# ---- l2_write_buffer_flat ----
### src/rtl/l2_write_buffer_if.sv
// rtl/l2_write_buffer_if.sv - line-granular request/response bus used on both sides of the write buffer
// The requester drives read/write/address/wdata and the responder returns resp/rdata.
interface l2_write_buffer_if #(
  parameter int ADDR_W = 16,
  parameter int LINE_W = 256
) ();
  logic              read;
  logic              write;
  logic [ADDR_W-1:0] address;
  logic [LINE_W-1:0] wdata;
  logic              resp;
  logic [LINE_W-1:0] rdata;

  modport master (output read, write, address, wdata, input resp, rdata);
  modport slave  (input read, write, address, wdata, output resp, rdata);
endinterface

### src/rtl/l2_write_buffer.sv
// rtl/l2_write_buffer.sv - posted line write buffer between the victim cache and physical memory
// Optional L2_WB_COALESCE_EN: writes to a line already buffered overwrite it in place.
module l2_write_buffer #(
  parameter int DEPTH    = 4,
  parameter int LINE_W   = 256,
  parameter int ADDR_W   = 16,
  parameter int OFFSET_W = 5
) (
  input  logic               clk,
  input  logic               rst_n,
  l2_write_buffer_if.slave   up,
  l2_write_buffer_if.master  pmem,
  output logic               wb_empty
);
  localparam int PTR_W = (DEPTH > 1) ? $clog2(DEPTH) : 1;
  localparam int CNT_W = PTR_W + 1;
  localparam int TAG_W = ADDR_W - OFFSET_W;

  typedef enum logic [1:0] {IDLE, RESP, PMEM_RD, PMEM_WR} state_t;

  state_t              r_state;
  logic [PTR_W-1:0]    r_head;
  logic [PTR_W-1:0]    r_tail;
  logic [CNT_W-1:0]    r_count;
  logic [DEPTH-1:0]    r_valid;
  logic [TAG_W-1:0]    r_tag  [DEPTH];
  logic [LINE_W-1:0]   r_data [DEPTH];
  logic                r_mem_resp;
  logic [LINE_W-1:0]   r_mem_rdata;
  logic                r_pmem_read;
  logic                r_pmem_write;
  logic [ADDR_W-1:0]   r_pmem_address;
  logic [LINE_W-1:0]   r_pmem_wdata;

  logic [TAG_W-1:0]    w_req_tag;
  logic                w_hit;
  logic [PTR_W-1:0]    w_hit_idx;
  logic                w_full;
  logic                w_unused_offset;

  assign w_req_tag       = up.address[ADDR_W-1:OFFSET_W];
  assign w_unused_offset = ^up.address[OFFSET_W-1:0];
  assign w_full          = (r_count == CNT_W'(DEPTH));

  // Walk oldest to youngest so the last match wins: reads must see the newest copy.
  always_comb begin
    w_hit     = 1'b0;
    w_hit_idx = '0;
    for (int i = 0; i < DEPTH; i++) begin
      if ((CNT_W'(i) < r_count) && r_valid[r_head + PTR_W'(i)] &&
          (r_tag[r_head + PTR_W'(i)] == w_req_tag)) begin
        w_hit     = 1'b1;
        w_hit_idx = r_head + PTR_W'(i);
      end
    end
  end

  always_ff @(posedge clk or negedge rst_n) begin
    if (!rst_n) begin
      r_state        <= IDLE;
      r_head         <= '0;
      r_tail         <= '0;
      r_count        <= '0;
      r_valid        <= '0;
      for (int i = 0; i < DEPTH; i++) begin
        r_tag[i]  <= '0;
        r_data[i] <= '0;
      end
      r_mem_resp     <= 1'b0;
      r_mem_rdata    <= '0;
      r_pmem_read    <= 1'b0;
      r_pmem_write   <= 1'b0;
      r_pmem_address <= '0;
      r_pmem_wdata   <= '0;
    end else begin
      case (r_state)
        IDLE: begin
          if (up.read) begin
            if (w_hit) begin
              r_mem_rdata <= r_data[w_hit_idx];
              r_mem_resp  <= 1'b1;
              r_state     <= RESP;
            end else begin
              r_pmem_read    <= 1'b1;
              r_pmem_address <= {w_req_tag, {OFFSET_W{1'b0}}};
              r_state        <= PMEM_RD;
            end
          end else if (up.write) begin
`ifdef L2_WB_COALESCE_EN
            if (w_hit) begin
              r_data[w_hit_idx] <= up.wdata;
              r_mem_resp        <= 1'b1;
              r_state           <= RESP;
            end else
`endif
            if (!w_full) begin
              r_valid[r_tail] <= 1'b1;
              r_tag[r_tail]   <= w_req_tag;
              r_data[r_tail]  <= up.wdata;
              r_tail          <= r_tail + PTR_W'(1);
              r_count         <= r_count + CNT_W'(1);
              r_mem_resp      <= 1'b1;
              r_state         <= RESP;
            end else begin
              // Full: drain the head first; the write stays pending and is retried from IDLE.
              r_pmem_write   <= 1'b1;
              r_pmem_address <= {r_tag[r_head], {OFFSET_W{1'b0}}};
              r_pmem_wdata   <= r_data[r_head];
              r_state        <= PMEM_WR;
            end
          end else if (r_count != '0) begin
            r_pmem_write   <= 1'b1;
            r_pmem_address <= {r_tag[r_head], {OFFSET_W{1'b0}}};
            r_pmem_wdata   <= r_data[r_head];
            r_state        <= PMEM_WR;
          end
        end
        RESP: begin
          r_mem_resp <= 1'b0;
          r_state    <= IDLE;
        end
        PMEM_RD: begin
          if (pmem.resp) begin
            r_pmem_read <= 1'b0;
            r_mem_rdata <= pmem.rdata;
            r_mem_resp  <= 1'b1;
            r_state     <= RESP;
          end
        end
        PMEM_WR: begin
          if (pmem.resp) begin
            r_pmem_write    <= 1'b0;
            r_valid[r_head] <= 1'b0;
            r_head          <= r_head + PTR_W'(1);
            r_count         <= r_count - CNT_W'(1);
            r_state         <= IDLE;
          end
        end
        default: r_state <= IDLE;
      endcase
    end
  end

  assign up.resp      = r_mem_resp;
  assign up.rdata     = r_mem_rdata;
  assign pmem.read    = r_pmem_read;
  assign pmem.write   = r_pmem_write;
  assign pmem.address = r_pmem_address;
  assign pmem.wdata   = r_pmem_wdata;
  assign wb_empty     = (r_count == '0) && !r_pmem_read && !r_pmem_write;
endmodule
### src/flat_wrapper.sv
// flat-port wrapper written by rule: the top's interface ports become plain ports
module l2_write_buffer_flat 
#(
  parameter int DEPTH    = 4,
  parameter int LINE_W   = 256,
  parameter int ADDR_W   = 16,
  parameter int OFFSET_W = 5
)
  (clk, rst_n, wb_empty, up_read, up_write, up_address, up_wdata, up_resp, up_rdata, pmem_read, pmem_write, pmem_address, pmem_wdata, pmem_resp, pmem_rdata);
  l2_write_buffer_if #(.ADDR_W(ADDR_W), .LINE_W(LINE_W)) up_i ();
  l2_write_buffer_if #(.ADDR_W(ADDR_W), .LINE_W(LINE_W)) pmem_i ();
  input  logic clk;
  input  logic rst_n;
  output logic wb_empty;
  input wire logic [$bits(up_i.read)-1:0] up_read;
  input wire logic [$bits(up_i.write)-1:0] up_write;
  input wire logic [$bits(up_i.address)-1:0] up_address;
  input wire logic [$bits(up_i.wdata)-1:0] up_wdata;
  output wire logic [$bits(up_i.resp)-1:0] up_resp;
  output wire logic [$bits(up_i.rdata)-1:0] up_rdata;
  output wire logic [$bits(pmem_i.read)-1:0] pmem_read;
  output wire logic [$bits(pmem_i.write)-1:0] pmem_write;
  output wire logic [$bits(pmem_i.address)-1:0] pmem_address;
  output wire logic [$bits(pmem_i.wdata)-1:0] pmem_wdata;
  input wire logic [$bits(pmem_i.resp)-1:0] pmem_resp;
  input wire logic [$bits(pmem_i.rdata)-1:0] pmem_rdata;
  assign up_i.read = up_read;
  assign up_i.write = up_write;
  assign up_i.address = up_address;
  assign up_i.wdata = up_wdata;
  assign up_resp = up_i.resp;
  assign up_rdata = up_i.rdata;
  assign pmem_read = pmem_i.read;
  assign pmem_write = pmem_i.write;
  assign pmem_address = pmem_i.address;
  assign pmem_wdata = pmem_i.wdata;
  assign pmem_i.resp = pmem_resp;
  assign pmem_i.rdata = pmem_rdata;
  l2_write_buffer #(.DEPTH(DEPTH), .LINE_W(LINE_W), .ADDR_W(ADDR_W), .OFFSET_W(OFFSET_W)) u_core (.clk(clk), .rst_n(rst_n), .up(up_i), .pmem(pmem_i), .wb_empty(wb_empty));
endmodule
### config.mk
export PLATFORM = sky130hd
export DESIGN_NAME = l2_write_buffer_flat
export DESIGN_NICKNAME = d
export VERILOG_FILES = /design/src/rtl/l2_write_buffer_if.sv /design/src/rtl/l2_write_buffer.sv /design/src/flat_wrapper.sv
export SDC_FILE = /design/constraint.sdc
export NUM_CORES = 2
export LEC_CHECK = 0
export ABC_AREA = 1
export CELL_PAD_IN_SITES_DETAIL_PLACEMENT = 1
export CELL_PAD_IN_SITES_GLOBAL_PLACEMENT = 2
export CORE_MARGIN = 2
export CORE_UTILIZATION = 33
export CTS_BUF_LIST = sky130_fd_sc_hd__clkbuf_8
export CTS_CLUSTER_SIZE = 14
export DETAILED_ROUTE_END_ITERATION = 6
export GPL_TIMING_DRIVEN = 0
export HOLD_SLACK_MARGIN = 0.05
export PLACE_DENSITY = 0.87
export SYNTH_ARGS = -nofsm -noshare
export SYNTH_HDL_FRONTEND = slang
export SYNTH_SLANG_ARGS = --single-unit
### constraint.sdc
create_clock -name clk -period 5.3 [get_ports clk]
set_input_delay 1.06 -clock clk [delete_from_list [all_inputs] [get_ports clk]]
set_output_delay 1.06 -clock clk [all_outputs]
set_load 0.005 [all_outputs]
# ---- uart_rx_sampler ----
==> src/rtl/uart_pkg.sv <==
// uart_pkg
// Shared definitions for the UART receive/transmit pair:
//   - rx_state_e   : receiver FSM states
//   - OVERSAMPLE   : oversampling ratio of the receiver (ticks per bit)
//   - SAMPLE_A/B/C : tick indices inside a bit at which the line is sampled
//   - uart_div()   : clock divisor for a given clock and rate, rounded to nearest
package uart_pkg;

    typedef enum logic [2:0] {
        IDLE,
        START,
        DATA,
        STOP,
        WAIT_HIGH
    } rx_state_e;

    localparam int OVERSAMPLE = 16;

    // Three samples centred on mid-bit; tick 0 is the first tick after the phase reset.
    localparam int SAMPLE_A = 7;
    localparam int SAMPLE_B = 8;
    localparam int SAMPLE_C = 9;

    // Divisor producing OVERSAMPLE ticks per bit, rounded to nearest integer.
    // The sender calls this with its own oversample-free rate.
    function automatic int unsigned uart_div(input int unsigned clk_freq,
                                             input int unsigned baud_rate);
        int unsigned os;
        os = OVERSAMPLE;
        return (clk_freq + (os / 2) * baud_rate) / (os * baud_rate);
    endfunction

endpackage

==> src/rtl/uart_baud_tick.sv <==
// uart_baud_tick
// Free-running divide-by-DIV counter producing a one-cycle tick every DIV clocks.
// Ports:
//   clk       : system clock
//   rst       : synchronous active-high reset
//   phase_rst : synchronous phase reset; counter restarts from 0, first tick
//               follows DIV clocks after the cycle in which it is asserted
//   tick      : one-cycle pulse every DIV clocks
module uart_baud_tick #(
    parameter int unsigned DIV = 87
) (
    input  logic clk,
    input  logic rst,
    input  logic phase_rst,
    output logic tick
);

    localparam int CW = (DIV > 1) ? $clog2(DIV) : 1;
    localparam logic [CW-1:0] LAST = CW'(DIV - 1);

    logic [CW-1:0] cnt_q;
    logic [CW-1:0] cnt_d;
    logic          wrap;

    assign wrap = (cnt_q == LAST);
    // A phase reset suppresses a coincident tick so the new phase starts clean.
    assign tick = wrap && !phase_rst;

    always_comb begin
        cnt_d = cnt_q + 1'b1;
        if (phase_rst || wrap) begin
            cnt_d = '0;
        end
    end

    always_ff @(posedge clk) begin
        if (rst) begin
            cnt_q <= '0;
        end else begin
            cnt_q <= cnt_d;
        end
    end

endmodule

==> src/rtl/uart_rx_sampler.sv <==
// uart_rx_sampler
// 8N1 UART receiver with 16x oversampling and 3-sample majority voting.
// Ports:
//   clk   : system clock
//   rst   : synchronous active-high reset
//   rxd   : asynchronous serial input, idle high
//   data  : last good received byte (updates only with avail)
//   avail : one-cycle strobe, data valid
//   busy  : high whenever the receiver is not in IDLE
//   error : one-cycle strobe, stop bit sampled low
//   brk   : one-cycle strobe with error when the frame was all zeros
module uart_rx_sampler
    import uart_pkg::*;
#(
    parameter int unsigned clk_freq  = 160_000_000,
    parameter int unsigned baud_rate = 115_200
) (
    input  logic       clk,
    input  logic       rst,
    input  logic       rxd,
    output logic [7:0] data,
    output logic       avail,
    output logic       busy,
    output logic       error,
    output logic       brk
);

    localparam int unsigned DIV = uart_div(clk_freq, baud_rate);
    localparam int TIDX_W = $clog2(OVERSAMPLE);
    localparam logic [TIDX_W-1:0] IDX_A = TIDX_W'(SAMPLE_A);
    localparam logic [TIDX_W-1:0] IDX_B = TIDX_W'(SAMPLE_B);
    localparam logic [TIDX_W-1:0] IDX_C = TIDX_W'(SAMPLE_C);

    // Two-flop synchroniser; only rx_s is used downstream.
    logic [1:0] sync_q;
    logic [1:0] sync_d;
    logic       rx_s;

    rx_state_e         state_q, state_d;
    logic [TIDX_W-1:0] tick_idx_q, tick_idx_d;
    logic [2:0]        bit_idx_q, bit_idx_d;
    logic [1:0]        samp_q, samp_d;
    logic [7:0]        shift_q, shift_d;
    logic [7:0]        data_q, data_d;
    logic              avail_q, avail_d;
    logic              error_q, error_d;
    logic              brk_q, brk_d;

    logic phase_rst;
    logic tick;
    logic maj;
    logic mid_bit;

    assign sync_d = {sync_q[0], rxd};
    assign rx_s   = sync_q[1];

    uart_baud_tick #(
        .DIV(DIV)
    ) u_tick (
        .clk      (clk),
        .rst      (rst),
        .phase_rst(phase_rst),
        .tick     (tick)
    );

    // The third sample is taken live on the decision tick, so the vote uses
    // the two stored samples plus the current line level.
    assign maj     = (samp_q[0] & samp_q[1]) | (samp_q[0] & rx_s) | (samp_q[1] & rx_s);
    assign mid_bit = tick && (tick_idx_q == IDX_C);

    always_comb begin
        state_d    = state_q;
        tick_idx_d = tick ? tick_idx_q + 1'b1 : tick_idx_q;
        bit_idx_d  = bit_idx_q;
        samp_d     = samp_q;
        shift_d    = shift_q;
        data_d     = data_q;
        avail_d    = 1'b0;
        error_d    = 1'b0;
        brk_d      = 1'b0;
        phase_rst  = 1'b0;

        if (tick && (tick_idx_q == IDX_A)) begin
            samp_d[0] = rx_s;
        end
        if (tick && (tick_idx_q == IDX_B)) begin
            samp_d[1] = rx_s;
        end

        case (state_q)
            IDLE: begin
                // Hold the divider in phase reset so ticks align to the start edge.
                phase_rst  = 1'b1;
                tick_idx_d = '0;
                if (!rx_s) begin
                    state_d   = START;
                    bit_idx_d = '0;
                end
            end
            START: begin
                if (mid_bit) begin
                    if (maj) begin
                        state_d = IDLE;
                    end else begin
                        state_d   = DATA;
                        bit_idx_d = '0;
                    end
                end
            end
            DATA: begin
                // The tick index keeps running across bits, so the next bit's
                // samples land at its own ticks 7/8/9.
                if (mid_bit) begin
                    shift_d[bit_idx_q] = maj;
                    bit_idx_d          = bit_idx_q + 3'd1;
                    if (bit_idx_q == 3'd7) begin
                        state_d = STOP;
                    end
                end
            end
            STOP: begin
                if (mid_bit) begin
                    if (maj) begin
                        // Leave before the stop bit ends to accept back-to-back frames.
                        data_d  = shift_q;
                        avail_d = 1'b1;
                        state_d = IDLE;
                    end else begin
                        error_d = 1'b1;
                        brk_d   = (shift_q == 8'h00);
                        state_d = WAIT_HIGH;
                    end
                end
            end
            WAIT_HIGH: begin
                // A line held low must not be decoded as a train of frames.
                if (rx_s) begin
                    state_d = IDLE;
                end
            end
            default: begin
                state_d = IDLE;
            end
        endcase
    end

    always_ff @(posedge clk) begin
        if (rst) begin
            sync_q     <= 2'b11;
            state_q    <= IDLE;
            tick_idx_q <= '0;
            bit_idx_q  <= '0;
            samp_q     <= '0;
            shift_q    <= '0;
            data_q     <= '0;
            avail_q    <= 1'b0;
            error_q    <= 1'b0;
            brk_q      <= 1'b0;
        end else begin
            sync_q     <= sync_d;
            state_q    <= state_d;
            tick_idx_q <= tick_idx_d;
            bit_idx_q  <= bit_idx_d;
            samp_q     <= samp_d;
            shift_q    <= shift_d;
            data_q     <= data_d;
            avail_q    <= avail_d;
            error_q    <= error_d;
            brk_q      <= brk_d;
        end
    end

    assign data  = data_q;
    assign avail = avail_q;
    assign error = error_q;
    assign brk   = brk_q;
    assign busy  = (state_q != IDLE);

endmodule

==> config.mk <==
export PLATFORM = sky130hd
export DESIGN_NAME = uart_rx_sampler
export DESIGN_NICKNAME = d
export VERILOG_FILES = /design/src/rtl/uart_pkg.sv /design/src/rtl/uart_baud_tick.sv /design/src/rtl/uart_rx_sampler.sv
export SDC_FILE = /design/constraint.sdc
export NUM_CORES = 1
export LEC_CHECK = 0
export CORE_AREA = 2 2 65 61
export DETAILED_ROUTE_END_ITERATION = 6
export DIE_AREA = 0 0 67 63
export PLACE_DENSITY = 0.73
export SYNTH_ARGS = -nofsm -noshare
export SYNTH_HDL_FRONTEND = slang
export SYNTH_HIERARCHICAL = 1
export SYNTH_SLANG_ARGS = --single-unit
==> constraint.sdc <==
create_clock -name clk -period 3.4 [get_ports clk]
set_input_delay 1.02 -clock clk [delete_from_list [all_inputs] [get_ports clk]]
set_output_delay 1.02 -clock clk [all_outputs]
set_load 0.01 [all_outputs]
Figure 1. Signal wires by layer (l2_write_buffer_flat).
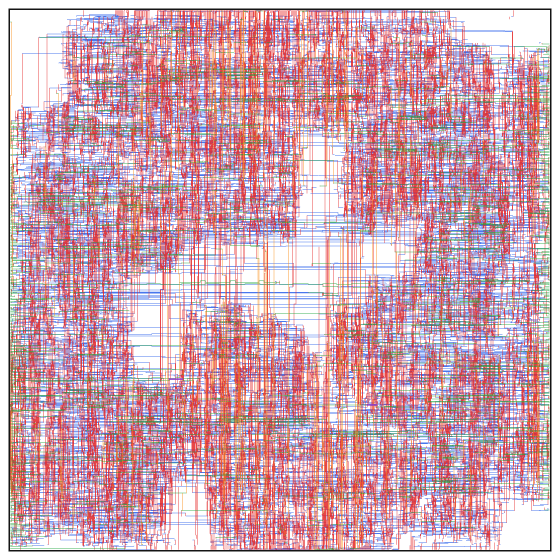
colour	layer	wire length
purple	M5	34.0 um
red	M2	189 mm
blue	M1	174 mm
orange	M4	19900 um
green	M3	27.0 mm
drt wl/cell: 26.19 um
total via count after detailed routing: 84180
total routing usage reported by global routing: 0.3201

==> summary.txt, l2_write_buffer_flat <==
The flow completed. Starting density of the core landed at 0.3325. Max-slew violation total from the final report landed at 11. Excluding fillers, the count of instances in the completed layout stands at 15640. The group that draws the most power in this run is combinational logic. Pin count of the biggest net entering global routing landed at 162. On the final layout, the worst clock skew is 0.09314 ns. Wires add up to 409600 um. Cell area after synthesis landed at 81100 um2. Share of total power in sequential cells landed at 0.333. STA classifies the critical path startpoint as a flip-flop. The worst hold path belongs to the class reg2reg. Detailed-routing wirelength on met1 landed at 174000 um.

Averaged over all synthesized cells, the footprint is 7.504 um2. Count of maximum capacitance violations landed at 1. Maximum fanout along the worst path landed at 11. The checks that failed: capacitance limit, slew limit.

The run finished, with violations left. Combinational power landed at 30.7 mW. Number of synthesized flops with an enable pin landed at 0. The worst setup path is captured at a flip-flop. Highest achievable clock rate landed at 0.1970 GHz. The routed design could run at a clock period as short as 5.077 ns. Proportion of synthesized chip area in sequential cells landed at 0.4959. Met2 usage landed at 0.5165. Measured on the finished design, the core utilization comes to 0.4224.
-- l2_write_buffer_flat: cell usage in the layout, fill, tap and decap left out, drive strengths merged --
master         synthesis  final
and2                   1      1
o211ai                 1      1
dfrtp               1607   1607
nor2                 812    812
a21oi                524    524
a21o                   1      1
ha                    12     12
nand4                  2      2
xnor2                  1      1
o31ai                  1      1
conb                   1      5
or2                    1      1
clkinvlp               0      7
xor2                   7      7
clkinv                 1     25
nand2               2636   2636
nor3                   1      1
nand3               1176   1176
a31oi                256    256
clkbuf               538    958
buf                  292    298
o21ai               1610   1610
nand3b               257    257
inv                 1068   1159
dlygate4sd3            0      1
diode                  0     19
clkdlybuf4s50          0   1053
o22ai                  1      1
bufinv                 0      6
-- l2_write_buffer_flat: area by class of cell --
class | count | area [um2]
well taps | 3202 | 4006
clock inverters | 128 | 706.9
plain buffers | 827 | 3856
flip-flops and latches | 1607 | 40210
diodes | 19 | 47.55
inverters | 1069 | 4019
repair buffers | 1074 | 10970
multi-input cells | 7305 | 33560
fillers | 29950 | 140900
clock buffers | 409 | 5629
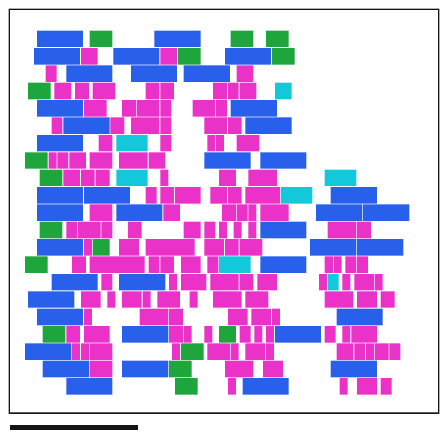
Figure 2: uart_rx_sampler, placement by cell class.
The bar under the picture is 20 um long.
colour	class	cells	share of their area
cyan	clock drivers and dummy loads	7	4.0%
magenta	remaining logic cells	138	49%
blue	registers	40	40%
green	remaining buffers and delay cells	16	7.7%
summed area of non-filler cells in the final layout: 2076 um2
post-layout util: 0.5809
total core area: 3573 um2
FP Rows: 21
sequential share of cell area: 0.3858

==> summary.txt, uart_rx_sampler <==
The flow completed. Traced cell by cell, the critical path runs through or3_1 > clkdlybuf4s50_1. Count of port buffers added during placement landed at 14. In this run, synthesis produced a sequential element count of 40. Number of antenna violations at the first check in global routing landed at 0.

Slew at the pin closest to its max-slew limit landed at 0.4361 ns. The number of global-route vias before repair is 1285. Residual antenna-violating net count after detailed routing landed at 0. The first global-routing pass estimated 5975 um of wire. Detailed-routing wirelength on met1 landed at 1560 um. By count the netlist is led by sky130_fd_sc_hd__dfxtp_1 (40), sky130_fd_sc_hd__nor2_1 (20), sky130_fd_sc_hd__mux2i_1 (13). Among the non-sequential cells, simple AND/OR/NAND/NOR gates take the most area. Once placement completed, the tool counted placed cells totaling 240.

STA classifies the critical path startpoint as a flip-flop. Timing would allow up to 0.3805 GHz. The commonest register cell is sky130_fd_sc_hd__dfxtp_1. The flow ran to the end, and the final reports show no timing, DRC or antenna violations. Latest clock arrival within the worst-skew pair landed at 0.28 ns. Minimum setup slack in the final design landed at 0.7716 ns.

After routing, the total negative slack on setup checks comes to 0 ns.
## uart_rx_sampler: report_power, final
| group | internal (mW) | switching (mW) |
|---|---|---|
| Sequential | 0.470 | 0.00345 |
| Combinational | 0.0108 | 0.0100 |
| Clock | 0.139 | 0.153 |
| Total | 0.620 | 0.166 |
## uart_rx_sampler: metrics by stage
stage | hold slack (ns) | cell area (um2)
after floorplan | 0.3895 | 1866
after global placement | 0.3934 | 1994
after detailed placement | 0.4332 | 1994
after CTS | 0.4518 | 2076
after global routing | 0.4518 | 2076
final | 0.4415 | 2076
## uart_rx_sampler: registers in the layout, summed over array words and instances, names as in the netlist
signal,cells
shift_q,8
bit_idx_q,3
brk,1
error,1
u_tick/cnt_q,7
avail,1
state_q,3
samp_q,2
sync_q,2
data,8
tick_idx_q,4
## uart_rx_sampler: worst paths after layout
path / from / to / cells past startpoint
worst max-delay path: state_q[2] / busy / 2
worst max register to register: state_q[0] / bit_idx_q[0] / 8
worst min register to register: sync_q[0] / sync_q[1] / 1
worst min-delay path: sync_q[0] / sync_q[1] / 1

==> screenshots <==
Clock network drawn from the DEF.
(a)
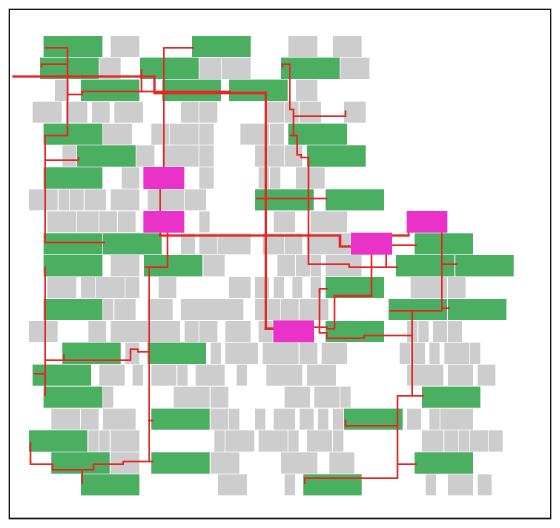
(b)
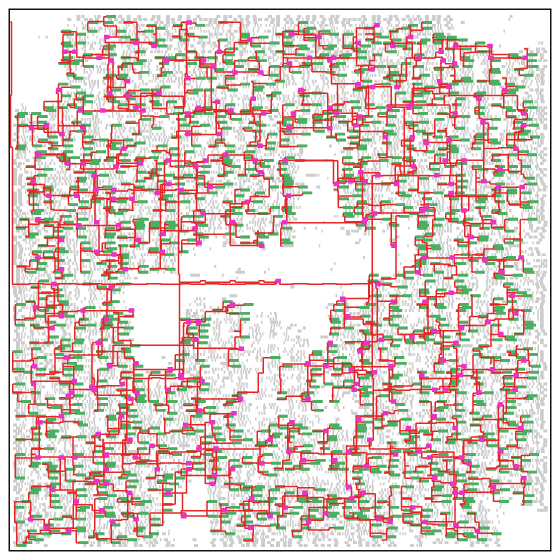
The one with the most sequential cells is (b).
(a) -> uart_rx_sampler
(b) -> l2_write_buffer_flat

Key to (a):
[red] clock wires | length: 455 um
[magenta] clock-net drivers | count: 5
[green] flip-flops | count: 40
flops lie	widely spread
routed clock nets	6


# ---- aes_key_expand ----
Figure 3. Clock network drawn from the DEF (aes_key_expand).
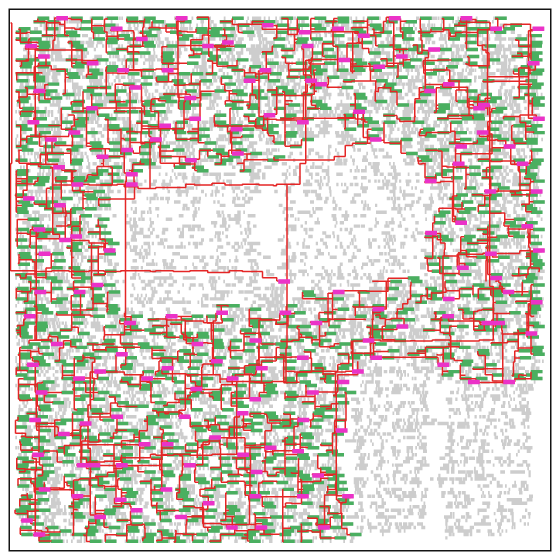

===== src/rtl/aes_key_expand.sv =====
// AES-128 key schedule: expands one cipher key into 11 round keys, one per clock,
// and holds them in a buffer that can be read combinationally by round index.
module aes_key_expand (
    input  logic         clock_i,
    input  logic         reset_i,
    input  logic         start_i,
    input  logic [127:0] key_i,
    input  logic [3:0]   rk_addr_i,
    output logic [127:0] rk_o,
    output logic         busy_o,
    output logic         keys_valid_o
);

    typedef enum logic [1:0] {
        IDLE   = 2'd0,
        EXPAND = 2'd1,
        READY  = 2'd2
    } state_t;

    localparam logic [3:0] LAST_ROUND = 4'd10;

    // FIPS-197 S-box, entry 0 in the most significant byte.
    localparam logic [2047:0] SBOX_TABLE = {
        128'h637c777bf26b6fc53001672bfed7ab76,
        128'hca82c97dfa5947f0add4a2af9ca472c0,
        128'hb7fd9326363ff7cc34a5e5f171d83115,
        128'h04c723c31896059a071280e2eb27b275,
        128'h09832c1a1b6e5aa0523bd6b329e32f84,
        128'h53d100ed20fcb15b6acbbe394a4c58cf,
        128'hd0efaafb434d338545f9027f503c9fa8,
        128'h51a3408f929d38f5bcb6da2110fff3d2,
        128'hcd0c13ec5f974417c4a77e3d645d1973,
        128'h60814fdc222a908846eeb814de5e0bdb,
        128'he0323a0a4906245cc2d3ac629195e479,
        128'he7c8376d8dd54ea96c56f4ea657aae08,
        128'hba78252e1ca6b4c6e8dd741f4bbd8b8a,
        128'h703eb5664803f60e613557b986c11d9e,
        128'he1f8981169d98e949b1e87e9ce5528df,
        128'h8ca1890dbfe6426841992d0fb054bb16
    };

    state_t         state;
    state_t         state_next;
    logic [3:0]     round_cnt;
    logic [7:0]     rcon;
    logic [127:0]   rk_mem [11];
    logic           busy;
    logic           keys_valid;
    logic           load_key;
    logic           step_round;
    logic           last_round;
    logic [127:0]   prev_key;
    logic [127:0]   new_key;

    // Entry x sits (255-x) bytes above bit 0, i.e. at bit offset {~x, 3'b000}.
    function automatic logic [7:0] sbox(input logic [7:0] x);
        logic [10:0] pos;
        pos = {~x, 3'b000};
        return SBOX_TABLE[pos +: 8];
    endfunction

    function automatic logic [31:0] sub_word(input logic [31:0] w);
        return {sbox(w[31:24]), sbox(w[23:16]), sbox(w[15:8]), sbox(w[7:0])};
    endfunction

    function automatic logic [7:0] xtime(input logic [7:0] b);
        return {b[6:0], 1'b0} ^ (b[7] ? 8'h1b : 8'h00);
    endfunction

    function automatic logic [127:0] next_round_key(input logic [127:0] prev, input logic [7:0] rc);
        logic [31:0] t;
        logic [31:0] w0;
        logic [31:0] w1;
        logic [31:0] w2;
        logic [31:0] w3;
        t  = sub_word({prev[23:0], prev[31:24]}) ^ {rc, 24'h000000};
        w0 = prev[127:96] ^ t;
        w1 = prev[95:64]  ^ w0;
        w2 = prev[63:32]  ^ w1;
        w3 = prev[31:0]   ^ w2;
        return {w0, w1, w2, w3};
    endfunction

    always_ff @(posedge clock_i or posedge reset_i) begin
        if (reset_i) begin
            state <= IDLE;
        end else begin
            state <= state_next;
        end
    end

    always_comb begin
        state_next = state;
        load_key   = 1'b0;
        step_round = 1'b0;
        last_round = (round_cnt == LAST_ROUND);
        case (state)
            IDLE, READY: begin
                if (start_i) begin
                    load_key   = 1'b1;
                    state_next = EXPAND;
                end
            end
            EXPAND: begin
                step_round = 1'b1;
                if (last_round) begin
                    state_next = READY;
                end
            end
            default: state_next = IDLE;
        endcase
    end

    // The key derived this cycle always comes from the entry just below the counter.
    always_comb begin
        prev_key = '0;
        for (int i = 0; i < 10; i++) begin
            if (round_cnt == 4'(i + 1)) begin
                prev_key = rk_mem[i];
            end
        end
    end

    assign new_key = next_round_key(prev_key, rcon);

    always_ff @(posedge clock_i or posedge reset_i) begin
        if (reset_i) begin
            round_cnt  <= '0;
            rcon       <= 8'h01;
            busy       <= 1'b0;
            keys_valid <= 1'b0;
            for (int i = 0; i < 11; i++) begin
                rk_mem[i] <= '0;
            end
        end else if (load_key) begin
            rk_mem[0]  <= key_i;
            round_cnt  <= 4'd1;
            rcon       <= 8'h01;
            busy       <= 1'b1;
            keys_valid <= 1'b0;
        end else if (step_round) begin
            for (int i = 1; i < 11; i++) begin
                if (round_cnt == 4'(i)) begin
                    rk_mem[i] <= new_key;
                end
            end
            // Counter parks at the last round rather than running past it.
            if (last_round) begin
                busy       <= 1'b0;
                keys_valid <= 1'b1;
            end else begin
                round_cnt <= round_cnt + 4'd1;
                rcon      <= xtime(rcon);
            end
        end
    end

    always_comb begin
        rk_o = '0;
        for (int i = 0; i < 11; i++) begin
            if (rk_addr_i == 4'(i)) begin
                rk_o = rk_mem[i];
            end
        end
    end

    assign busy_o       = busy;
    assign keys_valid_o = keys_valid;

endmodule


===== config.mk =====
export PLATFORM = sky130hd
export DESIGN_NAME = aes_key_expand
export DESIGN_NICKNAME = d
export VERILOG_FILES = /design/src/rtl/aes_key_expand.sv
export SDC_FILE = /design/constraint.sdc
export NUM_CORES = 2
export LEC_CHECK = 0
export CELL_PAD_IN_SITES_DETAIL_PLACEMENT = 0
export CELL_PAD_IN_SITES_GLOBAL_PLACEMENT = 1
export CORE_MARGIN = 4
export CORE_UTILIZATION = 49
export DETAILED_ROUTE_END_ITERATION = 8
export DONT_BUFFER_PORTS = 1
export GPL_ROUTABILITY_DRIVEN = 1
export GPL_TIMING_DRIVEN = 1
export PLACE_DENSITY = 0.83
export SLEW_MARGIN = 20
export SYNTH_ARGS = -nofsm -noshare
export SYNTH_HDL_FRONTEND = slang
export SYNTH_SLANG_ARGS = --single-unit

===== constraint.sdc =====
create_clock -name clock_i -period 77.8 [get_ports clock_i]
set_input_delay 23.34 -clock clock_i [delete_from_list [all_inputs] [get_ports clock_i]]
set_output_delay 23.34 -clock clock_i [all_outputs]
set_load 0.005 [all_outputs]

# ---- fir_transposed_param ----
===== src/rtl/fir_pkg.sv =====
// Sizing helpers and rounding/saturation used by the transposed FIR filter.
package fir_pkg;

   function automatic int unsigned clog2(input int unsigned n);
      int unsigned r;
      r = 0;
      for (int unsigned i = 0; i < 32; i++) begin
         if ((33'd1 << i) < 33'(n)) r = i + 32'd1;
      end
      return r;
   endfunction

   function automatic int unsigned acc_width(input int unsigned data_w,
                                              input int unsigned coef_w,
                                              input int unsigned n_taps);
      return data_w + coef_w + clog2(n_taps);
   endfunction

   // Round half up, arithmetic shift, then clamp to a signed out_w-bit range.
   function automatic logic signed [63:0] round_sat(input logic signed [63:0] a,
                                                    input int unsigned       shift,
                                                    input int unsigned       out_w);
      logic signed [63:0] r;
      logic signed [63:0] hi;
      logic signed [63:0] lo;
      r  = (a + (64'sd1 <<< (shift - 32'd1))) >>> shift;
      hi = (64'sd1 <<< (out_w - 32'd1)) - 64'sd1;
      lo = -(64'sd1 <<< (out_w - 32'd1));
      if (r > hi)      r = hi;
      else if (r < lo) r = lo;
      return r;
   endfunction

endpackage


===== src/rtl/fir_tap.sv =====
// One transposed-form tap: accumulates coef*x onto the incoming partial sum when enabled.
module fir_tap #(
   parameter int unsigned DATA_W = 8,
   parameter int unsigned COEF_W = 16,
   parameter int unsigned ACC_W  = 27
) (
   input  logic                     clk,
   input  logic                     rst,
   input  logic                     en_i,
   input  logic signed [COEF_W-1:0] coef_i,
   input  logic signed [DATA_W-1:0] x_i,
   input  logic signed [ACC_W-1:0]  acc_i,
   output logic signed [ACC_W-1:0]  acc_o
);

   logic signed [ACC_W-1:0] acc_q;
   logic signed [ACC_W-1:0] acc_d;

   // Product is formed at full accumulator width so it can never overflow.
   always_comb begin
      acc_d = acc_q;
      if (en_i) acc_d = acc_i + ACC_W'(coef_i) * ACC_W'(x_i);
   end

   always_ff @(posedge clk) begin
      if (rst) acc_q <= '0;
      else     acc_q <= acc_d;
   end

   assign acc_o = acc_q;

endmodule


===== src/rtl/fir_transposed_param.sv =====
// Parametrised transposed-form FIR with runtime-loadable coefficients.
// Define FIR_ROUND_SAT_EN for round-and-saturate output scaling; default truncates and wraps.
module fir_transposed_param
   import fir_pkg::*;
#(
   parameter int unsigned N_TAPS    = 7,
   parameter int unsigned DATA_W    = 8,
   parameter int unsigned COEF_W    = 16,
   parameter int unsigned OUT_W     = 10,
   parameter int unsigned OUT_SHIFT = 14
) (
   input  logic                            clk,
   input  logic                            rst,
   input  logic                            in_valid,
   input  logic signed [DATA_W-1:0]        in_data,
   input  logic                            coef_we,
   input  logic [clog2(N_TAPS)-1:0]        coef_addr,
   input  logic signed [COEF_W-1:0]        coef_data,
   output logic                            out_valid,
   output logic signed [OUT_W-1:0]         out_data
);

   localparam int unsigned ACC_W = acc_width(DATA_W, COEF_W, N_TAPS);

   logic signed [COEF_W-1:0] coef_q [N_TAPS];
   logic signed [COEF_W-1:0] coef_d [N_TAPS];
   logic signed [DATA_W-1:0] x_q;
   logic signed [DATA_W-1:0] x_d;
   logic                     v_q;
   logic                     v2_q;
   logic                     out_valid_q;
   logic signed [OUT_W-1:0]  out_data_q;
   logic signed [OUT_W-1:0]  out_data_d;
   logic signed [ACC_W-1:0]  acc_w [N_TAPS];
   logic signed [ACC_W-1:0]  acc_last_c;
   logic signed [OUT_W-1:0]  scaled_c;

   // Coefficient file; out-of-range addresses are dropped.
   always_comb begin
      coef_d = coef_q;
      if (coef_we && (32'(coef_addr) < N_TAPS)) coef_d[coef_addr] = coef_data;
   end

   assign x_d = in_valid ? in_data : x_q;

   always_ff @(posedge clk) begin
      if (rst) begin
         for (int unsigned i = 0; i < N_TAPS; i++) coef_q[i] <= '0;
         x_q  <= '0;
         v_q  <= 1'b0;
         v2_q <= 1'b0;
      end else begin
         coef_q <= coef_d;
         x_q    <= x_d;
         v_q    <= in_valid;
         v2_q   <= v_q;
      end
   end

   // Tap k weights x with coef[N-1-k]; the chain end carries sum coef[j]*x[n-j].
   for (genvar k = 0; k < int'(N_TAPS); k++) begin : g_tap
      if (k == 0) begin : g_first
         fir_tap #(.DATA_W(DATA_W), .COEF_W(COEF_W), .ACC_W(ACC_W)) u_tap (
            .clk    (clk),
            .rst    (rst),
            .en_i   (v_q),
            .coef_i (coef_q[N_TAPS-1]),
            .x_i    (x_q),
            .acc_i  ('0),
            .acc_o  (acc_w[0])
         );
      end else begin : g_rest
         fir_tap #(.DATA_W(DATA_W), .COEF_W(COEF_W), .ACC_W(ACC_W)) u_tap (
            .clk    (clk),
            .rst    (rst),
            .en_i   (v_q),
            .coef_i (coef_q[int'(N_TAPS)-1-k]),
            .x_i    (x_q),
            .acc_i  (acc_w[k-1]),
            .acc_o  (acc_w[k])
         );
      end
   end

   assign acc_last_c = acc_w[N_TAPS-1];

`ifdef FIR_ROUND_SAT_EN
   assign scaled_c = OUT_W'(round_sat(64'(acc_last_c), OUT_SHIFT, OUT_W));
`else
   assign scaled_c = OUT_W'(acc_last_c >>> OUT_SHIFT);
`endif

   assign out_data_d = v2_q ? scaled_c : out_data_q;

   always_ff @(posedge clk) begin
      if (rst) begin
         out_valid_q <= 1'b0;
         out_data_q  <= '0;
      end else begin
         out_valid_q <= v2_q;
         out_data_q  <= out_data_d;
      end
   end

   assign out_valid = out_valid_q;
   assign out_data  = out_data_q;

endmodule


===== config.mk =====
export PLATFORM = sky130hd
export DESIGN_NAME = fir_transposed_param
export DESIGN_NICKNAME = d
export VERILOG_FILES = /design/src/rtl/fir_pkg.sv /design/src/rtl/fir_tap.sv /design/src/rtl/fir_transposed_param.sv
export SDC_FILE = /design/constraint.sdc
export NUM_CORES = 2
export LEC_CHECK = 0
export CORE_MARGIN = 2
export CORE_UTILIZATION = 54
export CTS_BUF_LIST = sky130_fd_sc_hd__clkbuf_8 sky130_fd_sc_hd__clkbuf_16
export DETAILED_ROUTE_END_ITERATION = 8
export PLACE_DENSITY = 0.7
export REMOVE_ABC_BUFFERS = 1
export SYNTH_ARGS = -nofsm -noshare
export SYNTH_HDL_FRONTEND = slang
export SYNTH_HIERARCHICAL = 1
export SYNTH_SLANG_ARGS = --single-unit

===== constraint.sdc =====
create_clock -name clk -period 12.1 [get_ports clk]
set_input_delay 2.42 -clock clk [delete_from_list [all_inputs] [get_ports clk]]
set_output_delay 2.42 -clock clk [all_outputs]
set_load 0.005 [all_outputs]

# ---- chacha_block_core ----
<file path="src/rtl/chacha_block_core.sv">
// chacha_block_core
// Iterative ChaCha permutation engine. IDLE accepts a 16-word state. RUN
// applies one half-round per clock using four quarter-round units in
// parallel: columns on even counter values, diagonals on odd ones. DONE
// holds the result until the sink takes it.
//
// Optional feature, macro CHACHA_FEEDFWD_EN:
//   defined   - the accepted input is kept and added word-wise onto the
//               permuted state (the full ChaCha block function).
//   undefined - the raw permuted state is output and no input copy is kept.
//
// Parameters:
//   ROUNDS     total rounds per block, even, 2..30 (20 gives ChaCha20)
// Ports:
//   g_clk      clock, all state changes on the rising edge
//   g_resetn   asynchronous active-low reset, drops any in-flight block
//   in_valid   source offers in_state
//   in_ready   high only in IDLE (registered)
//   in_state   16 x 32-bit words, word i at [32i+31:32i]
//   out_valid  out_state holds a finished block (registered)
//   out_ready  sink takes the block this cycle
//   out_state  result words, same ordering; all zeros while out_valid is low
//   busy       high in RUN and DONE
module chacha_block_core #(
  parameter int ROUNDS = 20
) (
  input  logic         g_clk,
  input  logic         g_resetn,
  input  logic         in_valid,
  output logic         in_ready,
  input  logic [511:0] in_state,
  output logic         out_valid,
  input  logic         out_ready,
  output logic [511:0] out_state,
  output logic         busy
);

  localparam int CW = (ROUNDS > 1) ? $clog2(ROUNDS) : 1;

  typedef logic [15:0][31:0] state_t;

  typedef struct packed {
    logic [31:0] a;
    logic [31:0] b;
    logic [31:0] c;
    logic [31:0] d;
  } qr_t;

  typedef enum logic [1:0] {
    IDLE = 2'd0,
    RUN  = 2'd1,
    DONE = 2'd2
  } fsm_e;

  fsm_e          state_q;
  logic [CW-1:0] cnt_q;
  state_t        working_q;
  state_t        working_d;
  state_t        result;
  logic          in_ready_q;
  logic          out_valid_q;
  logic          busy_q;
  logic          diagRound;
  logic          lastRound;
  qr_t           qIn  [4];
  qr_t           qOut [4];

  function automatic logic [31:0] rotl(input logic [31:0] v, input int n);
    return (v << n) | (v >> (32 - n));
  endfunction

  function automatic qr_t quarterRound(input qr_t x);
    logic [31:0] a;
    logic [31:0] b;
    logic [31:0] c;
    logic [31:0] d;
    a = x.a;
    b = x.b;
    c = x.c;
    d = x.d;
    a = a + b; d = rotl(d ^ a, 16);
    c = c + d; b = rotl(b ^ c, 12);
    a = a + b; d = rotl(d ^ a, 8);
    c = c + d; b = rotl(b ^ c, 7);
    return {a, b, c, d};
  endfunction

  assign diagRound = cnt_q[0];
  assign lastRound = (cnt_q == CW'(ROUNDS - 1));

  // Four quarter-round units shared by column and diagonal rounds. Unit j
  // always owns word j as 'a'; in a diagonal round its b/c/d words are
  // rotated by 1/2/3 positions within their rows, so the write-back of row
  // word k comes from unit (k-1)/(k-2)/(k-3) mod 4 respectively.
  for (genvar j = 0; j < 4; j++) begin : g_unit
    assign qIn[j] = diagRound
      ? {working_q[j], working_q[4 + (j + 1) % 4],
         working_q[8 + (j + 2) % 4], working_q[12 + (j + 3) % 4]}
      : {working_q[j], working_q[4 + j], working_q[8 + j], working_q[12 + j]};

    assign qOut[j] = quarterRound(qIn[j]);

    assign working_d[j]      = qOut[j].a;
    assign working_d[4 + j]  = diagRound ? qOut[(j + 3) % 4].b : qOut[j].b;
    assign working_d[8 + j]  = diagRound ? qOut[(j + 2) % 4].c : qOut[j].c;
    assign working_d[12 + j] = diagRound ? qOut[(j + 1) % 4].d : qOut[j].d;
  end

`ifdef CHACHA_FEEDFWD_EN
  state_t saved_q;

  // Feed-forward: add the original input back onto the permuted state.
  for (genvar i = 0; i < 16; i++) begin : g_ffwd
    assign result[i] = working_q[i] + saved_q[i];
  end
`else
  assign result = working_q;
`endif

  // Control FSM plus datapath registers. in_ready/out_valid/busy are
  // registered copies of the state decode so they change exactly with it;
  // in_ready stays low during reset and rises on the first edge after it.
  // The counter stops at ROUNDS-1 rather than wrapping.
  always_ff @(posedge g_clk or negedge g_resetn) begin
    if (!g_resetn) begin
      state_q     <= IDLE;
      cnt_q       <= '0;
      working_q   <= '0;
`ifdef CHACHA_FEEDFWD_EN
      saved_q     <= '0;
`endif
      in_ready_q  <= 1'b0;
      out_valid_q <= 1'b0;
      busy_q      <= 1'b0;
    end else begin
      case (state_q)
        IDLE: begin
          in_ready_q <= 1'b1;
          if (in_valid && in_ready_q) begin
            working_q  <= in_state;
`ifdef CHACHA_FEEDFWD_EN
            saved_q    <= in_state;
`endif
            cnt_q      <= '0;
            state_q    <= RUN;
            in_ready_q <= 1'b0;
            busy_q     <= 1'b1;
          end
        end
        RUN: begin
          working_q <= working_d;
          if (lastRound) begin
            state_q     <= DONE;
            out_valid_q <= 1'b1;
          end else begin
            cnt_q <= cnt_q + CW'(1);
          end
        end
        DONE: begin
          if (out_ready) begin
            state_q     <= IDLE;
            out_valid_q <= 1'b0;
            busy_q      <= 1'b0;
            in_ready_q  <= 1'b1;
          end
        end
        default: begin
          state_q     <= IDLE;
          in_ready_q  <= 1'b0;
          out_valid_q <= 1'b0;
          busy_q      <= 1'b0;
        end
      endcase
    end
  end

  assign in_ready  = in_ready_q;
  assign out_valid = out_valid_q;
  assign busy      = busy_q;
  assign out_state = out_valid_q ? result : '0;

endmodule

</file>
<file path="config.mk">
export PLATFORM = sky130hd
export DESIGN_NAME = chacha_block_core
export DESIGN_NICKNAME = d
export VERILOG_FILES = /design/src/rtl/chacha_block_core.sv
export SDC_FILE = /design/constraint.sdc
export NUM_CORES = 2
export LEC_CHECK = 0
export CORE_UTILIZATION = 25
export DETAILED_ROUTE_END_ITERATION = 12
export PLACE_DENSITY = 0.42
export SLEW_MARGIN = 20
export SYNTH_ARGS = -nofsm -noshare
export SYNTH_HDL_FRONTEND = slang
export SYNTH_SLANG_ARGS = --single-unit
</file>
<file path="constraint.sdc">
create_clock -name g_clk -period 16.6 [get_ports g_clk]
set_input_delay 3.32 -clock g_clk [delete_from_list [all_inputs] [get_ports g_clk]]
set_output_delay 3.32 -clock g_clk [all_outputs]
set_load 0.005 [all_outputs]
</file>
# ---- inhibitory_spike_aer_tx ----
`src/rtl/inhibitory_spike_aer_tx.sv`:
```
// Address-event transmitter for the inhibitory layer.
// Captures one spike vector per accepted timestep and serialises the set
// indices, lowest first, over a valid/ready handshake. Also reports the
// frame popcount, a frame-done pulse and a sticky overrun flag.
module inhibitory_spike_aer_tx #(
  parameter int unsigned NUM_NEURONS = 100,
  parameter int unsigned ADDR_WIDTH  = 7,
  parameter int unsigned CNT_WIDTH   = 7
) (
  input  logic                   clk,
  input  logic                   rst,
  input  logic                   en,
  input  logic                   step,
  input  logic [NUM_NEURONS-1:0] spike_vec,
  output logic                   busy,
  output logic                   evt_valid,
  input  logic                   evt_ready,
  output logic [ADDR_WIDTH-1:0]  evt_addr,
  output logic                   evt_last,
  output logic                   frame_done,
  output logic [CNT_WIDTH-1:0]   spike_count,
  output logic                   overrun
);

  typedef enum logic [1:0] {StIdle, StEmit, StDone} state_e;

  state_e                 state;
  logic [NUM_NEURONS-1:0] pending;
  logic [NUM_NEURONS-1:0] pending_rest;
  logic [CNT_WIDTH-1:0]   cap_count;
  logic [ADDR_WIDTH-1:0]  low_idx;
  logic                   last_evt;
  logic                   accept;

  // A new frame can only be taken when nothing is left to emit.
  assign accept = en && step && (state != StEmit);

  // Popcount of the incoming spike vector, loaded on capture.
  always_comb begin
    cap_count = '0;
    for (int i = 0; i < int'(NUM_NEURONS); i++) begin
      cap_count = cap_count + CNT_WIDTH'(spike_vec[i]);
    end
  end

  // Priority encoder: index of the lowest set pending bit (0 when empty).
  always_comb begin
    low_idx = '0;
    for (int i = int'(NUM_NEURONS) - 1; i >= 0; i--) begin
      if (pending[i]) low_idx = ADDR_WIDTH'(i);
    end
  end

  // Clearing the lowest set bit; the event is last when nothing remains after it.
  always_comb begin
    pending_rest = pending & (pending - NUM_NEURONS'(1));
    last_evt     = (pending != '0) && (pending_rest == '0);
  end

  // Frame FSM with the pending vector, frame count and overrun flag.
  always_ff @(posedge clk) begin
    if (rst) begin
      state       <= StIdle;
      pending     <= '0;
      spike_count <= '0;
      overrun     <= 1'b0;
    end else begin
      if (accept) begin
        pending     <= spike_vec;
        spike_count <= cap_count;
        state       <= (spike_vec != '0) ? StEmit : StDone;
      end else begin
        case (state)
          StIdle: state <= StIdle;
          StEmit: begin
            if (evt_ready) begin
              pending <= pending_rest;
              if (last_evt) state <= StDone;
            end
          end
          StDone:  state <= StIdle;
          default: state <= StIdle;
        endcase
      end
      // A step during emission is dropped but remembered until reset.
      if (en && step && (state == StEmit)) overrun <= 1'b1;
    end
  end

  // Outputs decode directly from registered state and the pending vector only.
  always_comb begin
    evt_valid  = (state == StEmit);
    busy       = (state == StEmit);
    frame_done = (state == StDone);
    evt_addr   = low_idx;
    evt_last   = last_evt;
  end

endmodule

```
`config.mk`:
```
export PLATFORM = sky130hd
export DESIGN_NAME = inhibitory_spike_aer_tx
export DESIGN_NICKNAME = d
export VERILOG_FILES = /design/src/rtl/inhibitory_spike_aer_tx.sv
export SDC_FILE = /design/constraint.sdc
export NUM_CORES = 1
export LEC_CHECK = 0
export ABC_CLOCK_PERIOD_IN_PS = 11500
export CAP_MARGIN = 5
export CELL_PAD_IN_SITES_DETAIL_PLACEMENT = 0
export CELL_PAD_IN_SITES_GLOBAL_PLACEMENT = 1
export CORE_ASPECT_RATIO = 1.25
export CORE_UTILIZATION = 42
export CTS_CLUSTER_SIZE = 40
export DETAILED_ROUTE_END_ITERATION = 12
export GPL_ROUTABILITY_DRIVEN = 0
export PLACE_DENSITY = 0.83
export SETUP_SLACK_MARGIN = 0.05
export SLEW_MARGIN = 20
export SYNTH_ARGS = -nofsm -noshare
export SYNTH_HDL_FRONTEND = slang
export SYNTH_SLANG_ARGS = --single-unit
```
`constraint.sdc`:
```
create_clock -name clk -period 11.5 [get_ports clk]
set_clock_uncertainty 0.1 [all_clocks]
set_input_delay 3.45 -clock clk [delete_from_list [all_inputs] [get_ports clk]]
set_output_delay 3.45 -clock clk [all_outputs]
set_load 0.01 [all_outputs]
```
# ---- mux2x1_arbiter ----
File: config.mk
export PLATFORM = sky130hd
export DESIGN_NAME = mux2x1_arbiter
export DESIGN_NICKNAME = d
export VERILOG_FILES = /design/src/rtl/mux_arb_pkg.sv /design/src/rtl/mux2x1.sv /design/src/rtl/mux2x1_arbiter.sv
export SDC_FILE = /design/constraint.sdc
export NUM_CORES = 1
export LEC_CHECK = 0
export CAP_MARGIN = 20
export CORE_UTILIZATION = 40
export CTS_BUF_LIST = sky130_fd_sc_hd__clkbuf_4 sky130_fd_sc_hd__clkbuf_8
export DETAILED_ROUTE_END_ITERATION = 8
export HOLD_SLACK_MARGIN = 0.03
export PLACE_DENSITY = 0.78
export SLEW_MARGIN = 20
export SYNTH_ARGS = -nofsm -noshare
export SYNTH_HDL_FRONTEND = slang
export SYNTH_HIERARCHICAL = 1
export SYNTH_SLANG_ARGS = --single-unit
File: constraint.sdc
create_clock -name clk -period 2 [get_ports clk]
set_clock_uncertainty 0.2 [all_clocks]
set_input_delay 0.2 -clock clk [delete_from_list [all_inputs] [get_ports clk]]
set_output_delay 0.2 -clock clk [all_outputs]
set_load 0.05 [all_outputs]
File: src/rtl/mux_arb_pkg.sv
// Shared types and helpers for the two-requester arbitrated mux.
package mux_arb_pkg;

  typedef enum logic [1:0] {
    ST_IDLE = 2'd0,
    ST_OWN0 = 2'd1,
    ST_OWN1 = 2'd2
  } state_t;

  function automatic int clog2(input int value);
    int result;
    int v;
    result = 0;
    v = value - 1;
    while (v > 0) begin
      result++;
      v = v >> 1;
    end
    return result;
  endfunction

endpackage

File: src/rtl/mux2x1.sv
// Single-bit 2:1 multiplexer cell: y = s ? a1 : a0.
module mux2x1 (
  input  logic a0,
  input  logic a1,
  input  logic s,
  output logic y
);

  assign y = s ? a1 : a0;

endmodule

File: src/rtl/mux2x1_arbiter.sv
// Round-robin, hold-limited arbiter sharing one registered 2:1 mux between two requesters.
module mux2x1_arbiter
  import mux_arb_pkg::*;
#(
  parameter int W        = 8,
  parameter int MAX_HOLD = 4
) (
  input  logic         clk,
  input  logic         rst,
  input  logic         req0,
  input  logic         req1,
  input  logic [W-1:0] d0,
  input  logic [W-1:0] d1,
  output logic         gnt0,
  output logic         gnt1,
  output logic         sel,
  output logic [W-1:0] y,
  output logic         y_valid
);

  localparam int CNT_W = (clog2(MAX_HOLD) < 1) ? 1 : clog2(MAX_HOLD);
  localparam logic [CNT_W-1:0] HOLD_LAST = CNT_W'(MAX_HOLD - 1);

  state_t           state;
  logic [CNT_W-1:0] hold_cnt;
  logic             last;
  logic [W-1:0]     mux_y;
  logic             owner_active;

  for (genvar i = 0; i < W; i++) begin : g_mux
    mux2x1 u_mux (
      .a0 (d0[i]),
      .a1 (d1[i]),
      .s  (sel),
      .y  (mux_y[i])
    );
  end

  assign gnt0         = (state == ST_OWN0);
  assign gnt1         = (state == ST_OWN1);
  assign owner_active = (gnt0 & req0) | (gnt1 & req1);

  // hold_cnt only advances while the other side is waiting, so an uncontested
  // owner keeps the path indefinitely; sel is left alone on entry to IDLE
  always_ff @(posedge clk) begin
    if (rst) begin
      state    <= ST_IDLE;
      hold_cnt <= '0;
      last     <= 1'b1;
      sel      <= 1'b0;
      y        <= '0;
      y_valid  <= 1'b0;
    end else begin
      y_valid <= owner_active;
      if (owner_active) begin
        y <= mux_y;
      end

      case (state)
        ST_IDLE: begin
          if (req0 && (!req1 || last)) begin
            state    <= ST_OWN0;
            sel      <= 1'b0;
            hold_cnt <= '0;
          end else if (req1) begin
            state    <= ST_OWN1;
            sel      <= 1'b1;
            hold_cnt <= '0;
          end
        end
        ST_OWN0: begin
          if (!req0 || (req1 && hold_cnt == HOLD_LAST)) begin
            last     <= 1'b0;
            hold_cnt <= '0;
            if (req1) begin
              state <= ST_OWN1;
              sel   <= 1'b1;
            end else begin
              state <= ST_IDLE;
            end
          end else if (req1) begin
            hold_cnt <= hold_cnt + 1'b1;
          end
        end
        ST_OWN1: begin
          if (!req1 || (req0 && hold_cnt == HOLD_LAST)) begin
            last     <= 1'b1;
            hold_cnt <= '0;
            if (req0) begin
              state <= ST_OWN0;
              sel   <= 1'b0;
            end else begin
              state <= ST_IDLE;
            end
          end else if (req0) begin
            hold_cnt <= hold_cnt + 1'b1;
          end
        end
        default: begin
          state    <= ST_IDLE;
          hold_cnt <= '0;
        end
      endcase
    end
  end

endmodule

Figure 4. Placement by cell class (fir_transposed_param).
The bar under the picture is 100 um long.
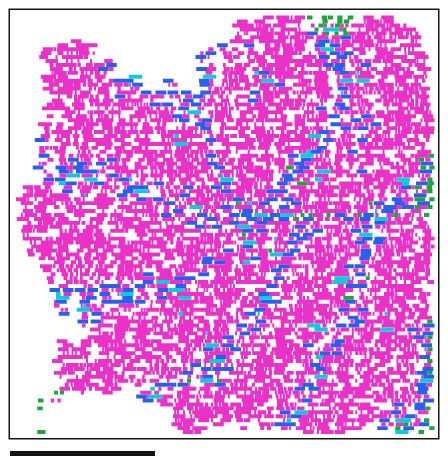
colour	class	cells	share of their area
magenta	remaining logic cells	4193	84%
green	remaining buffers and delay cells	63	1.3%
blue	registers	287	12%
cyan	clock drivers and dummy loads	71	2.9%
total core area: 83690 um2
post-layout util: 0.5797
summed area of non-filler cells in the final layout: 48510 um2
sequential share of cell area: 0.1191

==> summary.txt, fir_transposed_param <==
The flow completed. Listed in order, past its start point the critical path passes inv_1 > nor2_1 > fa_1 > fa_1 > fa_1 > fa_1 > ha_1 > ha_1 > a2111oi_0 > a211oi_1 > o21ai_0 > o21ai_0 > a31o_2 > a21oi_1 > nand4b_1 > o221ai_1. Final sequential cell count landed at 287. Number of standard-cell rows in the floorplan landed at 106.

Minimum period implied by the final worst setup slack landed at 6.518 ns. Count of plain and timing-repair buffers in the layout landed at 63. The run finished with clean final reports.

Number of filler instances in the final layout landed at 7210. Total global routing overflow landed at 0. After clock tree synthesis, the repair step resized 0 gates. Once the clock tree was built, the setup fixing pass inserted 0 buffers.

The kind of cell with the highest combined delay along the critical path is adder cells. Summing all flip-flop and latch instances after layout gives 5776 um2. Headroom to the max-slew limit landed at 0.1867.

Summed over all routing layers, the global router reports a total usage of 0.2432. The worst setup path is launched from a flip-flop. Starting density of the core landed at 0.5460.

Clock skew on the completed layout was measured at 0.02855 ns. Half-perimeter wire length after detailed placement landed at 76010 um. In this run the maximum-capacitance check reported violations numbering 0.
==> fir_transposed_param: final timing paths <==
check                                    endpoint  slack, ns  cells past startpoint
hold / removal    g_tap[6].g_rest.u_tap/acc_o[20]       0.45                      2
setup / recovery  g_tap[1].g_rest.u_tap/acc_o[20]       5.58                     16
setup reg to reg  g_tap[1].g_rest.u_tap/acc_o[20]       5.58                     16
hold reg to reg   g_tap[6].g_rest.u_tap/acc_o[20]       0.45                      2
==> fir_transposed_param: cells in the final DEF, fill, tap and decap left out, drive strengths merged, types with 10 or more instances in the layout <==
cell           instances
nand2                335
nand4                 11
o21bai                19
xnor2                 47
fa                   924
nor2                 271
a211oi                34
o21ai                 89
a21o                  63
buf                   23
mux2i                216
and3                  18
nor2b                 13
nand3                 36
a31oi                 15
clkdlybuf4s50         40
and2                 528
inv                  697
ha                   378
a31o                  11
o211ai                12
clkbuf                46
conb                  24
a21oi                112
a21boi                15
xor2                  22
o22ai                 14
nor3                  14
nand2b               178
dfxtp                287
o21a                  10
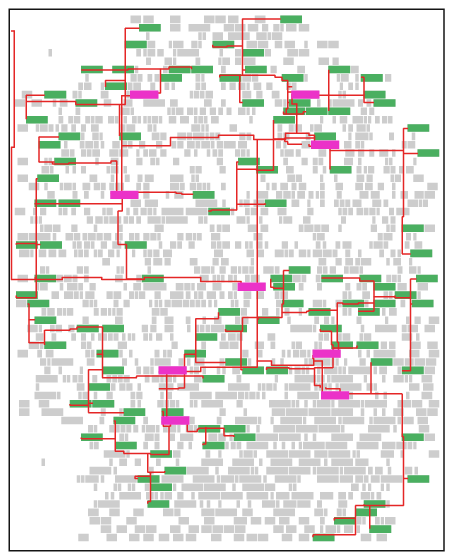
Figure 5: inhibitory_spike_aer_tx, clock network drawn from the DEF.
[red] clock wires | length: 1820 um
[magenta] clock-net drivers | count: 9
[green] flip-flops | count: 110
flops lie	widely spread
clock latency on the worst-skew pair: 0.38 ns

==> summary.txt, inhibitory_spike_aer_tx <==
The flow completed. Across all stage logs, warnings added up to 27. Pin count of the biggest net entering global routing landed at 81. Mean number of vias per cell landed at 6.225. Per the synthesis report, the dominant area consumer among library cells is sky130_fd_sc_hd__dfxtp_1. STA reports a reg2reg setup slack of 6.64 ns. Clock tree buffer depth landed at 2.

The area fraction of the largest cell type after synthesis is 0.2170. The flow ran to the end, and the final reports show no timing, DRC or antenna violations. Post-cts hold buffer count landed at 0.

Total wirelength of the detailed-routed design landed at 40380 um. Counting instances, the worst hold path has a depth of 2. The root buffer cell chosen for the clock tree is sky130_fd_sc_hd__clkbuf_16. The critical path is of the in2reg type.

The number of placed instances, taps included, is 1717. Together, buffers and inverters on the worst path number 9. The global route stage reports its total congestion overflow as 0. Async set-reset flop share out of synthesis landed at 0. Hold analysis lists the worst path endpoint as spike_count[3]. The synthesized netlist handed to floorplanning was reported with a cell count of 1351. Area of the die landed at 24790 um2. Port buffering added 123 buffers. Setup repair after global routing left no endpoint under its margin. The library cell used most frequently in the layout, excluding fill and tap cells, is sky130_fd_sc_hd__inv_1.

Minimum period implied by the final worst setup slack landed at 10.19 ns. Count of maximum capacitance violations landed at 0. Counting stages on the worst path, the most repeated cell is sky130_fd_sc_hd__fa_1.

Routed wire length per instance landed at 23.30 um. Residual antenna-violating net count after detailed routing landed at 0. Final routed DRC violation total landed at 0.
## inhibitory_spike_aer_tx: per-layer routing
layer  up-vias  global-route usage
li1       4909                   -
met1      5260              0.4055
met2       501              0.5481
met3       118             0.04553
met4         0              0.2378
met5         -                   0
## inhibitory_spike_aer_tx: per-stage QoR
| stage | utilization | cell area [um2] |
|---|---|---|
| floorplan | - | 10150 |
| global placement | 0.4844 | 11490 |
| detailed placement | 0.4844 | 11490 |
| CTS | 0.4964 | 11780 |
| global route | 0.4964 | 11780 |
| finish | 0.4964 | 11780 |
## inhibitory_spike_aer_tx: final cells by class
cell class / instances / area, um2
clock buffer: 10 / 239.0
inverter: 162 / 608.1
timing repair buffer: 132 / 1296
sequential: 110 / 2202
clock inverter: 6 / 46.29
tap: 325 / 406.6
multi-input combinational: 988 / 6979
fill: 2400 / 11950
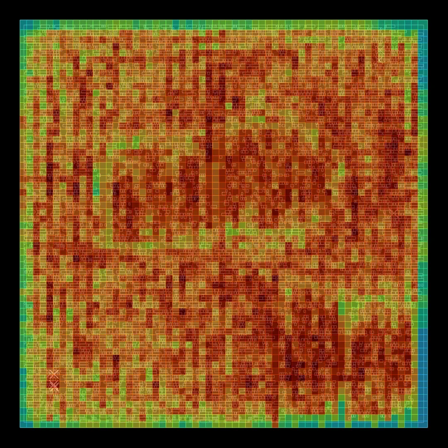
Figure 6: aes_key_expand, track usage over the die.
fraction of met1 tracks used by global routing: 0.5944
met2 Usage GRT: 0.6646

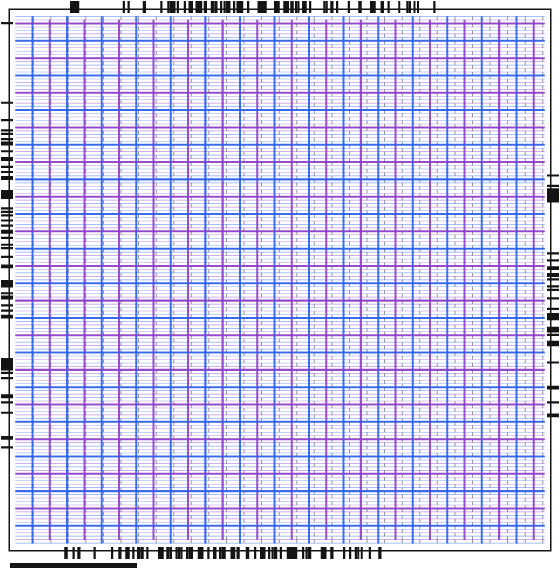
Figure 7: aes_key_expand, power grid.
The bar under the picture is 100 um long. Pins as bars on the die edge. Tap cells in grey.
colour	net
purple	VDD
blue	VSS
tap cells	2310
signal pins	265
Die Y: 424.1 um

About Figure 3:
[red] clock wires | length: 19200 um
[magenta] clock-net drivers | count: 160
[green] flip-flops | count: 1424
routed clock nets	161
skew final: 0.07252 ns

==> summary.txt, aes_key_expand <==
The flow completed. Summing all multiplexer cells gives an area fraction of 0.009470. Number of warning messages in the yosys log landed at 0. The repair_antennas step left the layout with diodes totalling 10.

The flow inserted 2310 tap cells. Proportion of synthesized chip area in sequential cells landed at 0.4201. The report puts the cell count of the worst reg-to-reg path at 21. The final reports fail on DRC. Per the detail_route report, DRC violations left total 22.

Area of the die landed at 179800 um2. Number of DRC markers in iteration 0 landed at 15020.

The flow ran to the end, but the final reports show violations. Row generation in the floorplan step produced 152 rows. The first global-routing pass estimated 611000 um of wire. Tightest hold margin landed at 0.4793 ns. Area taken by multi-input logic gates landed at 45340 um2.

At the floorplan stage, the core utilization is reported as 0.4933. Setup repair after global routing left no endpoint under its margin. The endpoint of the worst hold path is reported as rk_mem[38].

Of the post-synthesis cell area, the dominant cell type holds 0.4198. Post-cts resize count landed at 0. In this run the critical register-to-register path is launched from round_cnt[0]. Minimum setup slack in the final design landed at 27.59 ns. Total global-route track usage landed at 0.4630. The routed design shows a via density per instance of 7.211.
-- aes_key_expand: cell families after synthesis --
| group | count (synthesis) |
|---|---|
| buffers and inverters | 1099 |
| DFF | 1424 |
| xor gates and xnor gates | 194 |
| AOI/OAI and AO/OA | 4276 |
| muxes | 76 |
| adders and majority gates | 61 |
| and+or+nand+nor | 3366 |
-- aes_key_expand: layer usage --
metal  part of all wire  up-vias  global-route usage
met3               0.13     1791              0.1400
met4              0.087       10              0.3284
met5            0.00018        -                   0
li1                   -    37320                   -
met2               0.42     7094              0.6646
met1               0.37    43180              0.5944
-- aes_key_expand: worst max-delay path, delay by kind of cell --
kind	cells	cell delay, ns
buffers and inverters	3	1.46
AND/OR/NAND/NOR	2	0.49
AND-OR/OR-AND	6	1.51
-- aes_key_expand: registers in the layout, indices dropped and copies added (netlist names) --
| name | count |
|---|---|
| rk_mem | 1408 |
| keys_valid_o | 1 |
| rcon | 8 |
| state | 2 |
| round_cnt | 4 |
| busy_o | 1 |
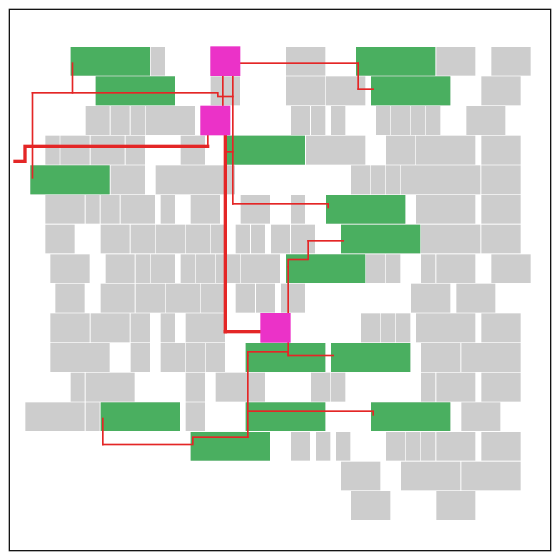
Figure 8: mux2x1_arbiter, clock network drawn from the DEF.
[green] flip-flops | count: 15
[magenta] clock-net drivers | count: 3
[red] clock wires | length: 178 um
routed clock nets	4
clock latency on the worst-skew pair: 0.28 ns

==> summary.txt, mux2x1_arbiter <==
The flow completed. The run finished with clean final reports. Highest achievable clock rate landed at 0.5409 GHz. Number of warning messages in the yosys log landed at 6. Summed over all failing endpoints, the final setup total negative slack is 0 ns.

Number of standard-cell rows in the floorplan landed at 16. y holds more flip-flops than any other register. The flow measured a signed area growth from synthesis to layout of 44.06%. Looking at the setup timing report, the critical path kind is reg2reg.

At the end of the flow, the number of nets in the layout was 168. Pin count of the biggest net entering global routing landed at 16. Number of buffers added by the clock tree synthesis step landed at 3. Antenna cell count landed at 0.

In this run the cell area of the synthesized design comes to 905.9 um2. Hold is met by 0.2564 ns. Count of boundary I/O pins landed at 32.

The register with the most flip-flops in the layout has 8 of them. Detailed-route iteration 0 reported a violation count of 19. Total setup violations reported at the end of the flow landed at 0. Per the synthesis report, the number of distinct cell types is 27. Proportion of synthesized chip area in sequential cells landed at 0.3315.

The tree is rooted in a sky130_fd_sc_hd__clkbuf_4. Counting I/O delays and the setup requirement, the final critical path takes 1.849 ns. Mean number of vias per cell landed at 5.095.
[mux2x1_arbiter: path summary, 6_finish.rpt]
check	start	to	slack, ns	cells past startpoint
worst min-delay path	y[0]	y[0]	0.26	2
worst max-delay path	state[0]	state[0]	0.15	6
worst max register to register	state[0]	state[0]	0.15	6
worst min register to register	y[0]	y[0]	0.26	2
[mux2x1_arbiter: worst max-delay path: stages, from the launching register on]
cell	delay, ns
sky130_fd_sc_hd__dfxtp_1	0.40
sky130_fd_sc_hd__inv_1	0.08
sky130_fd_sc_hd__ha_2	0.22
sky130_fd_sc_hd__nand2_2	0.15
sky130_fd_sc_hd__o22ai_4	0.09
sky130_fd_sc_hd__or4b_1	0.49
sky130_fd_sc_hd__a21oi_1	0.15
[mux2x1_arbiter: cell families after synthesis]
family          share of synthesized area
flops                              0.3315
fa+ha+maj                         0.06906
compound gates                     0.1906
buf+inv                           0.05387
mux                                0.1437
simple gates                       0.2113
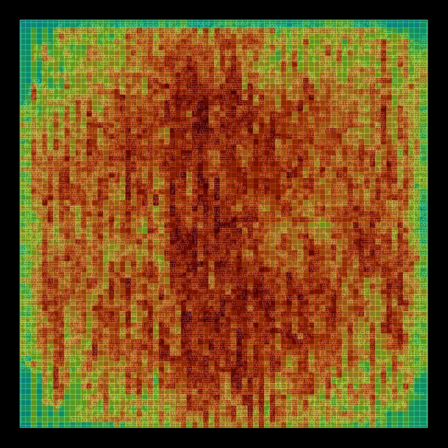
Figure 9: chacha_block_core, track usage over the die.
post-layout util: 0.3335
met2 Usage GRT: 0.6362
drt wl/cell: 47.57 um
Most Crowded Layer GR: met2

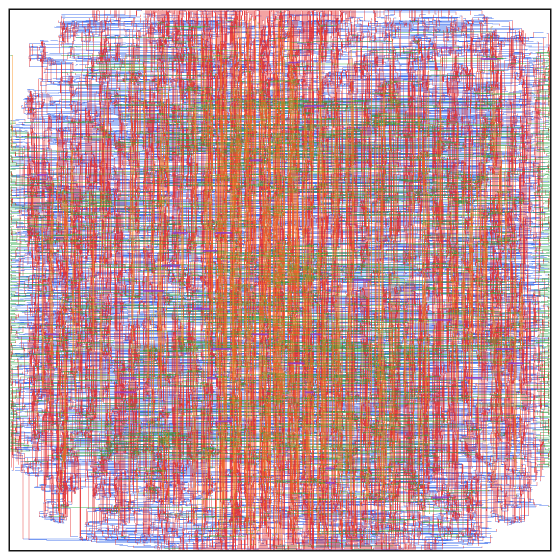
Figure 10: chacha_block_core, signal wires by layer.
colour	layer	wire length
purple	M5	386 um
orange	M4	54.2 mm
green	M3	58.5 mm
blue	M1	236 mm
red	M2	244 mm
total wire length after detailed routing: 592900 um
total routing usage reported by global routing: 0.4463
total via count after detailed routing: 76530

==> summary.txt, chacha_block_core <==
The flow completed. At the floorplan stage, the core utilization is reported as 0.2524. Number of signal-net inverters in the final layout landed at 302. Overall die width landed at 506.5 um. The worst register-to-register path has a setup slack of 0.30 ns. The timing report shows that the slowest cell on the worst path is sky130_fd_sc_hd__o31ai_1. Counting the buffers created by CTS gives 77. The detailed router reports a met3 wire length of 58540 um. Global routing finished with a remaining overflow of 0. For the worst setup path, the data arrival time is 16.95 ns.

Met2 wirelength from detailed routing landed at 243500 um. Number of warnings in the stage logs landed at 56. Number of tapcells landed at 3348. In this run the clock root is driven by a sky130_fd_sc_hd__clkbuf_16. The run finished with clean final reports. Measured on the final layout, the clock distribution area share stands at 0.03068. Residual antenna-violating net count after detailed routing landed at 0. The design has 522 sequential cells. Counting flops and latches in the post-synthesis netlist gives 522. The number of multi-input combinational cells in the layout is 6494. The worst setup path is of the reg2reg kind. Fraction of met3 tracks used by global routing landed at 0.1372.

Mean number of vias per cell landed at 6.139. Cell area after synthesis landed at 63640 um2.
==> chacha_block_core: logic make-up (layout without fill, tap and decap cells) <==
logic type                 after synthesis  after routing
AOI/OAI and AO/OA                     2590           2590
and+or+nand+nor                       1935           1935
xor gates and xnor gates              1040           1040
buffers and inverters                  730           2005
DFF                                    522            522
adders and majority gates              513            513
muxes                                  416            416
other                                    0             97
==> chacha_block_core: sequential cells by signal, summed over array words and instances, names as in the netlist <==
signal	flops
busy	1
cnt_q	5
in_ready	1
out_valid	1
result	512
state_q	2
==> chacha_block_core: through the flow <==
stage / cell area, um2 / hold WS [ns] / setup WS [ns]
after detailed placement: 81080 / 0.4852 / 0.3374
after global routing: 83840 / 0.5194 / 0.1630
final: 84060 / 0.5028 / 0.2966
after global placement: 80990 / 0.4704 / 0.01585
after floorplan: 63640 / 0.4703 / 3.511
after CTS: 83660 / 0.4982 / 0.2827
==> chacha_block_core: repair_timing <==
item                                    in CTS  in global routing
hold buffers                                 0                  0
gates resized                                0                  4
endpoints found under the setup margin       0                 10

# ---- dmem_access_unit_flat ----
Figure 11. Signal wires by layer (dmem_access_unit_flat).
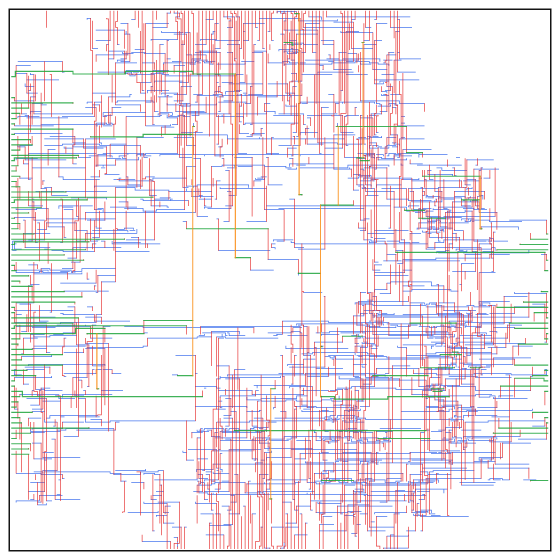

`config.mk`:
```
export PLATFORM = sky130hd
export DESIGN_NAME = dmem_access_unit_flat
export DESIGN_NICKNAME = d
export VERILOG_FILES = /design/src/rtl/dmem_access_unit_if.sv /design/src/rtl/dmem_access_unit.sv /design/src/flat_wrapper.sv
export SDC_FILE = /design/constraint.sdc
export NUM_CORES = 1
export LEC_CHECK = 0
export ABC_AREA = 0
export CELL_PAD_IN_SITES_DETAIL_PLACEMENT = 0
export CELL_PAD_IN_SITES_GLOBAL_PLACEMENT = 2
export CORE_UTILIZATION = 29
export DETAILED_ROUTE_END_ITERATION = 7
export PLACE_DENSITY = 0.85
export SLEW_MARGIN = 20
export SYNTH_ARGS = -nofsm -noshare
export SYNTH_HDL_FRONTEND = slang
export SYNTH_SLANG_ARGS = --single-unit
```
`constraint.sdc`:
```
create_clock -name clk -period 4.45 [get_ports clk]
set_input_delay 0.6675 -clock clk [delete_from_list [all_inputs] [get_ports clk]]
set_output_delay 0.6675 -clock clk [all_outputs]
set_load 0.005 [all_outputs]
```
`src/rtl/dmem_access_unit_if.sv`:
```
// dmem_access_unit_if: core request/response and data-memory bus signals of the load/store unit.
interface dmem_access_unit_if;
    logic        req_rd;
    logic        req_wr;
    logic [31:0] req_addr;
    logic [31:0] req_wdata;
    logic [2:0]  req_funct3;
    logic        stall;
    logic [31:0] rdata;
    logic        err_misalign;
    logic        err_timeout;
    logic        bus_valid;
    logic        bus_we;
    logic [31:0] bus_addr;
    logic [3:0]  bus_wstrb;
    logic [31:0] bus_wdata;
    logic        bus_ready;
    logic [31:0] bus_rdata;

    modport slave (
        input  req_rd, req_wr, req_addr, req_wdata, req_funct3, bus_ready, bus_rdata,
        output stall, rdata, err_misalign, err_timeout, bus_valid, bus_we, bus_addr, bus_wstrb, bus_wdata
    );
    modport master (
        output req_rd, req_wr, req_addr, req_wdata, req_funct3, bus_ready, bus_rdata,
        input  stall, rdata, err_misalign, err_timeout, bus_valid, bus_we, bus_addr, bus_wstrb, bus_wdata
    );
endinterface

```
`src/rtl/dmem_access_unit.sv`:
```
// dmem_access_unit: load/store unit bridging the core data port to a valid/ready memory bus,
// with byte-lane strobes, load extension, core stall, misalign and timeout flags.
module dmem_access_unit #(
    parameter int TIMEOUT = 16,
    parameter int CNT_W   = 5
) (
    input logic clk,
    input logic rst,
    dmem_access_unit_if.slave io
);
    typedef enum logic [1:0] {IDLE, WAIT, DONE} state_e;

    state_e      state_q;
    logic [CNT_W-1:0] cnt_q;
    logic [31:0] data_q;
    logic [2:0]  f3_q;
    logic [1:0]  off_q;
    logic        bus_valid_q, bus_we_q, err_timeout_q;
    logic [31:0] bus_addr_q, bus_wdata_q;
    logic [3:0]  bus_wstrb_q;

    logic        req, is_b, is_h, misalign;
    logic [3:0]  strb;
    logic [31:0] wdata, ext;
    logic [7:0]  lb;
    logic [15:0] lh;

    assign req      = io.req_rd | io.req_wr;
    assign is_b     = io.req_funct3[1:0] == 2'b00;
    assign is_h     = io.req_funct3[1:0] == 2'b01;
    // Anything that is not B/H (including the undefined encodings) is a word access.
    assign misalign = req & ((is_h & io.req_addr[0]) | (~is_b & ~is_h & |io.req_addr[1:0]));
    assign strb     = ~io.req_wr ? 4'b0000 :
                      is_b ? 4'b0001 << io.req_addr[1:0] :
                      is_h ? 4'b0011 << {io.req_addr[1], 1'b0} : 4'b1111;
    assign wdata    = is_b ? {4{io.req_wdata[7:0]}} :
                      is_h ? {2{io.req_wdata[15:0]}} : io.req_wdata;

    assign lb  = data_q[{off_q, 3'b000} +: 8];
    assign lh  = off_q[1] ? data_q[31:16] : data_q[15:0];
    assign ext = f3_q[1:0] == 2'b00 ? {{24{~f3_q[2] & lb[7]}}, lb} :
                 f3_q[1:0] == 2'b01 ? {{16{~f3_q[2] & lh[15]}}, lh} : data_q;

    assign io.rdata        = state_q == DONE ? ext : 32'h0;
    assign io.stall        = req & ~misalign & (state_q != DONE);
    assign io.err_misalign = misalign;
    assign io.err_timeout  = err_timeout_q;
    assign io.bus_valid    = bus_valid_q;
    assign io.bus_we       = bus_we_q;
    assign io.bus_addr     = bus_addr_q;
    assign io.bus_wstrb    = bus_wstrb_q;
    assign io.bus_wdata    = bus_wdata_q;

    always_ff @(posedge clk or negedge rst) begin
        if (!rst) begin
            state_q       <= IDLE;
            cnt_q         <= '0;
            data_q        <= '0;
            f3_q          <= '0;
            off_q         <= '0;
            bus_valid_q   <= 1'b0;
            bus_we_q      <= 1'b0;
            bus_addr_q    <= '0;
            bus_wstrb_q   <= '0;
            bus_wdata_q   <= '0;
            err_timeout_q <= 1'b0;
        end else begin
            case (state_q)
                IDLE: if (req && !misalign) begin
                    bus_valid_q <= 1'b1;
                    bus_we_q    <= io.req_wr;
                    bus_addr_q  <= {io.req_addr[31:2], 2'b00};
                    bus_wstrb_q <= strb;
                    bus_wdata_q <= wdata;
                    f3_q        <= io.req_funct3;
                    off_q       <= io.req_addr[1:0];
                    cnt_q       <= '0;
                    state_q     <= WAIT;
                end
                WAIT: if (io.bus_ready) begin
                    data_q      <= bus_we_q ? 32'h0 : io.bus_rdata;
                    bus_valid_q <= 1'b0;
                    state_q     <= DONE;
                end else if (cnt_q == CNT_W'(TIMEOUT - 1)) begin
                    data_q        <= '0;
                    bus_valid_q   <= 1'b0;
                    err_timeout_q <= 1'b1;
                    state_q       <= DONE;
                end else begin
                    cnt_q <= cnt_q + CNT_W'(1);
                end
                DONE: begin
                    cnt_q         <= '0;
                    err_timeout_q <= 1'b0;
                    state_q       <= IDLE;
                end
                default: state_q <= IDLE;
            endcase
        end
    end
endmodule

```
`src/flat_wrapper.sv`:
```
// flat-port wrapper written by rule: the top's interface ports become plain ports
module dmem_access_unit_flat 
#(
    parameter int TIMEOUT = 16,
    parameter int CNT_W   = 5
)
  (clk, rst, io_req_rd, io_req_wr, io_req_addr, io_req_wdata, io_req_funct3, io_bus_ready, io_bus_rdata, io_stall, io_rdata, io_err_misalign, io_err_timeout, io_bus_valid, io_bus_we, io_bus_addr, io_bus_wstrb, io_bus_wdata);
  dmem_access_unit_if io_i ();
  input logic clk;
  input logic rst;
  input wire logic [$bits(io_i.req_rd)-1:0] io_req_rd;
  input wire logic [$bits(io_i.req_wr)-1:0] io_req_wr;
  input wire logic [$bits(io_i.req_addr)-1:0] io_req_addr;
  input wire logic [$bits(io_i.req_wdata)-1:0] io_req_wdata;
  input wire logic [$bits(io_i.req_funct3)-1:0] io_req_funct3;
  input wire logic [$bits(io_i.bus_ready)-1:0] io_bus_ready;
  input wire logic [$bits(io_i.bus_rdata)-1:0] io_bus_rdata;
  output wire logic [$bits(io_i.stall)-1:0] io_stall;
  output wire logic [$bits(io_i.rdata)-1:0] io_rdata;
  output wire logic [$bits(io_i.err_misalign)-1:0] io_err_misalign;
  output wire logic [$bits(io_i.err_timeout)-1:0] io_err_timeout;
  output wire logic [$bits(io_i.bus_valid)-1:0] io_bus_valid;
  output wire logic [$bits(io_i.bus_we)-1:0] io_bus_we;
  output wire logic [$bits(io_i.bus_addr)-1:0] io_bus_addr;
  output wire logic [$bits(io_i.bus_wstrb)-1:0] io_bus_wstrb;
  output wire logic [$bits(io_i.bus_wdata)-1:0] io_bus_wdata;
  assign io_i.req_rd = io_req_rd;
  assign io_i.req_wr = io_req_wr;
  assign io_i.req_addr = io_req_addr;
  assign io_i.req_wdata = io_req_wdata;
  assign io_i.req_funct3 = io_req_funct3;
  assign io_i.bus_ready = io_bus_ready;
  assign io_i.bus_rdata = io_bus_rdata;
  assign io_stall = io_i.stall;
  assign io_rdata = io_i.rdata;
  assign io_err_misalign = io_i.err_misalign;
  assign io_err_timeout = io_i.err_timeout;
  assign io_bus_valid = io_i.bus_valid;
  assign io_bus_we = io_i.bus_we;
  assign io_bus_addr = io_i.bus_addr;
  assign io_bus_wstrb = io_i.bus_wstrb;
  assign io_bus_wdata = io_i.bus_wdata;
  dmem_access_unit #(.TIMEOUT(TIMEOUT), .CNT_W(CNT_W)) u_core (.clk(clk), .rst(rst), .io(io_i));
endmodule
```
# ---- addersub_rr_arbiter ----
### config.mk
export PLATFORM = sky130hd
export DESIGN_NAME = addersub_rr_arbiter
export DESIGN_NICKNAME = d
export VERILOG_FILES = /design/src/rtl/addersub_rr_arbiter.sv
export SDC_FILE = /design/constraint.sdc
export NUM_CORES = 1
export LEC_CHECK = 0
export CAP_MARGIN = 20
export CORE_AREA = 2 2 124 126
export CTS_BUF_LIST = sky130_fd_sc_hd__clkbuf_4
export CTS_CLUSTER_SIZE = 40
export DETAILED_ROUTE_END_ITERATION = 10
export DIE_AREA = 0 0 126 128
export PLACE_DENSITY = 0.83
export RECOVER_POWER = 100
export SYNTH_ARGS = -nofsm -noshare
export SYNTH_HDL_FRONTEND = slang
export SYNTH_SLANG_ARGS = --single-unit
### constraint.sdc
create_clock -name clk -period 13.1 [get_ports clk]
set_input_delay 2.62 -clock clk [delete_from_list [all_inputs] [get_ports clk]]
set_output_delay 2.62 -clock clk [all_outputs]
set_load 0.01 [all_outputs]
### src/rtl/addersub_rr_arbiter.sv
// addersub_rr_arbiter: round-robin sharing of one addersub_32 unit among NREQ requesters.
// Latency: one cycle from the req handshake to a visible response; 1 op/cycle throughput.
// Backpressure: a held response (rsp_valid & !rsp_ready) blocks all grants; drain and refill can happen in the same cycle.
// Optional macro ADDSUB_ARB_PRIO0_EN: requester 0 gets absolute priority and does not advance rr_ptr.
// Parameter contract: IDW must equal $clog2(NREQ), NREQ in 2..8.

// Combinational add/subtract with a set-less-than flag in bit WIDTH.
// op[0]=1 adds, op[0]=0 subtracts; op[1] selects signed extension; op[2] (SLT/SLTU) forces subtract.
module addersub_32 #(
   parameter int WIDTH = 32
) (
   input  logic [WIDTH-1:0] a_i,
   input  logic [WIDTH-1:0] b_i,
   input  logic [2:0]       op_i,
   output logic [WIDTH-1:0] result_o,
   output logic             slt_o
);

   logic             sub;
   logic             sgn;
   logic [WIDTH:0]   a_ext;
   logic [WIDTH:0]   b_ext;
   logic [WIDTH:0]   sum;

   // One extra bit: for subtracts it is the borrow (unsigned) or true sign (signed), i.e. the less-than flag.
   always_comb begin
      sub      = ~op_i[0] | op_i[2];
      sgn      = op_i[1];
      a_ext    = {sgn & a_i[WIDTH-1], a_i};
      b_ext    = {sgn & b_i[WIDTH-1], b_i};
      sum      = sub ? (a_ext - b_ext) : (a_ext + b_ext);
      result_o = sum[WIDTH-1:0];
      slt_o    = sum[WIDTH];
   end

endmodule

module addersub_rr_arbiter #(
   parameter int NREQ  = 4,
   parameter int IDW   = 2,
   parameter int WIDTH = 32
) (
   input  logic                  clk,
   input  logic                  resetn,
   input  logic [NREQ-1:0]       req_valid,
   output logic [NREQ-1:0]       req_ready,
   input  logic [NREQ*WIDTH-1:0] req_opA,
   input  logic [NREQ*WIDTH-1:0] req_opB,
   input  logic [NREQ*3-1:0]     req_op,
   output logic                  rsp_valid,
   input  logic                  rsp_ready,
   output logic [IDW-1:0]        rsp_id,
   output logic [WIDTH-1:0]      rsp_result,
   output logic                  rsp_slt
);

   // Response register and round-robin pointer.
   logic             rsp_valid_q,  rsp_valid_d;
   logic [IDW-1:0]   rsp_id_q,     rsp_id_d;
   logic [WIDTH-1:0] rsp_result_q, rsp_result_d;
   logic             rsp_slt_q,    rsp_slt_d;
   logic [IDW-1:0]   rr_ptr_q,     rr_ptr_d;

   // Arbitration results.
   logic             accept_ok;
   logic             grant_vld;
   logic [IDW-1:0]   grant_idx;
   logic             prio_hit;
   logic             accept;
   logic [IDW:0]     idx_ext;

   // Operands of the winner.
   logic [WIDTH-1:0] mux_a;
   logic [WIDTH-1:0] mux_b;
   logic [2:0]       mux_op;
   logic [WIDTH-1:0] add_result;
   logic             add_slt;

   assign accept_ok = ~rsp_valid_q | rsp_ready;

   // Pick the first valid requester at or after rr_ptr, wrapping modulo NREQ.
   always_comb begin
      grant_vld = 1'b0;
      grant_idx = '0;
      idx_ext   = '0;
      for (int k = 0; k < NREQ; k++) begin
         idx_ext = {1'b0, rr_ptr_q} + (IDW+1)'(k);
         if (idx_ext >= (IDW+1)'(NREQ)) begin
            idx_ext = idx_ext - (IDW+1)'(NREQ);
         end
         if (!grant_vld && req_valid[idx_ext[IDW-1:0]]) begin
            grant_vld = 1'b1;
            grant_idx = idx_ext[IDW-1:0];
         end
      end
`ifdef ADDSUB_ARB_PRIO0_EN
      // Requester 0 overrides the rotation; requesters 1..NREQ-1 may starve while it stays valid.
      prio_hit = req_valid[0];
      if (prio_hit) begin
         grant_vld = 1'b1;
         grant_idx = '0;
      end
`else
      prio_hit = 1'b0;
`endif
   end

   // Accept only out of reset and when the response slot can load this cycle.
   always_comb begin
      accept    = resetn & accept_ok & grant_vld;
      req_ready = '0;
      if (accept) begin
         req_ready = NREQ'(1) << grant_idx;
      end
   end

   // Route the granted requester's operands to the shared adder.
   always_comb begin
      mux_a  = '0;
      mux_b  = '0;
      mux_op = '0;
      for (int i = 0; i < NREQ; i++) begin
         if (grant_idx == IDW'(i)) begin
            mux_a  = req_opA[i*WIDTH +: WIDTH];
            mux_b  = req_opB[i*WIDTH +: WIDTH];
            mux_op = req_op[i*3 +: 3];
         end
      end
   end

   addersub_32 #(
      .WIDTH (WIDTH)
   ) u_addersub (
      .a_i      (mux_a),
      .b_i      (mux_b),
      .op_i     (mux_op),
      .result_o (add_result),
      .slt_o    (add_slt)
   );

   // Next state: load on accept, clear valid on a plain drain, otherwise hold.
   always_comb begin
      rsp_valid_d  = rsp_valid_q & ~rsp_ready;
      rsp_id_d     = rsp_id_q;
      rsp_result_d = rsp_result_q;
      rsp_slt_d    = rsp_slt_q;
      rr_ptr_d     = rr_ptr_q;
      if (accept) begin
         rsp_valid_d  = 1'b1;
         rsp_id_d     = grant_idx;
         rsp_result_d = add_result;
         rsp_slt_d    = add_slt;
         if (!prio_hit) begin
            rr_ptr_d = (grant_idx == IDW'(NREQ-1)) ? '0 : grant_idx + 1'b1;
         end
      end
   end

   // State registers with synchronous active-low reset; a pending response is discarded by reset.
   always_ff @(posedge clk) begin
      if (!resetn) begin
         rsp_valid_q  <= 1'b0;
         rsp_id_q     <= '0;
         rsp_result_q <= '0;
         rsp_slt_q    <= 1'b0;
         rr_ptr_q     <= '0;
      end else begin
         rsp_valid_q  <= rsp_valid_d;
         rsp_id_q     <= rsp_id_d;
         rsp_result_q <= rsp_result_d;
         rsp_slt_q    <= rsp_slt_d;
         rr_ptr_q     <= rr_ptr_d;
      end
   end

   assign rsp_valid  = rsp_valid_q;
   assign rsp_id     = rsp_id_q;
   assign rsp_result = rsp_result_q;
   assign rsp_slt    = rsp_slt_q;

endmodule
# ---- adder_32bit ----
### src/rtl/adder_32bit.sv
// adder_32bit: 32-bit registered adder with carry-in/carry-out.
// The carry network is a Kogge-Stone parallel prefix with 5 levels
// (distances 1, 2, 4, 8, 16). cin is merged into the generate of bit 0,
// so after the last level every position i holds the generate of bits i..0
// including cin. Result is registered; synchronous active-high reset.
// Optional macro ADDER32_OVF_EN adds a registered signed-overflow output ovf.
module adder_32bit (
  input  logic        clk,
  input  logic        rst,
  input  logic [31:0] a,
  input  logic [31:0] b,
  input  logic        cin,
`ifdef ADDER32_OVF_EN
  output logic        ovf,
`endif
  output logic [31:0] sum,
  output logic        cout
);

  logic [31:0] gen_bit;
  logic [31:0] prop_bit;
  logic [31:0] gen_seed;
  logic [31:0] gen_pfx;
  logic [31:0] carry;
  logic [31:0] sum_d, sum_q;
  logic        cout_d, cout_q;

  assign gen_bit  = a & b;
  assign prop_bit = a ^ b;

  // Bit 0 absorbs cin: it generates if it generates itself or propagates cin.
  assign gen_seed = {gen_bit[31:1], gen_bit[0] | (prop_bit[0] & cin)};

  // Prefix levels. Each level combines position i with position i-d.
  // Positions below d have no partner: the zero-filled shift leaves G intact,
  // and the low-bit mask keeps P intact.
  for (genvar k = 0; k < 5; k++) begin : g_level
    localparam int unsigned Dist = 1 << k;
    localparam logic [31:0] LowMask = ~(32'hFFFF_FFFF << Dist);
    logic [31:0] g_in;
    logic [31:0] p_in;
    logic [31:0] g_out;

    if (k == 0) begin : g_first
      assign g_in = gen_seed;
      assign p_in = prop_bit;
    end else begin : g_next
      assign g_in = g_level[k-1].g_out;
      assign p_in = g_level[k-1].g_pass.p_out;
    end

    assign g_out = g_in | (p_in & (g_in << Dist));

    // The final level's group propagate is never consumed, so it is not built.
    if (k < 4) begin : g_pass
      logic [31:0] p_out;
      assign p_out = p_in & ((p_in << Dist) | LowMask);
    end
  end

  assign gen_pfx = g_level[4].g_out;

  // c_i is the group generate of bits i-1..0 with cin; c_0 is cin itself.
  assign carry  = {gen_pfx[30:0], cin};
  assign sum_d  = prop_bit ^ carry;
  assign cout_d = gen_pfx[31];

`ifdef ADDER32_OVF_EN
  logic ovf_d, ovf_q;

  // Signed overflow: carry into the sign bit differs from carry out of it.
  assign ovf_d = carry[31] ^ cout_d;

  // Overflow flag register, cleared by reset alongside the sum.
  always_ff @(posedge clk) begin
    if (rst) ovf_q <= 1'b0;
    else     ovf_q <= ovf_d;
  end

  assign ovf = ovf_q;
`endif

  // Result register; reset discards whatever operands are present.
  always_ff @(posedge clk) begin
    if (rst) begin
      sum_q  <= 32'd0;
      cout_q <= 1'b0;
    end else begin
      sum_q  <= sum_d;
      cout_q <= cout_d;
    end
  end

  assign sum  = sum_q;
  assign cout = cout_q;

endmodule

### config.mk
export PLATFORM = sky130hd
export DESIGN_NAME = adder_32bit
export DESIGN_NICKNAME = d
export VERILOG_FILES = /design/src/rtl/adder_32bit.sv
export SDC_FILE = /design/constraint.sdc
export NUM_CORES = 1
export LEC_CHECK = 0
export CAP_MARGIN = 20
export CORE_MARGIN = 3
export CORE_UTILIZATION = 25
export CTS_CLUSTER_SIZE = 16
export DETAILED_ROUTE_END_ITERATION = 10
export MAX_ROUTING_LAYER = met4
export PLACE_DENSITY = 0.51
export SKIP_CTS_REPAIR_TIMING = 1
export SYNTH_ARGS = -nofsm -noshare
export SYNTH_HDL_FRONTEND = slang
export SYNTH_SLANG_ARGS = --single-unit
export TNS_END_PERCENT = 1
### constraint.sdc
create_clock -name clk -period 3.5 [get_ports clk]
set_input_delay 0.35 -clock clk [delete_from_list [all_inputs] [get_ports clk]]
set_output_delay 0.35 -clock clk [all_outputs]
set_load 0.02 [all_outputs]
# ---- compare_scan ----
==> src/rtl/compare_scan.sv <==
// compare_scan: compares two player vectors every clock, reports the first
// differing bit index as a blinking code, plus full-match flag and the
// number of mismatching bits. All outputs are registered (1-cycle latency).
// WIDTH must not exceed 2**CODEW - 2 so indices never collide with the
// BLANK/IDLE codes.
module compare_scan #(
    parameter int WIDTH     = 10,
    parameter int CODEW     = 4,
    parameter int BLINK_DIV = 1
) (
    input  logic                         clk,
    input  logic                         reset,
    input  logic [WIDTH-1:0]             one_input,
    input  logic [WIDTH-1:0]             two_input,
    input  logic                         advance,
    input  logic                         practicle,
    input  logic                         msb_first,
    output logic [CODEW-1:0]             change,
    output logic                         match,
    output logic [$clog2(WIDTH+1)-1:0]   diff_count
);

    localparam int DCW  = $clog2(WIDTH + 1);
    localparam int CNTW = $clog2(BLINK_DIV + 1);

    localparam logic [CODEW-1:0] BLANK_CODE = {CODEW{1'b1}};
    localparam logic [CODEW-1:0] IDLE_CODE  = {{(CODEW-1){1'b1}}, 1'b0};
    localparam logic [CNTW-1:0]  CNT_LAST   = CNTW'(BLINK_DIV - 1);

    typedef enum logic [1:0] {
        S_IDLE,
        S_SHOW,
        S_BLANK,
        S_MATCH
    } state_t;

    state_t               state_q, state_d;
    logic [CODEW-1:0]     idx_q, idx_d;
    logic [CNTW-1:0]      cnt_q, cnt_d;
    logic [CODEW-1:0]     change_q, change_d;
    logic                 match_q, match_d;
    logic [DCW-1:0]       count_q, count_d;

    logic [WIDTH-1:0]     diff_vec;
    logic                 any_diff;
    logic [CODEW-1:0]     first_idx;
    logic [DCW-1:0]       pop;
    logic                 en;

    assign en = advance | practicle;

    // Mismatch vector, priority scan in the selected direction, and popcount.
    always_comb begin
        diff_vec  = one_input ^ two_input;
        any_diff  = |diff_vec;
        first_idx = '0;
        pop       = '0;
        for (int i = 0; i < WIDTH; i++) begin
            pop = pop + DCW'(diff_vec[i]);
        end
        if (msb_first) begin
            // Ascending walk: the last hit is the highest set bit.
            for (int i = 0; i < WIDTH; i++) begin
                if (diff_vec[i]) first_idx = CODEW'(i);
            end
        end else begin
            // Descending walk: the last hit is the lowest set bit.
            for (int i = WIDTH - 1; i >= 0; i--) begin
                if (diff_vec[i]) first_idx = CODEW'(i);
            end
        end
    end

    // Next-state and registered-output values, highest-priority rule first.
    always_comb begin
        state_d  = state_q;
        idx_d    = idx_q;
        cnt_d    = cnt_q;
        change_d = change_q;
        match_d  = match_q;
        count_d  = count_q;

        if (!en) begin
            state_d  = S_IDLE;
            change_d = IDLE_CODE;
            match_d  = 1'b0;
            count_d  = '0;
            cnt_d    = '0;
        end else begin
            count_d = pop;
            if (!any_diff) begin
                state_d  = S_MATCH;
                change_d = BLANK_CODE;
                match_d  = 1'b1;
                cnt_d    = '0;
            end else if (state_q == S_IDLE || state_q == S_MATCH || first_idx != idx_q) begin
                // New or changed index: restart the blink at SHOW.
                state_d  = S_SHOW;
                idx_d    = first_idx;
                change_d = first_idx;
                match_d  = 1'b0;
                cnt_d    = '0;
            end else if (cnt_q < CNT_LAST) begin
                // Same index, phase not yet complete: hold the current phase.
                cnt_d   = cnt_q + CNTW'(1);
                match_d = 1'b0;
            end else if (state_q == S_SHOW) begin
                state_d  = S_BLANK;
                change_d = BLANK_CODE;
                match_d  = 1'b0;
                cnt_d    = '0;
            end else begin
                state_d  = S_SHOW;
                change_d = idx_q;
                match_d  = 1'b0;
                cnt_d    = '0;
            end
        end
    end

    // State and output registers; reset forces IDLE values immediately.
    always_ff @(posedge clk or negedge reset) begin
        if (!reset) begin
            state_q  <= S_IDLE;
            idx_q    <= '0;
            cnt_q    <= '0;
            change_q <= IDLE_CODE;
            match_q  <= 1'b0;
            count_q  <= '0;
        end else begin
            state_q  <= state_d;
            idx_q    <= idx_d;
            cnt_q    <= cnt_d;
            change_q <= change_d;
            match_q  <= match_d;
            count_q  <= count_d;
        end
    end

    assign change     = change_q;
    assign match      = match_q;
    assign diff_count = count_q;

endmodule

==> config.mk <==
export PLATFORM = sky130hd
export DESIGN_NAME = compare_scan
export DESIGN_NICKNAME = d
export VERILOG_FILES = /design/src/rtl/compare_scan.sv
export SDC_FILE = /design/constraint.sdc
export NUM_CORES = 1
export LEC_CHECK = 0
export CAP_MARGIN = 10
export CORE_MARGIN = 3
export CORE_UTILIZATION = 52
export CTS_CLUSTER_SIZE = 30
export DETAILED_ROUTE_END_ITERATION = 6
export GPL_ROUTABILITY_DRIVEN = 0
export PLACE_DENSITY = 0.85
export REMOVE_ABC_BUFFERS = 1
export SLEW_MARGIN = 20
export SYNTH_ARGS = -nofsm -noshare
export SYNTH_HDL_FRONTEND = slang
export SYNTH_SLANG_ARGS = --single-unit
==> constraint.sdc <==
create_clock -name clk -period 5.4 [get_ports clk]
set_clock_uncertainty 0.1 [all_clocks]
set_input_delay 1.08 -clock clk [delete_from_list [all_inputs] [get_ports clk]]
set_output_delay 1.08 -clock clk [all_outputs]
set_load 0.03 [all_outputs]
# ---- multi_fifo_rr_merge ----
===== src/rtl/multi_fifo_rr_merge.sv =====
// multi_fifo_rr_merge: NUM_FIFOS write-side FIFOs merged round-robin onto one
// valid/ready stream; per-channel LEVEL/FULL/EMPTY/ALMOST_FULL and sticky OVERFLOW.
module multi_fifo_rr_merge #(
  parameter  int DATA_WIDTH = 8,
  parameter  int FIFO_DEPTH = 16,
  parameter  int NUM_FIFOS  = 4,
  parameter  int AF_THRESH  = 12,
  localparam int CW = (NUM_FIFOS > 1) ? $clog2(NUM_FIFOS) : 1,
  localparam int LW = $clog2(FIFO_DEPTH) + 1
) (
  input  logic                          CLK,
  input  logic                          RST_N,
  input  logic [NUM_FIFOS-1:0]          WR_EN,
  input  logic [NUM_FIFOS*DATA_WIDTH-1:0] DIN,
  input  logic                          ERR_CLR,
  input  logic                          OUT_READY,
  output logic                          OUT_VALID,
  output logic [DATA_WIDTH-1:0]         OUT_DATA,
  output logic [CW-1:0]                 OUT_CH,
  output logic [NUM_FIFOS-1:0]          FULL,
  output logic [NUM_FIFOS-1:0]          EMPTY,
  output logic [NUM_FIFOS-1:0]          ALMOST_FULL,
  output logic [NUM_FIFOS*LW-1:0]       LEVEL,
  output logic [NUM_FIFOS-1:0]          OVERFLOW
);

  localparam int PW = LW - 1;

  logic [DATA_WIDTH-1:0] mem [NUM_FIFOS][FIFO_DEPTH];
  logic [DATA_WIDTH-1:0] head [NUM_FIFOS];
  logic [PW-1:0]         wr_ptr [NUM_FIFOS];
  logic [PW-1:0]         rd_ptr [NUM_FIFOS];
  logic [LW-1:0]         lvl [NUM_FIFOS];

  logic [NUM_FIFOS-1:0]  push;
  logic [NUM_FIFOS-1:0]  pop;
  logic [NUM_FIFOS-1:0]  full;
  logic [NUM_FIFOS-1:0]  empty;
  logic [NUM_FIFOS-1:0]  ovf;

  logic [CW-1:0]         last_grant;
  logic [CW-1:0]         grant_ch;
  logic                  grant_vld;
  logic                  slot_free;
  logic [CW:0]           cand;

  assign slot_free   = ~OUT_VALID | OUT_READY;
  assign FULL        = full;
  assign EMPTY       = empty;
  assign OVERFLOW    = ovf;

  for (genvar g = 0; g < NUM_FIFOS; g++) begin : g_ch
    assign full[g]        = lvl[g] == LW'(FIFO_DEPTH);
    assign empty[g]       = lvl[g] == '0;
    assign ALMOST_FULL[g] = lvl[g] >= LW'(AF_THRESH);
    // FULL is registered: a pop in this cycle does not free room
    assign push[g]        = WR_EN[g] & ~full[g];
    assign pop[g]         = grant_vld & slot_free
                          & (grant_ch == CW'(g));
    assign head[g]        = mem[g][rd_ptr[g]];
    assign LEVEL[g*LW +: LW] = lvl[g];

    always_ff @(posedge CLK) begin
      if (push[g])
        mem[g][wr_ptr[g]] <= DIN[g*DATA_WIDTH +: DATA_WIDTH];
    end

    always_ff @(posedge CLK or negedge RST_N) begin
      if (!RST_N) begin
        wr_ptr[g] <= '0;
        rd_ptr[g] <= '0;
        lvl[g]    <= '0;
      end else begin
        if (push[g])
          wr_ptr[g] <= wr_ptr[g] + PW'(1);
        if (pop[g])
          rd_ptr[g] <= rd_ptr[g] + PW'(1);
        unique case ({push[g], pop[g]})
          2'b10:   lvl[g] <= lvl[g] + LW'(1);
          2'b01:   lvl[g] <= lvl[g] - LW'(1);
          default: lvl[g] <= lvl[g];
        endcase
      end
    end

    // a fresh overflow outranks a clear in the same cycle
    always_ff @(posedge CLK or negedge RST_N) begin
      if (!RST_N)
        ovf[g] <= 1'b0;
      else if (WR_EN[g] & full[g])
        ovf[g] <= 1'b1;
      else if (ERR_CLR)
        ovf[g] <= 1'b0;
    end
  end

  // first non-empty channel after last_grant, wrapping
  always_comb begin
    grant_vld = 1'b0;
    grant_ch  = last_grant;
    cand      = '0;
    for (int k = 1; k <= NUM_FIFOS; k++) begin
      cand = {1'b0, last_grant} + (CW+1)'(k);
      if (cand >= (CW+1)'(NUM_FIFOS))
        cand = cand - (CW+1)'(NUM_FIFOS);
      if (!grant_vld && !empty[cand[CW-1:0]]) begin
        grant_vld = 1'b1;
        grant_ch  = cand[CW-1:0];
      end
    end
  end

  always_ff @(posedge CLK or negedge RST_N) begin
    if (!RST_N) begin
      OUT_VALID  <= 1'b0;
      OUT_DATA   <= '0;
      OUT_CH     <= '0;
      last_grant <= CW'(NUM_FIFOS - 1);
    end else if (grant_vld & slot_free) begin
      OUT_VALID  <= 1'b1;
      OUT_DATA   <= head[grant_ch];
      OUT_CH     <= grant_ch;
      last_grant <= grant_ch;
    end else if (OUT_READY) begin
      OUT_VALID  <= 1'b0;
    end
  end

endmodule


===== config.mk =====
export PLATFORM = sky130hd
export DESIGN_NAME = multi_fifo_rr_merge
export DESIGN_NICKNAME = d
export VERILOG_FILES = /design/src/rtl/multi_fifo_rr_merge.sv
export SDC_FILE = /design/constraint.sdc
export NUM_CORES = 1
export LEC_CHECK = 0
export CORE_MARGIN = 4
export CORE_UTILIZATION = 40
export DETAILED_ROUTE_END_ITERATION = 7
export RECOVER_POWER = 25
export SYNTH_ARGS = -nofsm -noshare
export SYNTH_HDL_FRONTEND = slang
export SYNTH_SLANG_ARGS = --single-unit
export TNS_END_PERCENT = 10

===== constraint.sdc =====
create_clock -name CLK -period 3.85 [get_ports CLK]
set_input_delay 0.5775 -clock CLK [delete_from_list [all_inputs] [get_ports CLK]]
set_output_delay 0.5775 -clock CLK [all_outputs]
set_load 0.01 [all_outputs]

Figure 12. Power grid (adder_32bit).
The bar under the picture is 20 um long. Pins as bars on the die edge. Tap cells in grey.
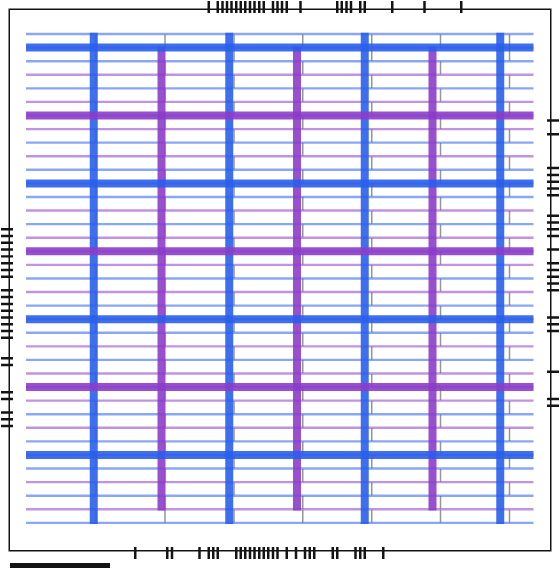
colour	net
blue	VSS
purple	VDD
rows	36
met4 straps	7
total core area: 9955 um2
Worst IR Drop VDD: 0.1802 mV
Die Y: 108.2 um
Die Width: 108.2 um

==> summary.txt, adder_32bit <==
The flow completed. The worst setup path is captured at a flip-flop. Count of mapped cells out of synthesis landed at 313. Fraction of final layout cells sized beyond drive strength 1 landed at 0.06068.

CTS placed an instance of sky130_fd_sc_hd__clkbuf_8 at the clock tree root. On the critical path the largest part of the delay comes from AND-OR/OR-AND gates. Number of global-route vias before repair landed at 2521. In this run the cell area of the synthesized design comes to 2610 um2. In the per-layer summary, the met1 wirelength comes to 3613 um. met2 track demand over resource after global routing is 0.2127.

After detailed routing, the total wire length is 7694 um. The final report lists a non-filler cell total of 545. By area the synthesized netlist is led by sky130_fd_sc_hd__dfxtp_1 (25%), sky130_fd_sc_hd__ha_1 (15%), sky130_fd_sc_hd__nor2_1 (6.8%), sky130_fd_sc_hd__a21oi_1 (5.9%), sky130_fd_sc_hd__xnor2_1 (3.7%).

Switching power as a fraction of the total was reported as 0.3404. The Yosys step of the flow raised 0 warnings. Clock-pin slew was measured on the worst setup and hold paths at 0.08 ns. Final routed DRC violation total landed at 0. The flow ran to the end, and the final reports show no timing, DRC or antenna violations. No sink is reached through more buffers than the 2 on the longest clock path.

The critical path is of the in2reg type. Area of the synthesized netlist per yosys stat landed at 2610 um2. Setup repair after global routing left no endpoint under its margin.

The share of synthesized area in the top cell type comes to 0.2531.
==> adder_32bit: area by class of cell <==
cell class	instances	area, um2
fillers	1032	6095
inverters	4	15.01
repair buffers	104	1028
clock buffers	5	68.82
clock inverters	3	46.29
multi-input cells	263	1874
well taps	133	166.4
flip-flops and latches	33	660.6
==> adder_32bit: worst min-delay path, delay by kind of cell <==
family,cells,cell delay (ns)
and+or+nand+nor,1,0.10
adders and majority gates,1,0.14
buffers and inverters,1,0.47
==> adder_32bit: worst min path at each step <==
stage          slack, ns  start  endpoint
2_1_floorplan       0.58    rst   sum[29]
3_3_place_gp        1.12    cin    sum[0]
3_5_place_dp        1.11    cin    sum[0]
4_1_cts             0.81    cin    sum[0]
5_1_grt             0.85    cin    sum[0]
6_report            0.82    cin    sum[0]
==> adder_32bit: power by group through the flow <==
stage / registers [mW] / clock network [mW] / logic (mW)
2_1_floorplan: 0.516 / 0 / 0.305
3_3_place_gp: 0.454 / 0 / 0.633
3_5_place_dp: 0.453 / 0 / 0.631
4_1_cts: 0.445 / 0.388 / 0.635
5_1_grt: 0.450 / 0.404 / 0.692
6_report: 0.444 / 0.372 / 0.632
==> adder_32bit: sequential cells by signal, summed over array words and instances (netlist names) <==
register	count
cout	1
sum	32
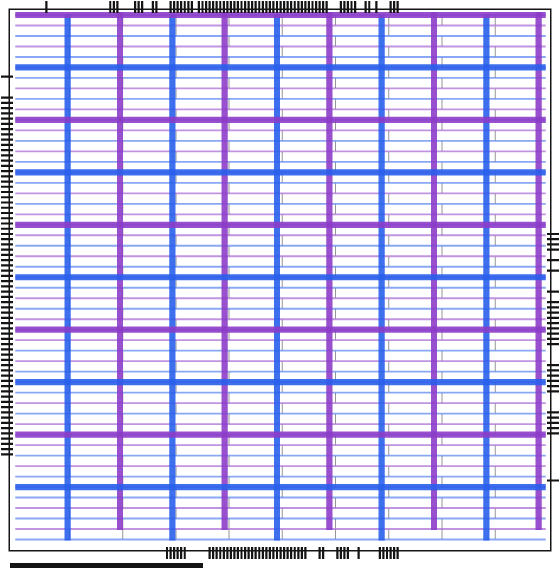
Figure 13: dmem_access_unit_flat, power grid.
The bar under the picture is 50 um long. Pins as bars on the die edge. Tap cells in grey.
colour	net
blue	VSS
purple	VDD
met4 straps	10
tap cells	234
Worst IR Drop VDD: 0.2627 mV
total core area: 18710 um2
Die Width: 140.0 um
Die Y: 140.0 um

About Figure 11:
colour	layer	wire length
red	M2	8090 um
orange	M4	316 um
green	M3	1180 um
blue	M1	6870 um
total routing usage reported by global routing: 0.1733
total via count after detailed routing: 4758
drt wl/cell: 17.08 um

==> summary.txt, dmem_access_unit_flat <==
The flow completed. The flow ran to the end, and the final reports show no timing, DRC or antenna violations. Count of port buffers added during placement landed at 206. Ratio of final minimum period to clock period landed at 0.8337. The clock period could shrink to 3.710 ns. Per the final report, the share of cell area in clock cells is 0.06330. For the worst flop-to-flop path, the logic depth is 7.

Looking at the critical path, the highest net fanout was 16. Async set-reset flop share out of synthesis landed at 1.000. Final sequential cell count landed at 113.

By count the netlist is led by sky130_fd_sc_hd__dfrtp_1 (113), sky130_fd_sc_hd__nand2_1 (62), sky130_fd_sc_hd__o21ai_0 (56). In the final layout, excluding clock buffers the buffer count is 216. Number of DRC markers in iteration 0 landed at 244.

The post-synth count of flops with an enable pin is 0. During I/O placement, the number of pins put on the boundary was 209. Basic-gate share of the synthesized area counting and, or, nand and nor cells landed at 0.09400.

The critical path starts at u_core.off_q[1]. Setup slack on the worst path after placement came out at 1.097 ns. In the final layout, the clock buffer count is 21. Slew at the pin closest to its max-slew limit landed at 0.7896 ns. The first detailed-routing pass ran for 4 iterations. Final net count landed at 823. Post-cts resize count landed at 0. Setup repair after global routing left no endpoint under its margin. After clock tree synthesis, the setup repair step added 0 buffers.
-- dmem_access_unit_flat: cells by family after synthesis --
family	Yosys count
AND-OR/OR-AND	146
AND/OR/NAND/NOR	114
other	1
adder cells (fa/ha/maj)	2
buffers and inverters	67
flip-flops	113
multiplexers	76
-- dmem_access_unit_flat: layout by cell type, fill, tap and decap left out, drive strengths merged, types with 2 or more instances in the layout --
master / instances
clkdlybuf4s50: 205
dfrtp: 113
o21ai: 67
nand2: 63
mux2: 43
inv: 29
a21oi: 28
mux2i: 26
clkbuf: 21
nor2: 19
o22ai: 16
nor3: 11
buf: 11
a22o: 9
nand3: 8
a221oi: 7
mux4: 7
a211oi: 7
clkinv: 6
a31oi: 4
clkinvlp: 4
o211ai: 3
nor2b: 2
or3: 2
ha: 2
conb: 2
a21boi: 2
or2: 2
-- dmem_access_unit_flat: metal layers --
metal,routed length [um],global-route usage,vias to the layer above
li1,-,-,2236
met1,6871,0.2114,2336
met2,8090,0.2829,163
met3,1184,0.06017,23
met4,315,0.06304,0
met5,0,0,-
-- dmem_access_unit_flat: report_power, final --
group / internal, mW / switching [mW]
Combinational: 1.07 / 0.762
Sequential: 1.48 / 0.405
Clock: 0.731 / 0.482
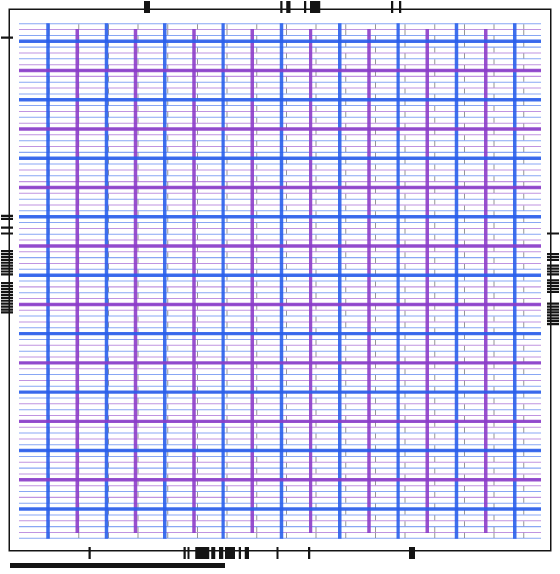
Figure 14: multi_fifo_rr_merge, power grid.
The bar under the picture is 100 um long. Pins as bars on the die edge. Tap cells in grey.
colour	net
purple	VDD
blue	VSS
met1 rails	89
tap cells	765
signal pins	87
met4 straps	17
Worst IR Drop VDD: 0.3810 mV
total core area: 58140 um2
Die Y: 251.2 um

==> summary.txt, multi_fifo_rr_merge <==
The flow completed. Fraction of met3 tracks used by global routing landed at 0.04035. Buffer and inverter count on the worst path landed at 1. The number of global-route vias before repair was 12340. The final reports fail on capacitance limit, slew limit. Residual antenna-violating net count after detailed routing landed at 0. In this run the maximum-capacitance check reported violations numbering 1. Total power of the final layout landed at 21.02 mW. Per the final report, max-transition violations number 60. Number of synthesized flops with an enable pin landed at 512.

TritonCTS built the clock tree. The transition time recorded at the tightest slew-check pin is 1.663 ns. Cell internal power was estimated by the tool at 14.28 mW.

The flow ran to the end, but the final reports show violations. Switching power as a fraction of the total was reported as 0.3207. Number of buffers added by the clock tree synthesis step landed at 59. The final weighted congestion recorded by global placement is 0.7810. The chip occupies 63100 um2.
-- multi_fifo_rr_merge: state kept, by name, indices dropped and copies added, names as in the netlist --
register / count
OUT_CH: 2
OUT_VALID: 1
OVERFLOW: 4
LEVEL: 20
mem: 512
wr_ptr: 16
rd_ptr: 16
OUT_DATA: 8
last_grant: 2
-- multi_fifo_rr_merge: layout by cell type, fill, tap and decap left out, drive strengths merged, types with 10 or more instances in the layout --
cell	n
dlygate4sd3	15
xnor2	30
buf	45
a21o	10
a22o	20
a22oi	32
clkdlybuf4s50	70
nor2	59
edfxtp	512
dfrtp	67
xor2	14
o21ai	26
mux4	128
and2	10
nor3	28
a21oi	19
nand3	10
nand2	75
clkbuf	72
ha	36
clkinv	24
a221oi	16
inv	35
-- multi_fifo_rr_merge: cells by family after synthesis --
logic type	after synthesis
adders and majority gates	40
muxes	141
buffers and inverters	99
DFF	581
xor gates and xnor gates	44
AOI/OAI and AO/OA	142
and+or+nand+nor	215
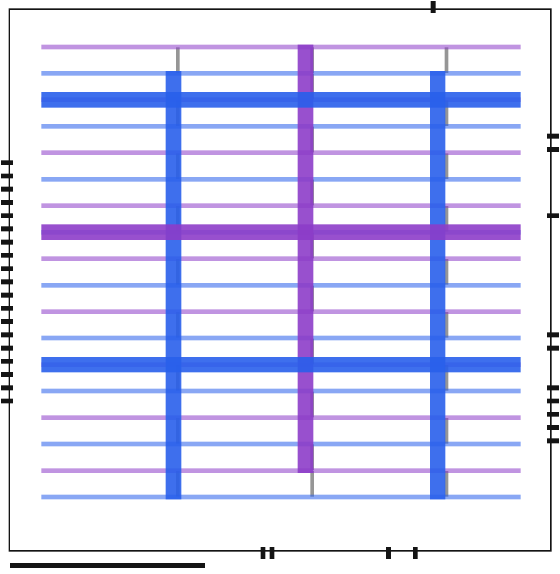
Figure 15: compare_scan, power grid.
The bar under the picture is 20 um long. Pins as bars on the die edge. Tap cells in grey.
colour	net
purple	VDD
blue	VSS
met5 straps	3
tap cells	28
Die Y: 55.47 um
Worst IR Drop VDD: 0.2614 mV
total core area: 2276 um2

==> summary.txt, compare_scan <==
The flow completed. Per the hold report, the tightest min-delay path originates at idx_q[1]. The transition time recorded at the tightest slew-check pin is 0.6209 ns. Yosys reports a chip area of 1272 um2.

Length of routed met3 wiring landed at 201 um. Number of DRC markers in iteration 0 landed at 38. Buffers added to address setup during post-CTS repair amount to 0.

The timing report shows that the slowest cell on the worst path is sky130_fd_sc_hd__clkdlybuf4s50_1. Half-perimeter wire length after detailed placement landed at 2203 um. The registers of the reported paths see a clock transition of 0.08 ns. Latest clock arrival within the worst-skew pair landed at 0.28 ns. Summed over all layers, the routed wires come to 2561 um.

The flow ran to the end, and the final reports show no timing, DRC or antenna violations. Number of global-route vias before repair landed at 1130. Total global-route track usage landed at 0.1704.

The synthesis stats list as the most numerous cell sky130_fd_sc_hd__inv_1. The synthesized instance count is 125. Max-slew violation total from the final report landed at 0.

The path with the worst hold slack has its endpoint at change[1].
compare_scan: cell type report:
type                    instances  area, um2  area share
clock buffers                   4      26.28     0.01579
inverters                      16      60.06     0.03609
multi-input cells              94      833.3      0.5008
flip-flops and latches         15      379.1      0.2278
well taps                      28      35.03     0.02105
repair buffers                 33      330.3      0.1985
compare_scan: power breakdown:
| group | switching, mW | internal, mW | total, mW |
|---|---|---|---|
| registers | 0.0112 | 0.142 | 0.154 |
| logic | 0.166 | 0.136 | 0.302 |
| clock network | 0.0324 | 0.0287 | 0.0611 |
| total | 0.209 | 0.307 | 0.516 |
compare_scan: critical path, delay by kind of cell:
kind | cells | cell delay, ns
XOR/XNOR | 3 | 0.71
adder cells (fa/ha/maj) | 5 | 1.82
buffers and inverters | 3 | 0.62
AND/OR/NAND/NOR | 1 | 0.05
compare_scan: registers in the layout, summed over array words and instances, names as in the netlist:
| signal | count |
|---|---|
| diff_count | 4 |
| match | 1 |
| change | 4 |
| state_q | 2 |
| idx_q | 4 |
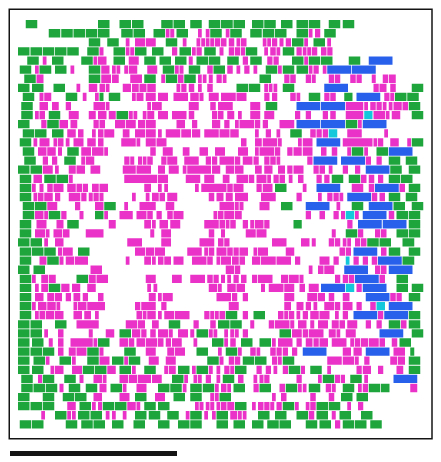
Figure 16: addersub_rr_arbiter, placement by cell class.
The bar under the picture is 50 um long.
colour	class	cells	share of their area
green	remaining buffers and delay cells	320	35%
cyan	clock drivers and dummy loads	6	0.46%
magenta	remaining logic cells	835	56%
blue	registers	38	8.4%
total core area: 14860 um2
FP Rows: 45
sequential share of cell area: 0.08220
post-layout util: 0.6226

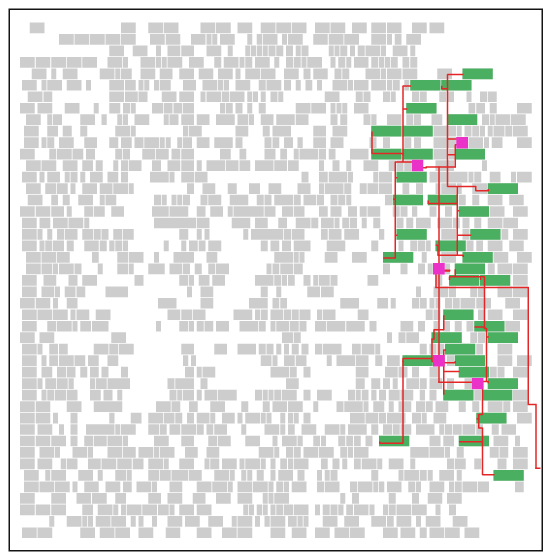
Figure 17: addersub_rr_arbiter, clock network drawn from the DEF.
[magenta] clock-net drivers | count: 5
[green] flip-flops | count: 38
[red] clock wires | length: 445 um
routed clock nets	6
clock latency on the worst-skew pair: 0.34 ns
skew final: 0.008793 ns

==> summary.txt, addersub_rr_arbiter <==
The flow completed. The flow ran to the end, but the final reports show violations. The final reports fail on capacitance limit, slew limit. Half-perimeter wire length after detailed placement landed at 20230 um.

Static power due to leakage landed at 3.642 nW. Per the post-synthesis stats, the area per cell is 6.531 um2. Per the placement log, port buffering inserted 314 buffers. Data required time at the worst endpoint landed at 13.37 ns. Total global-route track usage landed at 0.2863. Routing resource usage on met3 recorded by global route was 0.04007. Among all cell classes, the greatest summed area belongs to multi-input combinational cells.

Pin count of the biggest net entering global routing landed at 76. Clock group power landed at 0.0534 mW. Hold-check failures listed in the final report amount to 0. Between the synthesized netlist and the finished layout, the area growth was recorded as 51.24%. Proportion of synthesized chip area in sequential cells landed at 0.1243. Total setup violations reported at the end of the flow landed at 0. For this floorplan the total number of well-tap instances is 188. The share of total power dissipated in combinational logic is 0.858. Async set-reset flop share out of synthesis landed at 0.

Max-slew violation total from the final report landed at 184. Setup TNS landed at 0 ns. Routed signal wires occupy layers up through met4. Final net count landed at 1513. Routed wire length per instance landed at 17.68 um. Number of antenna violations at the first check in global routing landed at 0. Yosys reports a chip area of 6120 um2.

Tracing the worst setup path back leads to its startpoint at req_valid[0]. The capture point of the worst register-to-register path is recorded as rsp_result[31]. Fraction of final layout cells sized beyond drive strength 1 landed at 0.02419. The report counts max-capacitance violations totalling 3.

Detailed-routing wirelength on met1 landed at 10970 um. Maximum fanout along the worst path landed at 75. In this run the tools logged warnings totalling 29.

Counting instances, the worst hold path has a depth of 2. The cell type that accounts for the most area after synthesis is sky130_fd_sc_hd__dfxtp_1. Placed instance area landed at 9253 um2. Slew at the pin closest to its max-slew limit landed at 2.598 ns.

Once iteration 0 of detailed routing completed, the report listed 413 DRC markers. met1 track demand over resource after global routing is 0.3882. Total global routing overflow landed at 0.

Per the synthesis report, the number of distinct cell types is 79.
[addersub_rr_arbiter: stage by stage]
step	total power [mW]	util
2_1_floorplan	1.197	-
4_1_cts	1.697	0.6253
5_1_grt	1.842	0.6225
3_5_place_dp	1.639	0.6225
6_report	1.687	0.6226
3_3_place_gp	1.625	0.6225
[addersub_rr_arbiter: sequential cells by signal, summed over array words and instances, names as in the netlist]
signal / cells
rsp_result: 32
rsp_valid: 1
rsp_id: 2
rsp_slt: 1
rr_ptr_q: 2
[addersub_rr_arbiter: cells by family after synthesis]
logic type	after synthesis	share of synthesized area
compound gates	338	0.3443
xor+xnor	58	0.08301
fa+ha+maj	38	0.07892
buf+inv	91	0.06972
flops	38	0.1243
mux	4	0.006543
simple gates	370	0.2932
[addersub_rr_arbiter: critical path: cells and delay by family]
kind	cells	cell delay (ns)
XOR/XNOR	1	0.13
multiplexers	1	0.15
AND/OR/NAND/NOR	7	1.68
buffers and inverters	2	1.33
AND-OR/OR-AND	10	2.78
adder cells (fa/ha/maj)	2	2.04

## Gallery

Track usage over the die.
shot_01.png
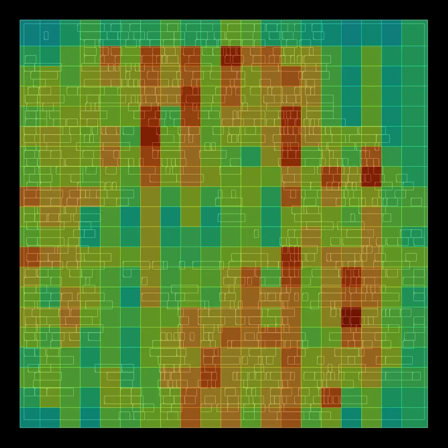
shot_02.png
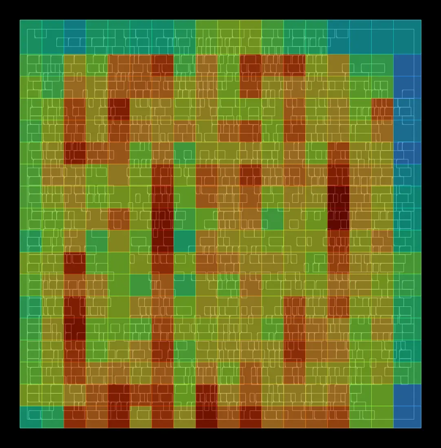
shot_03.png
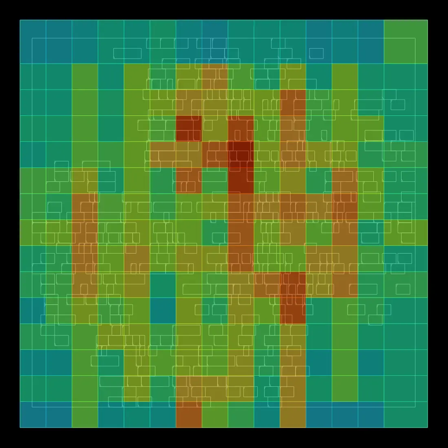
shot_04.png
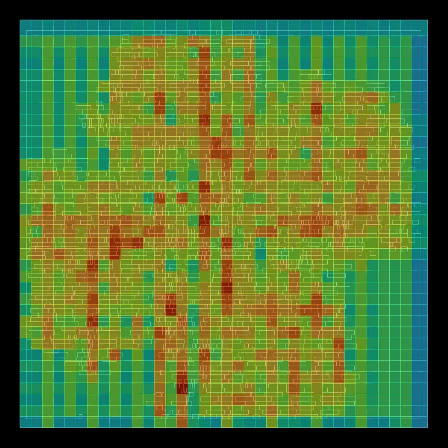
shot_05.png
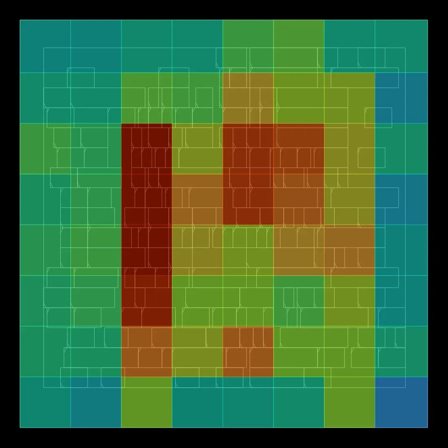
- lowest track usage: shot_03.png
| from | picture |
|---|---|
| dmem_access_unit_flat | shot_01.png |
| compare_scan | shot_05.png |
| multi_fifo_rr_merge | shot_04.png |
| adder_32bit | shot_03.png |
| addersub_rr_arbiter | shot_02.png |


# ---- fx_bus_master_flat ----
Figure 18. Signal wires by layer (fx_bus_master_flat).
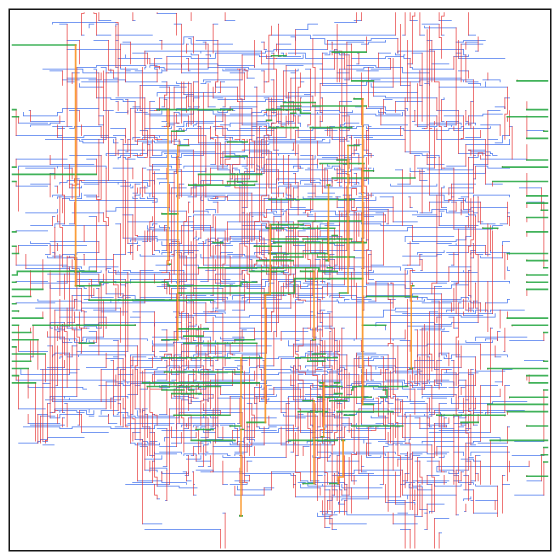

<file path="config.mk">
export PLATFORM = sky130hd
export DESIGN_NAME = fx_bus_master_flat
export DESIGN_NICKNAME = d
export VERILOG_FILES = /design/src/rtl/fx_bus_master_if.sv /design/src/rtl/fx_bus_master.sv /design/src/flat_wrapper.sv
export SDC_FILE = /design/constraint.sdc
export NUM_CORES = 1
export LEC_CHECK = 0
export ABC_AREA = 1
export CAP_MARGIN = 20
export CORE_UTILIZATION = 50
export CTS_BUF_LIST = sky130_fd_sc_hd__clkbuf_2 sky130_fd_sc_hd__clkbuf_4 sky130_fd_sc_hd__clkbuf_8
export DETAILED_ROUTE_END_ITERATION = 10
export PLACE_DENSITY_LB_ADDON = 0.3
export SKIP_LAST_GASP = 1
export SLEW_MARGIN = 30
export SYNTH_ARGS = -nofsm -noshare
export SYNTH_HDL_FRONTEND = slang
export SYNTH_SLANG_ARGS = --single-unit
</file>
<file path="constraint.sdc">
create_clock -name clk_sys -period 2.3 [get_ports clk_sys]
set_clock_uncertainty 0.15 [all_clocks]
set_input_delay 0.345 -clock clk_sys [delete_from_list [all_inputs] [get_ports clk_sys]]
set_output_delay 0.345 -clock clk_sys [all_outputs]
set_load 0.02 [all_outputs]
</file>
<file path="src/rtl/fx_bus_master_if.sv">
// rtl/fx_bus_master_if.sv - host byte streams and fx register bus bundle for fx_bus_master
interface fx_bus_master_if;
    logic [7:0]  rx_data;
    logic        rx_valid;
    logic        rx_ready;
    logic [7:0]  tx_data;
    logic        tx_valid;
    logic        tx_ready;
    logic [21:0] fx_waddr;
    logic        fx_wr;
    logic [7:0]  fx_data;
    logic [21:0] fx_raddr;
    logic        fx_rd;
    logic [7:0]  fx_q;
    logic        busy;

    modport master (
        input  rx_data, rx_valid, tx_ready, fx_q,
        output rx_ready, tx_data, tx_valid, fx_waddr, fx_wr, fx_data, fx_raddr, fx_rd, busy
    );

    modport slave (
        output rx_data, rx_valid, tx_ready, fx_q,
        input  rx_ready, tx_data, tx_valid, fx_waddr, fx_wr, fx_data, fx_raddr, fx_rd, busy
    );
endinterface

</file>
<file path="src/rtl/fx_bus_master.sv">
// rtl/fx_bus_master.sv - fx bus initiator: host command bytes to fx write/read strobes
// Optional command inactivity abort under macro FX_MASTER_TIMEOUT_EN.
module fx_bus_master #(
    parameter int RD_LAT  = 1,
    parameter int TIMEOUT = 65535
) (
    input  logic              clk_sys,
    input  logic              rst,
    fx_bus_master_if.master   bus
);
    typedef enum logic [3:0] {
        S_IDLE, S_ADDR2, S_ADDR1, S_ADDR0, S_LEN, S_WDATA,
        S_RISSUE, S_RWAIT, S_RSEND, S_ACK, S_ERR
    } state_t;

    localparam logic [7:0] OP_WRITE = 8'h57;
    localparam logic [7:0] OP_READ  = 8'h52;
    localparam logic [7:0] RSP_ERR  = 8'h45;
    localparam logic [7:0] RSP_ACK  = 8'h4B;

    if (RD_LAT < 1 || RD_LAT > 4 || TIMEOUT < 1) begin : g_bad_param
        $error("fx_bus_master: RD_LAT must be 1..4 and TIMEOUT positive");
    end

    state_t      r_state;
    logic [21:0] r_addr;
    logic [8:0]  r_cnt;
    logic        r_is_wr;
    logic [2:0]  r_lat;
    logic        r_tx_valid;
    logic [7:0]  r_tx_data;
    logic        r_fx_wr;
    logic        r_fx_rd;
    logic [21:0] r_fx_waddr;
    logic [21:0] r_fx_raddr;
    logic [7:0]  r_fx_data;

    logic w_rx_state;
    logic w_rx_ready;
    logic w_rx_fire;
    logic w_tx_fire;
    logic w_tmo_hit;

    assign w_rx_state = (r_state == S_IDLE)  || (r_state == S_ADDR2) || (r_state == S_ADDR1) ||
                        (r_state == S_ADDR0) || (r_state == S_LEN)   || (r_state == S_WDATA);
    assign w_rx_ready = w_rx_state && !rst;
    assign w_rx_fire  = bus.rx_valid && w_rx_ready;
    assign w_tx_fire  = r_tx_valid && bus.tx_ready;

`ifdef FX_MASTER_TIMEOUT_EN
    localparam int TMO_W = $clog2(TIMEOUT + 1);
    logic [TMO_W-1:0] r_tmo;
    logic             w_tmo_state;

    // Counts idle cycles only while the host still owes us command bytes.
    assign w_tmo_state = w_rx_state && (r_state != S_IDLE);
    assign w_tmo_hit   = w_tmo_state && !w_rx_fire && (r_tmo == TMO_W'(TIMEOUT));

    always_ff @(posedge clk_sys) begin
        if (rst || !w_tmo_state || w_rx_fire) begin
            r_tmo <= '0;
        end else if (!w_tmo_hit) begin
            r_tmo <= r_tmo + 1'b1;
        end
    end
`else
    assign w_tmo_hit = 1'b0;
`endif

    always_ff @(posedge clk_sys) begin
        if (rst) begin
            r_state    <= S_IDLE;
            r_addr     <= '0;
            r_cnt      <= '0;
            r_is_wr    <= 1'b0;
            r_lat      <= '0;
            r_tx_valid <= 1'b0;
            r_tx_data  <= '0;
            r_fx_wr    <= 1'b0;
            r_fx_rd    <= 1'b0;
            r_fx_waddr <= '0;
            r_fx_raddr <= '0;
            r_fx_data  <= '0;
        end else begin
            r_fx_wr <= 1'b0;
            r_fx_rd <= 1'b0;
            case (r_state)
                S_IDLE: if (w_rx_fire) begin
                    if (bus.rx_data == OP_WRITE || bus.rx_data == OP_READ) begin
                        r_is_wr <= (bus.rx_data == OP_WRITE);
                        r_state <= S_ADDR2;
                    end else begin
                        r_tx_data  <= RSP_ERR;
                        r_tx_valid <= 1'b1;
                        r_state    <= S_ERR;
                    end
                end
                S_ADDR2: if (w_rx_fire) begin
                    r_addr[21:16] <= bus.rx_data[5:0];
                    r_state       <= S_ADDR1;
                end
                S_ADDR1: if (w_rx_fire) begin
                    r_addr[15:8] <= bus.rx_data;
                    r_state      <= S_ADDR0;
                end
                S_ADDR0: if (w_rx_fire) begin
                    r_addr[7:0] <= bus.rx_data;
                    r_state     <= S_LEN;
                end
                S_LEN: if (w_rx_fire) begin
                    r_cnt   <= (bus.rx_data == 8'd0) ? 9'd256 : {1'b0, bus.rx_data};
                    r_state <= r_is_wr ? S_WDATA : S_RISSUE;
                end
                S_WDATA: if (w_rx_fire) begin
                    r_fx_wr    <= 1'b1;
                    r_fx_waddr <= r_addr;
                    r_fx_data  <= bus.rx_data;
                    r_addr     <= r_addr + 22'd1;
                    r_cnt      <= r_cnt - 9'd1;
                    if (r_cnt == 9'd1) begin
                        r_tx_data <= RSP_ACK;
                        r_state   <= S_ACK;
                    end
                end
                S_RISSUE: begin
                    r_fx_rd    <= 1'b1;
                    r_fx_raddr <= r_addr;
                    r_addr     <= r_addr + 22'd1;
                    r_cnt      <= r_cnt - 9'd1;
                    r_lat      <= '0;
                    r_state    <= S_RWAIT;
                end
                S_RWAIT: begin
                    // r_lat counts cycles since the fx_rd pulse was on the bus.
                    if (r_lat == 3'(RD_LAT)) begin
                        r_tx_data  <= bus.fx_q;
                        r_tx_valid <= 1'b1;
                        r_state    <= S_RSEND;
                    end else begin
                        r_lat <= r_lat + 3'd1;
                    end
                end
                S_RSEND: if (w_tx_fire) begin
                    r_tx_valid <= 1'b0;
                    r_state    <= (r_cnt == 9'd0) ? S_IDLE : S_RISSUE;
                end
                S_ACK: begin
                    // One cycle of delay so 'K' never shares a cycle with the last fx_wr.
                    if (!r_tx_valid) begin
                        r_tx_valid <= 1'b1;
                    end else if (w_tx_fire) begin
                        r_tx_valid <= 1'b0;
                        r_state    <= S_IDLE;
                    end
                end
                S_ERR: if (w_tx_fire) begin
                    r_tx_valid <= 1'b0;
                    r_state    <= S_IDLE;
                end
                default: r_state <= S_IDLE;
            endcase
            if (w_tmo_hit) begin
                r_tx_data  <= RSP_ERR;
                r_tx_valid <= 1'b1;
                r_state    <= S_ERR;
            end
        end
    end

    assign bus.rx_ready = w_rx_ready;
    assign bus.tx_valid = r_tx_valid;
    assign bus.tx_data  = r_tx_data;
    assign bus.fx_wr    = r_fx_wr;
    assign bus.fx_rd    = r_fx_rd;
    assign bus.fx_waddr = r_fx_waddr;
    assign bus.fx_raddr = r_fx_raddr;
    assign bus.fx_data  = r_fx_data;
    assign bus.busy     = (r_state != S_IDLE);
endmodule

</file>
<file path="src/flat_wrapper.sv">
// flat-port wrapper written by rule: the top's interface ports become plain ports
module fx_bus_master_flat 
#(
    parameter int RD_LAT  = 1,
    parameter int TIMEOUT = 65535
)
  (clk_sys, rst, bus_rx_data, bus_rx_valid, bus_tx_ready, bus_fx_q, bus_rx_ready, bus_tx_data, bus_tx_valid, bus_fx_waddr, bus_fx_wr, bus_fx_data, bus_fx_raddr, bus_fx_rd, bus_busy);
  fx_bus_master_if bus_i ();
  input  logic clk_sys;
  input  logic rst;
  input wire logic [$bits(bus_i.rx_data)-1:0] bus_rx_data;
  input wire logic [$bits(bus_i.rx_valid)-1:0] bus_rx_valid;
  input wire logic [$bits(bus_i.tx_ready)-1:0] bus_tx_ready;
  input wire logic [$bits(bus_i.fx_q)-1:0] bus_fx_q;
  output wire logic [$bits(bus_i.rx_ready)-1:0] bus_rx_ready;
  output wire logic [$bits(bus_i.tx_data)-1:0] bus_tx_data;
  output wire logic [$bits(bus_i.tx_valid)-1:0] bus_tx_valid;
  output wire logic [$bits(bus_i.fx_waddr)-1:0] bus_fx_waddr;
  output wire logic [$bits(bus_i.fx_wr)-1:0] bus_fx_wr;
  output wire logic [$bits(bus_i.fx_data)-1:0] bus_fx_data;
  output wire logic [$bits(bus_i.fx_raddr)-1:0] bus_fx_raddr;
  output wire logic [$bits(bus_i.fx_rd)-1:0] bus_fx_rd;
  output wire logic [$bits(bus_i.busy)-1:0] bus_busy;
  assign bus_i.rx_data = bus_rx_data;
  assign bus_i.rx_valid = bus_rx_valid;
  assign bus_i.tx_ready = bus_tx_ready;
  assign bus_i.fx_q = bus_fx_q;
  assign bus_rx_ready = bus_i.rx_ready;
  assign bus_tx_data = bus_i.tx_data;
  assign bus_tx_valid = bus_i.tx_valid;
  assign bus_fx_waddr = bus_i.fx_waddr;
  assign bus_fx_wr = bus_i.fx_wr;
  assign bus_fx_data = bus_i.fx_data;
  assign bus_fx_raddr = bus_i.fx_raddr;
  assign bus_fx_rd = bus_i.fx_rd;
  assign bus_busy = bus_i.busy;
  fx_bus_master #(.RD_LAT(RD_LAT), .TIMEOUT(TIMEOUT)) u_core (.clk_sys(clk_sys), .rst(rst), .bus(bus_i));
endmodule
</file>
# ---- vram_arbiter ----
[config.mk]
export PLATFORM = sky130hd
export DESIGN_NAME = vram_arbiter
export DESIGN_NICKNAME = d
export VERILOG_FILES = /design/src/rtl/vram_arbiter.sv
export SDC_FILE = /design/constraint.sdc
export NUM_CORES = 1
export LEC_CHECK = 0
export ABC_AREA = 1
export CAP_MARGIN = 15
export CORE_AREA = 3 3 58 100
export DETAILED_ROUTE_END_ITERATION = 12
export DIE_AREA = 0 0 61 103
export GPL_TIMING_DRIVEN = 0
export PLACE_DENSITY = 0.82
export SLEW_MARGIN = 20
export SYNTH_ARGS = -nofsm -noshare
export SYNTH_HDL_FRONTEND = slang
export SYNTH_SLANG_ARGS = --single-unit
export TNS_END_PERCENT = 1
[constraint.sdc]
create_clock -name clk -period 1.7 [get_ports clk]
set_input_delay 0.17 -clock clk [delete_from_list [all_inputs] [get_ports clk]]
set_output_delay 0.17 -clock clk [all_outputs]
set_load 0.005 [all_outputs]
[src/rtl/vram_arbiter.sv]
// Single-port VRAM arbiter: scanout has fixed priority, the CPU gets the free cycles via req/ack.
// Optional starvation guard enabled by defining VRAM_STARVE_GUARD_EN.
module vram_arbiter #(
   parameter int unsigned STARVE_LIMIT = 8
) (
   input  logic        clk,
   input  logic        rst,
   input  logic        disp_req,
   input  logic [15:0] disp_addr,
   output logic [15:0] disp_data,
   output logic        disp_stall,
   input  logic        cpu_req,
   input  logic        cpu_we,
   input  logic [1:0]  cpu_be,
   input  logic [15:0] cpu_addr,
   input  logic [15:0] cpu_wdata,
   output logic        cpu_ack,
   output logic [15:0] cpu_rdata,
   output logic [15:0] mem_addr,
   output logic        mem_we,
   output logic [1:0]  mem_be,
   output logic [15:0] mem_wdata,
   input  logic [15:0] mem_rdata
);

   typedef enum logic {IDLE, ISSUED} state_t;

   state_t      state_q, state_d;
   logic        is_read_q, is_read_d;
   logic [15:0] rdata_q, rdata_d;
   logic [15:0] hold_q, hold_d;
   logic        last_disp_q, last_disp_d;
   logic        gnt_cpu;
   logic        force_gnt;

`ifdef VRAM_STARVE_GUARD_EN
   localparam int unsigned CW = $clog2(STARVE_LIMIT + 1);

   logic [CW-1:0] wait_cnt_q, wait_cnt_d;
   logic          disp_stall_q, disp_stall_d;

   always_comb begin
      force_gnt    = (wait_cnt_q == CW'(STARVE_LIMIT));
      wait_cnt_d   = wait_cnt_q;
      if (gnt_cpu || !cpu_req)
         wait_cnt_d = '0;
      else if (state_q == IDLE)
         wait_cnt_d = wait_cnt_q + CW'(1);
      disp_stall_d = disp_req && gnt_cpu;
   end

   always_ff @(posedge clk or posedge rst) begin
      if (rst) begin
         wait_cnt_q   <= '0;
         disp_stall_q <= 1'b0;
      end else begin
         wait_cnt_q   <= wait_cnt_d;
         disp_stall_q <= disp_stall_d;
      end
   end

   assign disp_stall = disp_stall_q;
`else
   assign force_gnt  = 1'b0;
   assign disp_stall = 1'b0;
`endif

   always_comb begin
      // Grant is masked during reset so no write can be strobed while rst is held.
      gnt_cpu = !rst && (state_q == IDLE) && cpu_req && (!disp_req || force_gnt);

      mem_addr  = disp_addr;
      mem_we    = 1'b0;
      mem_be    = 2'b11;
      mem_wdata = '0;
      if (gnt_cpu) begin
         mem_addr  = cpu_addr;
         mem_we    = cpu_we;
         mem_be    = cpu_be;
         mem_wdata = cpu_wdata;
      end

      state_d   = state_q;
      is_read_d = is_read_q;
      case (state_q)
         IDLE: begin
            if (gnt_cpu) begin
               state_d   = ISSUED;
               is_read_d = !cpu_we;
            end
         end
         ISSUED:  state_d = IDLE;
         default: state_d = IDLE;
      endcase

      cpu_ack   = (state_q == ISSUED);
      rdata_d   = rdata_q;
      cpu_rdata = rdata_q;
      if (cpu_ack && is_read_q) begin
         rdata_d   = mem_rdata;
         cpu_rdata = mem_rdata;
      end

      last_disp_d = disp_req && !gnt_cpu;
      hold_d      = last_disp_q ? mem_rdata : hold_q;
      disp_data   = hold_d;
   end

   always_ff @(posedge clk or posedge rst) begin
      if (rst) begin
         state_q     <= IDLE;
         is_read_q   <= 1'b0;
         rdata_q     <= '0;
         hold_q      <= '0;
         last_disp_q <= 1'b0;
      end else begin
         state_q     <= state_d;
         is_read_q   <= is_read_d;
         rdata_q     <= rdata_d;
         hold_q      <= hold_d;
         last_disp_q <= last_disp_d;
      end
   end

endmodule

# ---- pwm_counter ----
<file path="src/rtl/pwm_counter.sv">
// pwm_counter: 16-bit PWM/timer time base.
// A prescaler divides chosen_clk by div_eff, the main counter steps 0..period_act-1
// on each prescaler tick and wraps, reloading the period shadow at every wrap so a
// mid-period write to period_reg never shortens or glitches the running period.
// Timer one-shot runs park in DONE after the first wrap and ask for ctrl[2] to clear.
module pwm_counter #(
    parameter int CW = 16
) (
    input  logic          chosen_clk,
    input  logic          rst,
    input  logic          counter_en,
    input  logic          mode,
    input  logic          cont,
    input  logic          irq_en,
    input  logic          cnt_rst,
    input  logic          irq_clr,
    input  logic [CW-1:0] divisor,
    input  logic [CW-1:0] period_reg,
    output logic [CW-1:0] counter,
    output logic          tick,
    output logic          period_done,
    output logic          irq_flag,
    output logic          en_clr
);

    typedef enum logic [1:0] {
        IDLE = 2'd0,
        RUN  = 2'd1,
        DONE = 2'd2
    } state_t;

    localparam logic [CW-1:0] ZERO = '0;
    localparam logic [CW-1:0] ONE  = {{(CW-1){1'b0}}, 1'b1};

    state_t        state, state_nxt;
    logic [CW-1:0] div_cnt;
    logic [CW-1:0] period_act;
    logic [CW-1:0] div_eff;
    logic          tick_nxt;
    logic          wrap_nxt;
    logic          en_clr_nxt;

    // A divisor of 0 behaves as divide-by-1.
    always_comb begin
        div_eff = (divisor == ZERO) ? ONE : divisor;
    end

    // Next state and the registered strobes that accompany the counter update.
    always_comb begin
        state_nxt  = state;
        tick_nxt   = 1'b0;
        wrap_nxt   = 1'b0;
        en_clr_nxt = 1'b0;
        case (state)
            IDLE: begin
                if (counter_en) state_nxt = RUN;
            end
            RUN: begin
                if (!counter_en) begin
                    state_nxt = IDLE;
                end else begin
                    tick_nxt = (div_cnt == div_eff - ONE);
                    // A zero period never wraps; >= also catches a period shrunk below the count.
                    wrap_nxt = tick_nxt && (period_act != ZERO) && (counter >= period_act - ONE);
                    if (wrap_nxt && !mode && !cont) begin
                        state_nxt  = DONE;
                        en_clr_nxt = 1'b1;
                    end
                end
            end
            DONE: begin
                if (!counter_en) state_nxt = IDLE;
            end
            default: state_nxt = IDLE;
        endcase
        // Counter clear overrides counting; it only changes state to release a finished one-shot.
        if (cnt_rst) begin
            state_nxt  = (state == DONE) ? IDLE : state;
            tick_nxt   = 1'b0;
            wrap_nxt   = 1'b0;
            en_clr_nxt = 1'b0;
        end
    end

    // State register.
    always_ff @(posedge chosen_clk or posedge rst) begin
        if (rst) state <= IDLE;
        else     state <= state_nxt;
    end

    // Prescaler, main counter, period shadow and output strobes.
    always_ff @(posedge chosen_clk or posedge rst) begin
        if (rst) begin
            counter     <= ZERO;
            div_cnt     <= ZERO;
            period_act  <= ZERO;
            tick        <= 1'b0;
            period_done <= 1'b0;
            en_clr      <= 1'b0;
        end else begin
            tick        <= tick_nxt;
            period_done <= wrap_nxt;
            en_clr      <= en_clr_nxt;
            if (cnt_rst) begin
                counter    <= ZERO;
                div_cnt    <= ZERO;
                period_act <= period_reg;
            end else begin
                case (state)
                    IDLE: begin
                        div_cnt <= ZERO;
                        if (counter_en) period_act <= period_reg;
                    end
                    RUN: begin
                        if (!counter_en) begin
                            // Pause: counter holds so a later enable resumes where it stopped.
                            div_cnt <= ZERO;
                        end else begin
                            div_cnt <= tick_nxt ? ZERO : div_cnt + ONE;
                            if (tick_nxt) begin
                                if (wrap_nxt) begin
                                    counter    <= ZERO;
                                    period_act <= period_reg;
                                end else if (period_act == ZERO) begin
                                    counter <= ZERO;
                                end else begin
                                    counter <= counter + ONE;
                                end
                            end
                        end
                    end
                    DONE: begin
                        counter <= ZERO;
                        div_cnt <= ZERO;
                    end
                    default: begin
                        div_cnt <= ZERO;
                    end
                endcase
            end
        end
    end

    // Sticky interrupt: a wrap sets it (beating a simultaneous clear), irq_clr clears it.
    always_ff @(posedge chosen_clk or posedge rst) begin
        if (rst)                    irq_flag <= 1'b0;
        else if (wrap_nxt && irq_en) irq_flag <= 1'b1;
        else if (irq_clr)           irq_flag <= 1'b0;
    end

endmodule

</file>
<file path="config.mk">
export PLATFORM = sky130hd
export DESIGN_NAME = pwm_counter
export DESIGN_NICKNAME = d
export VERILOG_FILES = /design/src/rtl/pwm_counter.sv
export SDC_FILE = /design/constraint.sdc
export NUM_CORES = 1
export LEC_CHECK = 0
export CELL_PAD_IN_SITES_DETAIL_PLACEMENT = 0
export CELL_PAD_IN_SITES_GLOBAL_PLACEMENT = 2
export CORE_UTILIZATION = 34
export CTS_BUF_LIST = sky130_fd_sc_hd__clkbuf_16
export CTS_CLUSTER_DIAMETER = 200
export DETAILED_ROUTE_END_ITERATION = 10
export HOLD_SLACK_MARGIN = 0.1
export PLACE_DENSITY_LB_ADDON = 0.1
export SETUP_SLACK_MARGIN = 0.02
export SYNTH_ARGS = -nofsm -noshare
export SYNTH_HDL_FRONTEND = slang
export SYNTH_SLANG_ARGS = --single-unit
</file>
<file path="constraint.sdc">
create_clock -name chosen_clk -period 5.1 [get_ports chosen_clk]
set_input_delay 1.02 -clock chosen_clk [delete_from_list [all_inputs] [get_ports chosen_clk]]
set_output_delay 1.02 -clock chosen_clk [all_outputs]
set_load 0.005 [all_outputs]
</file>
Figure 19. Clock network drawn from the DEF (pwm_counter).
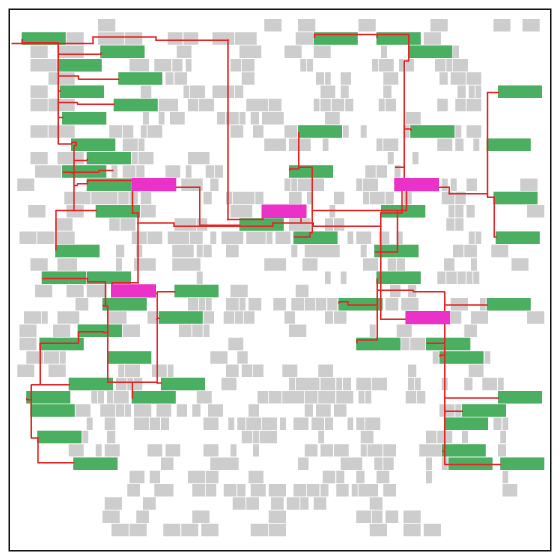
[magenta] clock-net drivers | count: 5
[red] clock wires | length: 788 um
[green] flip-flops | count: 54
flops lie	widely spread
skew final: 0.007890 ns
clock power share: 0.340

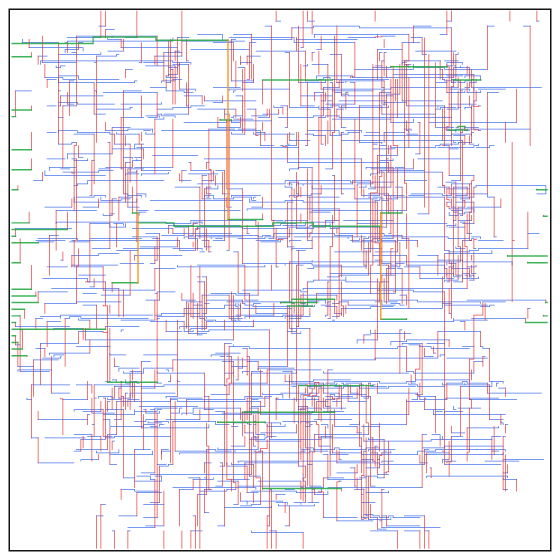
Figure 20: pwm_counter, signal wires by layer.
colour	layer	wire length
red	M2	4330 um
blue	M1	5690 um
orange	M4	72.8 um
green	M3	356 um
drt wl/cell: 15.83 um
total wire length after detailed routing: 10450 um
total via count after detailed routing: 3541
total routing usage reported by global routing: 0.1792

==> summary.txt, pwm_counter <==
The flow completed. For this run, the number of Yosys warnings is 0. Measured against its own limit, the worst slew margin works out to 0.4796. In the detailed route, the total length drawn on met3 is 355 um.

Worst path arrival time landed at 5.05 ns. The power report lists the combinational group at 0.178 mW. The first global-routing pass estimated 17820 um of wire. Count of clock buffers in the final design landed at 5. The most frequently used library cell after synthesis is sky130_fd_sc_hd__dfrtp_1. The flow ran to the end, and the final reports show no timing, DRC or antenna violations. The first routing iteration left 170 violations. Of the total power, combinational logic draws 0.182. The layout has 1118 filler cells. Buffers added to address setup during post-CTS repair amount to 0. Number of cells traversed by the worst hold path landed at 1.

Register area landed at 1351 um2. The share of synthesized area in the top cell type comes to 0.3372.
pwm_counter: registers in the layout, summed over array words and instances, names as in the netlist:
| register | count |
|---|---|
| irq_flag | 1 |
| state | 2 |
| en_clr | 1 |
| tick | 1 |
| div_cnt | 16 |
| counter | 16 |
| period_act | 16 |
| period_done | 1 |
pwm_counter: critical path: stages:
cell and delay, ns:
sky130_fd_sc_hd__clkdlybuf4s50_1 0.43, sky130_fd_sc_hd__or4_4 0.57, sky130_fd_sc_hd__nor3_1 0.33, sky130_fd_sc_hd__a21oi_1 0.13, sky130_fd_sc_hd__ha_1 0.24, sky130_fd_sc_hd__nor3b_1 0.20
sky130_fd_sc_hd__a211oi_1 0.26, sky130_fd_sc_hd__a41o_1 0.15, sky130_fd_sc_hd__o211ai_1 0.10, sky130_fd_sc_hd__or4b_4 0.53, sky130_fd_sc_hd__o31ai_1 0.46, sky130_fd_sc_hd__a21oi_4 0.27
sky130_fd_sc_hd__mux2_4 0.36
pwm_counter: cells by family (layout without fill, tap and decap cells):
logic type	count (synthesis)	in the layout
simple gates	198	198
compound gates	80	80
flops	54	54
xor+xnor	43	43
buf+inv	28	102
fa+ha+maj	20	20
mux	20	20
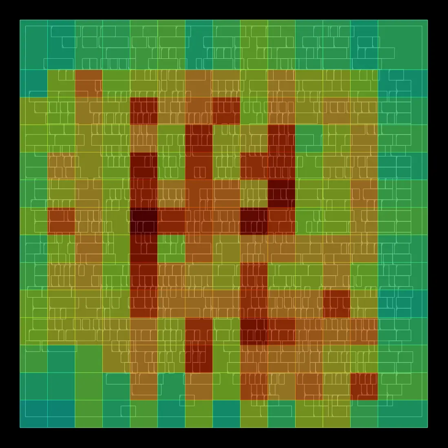
Figure 21: fx_bus_master_flat, track usage over the die.
met2 Usage GRT: 0.4109
drt wl/cell: 14.23 um
Most Crowded Layer GR: met2

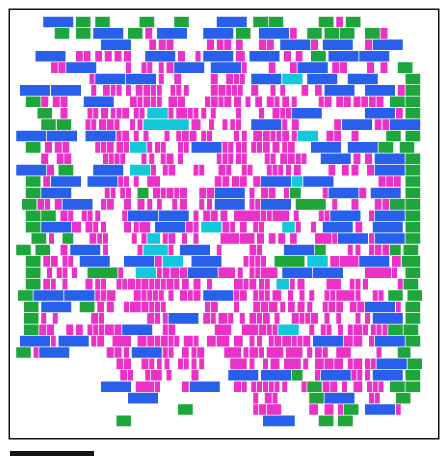
Figure 22: fx_bus_master_flat, placement by cell class.
The bar under the picture is 20 um long.
colour	class	cells	share of their area
green	remaining buffers and delay cells	93	16%
magenta	remaining logic cells	610	47%
blue	registers	102	34%
cyan	clock drivers and dummy loads	16	3.6%
summed area of non-filler cells in the final layout: 6216 um2
post-layout util: 0.6389
total core area: 9729 um2

Notes on Figure 18 above:
colour	layer	wire length
green	M3	951 um
red	M2	5900 um
orange	M4	343 um
blue	M1	6390 um
total routing usage reported by global routing: 0.2731
total via count after detailed routing: 5284
total wire length after detailed routing: 13580 um

==> summary.txt, fx_bus_master_flat <==
The flow completed. The synthesis report names the predominant flop master as sky130_fd_sc_hd__dfxtp_1. The power report attributes to the clock group a share of 0.273. The run finished with clean final reports. For this run, the slowest stage of the critical path takes 0.39 ns. Slew at the pin closest to its max-slew limit landed at 0.4239 ns.

Of the total power, registers draw 0.457. The flow measured a signed area growth from synthesis to layout of 23.95%. Pins over their slew limit in the final report were tallied at 0.

Yosys shows that the main logic family after synthesis is simple AND/OR/NAND/NOR gates. Count of maximum capacitance violations landed at 0. Per the final layout report, the fraction of cells sized above drive strength 1 comes to 0.08283.

Measured along the x axis, the die boundary spans 102.1 um. Tightest hold margin landed at 0.3252 ns. The top cell type in the final layout, fill and taps aside, is sky130_fd_sc_hd__nand2_1. Of the total synthesized cell area, the portion taken by XOR and XNOR cells is 0.001747. The detailed router finished its first iteration with 422 violations. Worst path arrival time landed at 2.32 ns. Wire segments on met2 add up to 5899 um in the final route. A synthesized cell averages 6.814 um2.

Max fanout on the critical path was recorded as 26. The post-synth register bit count is 102. In the post-synthesis netlist, the biggest area contributors are sky130_fd_sc_hd__dfxtp_1 (41%), sky130_fd_sc_hd__nand2_1 (12%), sky130_fd_sc_hd__o21ai_0 (8.9%), sky130_fd_sc_hd__nor2_1 (7.3%), sky130_fd_sc_hd__a21oi_1 (6.1%).

In the setup report, the worst path falls into the class reg2reg. Pin count of the biggest net entering global routing landed at 90. Final routed DRC violation total landed at 0. Number of warning messages in the yosys log landed at 0. For this design the static power due to leakage is 2.555 nW.

The detailed router used layers up to and including met4. The critical path in the final layout is reported with a setup slack of 0.1450 ns. Setup TNS landed at 0 ns. Setup repair after global routing left no endpoint under its margin.
[fx_bus_master_flat: final timing paths]
check,end,slack (ns)
max,u_core.r_addr[2],0.15
min,u_core.bus.tx_data[4],0.33
max reg2reg,u_core.r_addr[2],0.15
min reg2reg,u_core.bus.tx_data[4],0.33
[fx_bus_master_flat: critical path: cells and delay by family (launching register included)]
family | cells | cell delay (ns)
and+or+nand+nor | 5 | 0.62
buffers and inverters | 2 | 0.53
AOI/OAI and AO/OA | 2 | 0.41
DFF | 1 | 0.37
[fx_bus_master_flat: flip-flops by register name, summed over array words and instances (netlist names), 3 cells and up]
name / cells
u_core.r_cnt: 9
u_core.bus.tx_data: 8
u_core.r_addr: 22
u_core.bus.fx_raddr: 22
u_core.bus.fx_waddr: 22
u_core.r_state: 4
u_core.r_lat: 3
u_core.bus.fx_data: 8
[fx_bus_master_flat: layout make-up]
class | count | area (um2)
clock buffers | 9 | 123.9
clock inverters | 7 | 91.34
fillers | 922 | 3513
inverters | 75 | 284.0
multi-input cells | 535 | 2560
flip-flops and latches | 102 | 2043
well taps | 133 | 166.4
repair buffers | 93 | 947.2
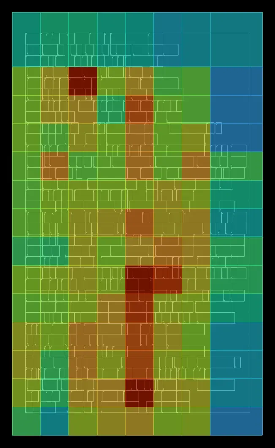
Figure 23: vram_arbiter, track usage over the die.
fraction of met1 tracks used by global routing: 0.2110
global routing met3 resource utilization: 0.05013
post-layout util: 0.6661
Most Crowded Layer GR: met2

==> summary.txt, vram_arbiter <==
The flow completed. Async set-reset flop share out of synthesis landed at 1.000. The critical path starts at last_disp_q. Once synthesis finished, the tally of register bits stood at 35. The area taken by sequential standard cells is reported as 875.8 um2.

Of the post-synthesis cell area, the dominant cell type holds 0.4841. Ratio of final minimum period to clock period landed at 1.072. The final timing report derives a shortest allowable period of 1.822 ns. The flow ran to the end, but the final reports show violations. The final reports fail on setup timing. The tree is rooted in a sky130_fd_sc_hd__clkbuf_8. At the worst endpoint, the required time is 1.53 ns.

Clock skew on the completed layout was measured at 0.003264 ns. No sink is reached through more buffers than the 2 on the longest clock path. The clock tree has to reach 35 sinks. Looking at the setup timing report, the critical path kind is reg2out. Antenna cell count landed at 0. Setup slack on the critical path of the routed design comes to -0.1221 ns. In this run, the synthesized area fraction spent on AND-OR/OR-AND gates is recorded as 0.04703. After synthesis, the design contains 242 cells according to Yosys.

Highest achievable clock rate landed at 0.5488 GHz. In the routed layout, each cell is associated on average with a via count of 4.627. The final report lists the setup-violating endpoint count as 23. For this run the top cell type by instance count after synthesis was sky130_fd_sc_hd__nand2_1.
[vram_arbiter: layout make-up]
cell class / instances / share of cell area
flip-flops and latches: 35 / 0.2597
multi-input cells: 154 / 0.2223
clock inverters: 3 / 0.004453
plain buffers: 15 / 0.04007
well taps: 54 / 0.02004
inverters: 38 / 0.04230
repair buffers: 149 / 0.3907
clock buffers: 5 / 0.02041
[vram_arbiter: report_power, final]
part	internal, mW	switching [mW]	total [mW]
clock network	0.280	0.287	0.566
registers	1.02	0.0563	1.08
logic	0.530	0.440	0.971
total	1.83	0.783	2.62
[vram_arbiter: per-stage QoR]
stage                     total power [mW]  instance area, um2  setup WS (ns)  hold slack, ns
after global routing                 2.778                3372        -0.1952          0.3315
final                                2.618                3372        -0.1221          0.2574
after CTS                            2.641                3416        -0.1759          0.2896
after floorplan                      1.435                1809         0.5080          0.2676
after global placement               2.138                3258        -0.3317          0.4505
after detailed placement             2.165                3258        -0.3686          0.4552
[vram_arbiter: per-layer routing]
layer	part of all wire	wire [um]
met4	0.018	116
met2	0.55	3516
met3	0.072	457
met5	0	0
met1	0.35	2245

==> gallery <==
Power grid.
The bar under the picture is 20 um long. Pins as bars on the die edge. Tap cells in grey.
Plate I
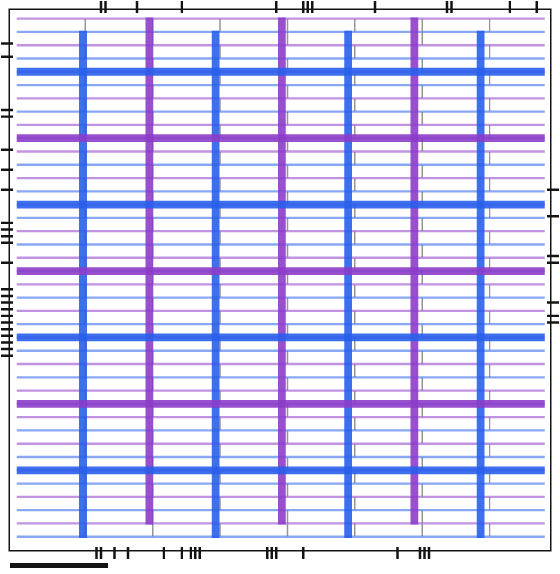
Plate II
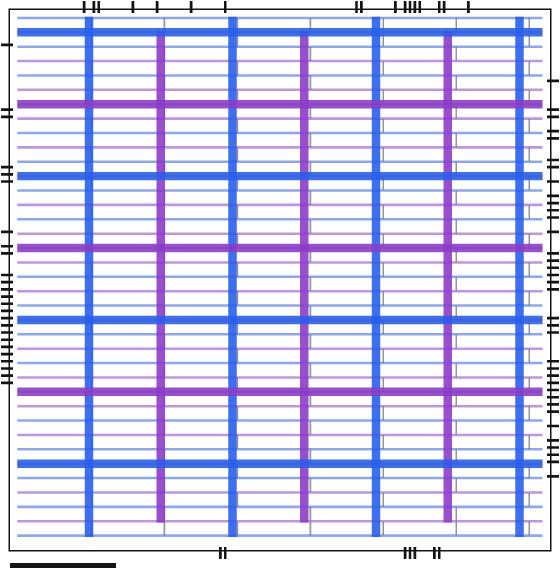
Plate III
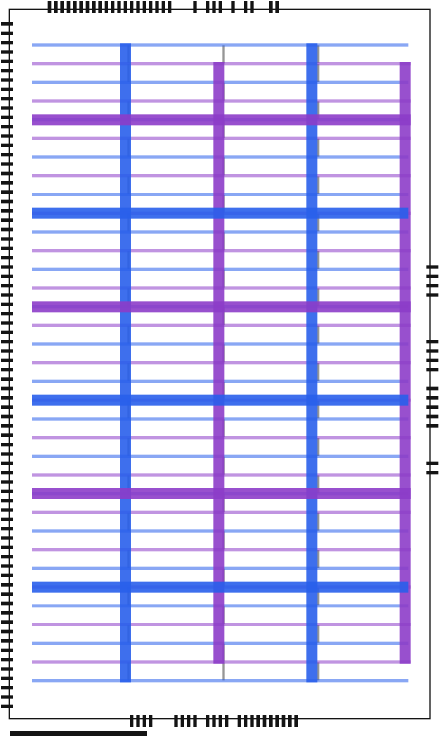
fx_bus_master_flat is Plate II.
vram_arbiter is Plate III.
pwm_counter is Plate I.


# ---- imem_loader ----
Figure 24. Clock network drawn from the DEF (imem_loader).
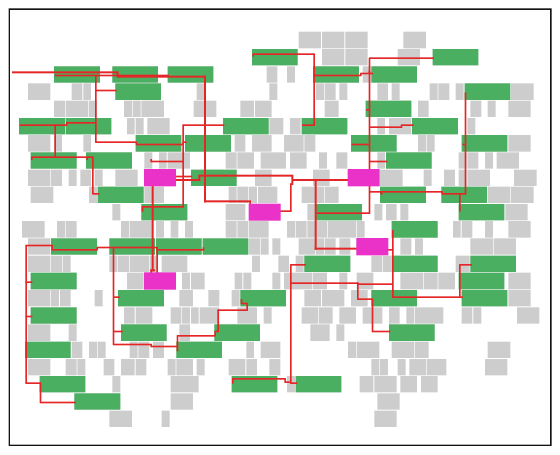

File: config.mk
export PLATFORM = sky130hd
export DESIGN_NAME = imem_loader
export DESIGN_NICKNAME = d
export VERILOG_FILES = /design/src/rtl/imem_loader.sv
export SDC_FILE = /design/constraint.sdc
export NUM_CORES = 1
export LEC_CHECK = 0
export CAP_MARGIN = 20
export CORE_ASPECT_RATIO = 0.8
export CORE_UTILIZATION = 40
export DETAILED_ROUTE_END_ITERATION = 10
export PLACE_DENSITY_LB_ADDON = 0.25
export SETUP_SLACK_MARGIN = 0.5
export SYNTH_ARGS = -nofsm -noshare
export SYNTH_HDL_FRONTEND = slang
export SYNTH_SLANG_ARGS = --single-unit
File: constraint.sdc
create_clock -name clk -period 5.4 [get_ports clk]
set_clock_uncertainty 0.15 [all_clocks]
set_input_delay 0.81 -clock clk [delete_from_list [all_inputs] [get_ports clk]]
set_output_delay 0.81 -clock clk [all_outputs]
set_load 0.01 [all_outputs]
File: src/rtl/imem_loader.sv
// imem_loader: receives a program over a byte stream and writes it into
// instruction memory, holding the CPU core in reset while loading.
//
// Stream: count byte N (words), then N words high byte first, then (only
// when LOADER_CHECKSUM_EN is defined) one XOR checksum byte over the data.
//
// Ports:
//   clk, reset    - clock, synchronous active-high reset
//   start         - begin a load session (honoured only when idle)
//   in_data/in_valid/in_ready - byte stream handshake
//   imem_we/imem_addr/imem_wdata - instruction memory write port
//   core_reset    - holds the core in reset until a successful load
//   busy, done    - session in progress / one-cycle success pulse
//   error         - sticky checksum failure
//
// Build option: LOADER_CHECKSUM_EN enables the trailing checksum byte.
module imem_loader #(
  parameter logic [7:0] BASE_ADDR = 8'h00
) (
  input  logic        clk,
  input  logic        reset,
  input  logic        start,
  input  logic [7:0]  in_data,
  input  logic        in_valid,
  output logic        in_ready,
  output logic        imem_we,
  output logic [7:0]  imem_addr,
  output logic [15:0] imem_wdata,
  output logic        core_reset,
  output logic        busy,
  output logic        done,
  output logic        error
);

`ifdef LOADER_CHECKSUM_EN
  typedef enum logic [2:0] {IDLE, COUNT, HI, LO, WRITE, CHK} state_t;
`else
  typedef enum logic [2:0] {IDLE, COUNT, HI, LO, WRITE} state_t;
`endif

  state_t     state, next_state;
  logic [7:0] ptr;      // next write address
  logic [7:0] cnt;      // words still to write
  logic [7:0] hi_byte;  // high byte held until the low byte arrives
  logic       ok;       // session completes successfully this cycle
`ifdef LOADER_CHECKSUM_EN
  logic [7:0] acc;
  logic       bad;
`endif

  assign imem_we = (state == WRITE);
  assign busy    = (state != IDLE);

  // Since in_ready is 1 in every byte-accepting state, a transfer there
  // reduces to in_valid.
  always_comb begin
    next_state = state;
    in_ready   = 1'b0;
    ok         = 1'b0;
`ifdef LOADER_CHECKSUM_EN
    bad        = 1'b0;
`endif
    case (state)
      IDLE: if (start) next_state = COUNT;
      COUNT: begin
        in_ready = 1'b1;
        if (in_valid) begin
          if (in_data == 8'h00) begin
`ifdef LOADER_CHECKSUM_EN
            next_state = CHK;
`else
            next_state = IDLE;
            ok         = 1'b1;
`endif
          end else begin
            next_state = HI;
          end
        end
      end
      HI: begin
        in_ready = 1'b1;
        if (in_valid) next_state = LO;
      end
      LO: begin
        in_ready = 1'b1;
        if (in_valid) next_state = WRITE;
      end
      WRITE: begin
        if (cnt == 8'd1) begin
`ifdef LOADER_CHECKSUM_EN
          next_state = CHK;
`else
          next_state = IDLE;
          ok         = 1'b1;
`endif
        end else begin
          next_state = HI;
        end
      end
`ifdef LOADER_CHECKSUM_EN
      CHK: begin
        in_ready = 1'b1;
        if (in_valid) begin
          next_state = IDLE;
          if (in_data == acc) ok  = 1'b1;
          else                bad = 1'b1;
        end
      end
`endif
      default: next_state = IDLE;
    endcase
  end

  always_ff @(posedge clk) begin
    if (reset) begin
      state      <= IDLE;
      ptr        <= BASE_ADDR;
      cnt        <= 8'h00;
      hi_byte    <= 8'h00;
      imem_addr  <= BASE_ADDR;
      imem_wdata <= 16'h0000;
      core_reset <= 1'b1;
      done       <= 1'b0;
      error      <= 1'b0;
`ifdef LOADER_CHECKSUM_EN
      acc        <= 8'h00;
`endif
    end else begin
      state <= next_state;
      done  <= ok;
      case (state)
        IDLE: if (start) begin
          error      <= 1'b0;
          ptr        <= BASE_ADDR;
          core_reset <= 1'b1;
`ifdef LOADER_CHECKSUM_EN
          acc        <= 8'h00;
`endif
        end
        COUNT: if (in_valid) cnt <= in_data;
        HI: if (in_valid) begin
          hi_byte <= in_data;
`ifdef LOADER_CHECKSUM_EN
          acc     <= acc ^ in_data;
`endif
        end
        // Address/data registers only change here so they hold their
        // values outside the write cycle.
        LO: if (in_valid) begin
          imem_addr  <= ptr;
          imem_wdata <= {hi_byte, in_data};
`ifdef LOADER_CHECKSUM_EN
          acc        <= acc ^ in_data;
`endif
        end
        WRITE: begin
          ptr <= ptr + 8'd1;
          cnt <= cnt - 8'd1;
        end
        default: ;
      endcase
      if (ok) core_reset <= 1'b0;
`ifdef LOADER_CHECKSUM_EN
      if (bad) error <= 1'b1;
`endif
    end
  end

endmodule

# ---- get_data_ctrl ----
## config.mk

```make
export PLATFORM = sky130hd
export DESIGN_NAME = get_data_ctrl
export DESIGN_NICKNAME = d
export VERILOG_FILES = /design/src/rtl/get_data_ctrl.sv
export SDC_FILE = /design/constraint.sdc
export NUM_CORES = 1
export LEC_CHECK = 0
export ABC_AREA = 1
export CAP_MARGIN = 10
export CORE_MARGIN = 8
export CORE_UTILIZATION = 30
export CTS_CLUSTER_DIAMETER = 80
export DETAILED_ROUTE_END_ITERATION = 6
export HOLD_SLACK_MARGIN = 0.1
export PLACE_DENSITY = 0.6
export SLEW_MARGIN = 20
export SYNTH_ARGS = -nofsm -noshare
export SYNTH_HDL_FRONTEND = slang
export SYNTH_SLANG_ARGS = --single-unit
```

## constraint.sdc

```tcl
create_clock -name user_clk -period 4.6 [get_ports user_clk]
set_input_delay 1.38 -clock user_clk [delete_from_list [all_inputs] [get_ports user_clk]]
set_output_delay 1.38 -clock user_clk [all_outputs]
set_load 0.05 [all_outputs]
```

## src/rtl/get_data_ctrl.sv

```systemverilog
// ============================================================================
// Module  : get_data_ctrl
// Purpose : Decodes the get_data control word and writes bounded capture
//           bursts into a BRAM write port; optional macro GET_DATA_EXT_TRIG_EN
//           holds each burst until an external trigger.
// Revision: 1.0 - initial release
// ============================================================================
`default_nettype none

module get_data_ctrl #(
  parameter int ADDR_W = 10,
  parameter int DATA_W = 32
) (
  input  logic              user_clk,
  input  logic              user_rst,
  input  logic [31:0]       sw_ctrl,
  input  logic [DATA_W-1:0] din,
  input  logic              din_valid,
  input  logic              ext_trig,
  output logic              bram_we,
  output logic [ADDR_W-1:0] bram_addr,
  output logic [DATA_W-1:0] bram_din,
  output logic [31:0]       status
);

  localparam int          CW       = ADDR_W + 1;
  localparam logic [31:0] DEPTH    = 32'd1 << ADDR_W;
  localparam logic [CW-1:0] DEPTH_CW = CW'(DEPTH);

`ifdef GET_DATA_EXT_TRIG_EN
  typedef enum logic [2:0] {
    S_IDLE      = 3'd0,
    S_ARMED     = 3'd1,
    S_WAIT_TRIG = 3'd2,
    S_CAPTURE   = 3'd3,
    S_DONE      = 3'd4
  } state_t;
`else
  typedef enum logic [2:0] {
    S_IDLE    = 3'd0,
    S_ARMED   = 3'd1,
    S_CAPTURE = 3'd3,
    S_DONE    = 3'd4
  } state_t;
`endif

  state_t              state_q, state_d;
  logic [31:0]         ctrl_q;
  logic                ctrl_prev_q;
  logic [ADDR_W-1:0]   addr_q, addr_d;
  logic [CW-1:0]       cnt_q, cnt_d;
  logic [CW-1:0]       neff_q, neff_d;
  logic                done_q, done_d;
  logic                clamped_q, clamped_d;
  logic                armed_q, armed_d;
  logic                we_q, we_d;
  logic [ADDR_W-1:0]   baddr_q, baddr_d;
  logic [DATA_W-1:0]   bdin_q, bdin_d;

  logic                w_arm_edge;
  logic                w_abort;
  logic                w_start;
  logic                w_accept;
  logic                w_busy;
  logic [15:0]         w_n;
  logic                w_over;
  logic [CW-1:0]       w_neff;
  logic [CW-1:0]       w_cnt_inc;
  logic                w_unused;

  assign w_arm_edge = ctrl_q[0] & ~ctrl_prev_q;
  assign w_abort    = ctrl_q[2];
  assign w_n        = ctrl_q[31:16];
  assign w_over     = 32'(w_n) > DEPTH;
  assign w_neff     = ((w_n == 16'd0) || w_over) ? DEPTH_CW : CW'(w_n);
  assign w_cnt_inc  = cnt_q + CW'(1);

`ifdef GET_DATA_EXT_TRIG_EN
  // The trigger cycle itself already captures sample 0.
  assign w_start  = (state_q == S_CAPTURE) || ((state_q == S_WAIT_TRIG) && ext_trig);
  assign w_busy   = (state_q == S_ARMED) || (state_q == S_WAIT_TRIG) || (state_q == S_CAPTURE);
  assign w_unused = ^ctrl_q[15:3];
`else
  assign w_start  = (state_q == S_CAPTURE);
  assign w_busy   = (state_q == S_ARMED) || (state_q == S_CAPTURE);
  assign w_unused = ^{ctrl_q[15:3], ext_trig};
`endif

  assign w_accept = w_start & din_valid & ~w_abort;

  always_comb begin
    state_d   = state_q;
    addr_d    = addr_q;
    cnt_d     = cnt_q;
    neff_d    = neff_q;
    done_d    = done_q;
    clamped_d = clamped_q;
    armed_d   = (state_q == S_ARMED);
    we_d      = 1'b0;
    baddr_d   = baddr_q;
    bdin_d    = bdin_q;

    if (w_abort) begin
      state_d   = S_IDLE;
      addr_d    = '0;
      cnt_d     = '0;
      done_d    = 1'b0;
      clamped_d = 1'b0;
      armed_d   = 1'b0;
    end else begin
      case (state_q)
        S_IDLE: begin
          if (w_arm_edge) begin
            state_d   = S_ARMED;
            neff_d    = w_neff;
            clamped_d = w_over;
          end
        end
`ifdef GET_DATA_EXT_TRIG_EN
        S_ARMED:     state_d = S_WAIT_TRIG;
        S_WAIT_TRIG: if (ext_trig) state_d = S_CAPTURE;
`else
        S_ARMED:     state_d = S_CAPTURE;
`endif
        S_CAPTURE:   state_d = S_CAPTURE;
        S_DONE: begin
          // A fresh arm re-latches the count; continuous re-entry reuses it.
          if (w_arm_edge) begin
            neff_d    = w_neff;
            clamped_d = w_over;
          end
          if (ctrl_q[1] || w_arm_edge) state_d = S_ARMED;
        end
        default:     state_d = S_IDLE;
      endcase

      if (w_accept) begin
        we_d    = 1'b1;
        baddr_d = addr_q;
        bdin_d  = din;
        addr_d  = addr_q + ADDR_W'(1);
        cnt_d   = w_cnt_inc;
        if (w_cnt_inc == neff_q) begin
          state_d = S_DONE;
          done_d  = 1'b1;
        end
      end

      if ((state_d == S_ARMED) && (state_q != S_ARMED)) begin
        done_d = 1'b0;
        addr_d = '0;
        cnt_d  = '0;
      end
    end
  end

  always_ff @(posedge user_clk or posedge user_rst) begin
    if (user_rst) begin
      state_q     <= S_IDLE;
      ctrl_q      <= '0;
      ctrl_prev_q <= 1'b0;
      addr_q      <= '0;
      cnt_q       <= '0;
      neff_q      <= '0;
      done_q      <= 1'b0;
      clamped_q   <= 1'b0;
      armed_q     <= 1'b0;
      we_q        <= 1'b0;
      baddr_q     <= '0;
      bdin_q      <= '0;
    end else begin
      state_q     <= state_d;
      ctrl_q      <= sw_ctrl;
      ctrl_prev_q <= ctrl_q[0];
      addr_q      <= addr_d;
      cnt_q       <= cnt_d;
      neff_q      <= neff_d;
      done_q      <= done_d;
      clamped_q   <= clamped_d;
      armed_q     <= armed_d;
      we_q        <= we_d;
      baddr_q     <= baddr_d;
      bdin_q      <= bdin_d;
    end
  end

  assign bram_we   = we_q;
  assign bram_addr = baddr_q;
  assign bram_din  = bdin_q;
  assign status    = {16'(cnt_q), 12'd0, armed_q, clamped_q, done_q, w_busy};

endmodule

`default_nettype wire
```

# ---- reset_extender ----
## src/rtl/reset_extender_pkg.sv

```systemverilog
// Shared state type and encodings for the reset extender.
package reset_extender_pkg;

  localparam logic [1:0] ENC_RST     = 2'b00;
  localparam logic [1:0] ENC_WAIT_PG = 2'b01;
  localparam logic [1:0] ENC_STRETCH = 2'b10;
  localparam logic [1:0] ENC_RUN     = 2'b11;

  typedef enum logic [1:0] {
    ST_RST     = ENC_RST,
    ST_WAIT_PG = ENC_WAIT_PG,
    ST_STRETCH = ENC_STRETCH,
    ST_RUN     = ENC_RUN
  } rst_ext_state_t;

  localparam int unsigned SYNC_STAGES_MIN = 2;
  localparam int unsigned SYNC_STAGES_MAX = 4;
  localparam int unsigned HOLD_CYCLES_MIN = 2;
  localparam int unsigned HOLD_CYCLES_MAX = 65535;

endpackage

```

## src/rtl/reset_extender_bit_sync.sv

```systemverilog
// Parameterized flop-chain synchronizer with asynchronous active-high clear.
module bit_sync #(
  parameter int unsigned STAGES = 2
) (
  input  logic clk_i,
  input  logic clr_i,
  input  logic d_i,
  output logic q_o
);

  logic [STAGES-1:0] sync_q;

  always_ff @(posedge clk_i or posedge clr_i) begin
    if (clr_i) begin
      sync_q <= '0;
    end else begin
      sync_q <= {sync_q[STAGES-2:0], d_i};
    end
  end

  assign q_o = sync_q[STAGES-1];

endmodule

```

## src/rtl/reset_extender.sv

```systemverilog
// Extends reset until synchronized power-good is stable plus a hold period.
// Optional power-good debounce filter: define RESET_EXTENDER_DEBOUNCE_EN.
module reset_extender
  import reset_extender_pkg::*;
#(
  parameter int unsigned SYNC_STAGES     = 2,
  parameter int unsigned HOLD_CYCLES     = 16,
  parameter int unsigned DEBOUNCE_CYCLES = 8
) (
  input  logic clock,
  input  logic reset,
  input  logic pwrgood_in,
  input  logic sw_reset_req,
  output logic areset_out,
  output logic reset_done
);

  localparam int unsigned CNT_W = $clog2(HOLD_CYCLES);
  localparam logic [CNT_W-1:0] HOLD_LAST = CNT_W'(HOLD_CYCLES - 1);

  if (SYNC_STAGES < SYNC_STAGES_MIN || SYNC_STAGES > SYNC_STAGES_MAX ||
      HOLD_CYCLES < HOLD_CYCLES_MIN || HOLD_CYCLES > HOLD_CYCLES_MAX ||
      DEBOUNCE_CYCLES < 1) begin : g_bad_params
    $error("reset_extender: parameter out of legal range");
  end

  logic           pg_s;
  rst_ext_state_t state_q;
  logic [CNT_W-1:0] cnt_q;
  logic           areset_q;
  logic           done_q;

`ifdef RESET_EXTENDER_DEBOUNCE_EN
  localparam int unsigned DB_W = $clog2(DEBOUNCE_CYCLES + 1);
  localparam logic [DB_W-1:0] DB_LAST = DB_W'(DEBOUNCE_CYCLES);
  logic [DB_W-1:0] db_q;
`endif

  bit_sync #(
    .STAGES(SYNC_STAGES)
  ) u_pg_sync (
    .clk_i(clock),
    .clr_i(reset),
    .d_i  (pwrgood_in),
    .q_o  (pg_s)
  );

  // Outputs are registered decodes of state_q, so they follow the state by
  // one edge; this extra edge is part of the release latency budget.
  always_ff @(posedge clock or posedge reset) begin
    if (reset) begin
      state_q  <= ST_RST;
      cnt_q    <= '0;
      areset_q <= 1'b1;
      done_q   <= 1'b0;
`ifdef RESET_EXTENDER_DEBOUNCE_EN
      db_q     <= '0;
`endif
    end else begin
      areset_q <= (state_q != ST_RUN);
      done_q   <= (state_q == ST_RUN);
      case (state_q)
        ST_RST: begin
          cnt_q   <= '0;
          state_q <= ST_WAIT_PG;
        end
        ST_WAIT_PG: begin
          cnt_q <= '0;
`ifdef RESET_EXTENDER_DEBOUNCE_EN
          // Transition needs DEBOUNCE_CYCLES high samples before the entry one.
          if (!pg_s) begin
            db_q <= '0;
          end else if (db_q == DB_LAST) begin
            db_q    <= '0;
            state_q <= ST_STRETCH;
          end else begin
            db_q <= db_q + DB_W'(1);
          end
`else
          if (pg_s) begin
            state_q <= ST_STRETCH;
          end
`endif
        end
        ST_STRETCH: begin
          if (!pg_s) begin
            cnt_q   <= '0;
            state_q <= ST_WAIT_PG;
          end else if (sw_reset_req) begin
            cnt_q <= '0;
          end else if (cnt_q == HOLD_LAST) begin
            state_q <= ST_RUN;
          end else begin
            cnt_q <= cnt_q + CNT_W'(1);
          end
        end
        ST_RUN: begin
          if (!pg_s) begin
            cnt_q   <= '0;
            state_q <= ST_WAIT_PG;
          end else if (sw_reset_req) begin
            cnt_q   <= '0;
            state_q <= ST_STRETCH;
          end
        end
        default: begin
          cnt_q   <= '0;
          state_q <= ST_RST;
        end
      endcase
    end
  end

  assign areset_out = areset_q;
  assign reset_done = done_q;

endmodule

```

## config.mk

```make
export PLATFORM = sky130hd
export DESIGN_NAME = reset_extender
export DESIGN_NICKNAME = d
export VERILOG_FILES = /design/src/rtl/reset_extender_pkg.sv /design/src/rtl/reset_extender_bit_sync.sv /design/src/rtl/reset_extender.sv
export SDC_FILE = /design/constraint.sdc
export NUM_CORES = 1
export LEC_CHECK = 0
export ABC_AREA = 1
export CORE_AREA = 4 4 41 43
export CTS_BUF_LIST = sky130_fd_sc_hd__clkbuf_8
export DETAILED_ROUTE_END_ITERATION = 10
export DIE_AREA = 0 0 45 47
export PLACE_DENSITY = 0.65
export SLEW_MARGIN = 25
export SYNTH_ARGS = -nofsm -noshare
export SYNTH_HDL_FRONTEND = slang
export SYNTH_HIERARCHICAL = 1
export SYNTH_SLANG_ARGS = --single-unit
export TNS_END_PERCENT = 100
```

## constraint.sdc

```tcl
create_clock -name clock -period 2.3 [get_ports clock]
set_clock_uncertainty 0.15 [all_clocks]
set_input_delay 0.46 -clock clock [delete_from_list [all_inputs] [get_ports clock]]
set_output_delay 0.46 -clock clock [all_outputs]
set_load 0.01 [all_outputs]
```

# ---- mips_regfile_dump_reader ----
### src/rtl/mips_regfile_dump_reader.sv
// Debug read-out engine: walks the register file through read port 0 and streams each
// register out on a valid/ready handshake with its index and a running XOR checksum.
module mips_regfile_dump_reader #(
  parameter int unsigned ADDR_W    = 5,
  parameter int unsigned DATA_W    = 32,
  parameter int unsigned NUM_REGS  = 32,
  parameter bit          SKIP_ZERO = 1'b0
) (
  input  logic              clk,
  input  logic              rst_n,
  input  logic              start_i,
  input  logic              abort_i,
  output logic [ADDR_W-1:0] rd_addr0_o,
  input  logic [DATA_W-1:0] rd_data0_i,
  output logic              dump_valid_o,
  input  logic              dump_ready_i,
  output logic [ADDR_W-1:0] dump_addr_o,
  output logic [DATA_W-1:0] dump_data_o,
  output logic              dump_last_o,
  output logic              busy_o,
  output logic              done_o,
  output logic [DATA_W-1:0] checksum_o
);

  typedef enum logic [1:0] {StIdle, StFetch, StSend, StDone} state_e;

  localparam logic [ADDR_W-1:0] FirstAddr = SKIP_ZERO ? ADDR_W'(1) : '0;
  localparam logic [ADDR_W-1:0] LastAddr  = ADDR_W'(NUM_REGS - 1);

  state_e state_q;

  always_ff @(posedge clk or negedge rst_n) begin
    if (!rst_n) begin
      state_q      <= StIdle;
      rd_addr0_o   <= '0;
      dump_valid_o <= 1'b0;
      dump_addr_o  <= '0;
      dump_data_o  <= '0;
      dump_last_o  <= 1'b0;
      busy_o       <= 1'b0;
      done_o       <= 1'b0;
      checksum_o   <= '0;
    end else begin
      done_o <= 1'b0;
      // Abort wins over a same-cycle handshake, so the pending word never reaches the checksum.
      if (abort_i && (state_q != StIdle)) begin
        state_q      <= StIdle;
        dump_valid_o <= 1'b0;
        dump_last_o  <= 1'b0;
        busy_o       <= 1'b0;
      end else begin
        unique case (state_q)
          StIdle: begin
            if (start_i) begin
              state_q    <= StFetch;
              rd_addr0_o <= FirstAddr;
              checksum_o <= '0;
              busy_o     <= 1'b1;
            end
          end
          StFetch: begin
            dump_data_o  <= rd_data0_i;
            dump_addr_o  <= rd_addr0_o;
            dump_valid_o <= 1'b1;
            dump_last_o  <= (rd_addr0_o == LastAddr);
            state_q      <= StSend;
          end
          StSend: begin
            if (dump_ready_i) begin
              checksum_o   <= checksum_o ^ dump_data_o;
              dump_valid_o <= 1'b0;
              if (dump_last_o) begin
                dump_last_o <= 1'b0;
                busy_o      <= 1'b0;
                done_o      <= 1'b1;
                state_q     <= StDone;
              end else begin
                rd_addr0_o <= rd_addr0_o + ADDR_W'(1);
                state_q    <= StFetch;
              end
            end
          end
          StDone: begin
            state_q <= StIdle;
          end
          default: begin
            state_q <= StIdle;
          end
        endcase
      end
    end
  end

endmodule

### config.mk
export PLATFORM = sky130hd
export DESIGN_NAME = mips_regfile_dump_reader
export DESIGN_NICKNAME = d
export VERILOG_FILES = /design/src/rtl/mips_regfile_dump_reader.sv
export SDC_FILE = /design/constraint.sdc
export NUM_CORES = 1
export LEC_CHECK = 0
export CAP_MARGIN = 10
export CORE_ASPECT_RATIO = 1.5
export CORE_MARGIN = 2
export CORE_UTILIZATION = 34
export CTS_CLUSTER_DIAMETER = 80
export DETAILED_ROUTE_END_ITERATION = 6
export GPL_ROUTABILITY_DRIVEN = 0
export PLACE_DENSITY = 0.64
export SLEW_MARGIN = 10
export SYNTH_ARGS = -nofsm -noshare
export SYNTH_HDL_FRONTEND = slang
export SYNTH_SLANG_ARGS = --single-unit
### constraint.sdc
create_clock -name clk -period 1.6 [get_ports clk]
set_clock_uncertainty 0.1 [all_clocks]
set_input_delay 0.48 -clock clk [delete_from_list [all_inputs] [get_ports clk]]
set_output_delay 0.48 -clock clk [all_outputs]
set_load 0.05 [all_outputs]
Figure 25. Placement by cell class (get_data_ctrl).
The bar under the picture is 50 um long.
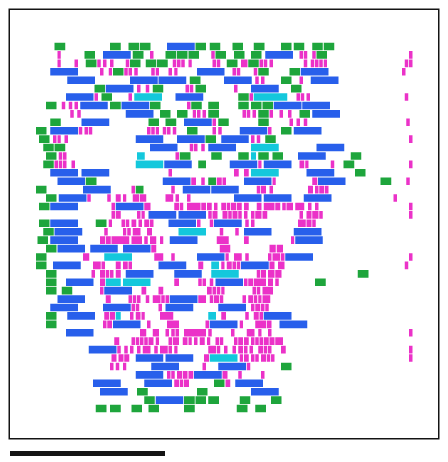
colour	class	cells	share of their area
cyan	clock drivers and dummy loads	16	5.2%
blue	registers	101	44%
green	remaining buffers and delay cells	114	20%
magenta	remaining logic cells	397	31%
post-layout util: 0.4107
sequential share of cell area: 0.4218
summed area of non-filler cells in the final layout: 5992 um2

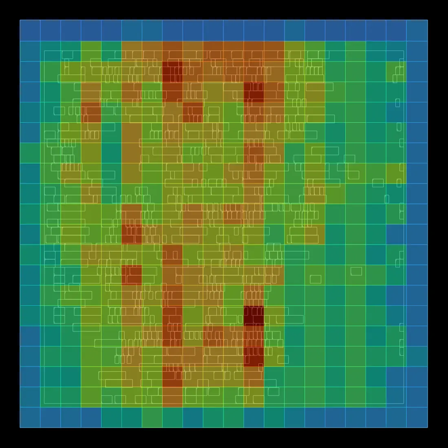
Figure 26: get_data_ctrl, track usage over the die.
fraction of met1 tracks used by global routing: 0.1409
global routing met3 resource utilization: 0.02877
drt wl/cell: 13.81 um
Most Crowded Layer GR: met2

==> summary.txt, get_data_ctrl <==
The flow completed. Number of buffers added by the clock tree synthesis step landed at 9. The routed layout has 3630 vias. The tool flagged a number of max-cap violations equal to 0. Measured on the final layout, buffering overhead outside the clock network stands at 0.1892.

On the critical path the largest part of the delay comes from buffers and inverters. Basic-gate share of the synthesized area counting and, or, nand and nor cells landed at 0.2695. Post-cts hold buffer count landed at 0. Count of clock buffers in the final design landed at 10. The worst path meets setup with 1.427 ns of slack. The min-delay analysis places its worst path in the category reg2reg.

The fraction of cell area in multi-input combinational cells is reported as 0.2671. The run finished with clean final reports. Logged for this run, the post-placement worst setup slack is 1.237 ns. Counting flops with a built-in enable in the synthesized netlist gives 0. Largest stage delay on the critical path landed at 0.86 ns.

Per the CTS log, the buffer count on the longest clock path is 2. Minimum period implied by the final worst setup slack landed at 3.173 ns. After the last flow step, the layout net total stands at 693.

In this run the mean area of a mapped cell was 8.643 um2. The internal portion of the total power is 1.466 mW. Number of distinct library cell variants in the gate-level netlist after synthesis landed at 33. On the final layout, the worst clock skew is 0.005854 ns. The post-synth register bit count is 101. Length of routed met3 wiring landed at 535 um. After synthesis, the share of cell area in mux cells is 0.
-- get_data_ctrl: placed cells by master (no fill, tap or decap), drive strengths merged, types with 2 or more instances in the layout --
cell           count
nand3             43
clkdlybuf4s50    111
o21ai             27
conb              17
clkbuf            10
inv               51
nor2              46
nor4               2
buf                3
clkinvlp           3
nand2            169
a21oi              9
dfrtp            101
nor3              10
nand4              4
ha                 2
clkinv             3
a211oi            10
-- get_data_ctrl: per-stage QoR --
step	utilization	instance area [um2]	total power [mW]	hold slack, ns	cells
floorplan	-	4546	1.164	0.3537	535
global placement	0.3896	5684	1.276	0.3588	796
detailed placement	0.3896	5684	1.280	0.3583	796
CTS	0.4103	5986	2.048	0.3731	812
global route	0.4107	5992	2.112	0.3783	812
finish	0.4107	5992	2.026	0.3737	812
-- get_data_ctrl: power by group through the flow --
stage	clock network (mW)	registers (mW)	logic [mW]
after floorplan	0	1.06	0.106
after global placement	0	0.964	0.313
after detailed placement	0	0.965	0.315
after CTS	0.784	0.948	0.316
after global routing	0.827	0.953	0.332
final	0.766	0.948	0.312
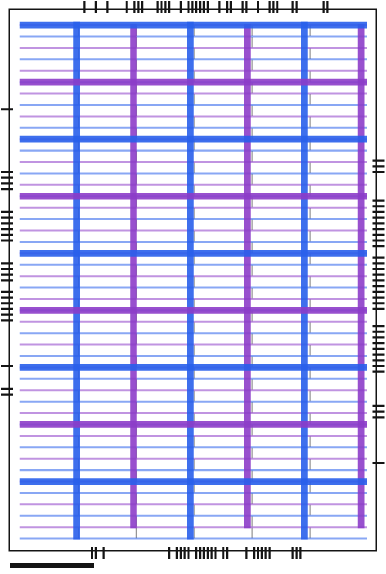
Figure 27: mips_regfile_dump_reader, power grid.
The bar under the picture is 20 um long. Pins as bars on the die edge. Tap cells in grey.
colour	net
blue	VSS
purple	VDD
tap cells	117
met5 straps	9
met1 rails	46
total core area: 10130 um2
Die Y: 128.7 um
Die Width: 87.15 um

==> summary.txt, mips_regfile_dump_reader <==
The flow completed. Power attributed to sequential cells is 3.09 mW. The most frequently used library cell after synthesis is sky130_fd_sc_hd__dfrtp_1. Area of the synthesized netlist per yosys stat landed at 3526 um2.

Per the OpenROAD power report, switching power amounts to 3.544 mW. The critical path endpoint has a required time of 1.02 ns. Worst setup slack for register-to-register paths landed at 0.01 ns. The filler cells instantiated in the layout total 761. The internal power of the cells totals 5.962 mW. Average cell area after synthesis landed at 13.01 um2. Area share of xor/xnor cells in the synthesized design landed at 0. From the final report, the count of setup violators was given as 2. Per report_power, the Combinational row totals 4.50 mW.

The flow ran to the end, but the final reports show violations. The startpoint identified for the worst hold timing path is checksum_o[13]. Slew at the pin closest to its max-slew limit landed at 0.2482 ns. TritonCTS built the clock tree.

Among all cell classes, the greatest summed area belongs to buffers. Of the total standard cell area in the layout, the sequential portion is 0.3151. The timing report gives the clock slew at the launch and capture registers of the worst setup and hold paths as 0.06 ns.

After synthesis, the share of cell area in mux cells is 0.2527. The critical path ends at rd_addr0_o[0]. The multi-input combinational cells in the finished layout cover a total of 1448 um2. Worst ir drop on vdd landed at 1.036 mV.

Static power due to leakage landed at 3.043 nW. The final reports fail on setup timing. Minimum setup slack in the final design landed at -0.01293 ns.
[mips_regfile_dump_reader: critical path, stage by stage (launching register included)]
cell and delay [ns]:
sky130_fd_sc_hd__dfrtp_2 0.43, sky130_fd_sc_hd__buf_6 0.14, sky130_fd_sc_hd__buf_12 0.14
[mips_regfile_dump_reader: per-layer routing]
layer / vias up / global-route usage / share of wire
li1: 1218 / - / -
met1: 1282 / 0.2008 / 0.40
met2: 82 / 0.2793 / 0.53
met3: 13 / 0.04490 / 0.043
met4: 0 / 0.06878 / 0.023
met5: - / 0 / 0
[mips_regfile_dump_reader: per-stage QoR]
stage	total power [mW]	hold slack (ns)	TNS, ns	utilization	setup slack [ns]
floorplan	5.061	0.08441	-0.1645	-	-0.09478
global placement	7.393	0.2614	-27.57	0.5601	-0.4153
detailed placement	7.453	0.2628	-28.88	0.5601	-0.4304
CTS	9.542	0.4337	-0.05509	0.6104	-0.02643
global route	9.836	0.4549	-0.2320	0.6288	-0.03773
finish	9.506	0.4273	-0.02304	0.6288	-0.01293
[mips_regfile_dump_reader: cells by family after synthesis]
family,count (synthesis)
AND/OR/NAND/NOR,87
flip-flops,80
multiplexers,73
buffers and inverters,17
AND-OR/OR-AND,12
adder cells (fa/ha/maj),2
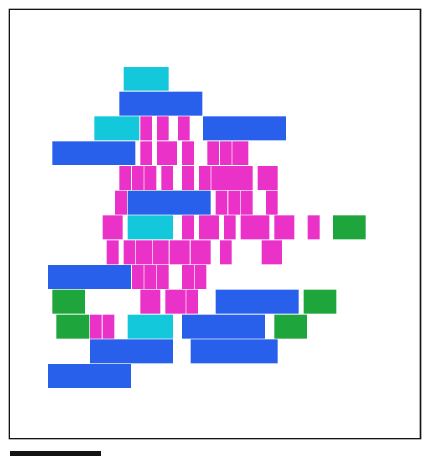
Figure 28: reset_extender, placement by cell class.
The bar under the picture is 10 um long.
colour	class	cells	share of their area
magenta	remaining logic cells	47	38%
green	remaining buffers and delay cells	5	8.7%
blue	registers	10	44%
cyan	clock drivers and dummy loads	4	9.6%
FP Rows: 13
post-layout util: 0.4567
sequential share of cell area: 0.4232
total core area: 1301 um2
summed area of non-filler cells in the final layout: 594.3 um2

==> summary.txt, reset_extender <==
The flow completed. Latest clock arrival within the worst-skew pair landed at 0.23 ns. Count of boundary I/O pins landed at 6. Number of synthesized flops with an enable pin landed at 0. First-pass GRT wire length landed at 1380 um. Met1 usage in global routing landed at 0.1200. The number of different library cells used by synthesis comes to 13. The detailed router reports a met3 wire length of 30 um.

The power report puts the net switching power at 0.1055 mW. The leakage power in the latest report is 0.3053 nW. Minimum period implied by the final worst setup slack landed at 1.879 ns. Of all cell types, the one taking the most synthesized area is sky130_fd_sc_hd__dfrtp_1. Summed over the clock group, the power is 0.217 mW. Of the synthesized area, sequential elements account for 0.5346. The flow ran to the end, and the final reports show no timing, DRC or antenna violations. Note, the detailed placer reported a final HPWL of 586.8 um. The critical path goes through clkdlybuf4s50_1. Number of global-route vias before repair landed at 333. The count of nets left with antenna violations once routing finished came out at 0. Depth of the worst register-to-register path landed at 6. Summed over all routing layers, the global router reports a total usage of 0.09592. The number of antenna diodes in the final layout is 0. STA lists the endpoint of the worst register-to-register path as cnt_q[3].
[reset_extender: flip-flops by register name (all words and copies together) (netlist names)]
signal            count
reset_done            1
areset_out            1
u_pg_sync/sync_q      2
state_q               2
cnt_q                 4
[reset_extender: worst max path at each step]
stage / start / endpoint / slack [ns] / cells after the start
final: areset_out / areset_out / 0.42 / 1
after floorplan: cnt_q[0] / cnt_q[3] / 1.06 / 6
after global routing: areset_out / areset_out / 0.38 / 1
after detailed placement: sw_reset_req / cnt_q[3] / 0.58 / 7
after CTS: areset_out / areset_out / 0.40 / 1
after global placement: sw_reset_req / cnt_q[3] / 0.58 / 7
[reset_extender: layout make-up]
cell class | instances | area share
Inverter | 9 | 0.05684
Sequential cell | 10 | 0.4232
Timing Repair Buffer | 5 | 0.08421
Tap cell | 15 | 0.03158
Multi-Input combinational cell | 38 | 0.3116
Clock buffer | 4 | 0.09263
[reset_extender: logic make-up after synthesis]
kind of cell    count (synthesis)  synth area share
xor+xnor                        1           0.01862
simple gates                   34            0.3271
fa+ha+maj                       1           0.02659
flops                          10            0.5346
buf+inv                         9           0.07180
compound gates                  2           0.02126
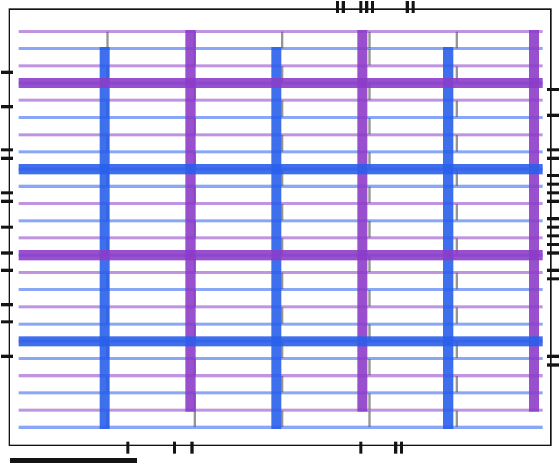
Figure 29: imem_loader, power grid.
The bar under the picture is 20 um long. Pins as bars on the die edge. Tap cells in grey.
colour	net
purple	VDD
blue	VSS
tap cells	62
rows	23
met5 straps	4
Die Y: 68.67 um
Worst IR Drop VDD: 0.1561 mV
Die Width: 85.33 um

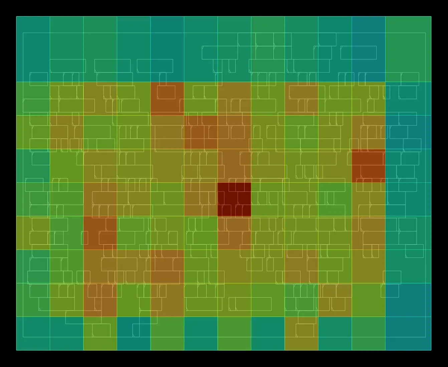
Figure 30: imem_loader, track usage over the die.
total routing usage reported by global routing: 0.1823
fraction of met1 tracks used by global routing: 0.2651

Notes on Figure 24 above:
[red] clock wires | length: 589 um
[magenta] clock-net drivers | count: 5
[green] flip-flops | count: 53
routed clock nets	6
flops lie	widely spread
P_clk: 0.217 mW
clock power share: 0.316
clock latency on the worst-skew pair: 0.30 ns

==> summary.txt, imem_loader <==
The flow completed. Area taken by multi-input logic gates landed at 1057 um2. The stage logs contain a warning count of 27. Routed signal wires occupy layers up through met4. Sorting the synthesized cells by area gives the leading types as sky130_fd_sc_hd__dfxtp_1 (48%), sky130_fd_sc_hd__nand2_1 (9.6%), sky130_fd_sc_hd__a21oi_1 (8.1%), sky130_fd_sc_hd__mux2i_1 (4.1%), sky130_fd_sc_hd__nor2_1 (4.1%).

The number of global-route vias before repair came to 1685. Counting flops with an async set or reset pin after synthesis yields a share of 0. The region available for standard cell placement spans 5180 um2.

The final weighted congestion recorded by global placement is 0.7657. Deepest level of the CTS H-tree landed at 2. Before CTS, the worst setup slack after placement is 2.248 ns. According to the timing report, the critical path is captured at imem_we. Number of filler instances in the final layout landed at 513. The worst setup path is captured at an output port.

The run finished with clean final reports. The number of antenna violations at the first check in global routing came to 0. Cell area after synthesis landed at 2222 um2. The final timing report lists a max-slew violation count of 0.

Fraction of met3 tracks used by global routing landed at 0.04048. Largest stage delay on the critical path landed at 0.62 ns. The cell type that accounts for the most area after synthesis is sky130_fd_sc_hd__dfxtp_1. Area of all placed cells without fillers landed at 2719 um2. TritonCTS built the clock tree. The most critical min-delay path falls under reg2reg. STA lists the maximum fanout along the critical path as 15. Per the TritonCTS log, the buffer count is 5. The first detailed-routing pass ran for 4 iterations. The number of cells on the worst reg-to-reg path is 5.

According to the I/O placement log, the pin count is 42. Total power of the final layout landed at 0.6864 mW. The finished design was reported to have a net count of 313. Count of plain and timing-repair buffers in the layout landed at 43. The post-synth register bit count is 53.

Relative contribution of combinational cells to total power landed at 0.093. Of the cells placed in the final design, the portion with a size suffix greater than 1 is 0.05017.
-- imem_loader: worst max-delay path: cells and delay by family (launching register included) --
family / cells / cell delay (ns)
and+or+nand+nor: 1 / 0.62
buffers and inverters: 2 / 0.82
DFF: 1 / 0.62
-- imem_loader: kinds of logic after synthesis --
kind of cell	count (synthesis)
adder cells (fa/ha/maj)	3
buffers and inverters	24
AND/OR/NAND/NOR	112
AND-OR/OR-AND	64
multiplexers	10
flip-flops	53
other	1
-- imem_loader: cells in the final DEF (no fill, tap or decap), types with 4 or more instances in the layout --
cell and n:
sky130_fd_sc_hd__inv_1 4, sky130_fd_sc_hd__nand3_1 6, sky130_fd_sc_hd__nand2_1 57, sky130_fd_sc_hd__mux2i_1 9
sky130_fd_sc_hd__a211oi_1 4, sky130_fd_sc_hd__dfxtp_1 53, sky130_fd_sc_hd__clkbuf_8 5, sky130_fd_sc_hd__a21oi_1 36
sky130_fd_sc_hd__clkdlybuf4s50_1 40, sky130_fd_sc_hd__nor2_1 24, sky130_fd_sc_hd__or3_1 4

# ---- fb_write_arbiter ----
Figure 31. Signal wires by layer (fb_write_arbiter).
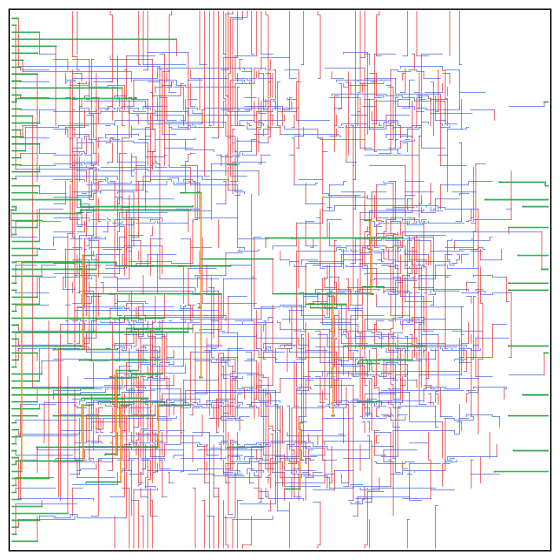

### src/rtl/gpu_pkg.sv
`default_nettype none
// +------------------------------------------------------------------+
// | gpu_pkg                                                          |
// | Shared screen geometry and frame-buffer write arbiter types.     |
// | Revision: 1.0                                                    |
// +------------------------------------------------------------------+
package gpu_pkg;

    localparam int SCREEN_W = 480;
    localparam int SCREEN_H = 272;
    localparam int PIXELS   = SCREEN_W * SCREEN_H;
    localparam int IDX_W    = 17;
    localparam int DATA_W   = 9;

    typedef enum logic [2:0] {
        IDLE      = 3'd0,
        ARB       = 3'd1,
        DRAIN     = 3'd2,
        COMMIT    = 3'd3,
        WAIT_SWAP = 3'd4
    } arb_state_t;

endpackage
`default_nettype wire

### src/rtl/rr_arbiter.sv
`default_nettype none
// +------------------------------------------------------------------+
// | rr_arbiter                                                       |
// | Round-robin one-hot picker; owns the next-priority pointer.      |
// | Revision: 1.0                                                    |
// +------------------------------------------------------------------+
module rr_arbiter #(
    parameter int NUM_REQ = 3
) (
    input  logic               clk,
    input  logic               reset,
    input  logic [NUM_REQ-1:0] eligible,
    input  logic               advance,
    output logic [NUM_REQ-1:0] grant
);

    localparam int PTR_W = (NUM_REQ > 1) ? $clog2(NUM_REQ) : 1;

    // ptr_q is the index searched first: one past the last granted requester.
    logic [PTR_W-1:0] ptr_q;
    logic [PTR_W-1:0] ptr_d;
    logic [PTR_W-1:0] pick;
    logic             found;

    always_comb begin
        grant = '0;
        found = 1'b0;
        pick  = ptr_q;
        for (int i = 0; i < NUM_REQ; i++) begin
            if (!found && eligible[i] && (PTR_W'(i) >= ptr_q)) begin
                found    = 1'b1;
                pick     = PTR_W'(i);
                grant[i] = 1'b1;
            end
        end
        for (int i = 0; i < NUM_REQ; i++) begin
            if (!found && eligible[i] && (PTR_W'(i) < ptr_q)) begin
                found    = 1'b1;
                pick     = PTR_W'(i);
                grant[i] = 1'b1;
            end
        end
        ptr_d = ptr_q;
        if (advance && found) begin
            ptr_d = (pick == PTR_W'(NUM_REQ - 1)) ? '0 : pick + PTR_W'(1);
        end
    end

    always_ff @(posedge clk or negedge reset) begin
        if (!reset) begin
            ptr_q <= '0;
        end else begin
            ptr_q <= ptr_d;
        end
    end

endmodule
`default_nettype wire

### src/rtl/fb_write_arbiter.sv
`default_nettype none
// +------------------------------------------------------------------+
// | fb_write_arbiter                                                 |
// | Shares the frame-buffer pixel port between render engines and   |
// | sequences each frame from buffer-ready to swap request.          |
// | Revision: 1.0                                                    |
// +------------------------------------------------------------------+
module fb_write_arbiter
    import gpu_pkg::*;
#(
    parameter int NUM_REQ = 3
) (
    input  logic                      clk,
    input  logic                      reset,
    input  logic [NUM_REQ-1:0]        req_en,
    input  logic [NUM_REQ-1:0]        req,
    input  logic [NUM_REQ*IDX_W-1:0]  req_idx,
    input  logic [NUM_REQ*DATA_W-1:0] req_data,
    input  logic [NUM_REQ-1:0]        req_last,
    output logic [NUM_REQ-1:0]        gnt,
    input  logic                      ready,
    output logic                      loaded,
    output logic                      wr_en,
    output logic [IDX_W-1:0]          drawIndex,
    output logic [DATA_W-1:0]         dataIn,
    output logic                      busy,
    output logic [IDX_W-1:0]          frame_pixels,
    output logic [7:0]                drop_cnt
);

    arb_state_t         state_q;
    arb_state_t         state_d;
    logic [NUM_REQ-1:0] done_q;
    logic [NUM_REQ-1:0] done_d;
    logic               wr_en_q;
    logic               wr_en_d;
    logic [IDX_W-1:0]   draw_idx_q;
    logic [IDX_W-1:0]   draw_idx_d;
    logic [DATA_W-1:0]  data_q;
    logic [DATA_W-1:0]  data_d;
    logic [IDX_W-1:0]   cnt_q;
    logic [IDX_W-1:0]   cnt_d;
    logic [IDX_W-1:0]   frame_q;
    logic [IDX_W-1:0]   frame_d;
    logic [7:0]         drop_q;
    logic [7:0]         drop_d;

    logic [NUM_REQ-1:0] eligible;
    logic [NUM_REQ-1:0] rr_grant;
    logic [IDX_W-1:0]   idx_arr  [NUM_REQ];
    logic [DATA_W-1:0]  data_arr [NUM_REQ];
    logic [IDX_W-1:0]   sel_idx;
    logic [DATA_W-1:0]  sel_data;
    logic               any_gnt;
    logic               sel_valid;

    for (genvar g = 0; g < NUM_REQ; g++) begin : g_unpack
        assign idx_arr[g]  = req_idx[g*IDX_W +: IDX_W];
        assign data_arr[g] = req_data[g*DATA_W +: DATA_W];
    end

    // Only ARB may grant; a low ready freezes arbitration without losing requests.
    assign eligible = (state_q == ARB) ? (req & ~done_q & {NUM_REQ{ready}}) : '0;

    rr_arbiter #(
        .NUM_REQ (NUM_REQ)
    ) u_rr_arbiter (
        .clk      (clk),
        .reset    (reset),
        .eligible (eligible),
        .advance  (state_q == ARB),
        .grant    (rr_grant)
    );

    always_comb begin
        sel_idx  = '0;
        sel_data = '0;
        for (int i = 0; i < NUM_REQ; i++) begin
            if (rr_grant[i]) begin
                sel_idx  = idx_arr[i];
                sel_data = data_arr[i];
            end
        end
        any_gnt   = |rr_grant;
        sel_valid = any_gnt && (sel_idx < IDX_W'(PIXELS));
    end

    always_comb begin
        state_d    = state_q;
        done_d     = done_q;
        cnt_d      = cnt_q;
        frame_d    = frame_q;
        loaded     = 1'b0;
        wr_en_d    = sel_valid;
        draw_idx_d = sel_valid ? sel_idx  : draw_idx_q;
        data_d     = sel_valid ? sel_data : data_q;
        drop_d     = drop_q;

        // Out-of-range grants still complete; they are only counted.
        if (any_gnt && !sel_valid && (drop_q != 8'hFF)) begin
            drop_d = drop_q + 8'd1;
        end
        if (sel_valid) begin
            cnt_d = cnt_q + IDX_W'(1);
        end

        case (state_q)
            IDLE: begin
                if (ready) begin
                    state_d = ARB;
                    done_d  = ~req_en;
                    cnt_d   = '0;
                end
            end
            ARB: begin
                done_d = done_q | (rr_grant & req_last);
                if (&done_d) begin
                    state_d = DRAIN;
                end
            end
            DRAIN: begin
                state_d = COMMIT;
            end
            COMMIT: begin
                loaded  = 1'b1;
                frame_d = cnt_q;
                state_d = WAIT_SWAP;
            end
            WAIT_SWAP: begin
                if (!ready) begin
                    state_d = IDLE;
                end
            end
            default: begin
                state_d = IDLE;
            end
        endcase
    end

    always_ff @(posedge clk or negedge reset) begin
        if (!reset) begin
            state_q    <= IDLE;
            done_q     <= '0;
            wr_en_q    <= 1'b0;
            draw_idx_q <= '0;
            data_q     <= '0;
            cnt_q      <= '0;
            frame_q    <= '0;
            drop_q     <= '0;
        end else begin
            state_q    <= state_d;
            done_q     <= done_d;
            wr_en_q    <= wr_en_d;
            draw_idx_q <= draw_idx_d;
            data_q     <= data_d;
            cnt_q      <= cnt_d;
            frame_q    <= frame_d;
            drop_q     <= drop_d;
        end
    end

    assign gnt          = rr_grant;
    assign wr_en        = wr_en_q;
    assign drawIndex    = draw_idx_q;
    assign dataIn       = data_q;
    assign busy         = (state_q != IDLE);
    assign frame_pixels = frame_q;
    assign drop_cnt     = drop_q;

endmodule
`default_nettype wire

### config.mk
export PLATFORM = sky130hd
export DESIGN_NAME = fb_write_arbiter
export DESIGN_NICKNAME = d
export VERILOG_FILES = /design/src/rtl/gpu_pkg.sv /design/src/rtl/rr_arbiter.sv /design/src/rtl/fb_write_arbiter.sv
export SDC_FILE = /design/constraint.sdc
export NUM_CORES = 1
export LEC_CHECK = 0
export ABC_AREA = 1
export ABC_CLOCK_PERIOD_IN_PS = 4000
export CAP_MARGIN = 25
export CORE_MARGIN = 5
export CORE_UTILIZATION = 46
export DETAILED_ROUTE_END_ITERATION = 6
export GPL_ROUTABILITY_DRIVEN = 0
export MAX_ROUTING_LAYER = met4
export PLACE_DENSITY_LB_ADDON = 0.3
export SLEW_MARGIN = 20
export SYNTH_ARGS = -nofsm -noshare
export SYNTH_HDL_FRONTEND = slang
export SYNTH_SLANG_ARGS = --single-unit
### constraint.sdc
create_clock -name clk -period 4 [get_ports clk]
set_input_delay 1.2 -clock clk [delete_from_list [all_inputs] [get_ports clk]]
set_output_delay 1.2 -clock clk [all_outputs]
set_load 0.1 [all_outputs]
# ---- dm_stream_loader_flat ----
<file path="config.mk">
export PLATFORM = sky130hd
export DESIGN_NAME = dm_stream_loader_flat
export DESIGN_NICKNAME = d
export VERILOG_FILES = /design/src/rtl/dm_pkg.sv /design/src/rtl/dm_stream_loader_if.sv /design/src/rtl/dm_stream_loader.sv /design/src/flat_wrapper.sv
export SDC_FILE = /design/constraint.sdc
export NUM_CORES = 1
export LEC_CHECK = 0
export CELL_PAD_IN_SITES_DETAIL_PLACEMENT = 1
export CELL_PAD_IN_SITES_GLOBAL_PLACEMENT = 2
export CORE_MARGIN = 4
export CORE_UTILIZATION = 43
export DETAILED_ROUTE_END_ITERATION = 10
export PLACE_DENSITY = 0.88
export SETUP_SLACK_MARGIN = 0.05
export SKIP_CTS_REPAIR_TIMING = 1
export SLEW_MARGIN = 20
export SYNTH_ARGS = -nofsm -noshare
export SYNTH_HDL_FRONTEND = slang
export SYNTH_SLANG_ARGS = --single-unit
</file>
<file path="constraint.sdc">
create_clock -name clk -period 9.9 [get_ports clk]
set_input_delay 0.99 -clock clk [delete_from_list [all_inputs] [get_ports clk]]
set_output_delay 0.99 -clock clk [all_outputs]
set_load 0.03 [all_outputs]
</file>
<file path="src/rtl/dm_pkg.sv">
// Shared definitions for the data-memory loader and the core programs that
// read the same memory layout.
package dm_pkg;

  typedef enum logic [2:0] {
    IDLE,
    HDR,
    LOAD,
    START,
    WAIT_DONE,
    RD_ADDR,
    RD_DATA,
    RD_OUT
  } dm_state_e;

  localparam int DIM_BASE  = 0;
  // Header word offsets from DIM_BASE, then matrix A right after the header
  localparam int HDR_M_OFS = 0;
  localparam int HDR_N_OFS = 1;
  localparam int HDR_P_OFS = 2;
  localparam int A_OFS     = 3;

endpackage

</file>
<file path="src/rtl/dm_stream_loader_if.sv">
// Host stream, memory loader port, core control and status of the loader.
interface dm_stream_loader_if #(
  parameter int DATA_W = 16,
  parameter int ADDR_W = 16
);
  logic              in_valid;
  logic              in_ready;
  logic [DATA_W-1:0] in_data;
  logic              dm_write_en;
  logic [ADDR_W-1:0] dm_addr;
  logic [DATA_W-1:0] dm_input_data;
  logic [DATA_W-1:0] dm_output_data;
  logic              start_cores;
  logic              cores_done;
  logic              out_valid;
  logic              out_ready;
  logic [DATA_W-1:0] out_data;
  logic              busy;
  logic              err;

  modport mst (
    input  in_valid, in_data, dm_output_data, cores_done, out_ready,
    output in_ready, dm_write_en, dm_addr, dm_input_data, start_cores,
           out_valid, out_data, busy, err
  );

  modport slv (
    output in_valid, in_data, dm_output_data, cores_done, out_ready,
    input  in_ready, dm_write_en, dm_addr, dm_input_data, start_cores,
           out_valid, out_data, busy, err
  );
endinterface

</file>
<file path="src/rtl/dm_stream_loader.sv">
// Streams header + A + B into data memory, kicks the cores, then streams C
// back out one word per 3-cycle read with valid/ready backpressure.
module dm_stream_loader
  import dm_pkg::*;
#(
  parameter int MAX_DIM  = 16,
  parameter int DIM_BASE = dm_pkg::DIM_BASE,
  parameter int DATA_W   = 16,
  parameter int ADDR_W   = 16
) (
  input  logic            clk,
  input  logic            rst_n,
  dm_stream_loader_if.mst bus
);

  dm_state_e         r_state, w_nxt;
  logic [1:0]        r_hdr_cnt;
  logic [15:0]       r_m, r_n;
  logic [15:0]       r_ld_last, r_mp;
  logic [15:0]       r_ld_cnt, r_rd_cnt;
  logic [ADDR_W-1:0] r_c_base;
  logic              r_we;
  logic [ADDR_W-1:0] r_addr;
  logic [DATA_W-1:0] r_wdata;
  logic              r_start;
  logic              r_out_vld;
  logic [DATA_W-1:0] r_out_data;
  logic              r_err;

  logic        w_in_rdy, w_xfer, w_hdr_last, w_hdr_bad, w_ld_last, w_out_hs, w_rd_last;
  logic [15:0] w_p, w_mn, w_np, w_mp;

  assign w_in_rdy   = (r_state == HDR) || (r_state == LOAD);
  assign w_xfer     = bus.in_valid && w_in_rdy;
  assign w_p        = 16'(bus.in_data);
  assign w_mn       = r_m * r_n;
  assign w_np       = r_n * w_p;
  assign w_mp       = r_m * w_p;
  assign w_hdr_last = (r_state == HDR) && w_xfer && (r_hdr_cnt == 2'd2);
  assign w_hdr_bad  = (r_m == 16'd0) || (r_m > 16'(MAX_DIM)) ||
                      (r_n == 16'd0) || (r_n > 16'(MAX_DIM)) ||
                      (w_p == 16'd0) || (w_p > 16'(MAX_DIM));
  assign w_ld_last  = (r_state == LOAD) && w_xfer && (r_ld_cnt == r_ld_last);
  assign w_out_hs   = (r_state == RD_OUT) && bus.out_ready;
  assign w_rd_last  = (r_rd_cnt == r_mp - 16'd1);

  always_ff @(posedge clk or negedge rst_n) begin
    if (!rst_n) r_state <= IDLE;
    else        r_state <= w_nxt;
  end

  always_comb begin
    w_nxt = r_state;
    unique case (r_state)
      IDLE:      w_nxt = HDR;
      HDR:       if (w_hdr_last) w_nxt = w_hdr_bad ? IDLE : LOAD;
      LOAD:      if (w_ld_last) w_nxt = START;
      START:     w_nxt = WAIT_DONE;
      WAIT_DONE: if (bus.cores_done) w_nxt = RD_ADDR;
      RD_ADDR:   w_nxt = RD_DATA;
      RD_DATA:   w_nxt = RD_OUT;
      RD_OUT:    if (bus.out_ready) w_nxt = w_rd_last ? IDLE : RD_ADDR;
      default:   w_nxt = IDLE;
    endcase
  end

  always_ff @(posedge clk or negedge rst_n) begin
    if (!rst_n) begin
      r_hdr_cnt  <= '0;
      r_m        <= '0;
      r_n        <= '0;
      r_ld_last  <= '0;
      r_mp       <= '0;
      r_ld_cnt   <= '0;
      r_rd_cnt   <= '0;
      r_c_base   <= '0;
      r_we       <= 1'b0;
      r_addr     <= '0;
      r_wdata    <= '0;
      r_start    <= 1'b0;
      r_out_vld  <= 1'b0;
      r_out_data <= '0;
      r_err      <= 1'b0;
    end else begin
      r_we    <= 1'b0;
      // Registered so the pulse lands after the last load write has committed
      r_start <= (r_state == START);

      if (w_xfer) begin
        r_we    <= 1'b1;
        r_wdata <= bus.in_data;
        r_addr  <= (r_state == HDR) ? ADDR_W'(DIM_BASE) + ADDR_W'(r_hdr_cnt)
                                    : ADDR_W'(DIM_BASE + A_OFS) + ADDR_W'(r_ld_cnt);
      end

      if ((r_state == HDR) && w_xfer) begin
        r_err     <= 1'b0;
        r_hdr_cnt <= r_hdr_cnt + 2'd1;
        if (r_hdr_cnt == 2'd0) r_m <= w_p;
        if (r_hdr_cnt == 2'd1) r_n <= w_p;
        if (w_hdr_last) begin
          r_hdr_cnt <= '0;
          r_err     <= w_hdr_bad;
          r_ld_cnt  <= '0;
          r_ld_last <= w_mn + w_np - 16'd1;
          r_mp      <= w_mp;
          r_c_base  <= ADDR_W'(DIM_BASE + A_OFS) + ADDR_W'(w_mn) + ADDR_W'(w_np);
        end
      end

      if ((r_state == LOAD) && w_xfer) r_ld_cnt <= r_ld_cnt + 16'd1;

      if ((r_state == WAIT_DONE) && bus.cores_done) begin
        r_rd_cnt <= '0;
        r_addr   <= r_c_base;
      end

      if (r_state == RD_DATA) begin
        r_out_data <= bus.dm_output_data;
        r_out_vld  <= 1'b1;
      end

      if (w_out_hs) begin
        r_out_vld <= 1'b0;
        if (!w_rd_last) begin
          r_rd_cnt <= r_rd_cnt + 16'd1;
          r_addr   <= r_c_base + ADDR_W'(r_rd_cnt + 16'd1);
        end
      end
    end
  end

  assign bus.in_ready      = w_in_rdy;
  assign bus.dm_write_en   = r_we;
  assign bus.dm_addr       = r_addr;
  assign bus.dm_input_data = r_wdata;
  assign bus.start_cores   = r_start;
  assign bus.out_valid     = r_out_vld;
  assign bus.out_data      = r_out_data;
  assign bus.busy          = (r_state != IDLE);
  assign bus.err           = r_err;

endmodule

</file>
<file path="src/flat_wrapper.sv">
// flat-port wrapper written by rule: the top's interface ports become plain ports
module dm_stream_loader_flat import dm_pkg::*;
#(
  parameter int MAX_DIM  = 16,
  parameter int DIM_BASE = dm_pkg::DIM_BASE,
  parameter int DATA_W   = 16,
  parameter int ADDR_W   = 16
)
  (clk, rst_n, bus_in_valid, bus_in_data, bus_dm_output_data, bus_cores_done, bus_out_ready, bus_in_ready, bus_dm_write_en, bus_dm_addr, bus_dm_input_data, bus_start_cores, bus_out_valid, bus_out_data, bus_busy, bus_err);
  dm_stream_loader_if #(.DATA_W(DATA_W), .ADDR_W(ADDR_W)) bus_i ();
  input  logic clk;
  input  logic rst_n;
  input wire logic [$bits(bus_i.in_valid)-1:0] bus_in_valid;
  input wire logic [$bits(bus_i.in_data)-1:0] bus_in_data;
  input wire logic [$bits(bus_i.dm_output_data)-1:0] bus_dm_output_data;
  input wire logic [$bits(bus_i.cores_done)-1:0] bus_cores_done;
  input wire logic [$bits(bus_i.out_ready)-1:0] bus_out_ready;
  output wire logic [$bits(bus_i.in_ready)-1:0] bus_in_ready;
  output wire logic [$bits(bus_i.dm_write_en)-1:0] bus_dm_write_en;
  output wire logic [$bits(bus_i.dm_addr)-1:0] bus_dm_addr;
  output wire logic [$bits(bus_i.dm_input_data)-1:0] bus_dm_input_data;
  output wire logic [$bits(bus_i.start_cores)-1:0] bus_start_cores;
  output wire logic [$bits(bus_i.out_valid)-1:0] bus_out_valid;
  output wire logic [$bits(bus_i.out_data)-1:0] bus_out_data;
  output wire logic [$bits(bus_i.busy)-1:0] bus_busy;
  output wire logic [$bits(bus_i.err)-1:0] bus_err;
  assign bus_i.in_valid = bus_in_valid;
  assign bus_i.in_data = bus_in_data;
  assign bus_i.dm_output_data = bus_dm_output_data;
  assign bus_i.cores_done = bus_cores_done;
  assign bus_i.out_ready = bus_out_ready;
  assign bus_in_ready = bus_i.in_ready;
  assign bus_dm_write_en = bus_i.dm_write_en;
  assign bus_dm_addr = bus_i.dm_addr;
  assign bus_dm_input_data = bus_i.dm_input_data;
  assign bus_start_cores = bus_i.start_cores;
  assign bus_out_valid = bus_i.out_valid;
  assign bus_out_data = bus_i.out_data;
  assign bus_busy = bus_i.busy;
  assign bus_err = bus_i.err;
  dm_stream_loader #(.MAX_DIM(MAX_DIM), .DIM_BASE(DIM_BASE), .DATA_W(DATA_W), .ADDR_W(ADDR_W)) u_core (.clk(clk), .rst_n(rst_n), .bus(bus_i));
endmodule
</file>
# ---- uart_tx_buffered ----
$ cat config.mk
export PLATFORM = sky130hd
export DESIGN_NAME = uart_tx_buffered
export DESIGN_NICKNAME = d
export VERILOG_FILES = /design/src/rtl/uart_tx_buffered.sv
export SDC_FILE = /design/constraint.sdc
export NUM_CORES = 1
export LEC_CHECK = 0
export CORE_MARGIN = 1
export CORE_UTILIZATION = 25
export CTS_CLUSTER_DIAMETER = 100
export CTS_CLUSTER_SIZE = 20
export DETAILED_ROUTE_END_ITERATION = 7
export PLACE_DENSITY = 0.37
export REMOVE_ABC_BUFFERS = 1
export SLEW_MARGIN = 20
export SYNTH_ARGS = -nofsm -noshare
export SYNTH_HDL_FRONTEND = slang
export SYNTH_SLANG_ARGS = --single-unit
$ cat constraint.sdc
create_clock -name clock -period 3.77 [get_ports clock]
set_clock_uncertainty 0.05 [all_clocks]
set_input_delay 0.754 -clock clock [delete_from_list [all_inputs] [get_ports clock]]
set_output_delay 0.754 -clock clock [all_outputs]
set_load 0.01 [all_outputs]
$ cat src/rtl/uart_tx_buffered.sv
// UART transmitter with a FIFO front end. Queued words are sent back-to-back
// as start / data (LSB first) / optional parity / stop bits on a registered line.
module uart_tx_buffered #(
  parameter int CLK_RATE   = 100000000,
  parameter int BAUD_RATE  = 115200,
  parameter int WORD_WIDTH = 8,
  parameter int FIFO_DEPTH = 16,
  parameter int PARITY_EN  = 0,
  parameter int PARITY_ODD = 0,
  parameter int STOP_BITS  = 1
) (
  input  logic                          clock,
  input  logic                          rst_n,
  input  logic [WORD_WIDTH-1:0]         tx_data_in,
  input  logic                          tx_data_valid,
  output logic                          tx_ready,
  output logic                          tx_data_out,
  output logic                          tx_busy,
  output logic [$clog2(FIFO_DEPTH):0]   fifo_count,
  output logic                          s_idle,
  output logic                          s_start,
  output logic                          s_data,
  output logic                          s_parity,
  output logic                          s_stop
);

  localparam int CLKS_PER_BIT = CLK_RATE / BAUD_RATE;
  localparam int CW = (CLKS_PER_BIT > 1) ? $clog2(CLKS_PER_BIT) : 1;
  localparam int BW = (WORD_WIDTH > 1) ? $clog2(WORD_WIDTH) : 1;
  localparam int AW = $clog2(FIFO_DEPTH);

  localparam logic [CW-1:0] BAUD_LAST  = CW'(CLKS_PER_BIT - 1);
  localparam logic [BW-1:0] BIT_LAST   = BW'(WORD_WIDTH - 1);
  localparam logic [AW:0]   FULL_COUNT = (AW+1)'(FIFO_DEPTH);
  localparam logic          STOP_LAST  = 1'(STOP_BITS - 1);
  localparam logic          PAR_INIT   = 1'(PARITY_ODD);

  // One-hot encoding so the debug flags come straight off the state flops.
  localparam logic [4:0] S_IDLE   = 5'b00001;
  localparam logic [4:0] S_START  = 5'b00010;
  localparam logic [4:0] S_DATA   = 5'b00100;
  localparam logic [4:0] S_PARITY = 5'b01000;
  localparam logic [4:0] S_STOP   = 5'b10000;

  logic [4:0]            state;
  logic [WORD_WIDTH-1:0] mem [FIFO_DEPTH];
  logic [AW-1:0]         wr_ptr;
  logic [AW-1:0]         rd_ptr;
  logic [WORD_WIDTH-1:0] shreg;
  logic                  parity_bit;
  logic [CW-1:0]         baud_cnt;
  logic [BW-1:0]         bit_cnt;
  logic                  stop_cnt;
  logic                  push;
  logic                  pop;
  logic                  baud_tick;

  assign tx_ready  = (fifo_count != FULL_COUNT);
  assign push      = tx_data_valid && tx_ready;
  assign pop       = (state == S_IDLE) && (fifo_count != '0);
  assign baud_tick = (baud_cnt == BAUD_LAST);

  assign s_idle   = state[0];
  assign s_start  = state[1];
  assign s_data   = state[2];
  assign s_parity = state[3];
  assign s_stop   = state[4];
  assign tx_busy  = !s_idle || (fifo_count != '0);

  always_ff @(posedge clock) begin
    if (push) begin
      mem[wr_ptr] <= tx_data_in;
    end
  end

  always_ff @(posedge clock or negedge rst_n) begin
    if (!rst_n) begin
      wr_ptr     <= '0;
      rd_ptr     <= '0;
      fifo_count <= '0;
    end else begin
      if (push) wr_ptr <= wr_ptr + AW'(1);
      if (pop)  rd_ptr <= rd_ptr + AW'(1);
      case ({push, pop})
        2'b10:   fifo_count <= fifo_count + (AW+1)'(1);
        2'b01:   fifo_count <= fifo_count - (AW+1)'(1);
        default: fifo_count <= fifo_count;
      endcase
    end
  end

  always_ff @(posedge clock or negedge rst_n) begin
    if (!rst_n) begin
      state       <= S_IDLE;
      tx_data_out <= 1'b1;
      shreg       <= '0;
      parity_bit  <= 1'b0;
      baud_cnt    <= '0;
      bit_cnt     <= '0;
      stop_cnt    <= 1'b0;
    end else begin
      if (state != S_IDLE) begin
        baud_cnt <= baud_tick ? '0 : baud_cnt + CW'(1);
      end
      case (state)
        S_IDLE: begin
          baud_cnt <= '0;
          if (pop) begin
            shreg       <= mem[rd_ptr];
            parity_bit  <= (^mem[rd_ptr]) ^ PAR_INIT;
            tx_data_out <= 1'b0;
            state       <= S_START;
          end
        end
        S_START: begin
          if (baud_tick) begin
            tx_data_out <= shreg[0];
            bit_cnt     <= '0;
            state       <= S_DATA;
          end
        end
        S_DATA: begin
          if (baud_tick) begin
            if (bit_cnt == BIT_LAST) begin
              if (PARITY_EN != 0) begin
                tx_data_out <= parity_bit;
                state       <= S_PARITY;
              end else begin
                tx_data_out <= 1'b1;
                stop_cnt    <= 1'b0;
                state       <= S_STOP;
              end
            end else begin
              bit_cnt     <= bit_cnt + BW'(1);
              shreg       <= shreg >> 1;
              tx_data_out <= shreg[1];
            end
          end
        end
        S_PARITY: begin
          if (baud_tick) begin
            tx_data_out <= 1'b1;
            stop_cnt    <= 1'b0;
            state       <= S_STOP;
          end
        end
        S_STOP: begin
          if (baud_tick) begin
            if (stop_cnt == STOP_LAST) begin
              state <= S_IDLE;
            end else begin
              stop_cnt <= 1'b1;
            end
          end
        end
        default: begin
          tx_data_out <= 1'b1;
          state       <= S_IDLE;
        end
      endcase
    end
  end

endmodule

# ---- itch_msg_buffer ----
===== src/rtl/hft_pkg.sv =====
// Shared constants and types for the ITCH front end and order-book stages.
package hft_pkg;

    localparam int WORD_BITS = 32;
    localparam int MSG_WORDS = 10;
    localparam int MSG_BITS  = WORD_BITS * MSG_WORDS;

    localparam logic [7:0] MSG_TYPE_ADD     = 8'h41;
    localparam logic [7:0] MSG_TYPE_DELETE  = 8'h44;
    localparam logic [7:0] MSG_TYPE_EXEC    = 8'h45;
    localparam logic [7:0] MSG_TYPE_SYSTEM  = 8'h53;
    localparam logic [7:0] MSG_TYPE_REPLACE = 8'h55;

    typedef logic [MSG_BITS-1:0] msg_t;

    typedef enum logic {
        ST_ASSEMBLE = 1'b0,
        ST_DISCARD  = 1'b1
    } asm_state_e;

    function automatic logic msg_type_known(input logic [7:0] msg_type);
        return msg_type inside {MSG_TYPE_ADD, MSG_TYPE_DELETE, MSG_TYPE_EXEC,
                                MSG_TYPE_SYSTEM, MSG_TYPE_REPLACE};
    endfunction

    function automatic logic [15:0] sat_inc16(input logic [15:0] value);
        return (value == 16'hFFFF) ? value : value + 16'd1;
    endfunction

endpackage


===== src/rtl/msg_fifo.sv =====
// DEPTH-entry message FIFO with a registered head that holds its last value when empty.
module msg_fifo
    import hft_pkg::*;
#(
    parameter int DEPTH = 8
) (
    input  logic clk,
    input  logic resetn,
    input  logic push,
    input  msg_t push_data,
    input  logic pop,
    output msg_t head,
    output logic not_empty,
    output logic full
);

    localparam int AW = $clog2(DEPTH);
    localparam int CW = AW + 1;
    localparam logic [CW-1:0] DEPTH_C = CW'(DEPTH);

    msg_t          mem [DEPTH];
    logic [AW-1:0] wr_ptr;
    logic [AW-1:0] rd_ptr;
    logic [AW-1:0] rd_next;
    logic [CW-1:0] count;
    logic [CW-1:0] count_after_pop;
    logic [CW-1:0] count_next;
    logic          do_push;
    logic          do_pop;

    assign full            = (count == DEPTH_C);
    assign not_empty       = (count != '0);
    assign do_push         = push && !full;
    assign do_pop          = pop && not_empty;
    assign rd_next         = rd_ptr + AW'(do_pop);
    assign count_after_pop = count - CW'(do_pop);
    assign count_next      = count_after_pop + CW'(do_push);

    always_ff @(posedge clk) begin
        if (do_push) begin
            mem[wr_ptr] <= push_data;
        end
    end

    always_ff @(posedge clk or negedge resetn) begin
        if (!resetn) begin
            wr_ptr <= '0;
            rd_ptr <= '0;
            count  <= '0;
            head   <= '0;
        end else begin
            wr_ptr <= wr_ptr + AW'(do_push);
            rd_ptr <= rd_next;
            count  <= count_next;
            // A push landing in an otherwise empty FIFO is not yet in mem, so bypass it.
            if (count_next != '0) begin
                if (do_push && (count_after_pop == '0)) begin
                    head <= push_data;
                end else begin
                    head <= mem[rd_next];
                end
            end
        end
    end

endmodule


===== src/rtl/itch_msg_buffer.sv =====
// Assembles 10-word ITCH messages into a FIFO and pops on system_free rising edges.
// Optional type filtering is enabled by defining MSG_TYPE_FILTER_EN.
//
// state       | meaning
// ST_ASSEMBLE | collecting words 0..9 of a message
// ST_DISCARD  | word 9 arrived without in_last; dropping words through next in_last
module itch_msg_buffer
    import hft_pkg::*;
#(
    parameter int DEPTH = 8
) (
    input  logic                clk,
    input  logic                resetn,
    input  logic                in_valid,
    input  logic [31:0]         in_data,
    input  logic                in_last,
    output logic                in_ready,
    input  logic                system_free,
    output logic                buffer_not_empty,
    output logic [MSG_BITS-1:0] ff_buffer,
    output logic [15:0]         err_count,
    output logic [15:0]         drop_count
);

    localparam int         ASM_BITS = MSG_BITS - WORD_BITS;
    localparam logic [3:0] LAST_IDX = 4'(MSG_WORDS - 1);

    asm_state_e          state_q;
    asm_state_e          state_d;
    logic [3:0]          idx_q;
    logic [3:0]          idx_d;
    logic [ASM_BITS-1:0] asm_q;
    logic [ASM_BITS-1:0] asm_d;
    logic [15:0]         err_q;
    logic [15:0]         err_d;
    logic                sf_q;
    logic                accept;
    logic                msg_done;
    logic                type_ok;
    logic                commit;
    logic                pop;
    logic                fifo_full;
    msg_t                msg_word;

    assign in_ready  = !fifo_full;
    assign accept    = in_valid && in_ready;
    assign msg_word  = {asm_q, in_data};
    assign commit    = msg_done && type_ok;
    assign pop       = system_free && !sf_q;
    assign err_count = err_q;

    always_ff @(posedge clk or negedge resetn) begin
        if (!resetn) begin
            state_q <= ST_ASSEMBLE;
            idx_q   <= '0;
            asm_q   <= '0;
            err_q   <= '0;
            sf_q    <= 1'b0;
        end else begin
            state_q <= state_d;
            idx_q   <= idx_d;
            asm_q   <= asm_d;
            err_q   <= err_d;
            sf_q    <= system_free;
        end
    end

    always_comb begin
        state_d  = state_q;
        idx_d    = idx_q;
        asm_d    = asm_q;
        err_d    = err_q;
        msg_done = 1'b0;
        if (accept) begin
            case (state_q)
                ST_ASSEMBLE: begin
                    if (idx_q == LAST_IDX) begin
                        idx_d = '0;
                        if (in_last) begin
                            msg_done = 1'b1;
                        end else begin
                            err_d   = sat_inc16(err_q);
                            state_d = ST_DISCARD;
                        end
                    end else if (in_last) begin
                        idx_d = '0;
                        err_d = sat_inc16(err_q);
                    end else begin
                        // Shifting keeps word 0 at the top once all ten words are in.
                        idx_d = idx_q + 4'd1;
                        asm_d = {asm_q[ASM_BITS-WORD_BITS-1:0], in_data};
                    end
                end
                ST_DISCARD: begin
                    if (in_last) begin
                        state_d = ST_ASSEMBLE;
                    end
                end
                default: state_d = ST_ASSEMBLE;
            endcase
        end
    end

`ifdef MSG_TYPE_FILTER_EN
    logic [15:0] drop_q;

    assign type_ok    = msg_type_known(msg_word[MSG_BITS-1 -: 8]);
    assign drop_count = drop_q;

    always_ff @(posedge clk or negedge resetn) begin
        if (!resetn) begin
            drop_q <= '0;
        end else if (msg_done && !type_ok) begin
            drop_q <= sat_inc16(drop_q);
        end
    end
`else
    assign type_ok    = 1'b1;
    assign drop_count = '0;
`endif

    msg_fifo #(.DEPTH(DEPTH)) u_msg_fifo (
        .clk       (clk),
        .resetn    (resetn),
        .push      (commit),
        .push_data (msg_word),
        .pop       (pop),
        .head      (ff_buffer),
        .not_empty (buffer_not_empty),
        .full      (fifo_full)
    );

endmodule


===== config.mk =====
export PLATFORM = sky130hd
export DESIGN_NAME = itch_msg_buffer
export DESIGN_NICKNAME = d
export VERILOG_FILES = /design/src/rtl/hft_pkg.sv /design/src/rtl/msg_fifo.sv /design/src/rtl/itch_msg_buffer.sv
export SDC_FILE = /design/constraint.sdc
export NUM_CORES = 2
export LEC_CHECK = 0
export CORE_ASPECT_RATIO = 1.1
export CORE_MARGIN = 2
export CORE_UTILIZATION = 55
export DETAILED_ROUTE_END_ITERATION = 8
export PLACE_DENSITY = 0.73
export SLEW_MARGIN = 20
export SYNTH_ARGS = -nofsm -noshare
export SYNTH_HDL_FRONTEND = slang
export SYNTH_SLANG_ARGS = --single-unit

===== constraint.sdc =====
create_clock -name clk -period 27.8 [get_ports clk]
set_input_delay 5.56 -clock clk [delete_from_list [all_inputs] [get_ports clk]]
set_output_delay 5.56 -clock clk [all_outputs]
set_load 0.1 [all_outputs]

Figure 32. Placement by cell class (dm_stream_loader_flat).
The bar under the picture is 50 um long.
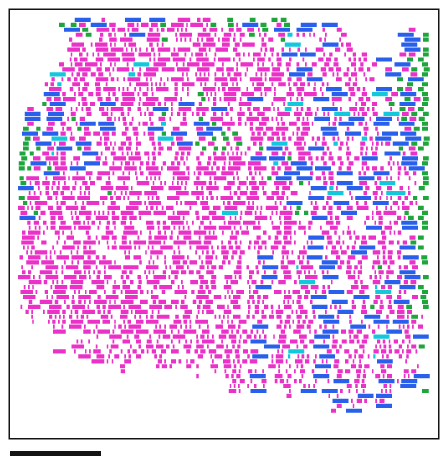
colour	class	cells	share of their area
magenta	remaining logic cells	2195	75%
blue	registers	167	18%
green	remaining buffers and delay cells	128	5.1%
cyan	clock drivers and dummy loads	32	2.4%
post-layout util: 0.4735
summed area of non-filler cells in the final layout: 24240 um2
sequential share of cell area: 0.1724
FP Rows: 83
total core area: 51200 um2

==> summary.txt, dm_stream_loader_flat <==
The flow completed. Net switching power landed at 4.475 mW. Headroom to the max-slew limit came out at 0.2891. First-pass iteration count of the detailed router landed at 5. The transition time recorded at the tightest slew-check pin is 1.063 ns. Half-perimeter wire length after detailed placement landed at 47770 um. Number of distinct library cell variants in the gate-level netlist after synthesis landed at 65. Detailed placement reports a standard cell area of 23680 um2. The run finished with clean final reports. Area fraction of the dominant cell type after synthesis landed at 0.2190. Minimum period implied by the final worst setup slack landed at 7.693 ns.

Total via count in the routed design landed at 16910. According to the I/O placement log, the pin count is 91. Recorded from the global router log, the overflow total was 0. Total global-route track usage landed at 0.2303. Post-synthesis net count landed at 3000.

Per the synthesis report, the XOR/XNOR share of the synthesized area is 0.09706. By area, the combinational part of the netlist is dominated by adder cells. Number of warnings in the stage logs landed at 37.

The worst setup path is launched from an input port. Mux cell area share after synthesis landed at 0.03290. Final routed DRC violation total landed at 0. Clock network power for this build is 0.673 mW. Number of standard cells reported by yosys landed at 2499. Total power of the final layout landed at 8.443 mW. Internal power comes to 3.968 mW.

Number of warning messages in the yosys log landed at 0. Per Yosys stat, the portion of area used by sequential elements is 0.1881. The initial utilization of the core area, before any placement, comes to 0.4338.

Average cell area after synthesis landed at 8.888 um2. Counting stages on the worst path, the most repeated cell is sky130_fd_sc_hd__ha_1. Per STA, the startpoint of the critical path is bus_in_data[1]. Fraction of final layout cells sized beyond drive strength 1 landed at 0.05749.

From bottom edge to top edge, the die measures 235.3 um.
[dm_stream_loader_flat: worst paths after layout]
check	depth (start not counted)	to	slack, ns
setup / recovery	30	u_core.r_ld_last[15]	2.21
min in group clk	2	u_core.r_ld_last[7]	0.50
max in group asynchronous	3	u_core.r_hdr_cnt[0]	7.66
setup reg to reg	22	u_core.r_c_base[15]	2.70
hold / removal	1	u_core.r_ld_cnt[6]	0.46
hold reg to reg	2	u_core.r_ld_last[7]	0.50
[dm_stream_loader_flat: routing by layer]
layer  global-route usage  vias to the layer above  part of all wire
met5                    0                        -                 0
met4              0.07225                        0             0.026
met3              0.03315                       83             0.035
met2               0.4054                      338              0.51
met1               0.2941                     8683              0.43
li1                     -                     7804                 -
[dm_stream_loader_flat: final cells by class]
type                            instances  area [um2]  share of cell area
Clock inverter                         11       115.1            0.004749
Inverter                              449        1685             0.06953
Antenna cell                            1       2.502           0.0001032
Multi-Input combinational cell       1746       15780              0.6508
Clock buffer                           21       440.4             0.01817
Tap cell                              680       850.8             0.03510
Timing Repair Buffer                  128        1191             0.04914
Sequential cell                       167        4179              0.1724
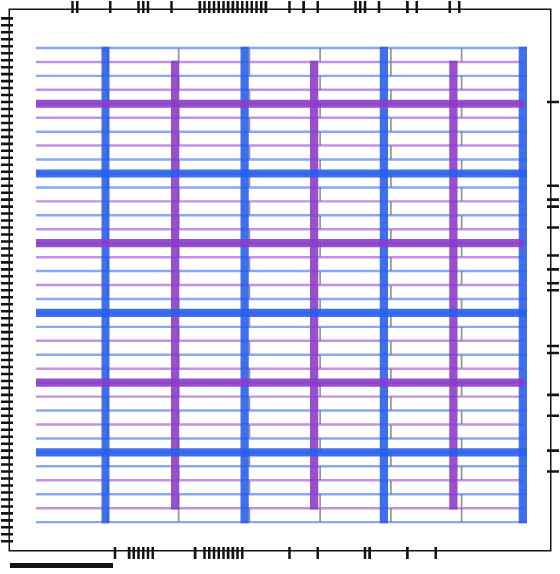
Figure 33: fb_write_arbiter, power grid.
The bar under the picture is 20 um long. Pins as bars on the die edge. Tap cells in grey.
colour	net
purple	VDD
blue	VSS
tap cells	108
met1 rails	35
met4 straps	7
total core area: 8806 um2
Die Width: 105.3 um
Worst IR Drop VDD: 0.5285 mV

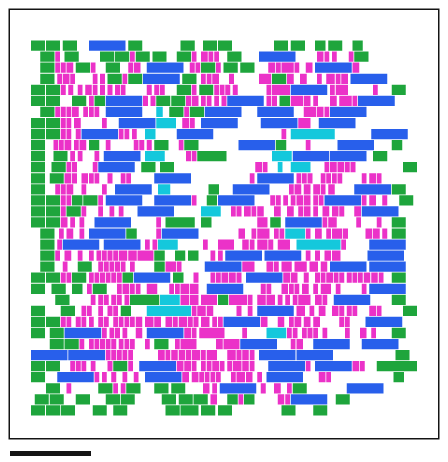
Figure 34: fb_write_arbiter, placement by cell class.
The bar under the picture is 20 um long.
colour	class	cells	share of their area
blue	registers	77	33%
magenta	remaining logic cells	482	36%
cyan	clock drivers and dummy loads	16	4.1%
green	remaining buffers and delay cells	158	27%
FP Rows: 34
post-layout util: 0.6831
sequential share of cell area: 0.3203
summed area of non-filler cells in the final layout: 6016 um2

## Picture notes: Figure 31
colour	layer	wire length
red	M2	5770 um
orange	M4	196 um
green	M3	939 um
blue	M1	4860 um
total via count after detailed routing: 4241
total routing usage reported by global routing: 0.2236
total wire length after detailed routing: 11770 um
drt wl/cell: 14.00 um

==> summary.txt, fb_write_arbiter <==
The flow completed. The flow ran to the end, and the final reports show no timing, DRC or antenna violations. After synthesis, the largest family of logic cells by area is simple AND/OR/NAND/NOR gates. Of all nets on the critical path, the largest fanout is 4. STA classifies the critical path endpoint as an output port. Area of the die landed at 11090 um2. Number of global-route vias before repair landed at 4371.

Total global routing overflow landed at 0. Setup TNS landed at 0 ns. Final routed DRC violation total landed at 0. Count of clock buffers in the final design landed at 10.

Power attributed to sequential cells is 1.14 mW. According to the finish report, the design has a final net count of 820. Count of maximum capacitance violations landed at 0. After layout, the minimum clock period comes to 3.788 ns. For this run, the register share of the synthesized area comes to 0.4609. Combinational power landed at 2.72 mW.

Setup repair after global routing left no endpoint under its margin. The layout report lists the non-clock buffer share of cell area as 0.2608.
fb_write_arbiter: cells by family after synthesis:
| logic type | count (synthesis) |
|---|---|
| AOI/OAI and AO/OA | 46 |
| xor gates and xnor gates | 11 |
| adders and majority gates | 2 |
| buffers and inverters | 73 |
| DFF | 77 |
| and+or+nand+nor | 370 |
fb_write_arbiter: metrics by stage:
step                instances  hold slack, ns
floorplan                 579          0.5033
global placement          824          0.4625
detailed placement        824          0.4700
CTS                       840          0.4887
global route              841          0.5193
finish                    841          0.4844
fb_write_arbiter: routing by layer:
layer	vias to the layer above	GRT usage	share of wire
li1	2119	-	-
met1	1947	0.2620	0.41
met2	153	0.3707	0.49
met3	22	0.05685	0.080
met4	0	0.08435	0.017
met5	-	-	0
fb_write_arbiter: state kept, by name (all words and copies together), names as in the netlist:
name                cells
cnt_q                  17
frame_pixels           17
done_q                  3
drawIndex              17
u_rr_arbiter.ptr_q      2
wr_en                   1
drop_cnt                8
dataIn                  9
state_q                 3
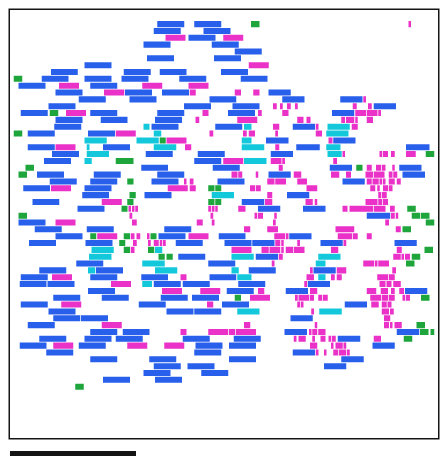
Figure 35: uart_tx_buffered, placement by cell class.
The bar under the picture is 50 um long.
colour	class	cells	share of their area
blue	registers	167	61%
green	remaining buffers and delay cells	42	4.8%
cyan	clock drivers and dummy loads	32	7.4%
magenta	remaining logic cells	243	27%
summed area of non-filler cells in the final layout: 8367 um2
post-layout util: 0.3012

==> summary.txt, uart_tx_buffered <==
The flow completed. Overall routing resource usage recorded by global route was 0.1190. Sequential portion of the cell area landed at 0.5765. Number of cells in the finished layout apart from fillers landed at 862. Looking at the reg2reg group, the worst path starts from state[0]. Per report_power, the Sequential row totals 2.59 mW. The flow reports power dissipated in the clock network as 1.71 mW. Once detail routing completed, the nets flagged for antenna violations numbered 0.

Relative contribution of combinational cells to total power landed at 0.306. For reference, the final report shows the max-slew violation count at 0. Relative area of non-clock buffer cells in the final design landed at 0.04516. Area of the die landed at 28960 um2. The run finished with clean final reports. Once the clock tree was built, the setup fixing pass inserted 0 buffers. Flip-flop and latch count after synthesis landed at 167. Path length in cells of the critical path landed at 4. Data required time at the worst endpoint landed at 2.97 ns. Total via count in the routed design landed at 3802.

The tree is rooted in a sky130_fd_sc_hd__clkbuf_16. Overall die width landed at 170.2 um. For reference, the most critical setup path is categorized as reg2out. The highest clock rate this design can be run at is 0.3205 GHz. A synthesized cell averages 16.22 um2.

Counting flops per register, the top entry is mem. TritonCTS built the clock tree. Number of warning messages in the yosys log landed at 0.
[uart_tx_buffered: through the flow]
step	setup slack (ns)	util	power, mW	hold slack, ns	cell area [um2]
after floorplan	0.9691	-	3.813	0.4035	6928
after global placement	0.5521	0.2803	4.551	0.4253	7786
after detailed placement	0.5254	0.2803	4.566	0.4360	7786
after CTS	0.5760	0.3012	6.296	0.4468	8367
after global routing	0.4253	0.3012	6.571	0.4770	8367
final	0.6494	0.3012	6.192	0.4066	8367
[uart_tx_buffered: placed cells by master, fill, tap and decap left out, drive strengths merged, types with 16 or more instances in the layout]
| cell | count |
|---|---|
| edfxtp | 128 |
| nand2 | 18 |
| clkdlybuf4s50 | 21 |
| inv | 22 |
| buf | 21 |
| a22oi | 19 |
| dfrtp | 37 |
| a21oi | 16 |
| nor2 | 29 |
| mux4 | 32 |
| clkbuf | 17 |
[uart_tx_buffered: metal layers]
| metal | share of wire | up-vias | global-route usage |
|---|---|---|---|
| met5 | 0 | - | 0 |
| met4 | 0.0084 | 0 | 0.02703 |
| met3 | 0.028 | 10 | 0.02837 |
| met2 | 0.47 | 56 | 0.1844 |
| met1 | 0.50 | 1995 | 0.1678 |
| li1 | - | 1741 | - |
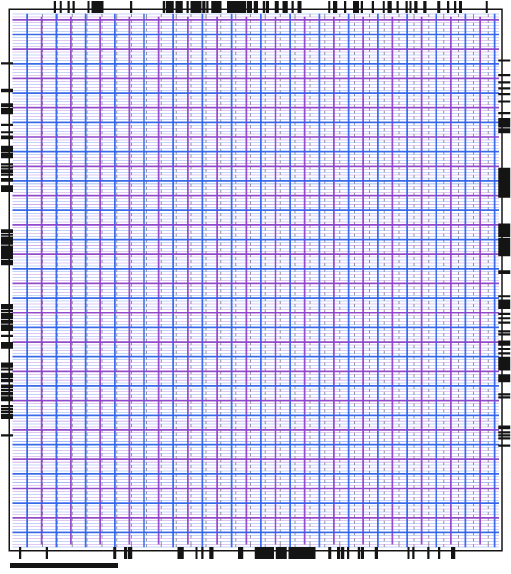
Figure 36: itch_msg_buffer, power grid.
The bar under the picture is 100 um long. Pins as bars on the die edge. Tap cells in grey.
colour	net
blue	VSS
purple	VDD
met1 rails	183
signal pins	391
met4 straps	33
tap cells	2944
Die Y: 501.5 um
Die Width: 456.2 um
total core area: 223600 um2

==> summary.txt, itch_msg_buffer <==
The flow completed. The flow ran to the end, and the final reports show no timing, DRC or antenna violations. Setup TNS landed at 0 ns. The group that draws the most power in this run is registers. Per the detail_route report, DRC violations left total 0. On the worst path, the slowest cell contributes a delay of 0.90 ns.

Headroom to the max-slew limit landed at 0.1901. Latest clock arrival within the worst-skew pair landed at 0.96 ns. Total global routing overflow landed at 0. In this run, synthesis produced a sequential element count of 3200. The most common cell in the synthesized netlist is sky130_fd_sc_hd__edfxtp_1. Residual antenna-violating net count after detailed routing landed at 0.

Cell area after synthesis landed at 123700 um2. Looking at the post-CTS report, the setup buffer insertion count equals 0. Final net count landed at 6084.

Number of standard cells reported by yosys landed at 5514. Switching power as a fraction of the total was reported as 0.3589. The internal power of the cells totals 11.46 mW. Subtracting the final worst setup slack from the clock period gives 11.04 ns. Pin count of the biggest net entering global routing landed at 137. Starting density of the core landed at 0.5533. Net switching power landed at 6.414 mW. Count of port buffers added during placement landed at 374.
## itch_msg_buffer: metrics by stage
stage               hold WS [ns]  cell area (um2)  total power, mW  utilization  cells
CTS                       0.4937           141300            18.03       0.6320   9234
finish                    0.4864           141400            17.87       0.6322   9240
global placement          0.4595           130800            13.59       0.5848   8647
floorplan                 0.4429           123800            11.82            -   5529
global route              0.5069           141400            18.56       0.6322   9237
detailed placement        0.4782           130800            13.71       0.5848   8648
## itch_msg_buffer: layout make-up
class                   instances  share of cell area
well taps                    2944             0.02606
inverters                       7           0.0001859
diodes                          4          0.00007080
repair buffers                475             0.03322
clock inverters               116            0.008797
flip-flops and latches       3200              0.6570
clock buffers                 470             0.06582
multi-input cells            2024              0.2088
## itch_msg_buffer: registers in the layout (all words and copies together), names as in the netlist, 3 cells and up
signal and flops:
u_msg_fifo.mem 2560, u_msg_fifo.head 320, asm_q 288, err_count 16, idx_q 4, u_msg_fifo.count 4, u_msg_fifo.rd_ptr 3, u_msg_fifo.wr_ptr 3

## Gallery

Clock network drawn from the DEF.
picture 1
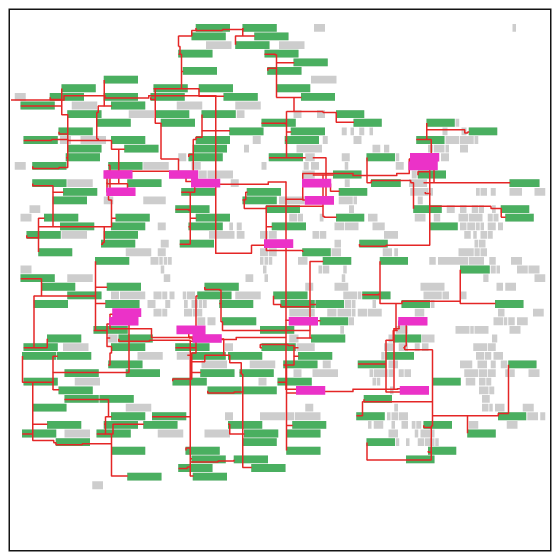
picture 2
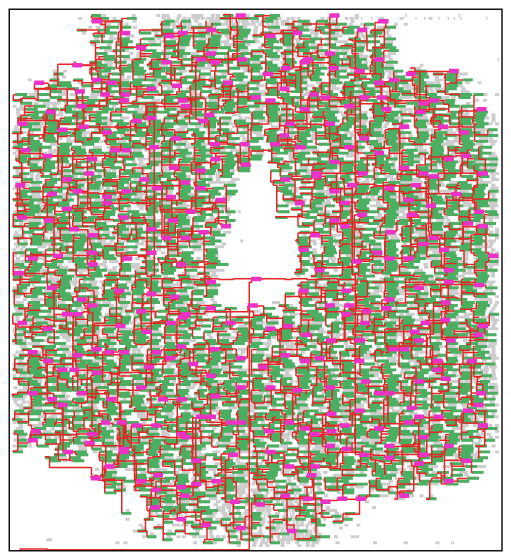
picture 3
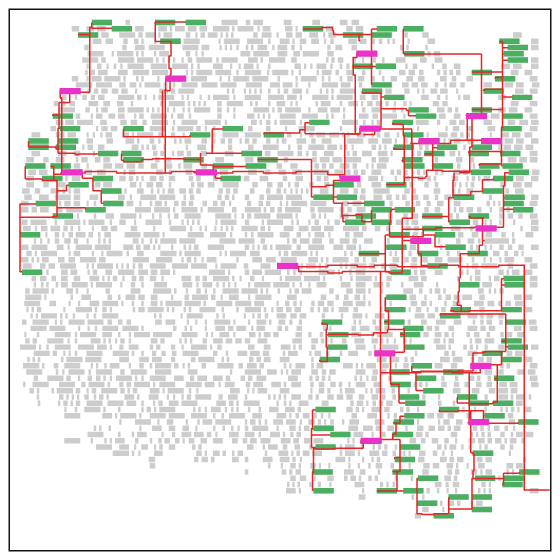
picture 4
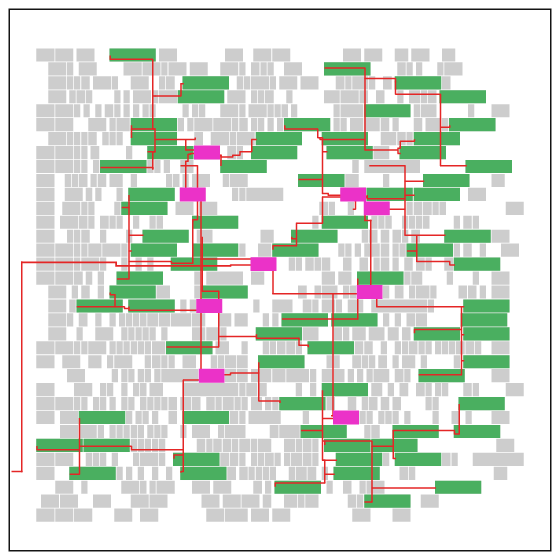
Of these, fewest sequential cells: picture 4
Of these, most sequential cells: picture 2
Picture 3 is dm_stream_loader_flat.
Picture 1 is uart_tx_buffered.
Picture 2 is itch_msg_buffer.
Picture 4 is fb_write_arbiter.

Key to picture 4:
[magenta] clock-net drivers | count: 9
[green] flip-flops | count: 77
[red] clock wires | length: 960 um
flops lie	widely spread
routed clock nets	10



==> notes/layouts.md <==
Pictures saved along the way, in no particular order.

Track usage over the die.
panel A
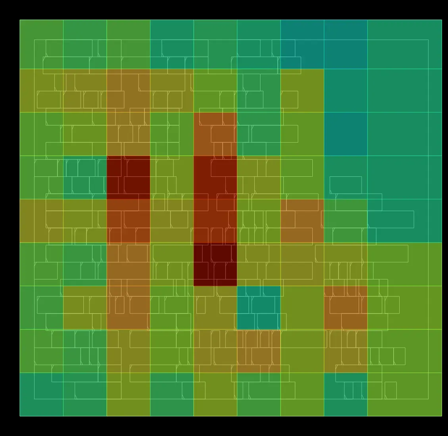
panel B
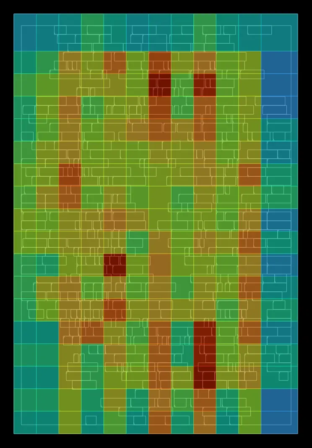
panel C
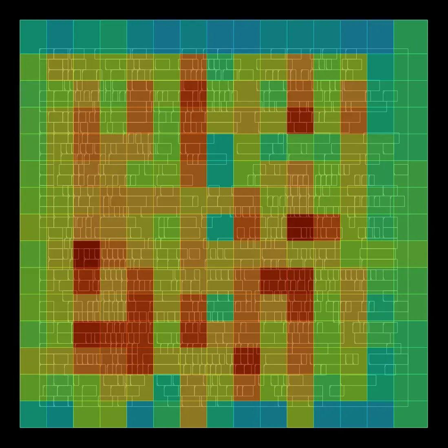
panel D
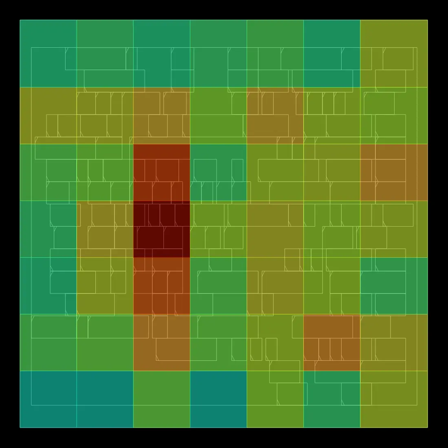
panel E
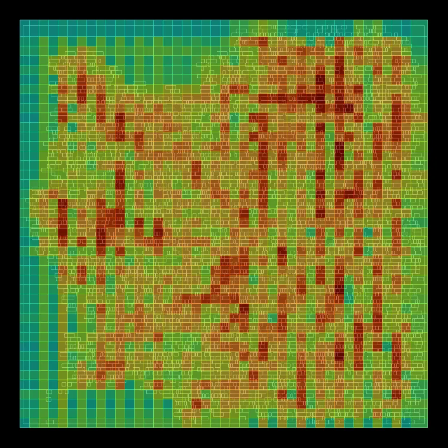
panel F
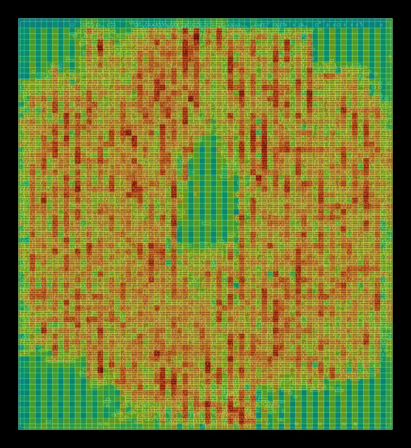
The one with the most wire per cell is panel F.
Panel C comes from fb_write_arbiter.
Panel E comes from fir_transposed_param.
Panel D comes from mux2x1_arbiter.
Panel B comes from mips_regfile_dump_reader.
Panel A comes from uart_rx_sampler.
Panel F comes from itch_msg_buffer.


## Gallery

Placement by cell class.
image #1
The bar under the picture is 10 um long.
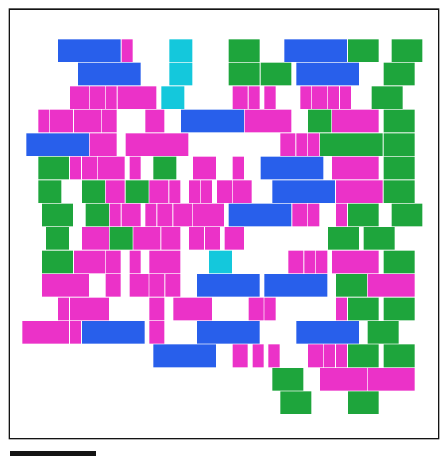
image #2
The bar under the picture is 20 um long.
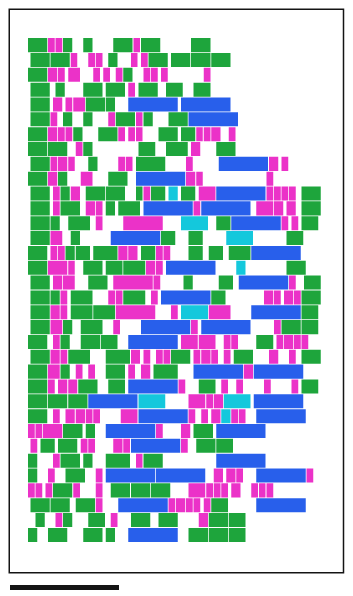
image #3
The bar under the picture is 20 um long.
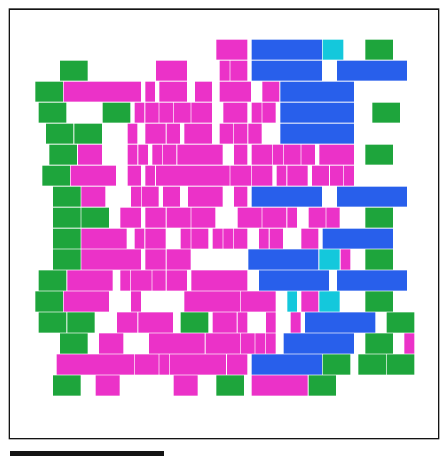
image #4
The bar under the picture is 50 um long.
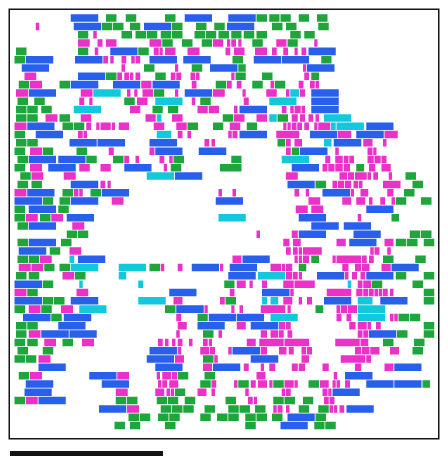
image #5
The bar under the picture is 20 um long.
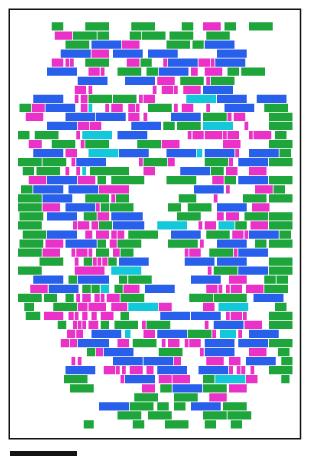
image #6
The bar under the picture is 20 um long.
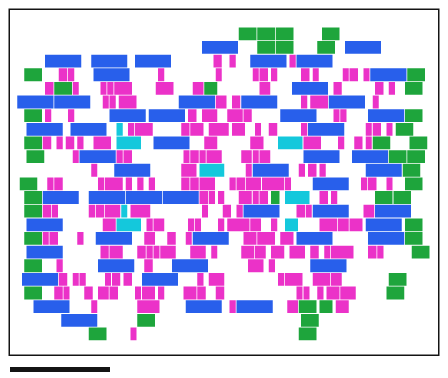
compare_scan: image #3
vram_arbiter: image #2
dmem_access_unit_flat: image #4
mux2x1_arbiter: image #1
imem_loader: image #6
mips_regfile_dump_reader: image #5

Key to image #4:
colour	class	cells	share of their area
cyan	clock drivers and dummy loads	31	6.6%
magenta	remaining logic cells	369	31%
blue	registers	113	35%
green	remaining buffers and delay cells	216	27%

No activity file was given, so power comes from the tool's default toggle rates.
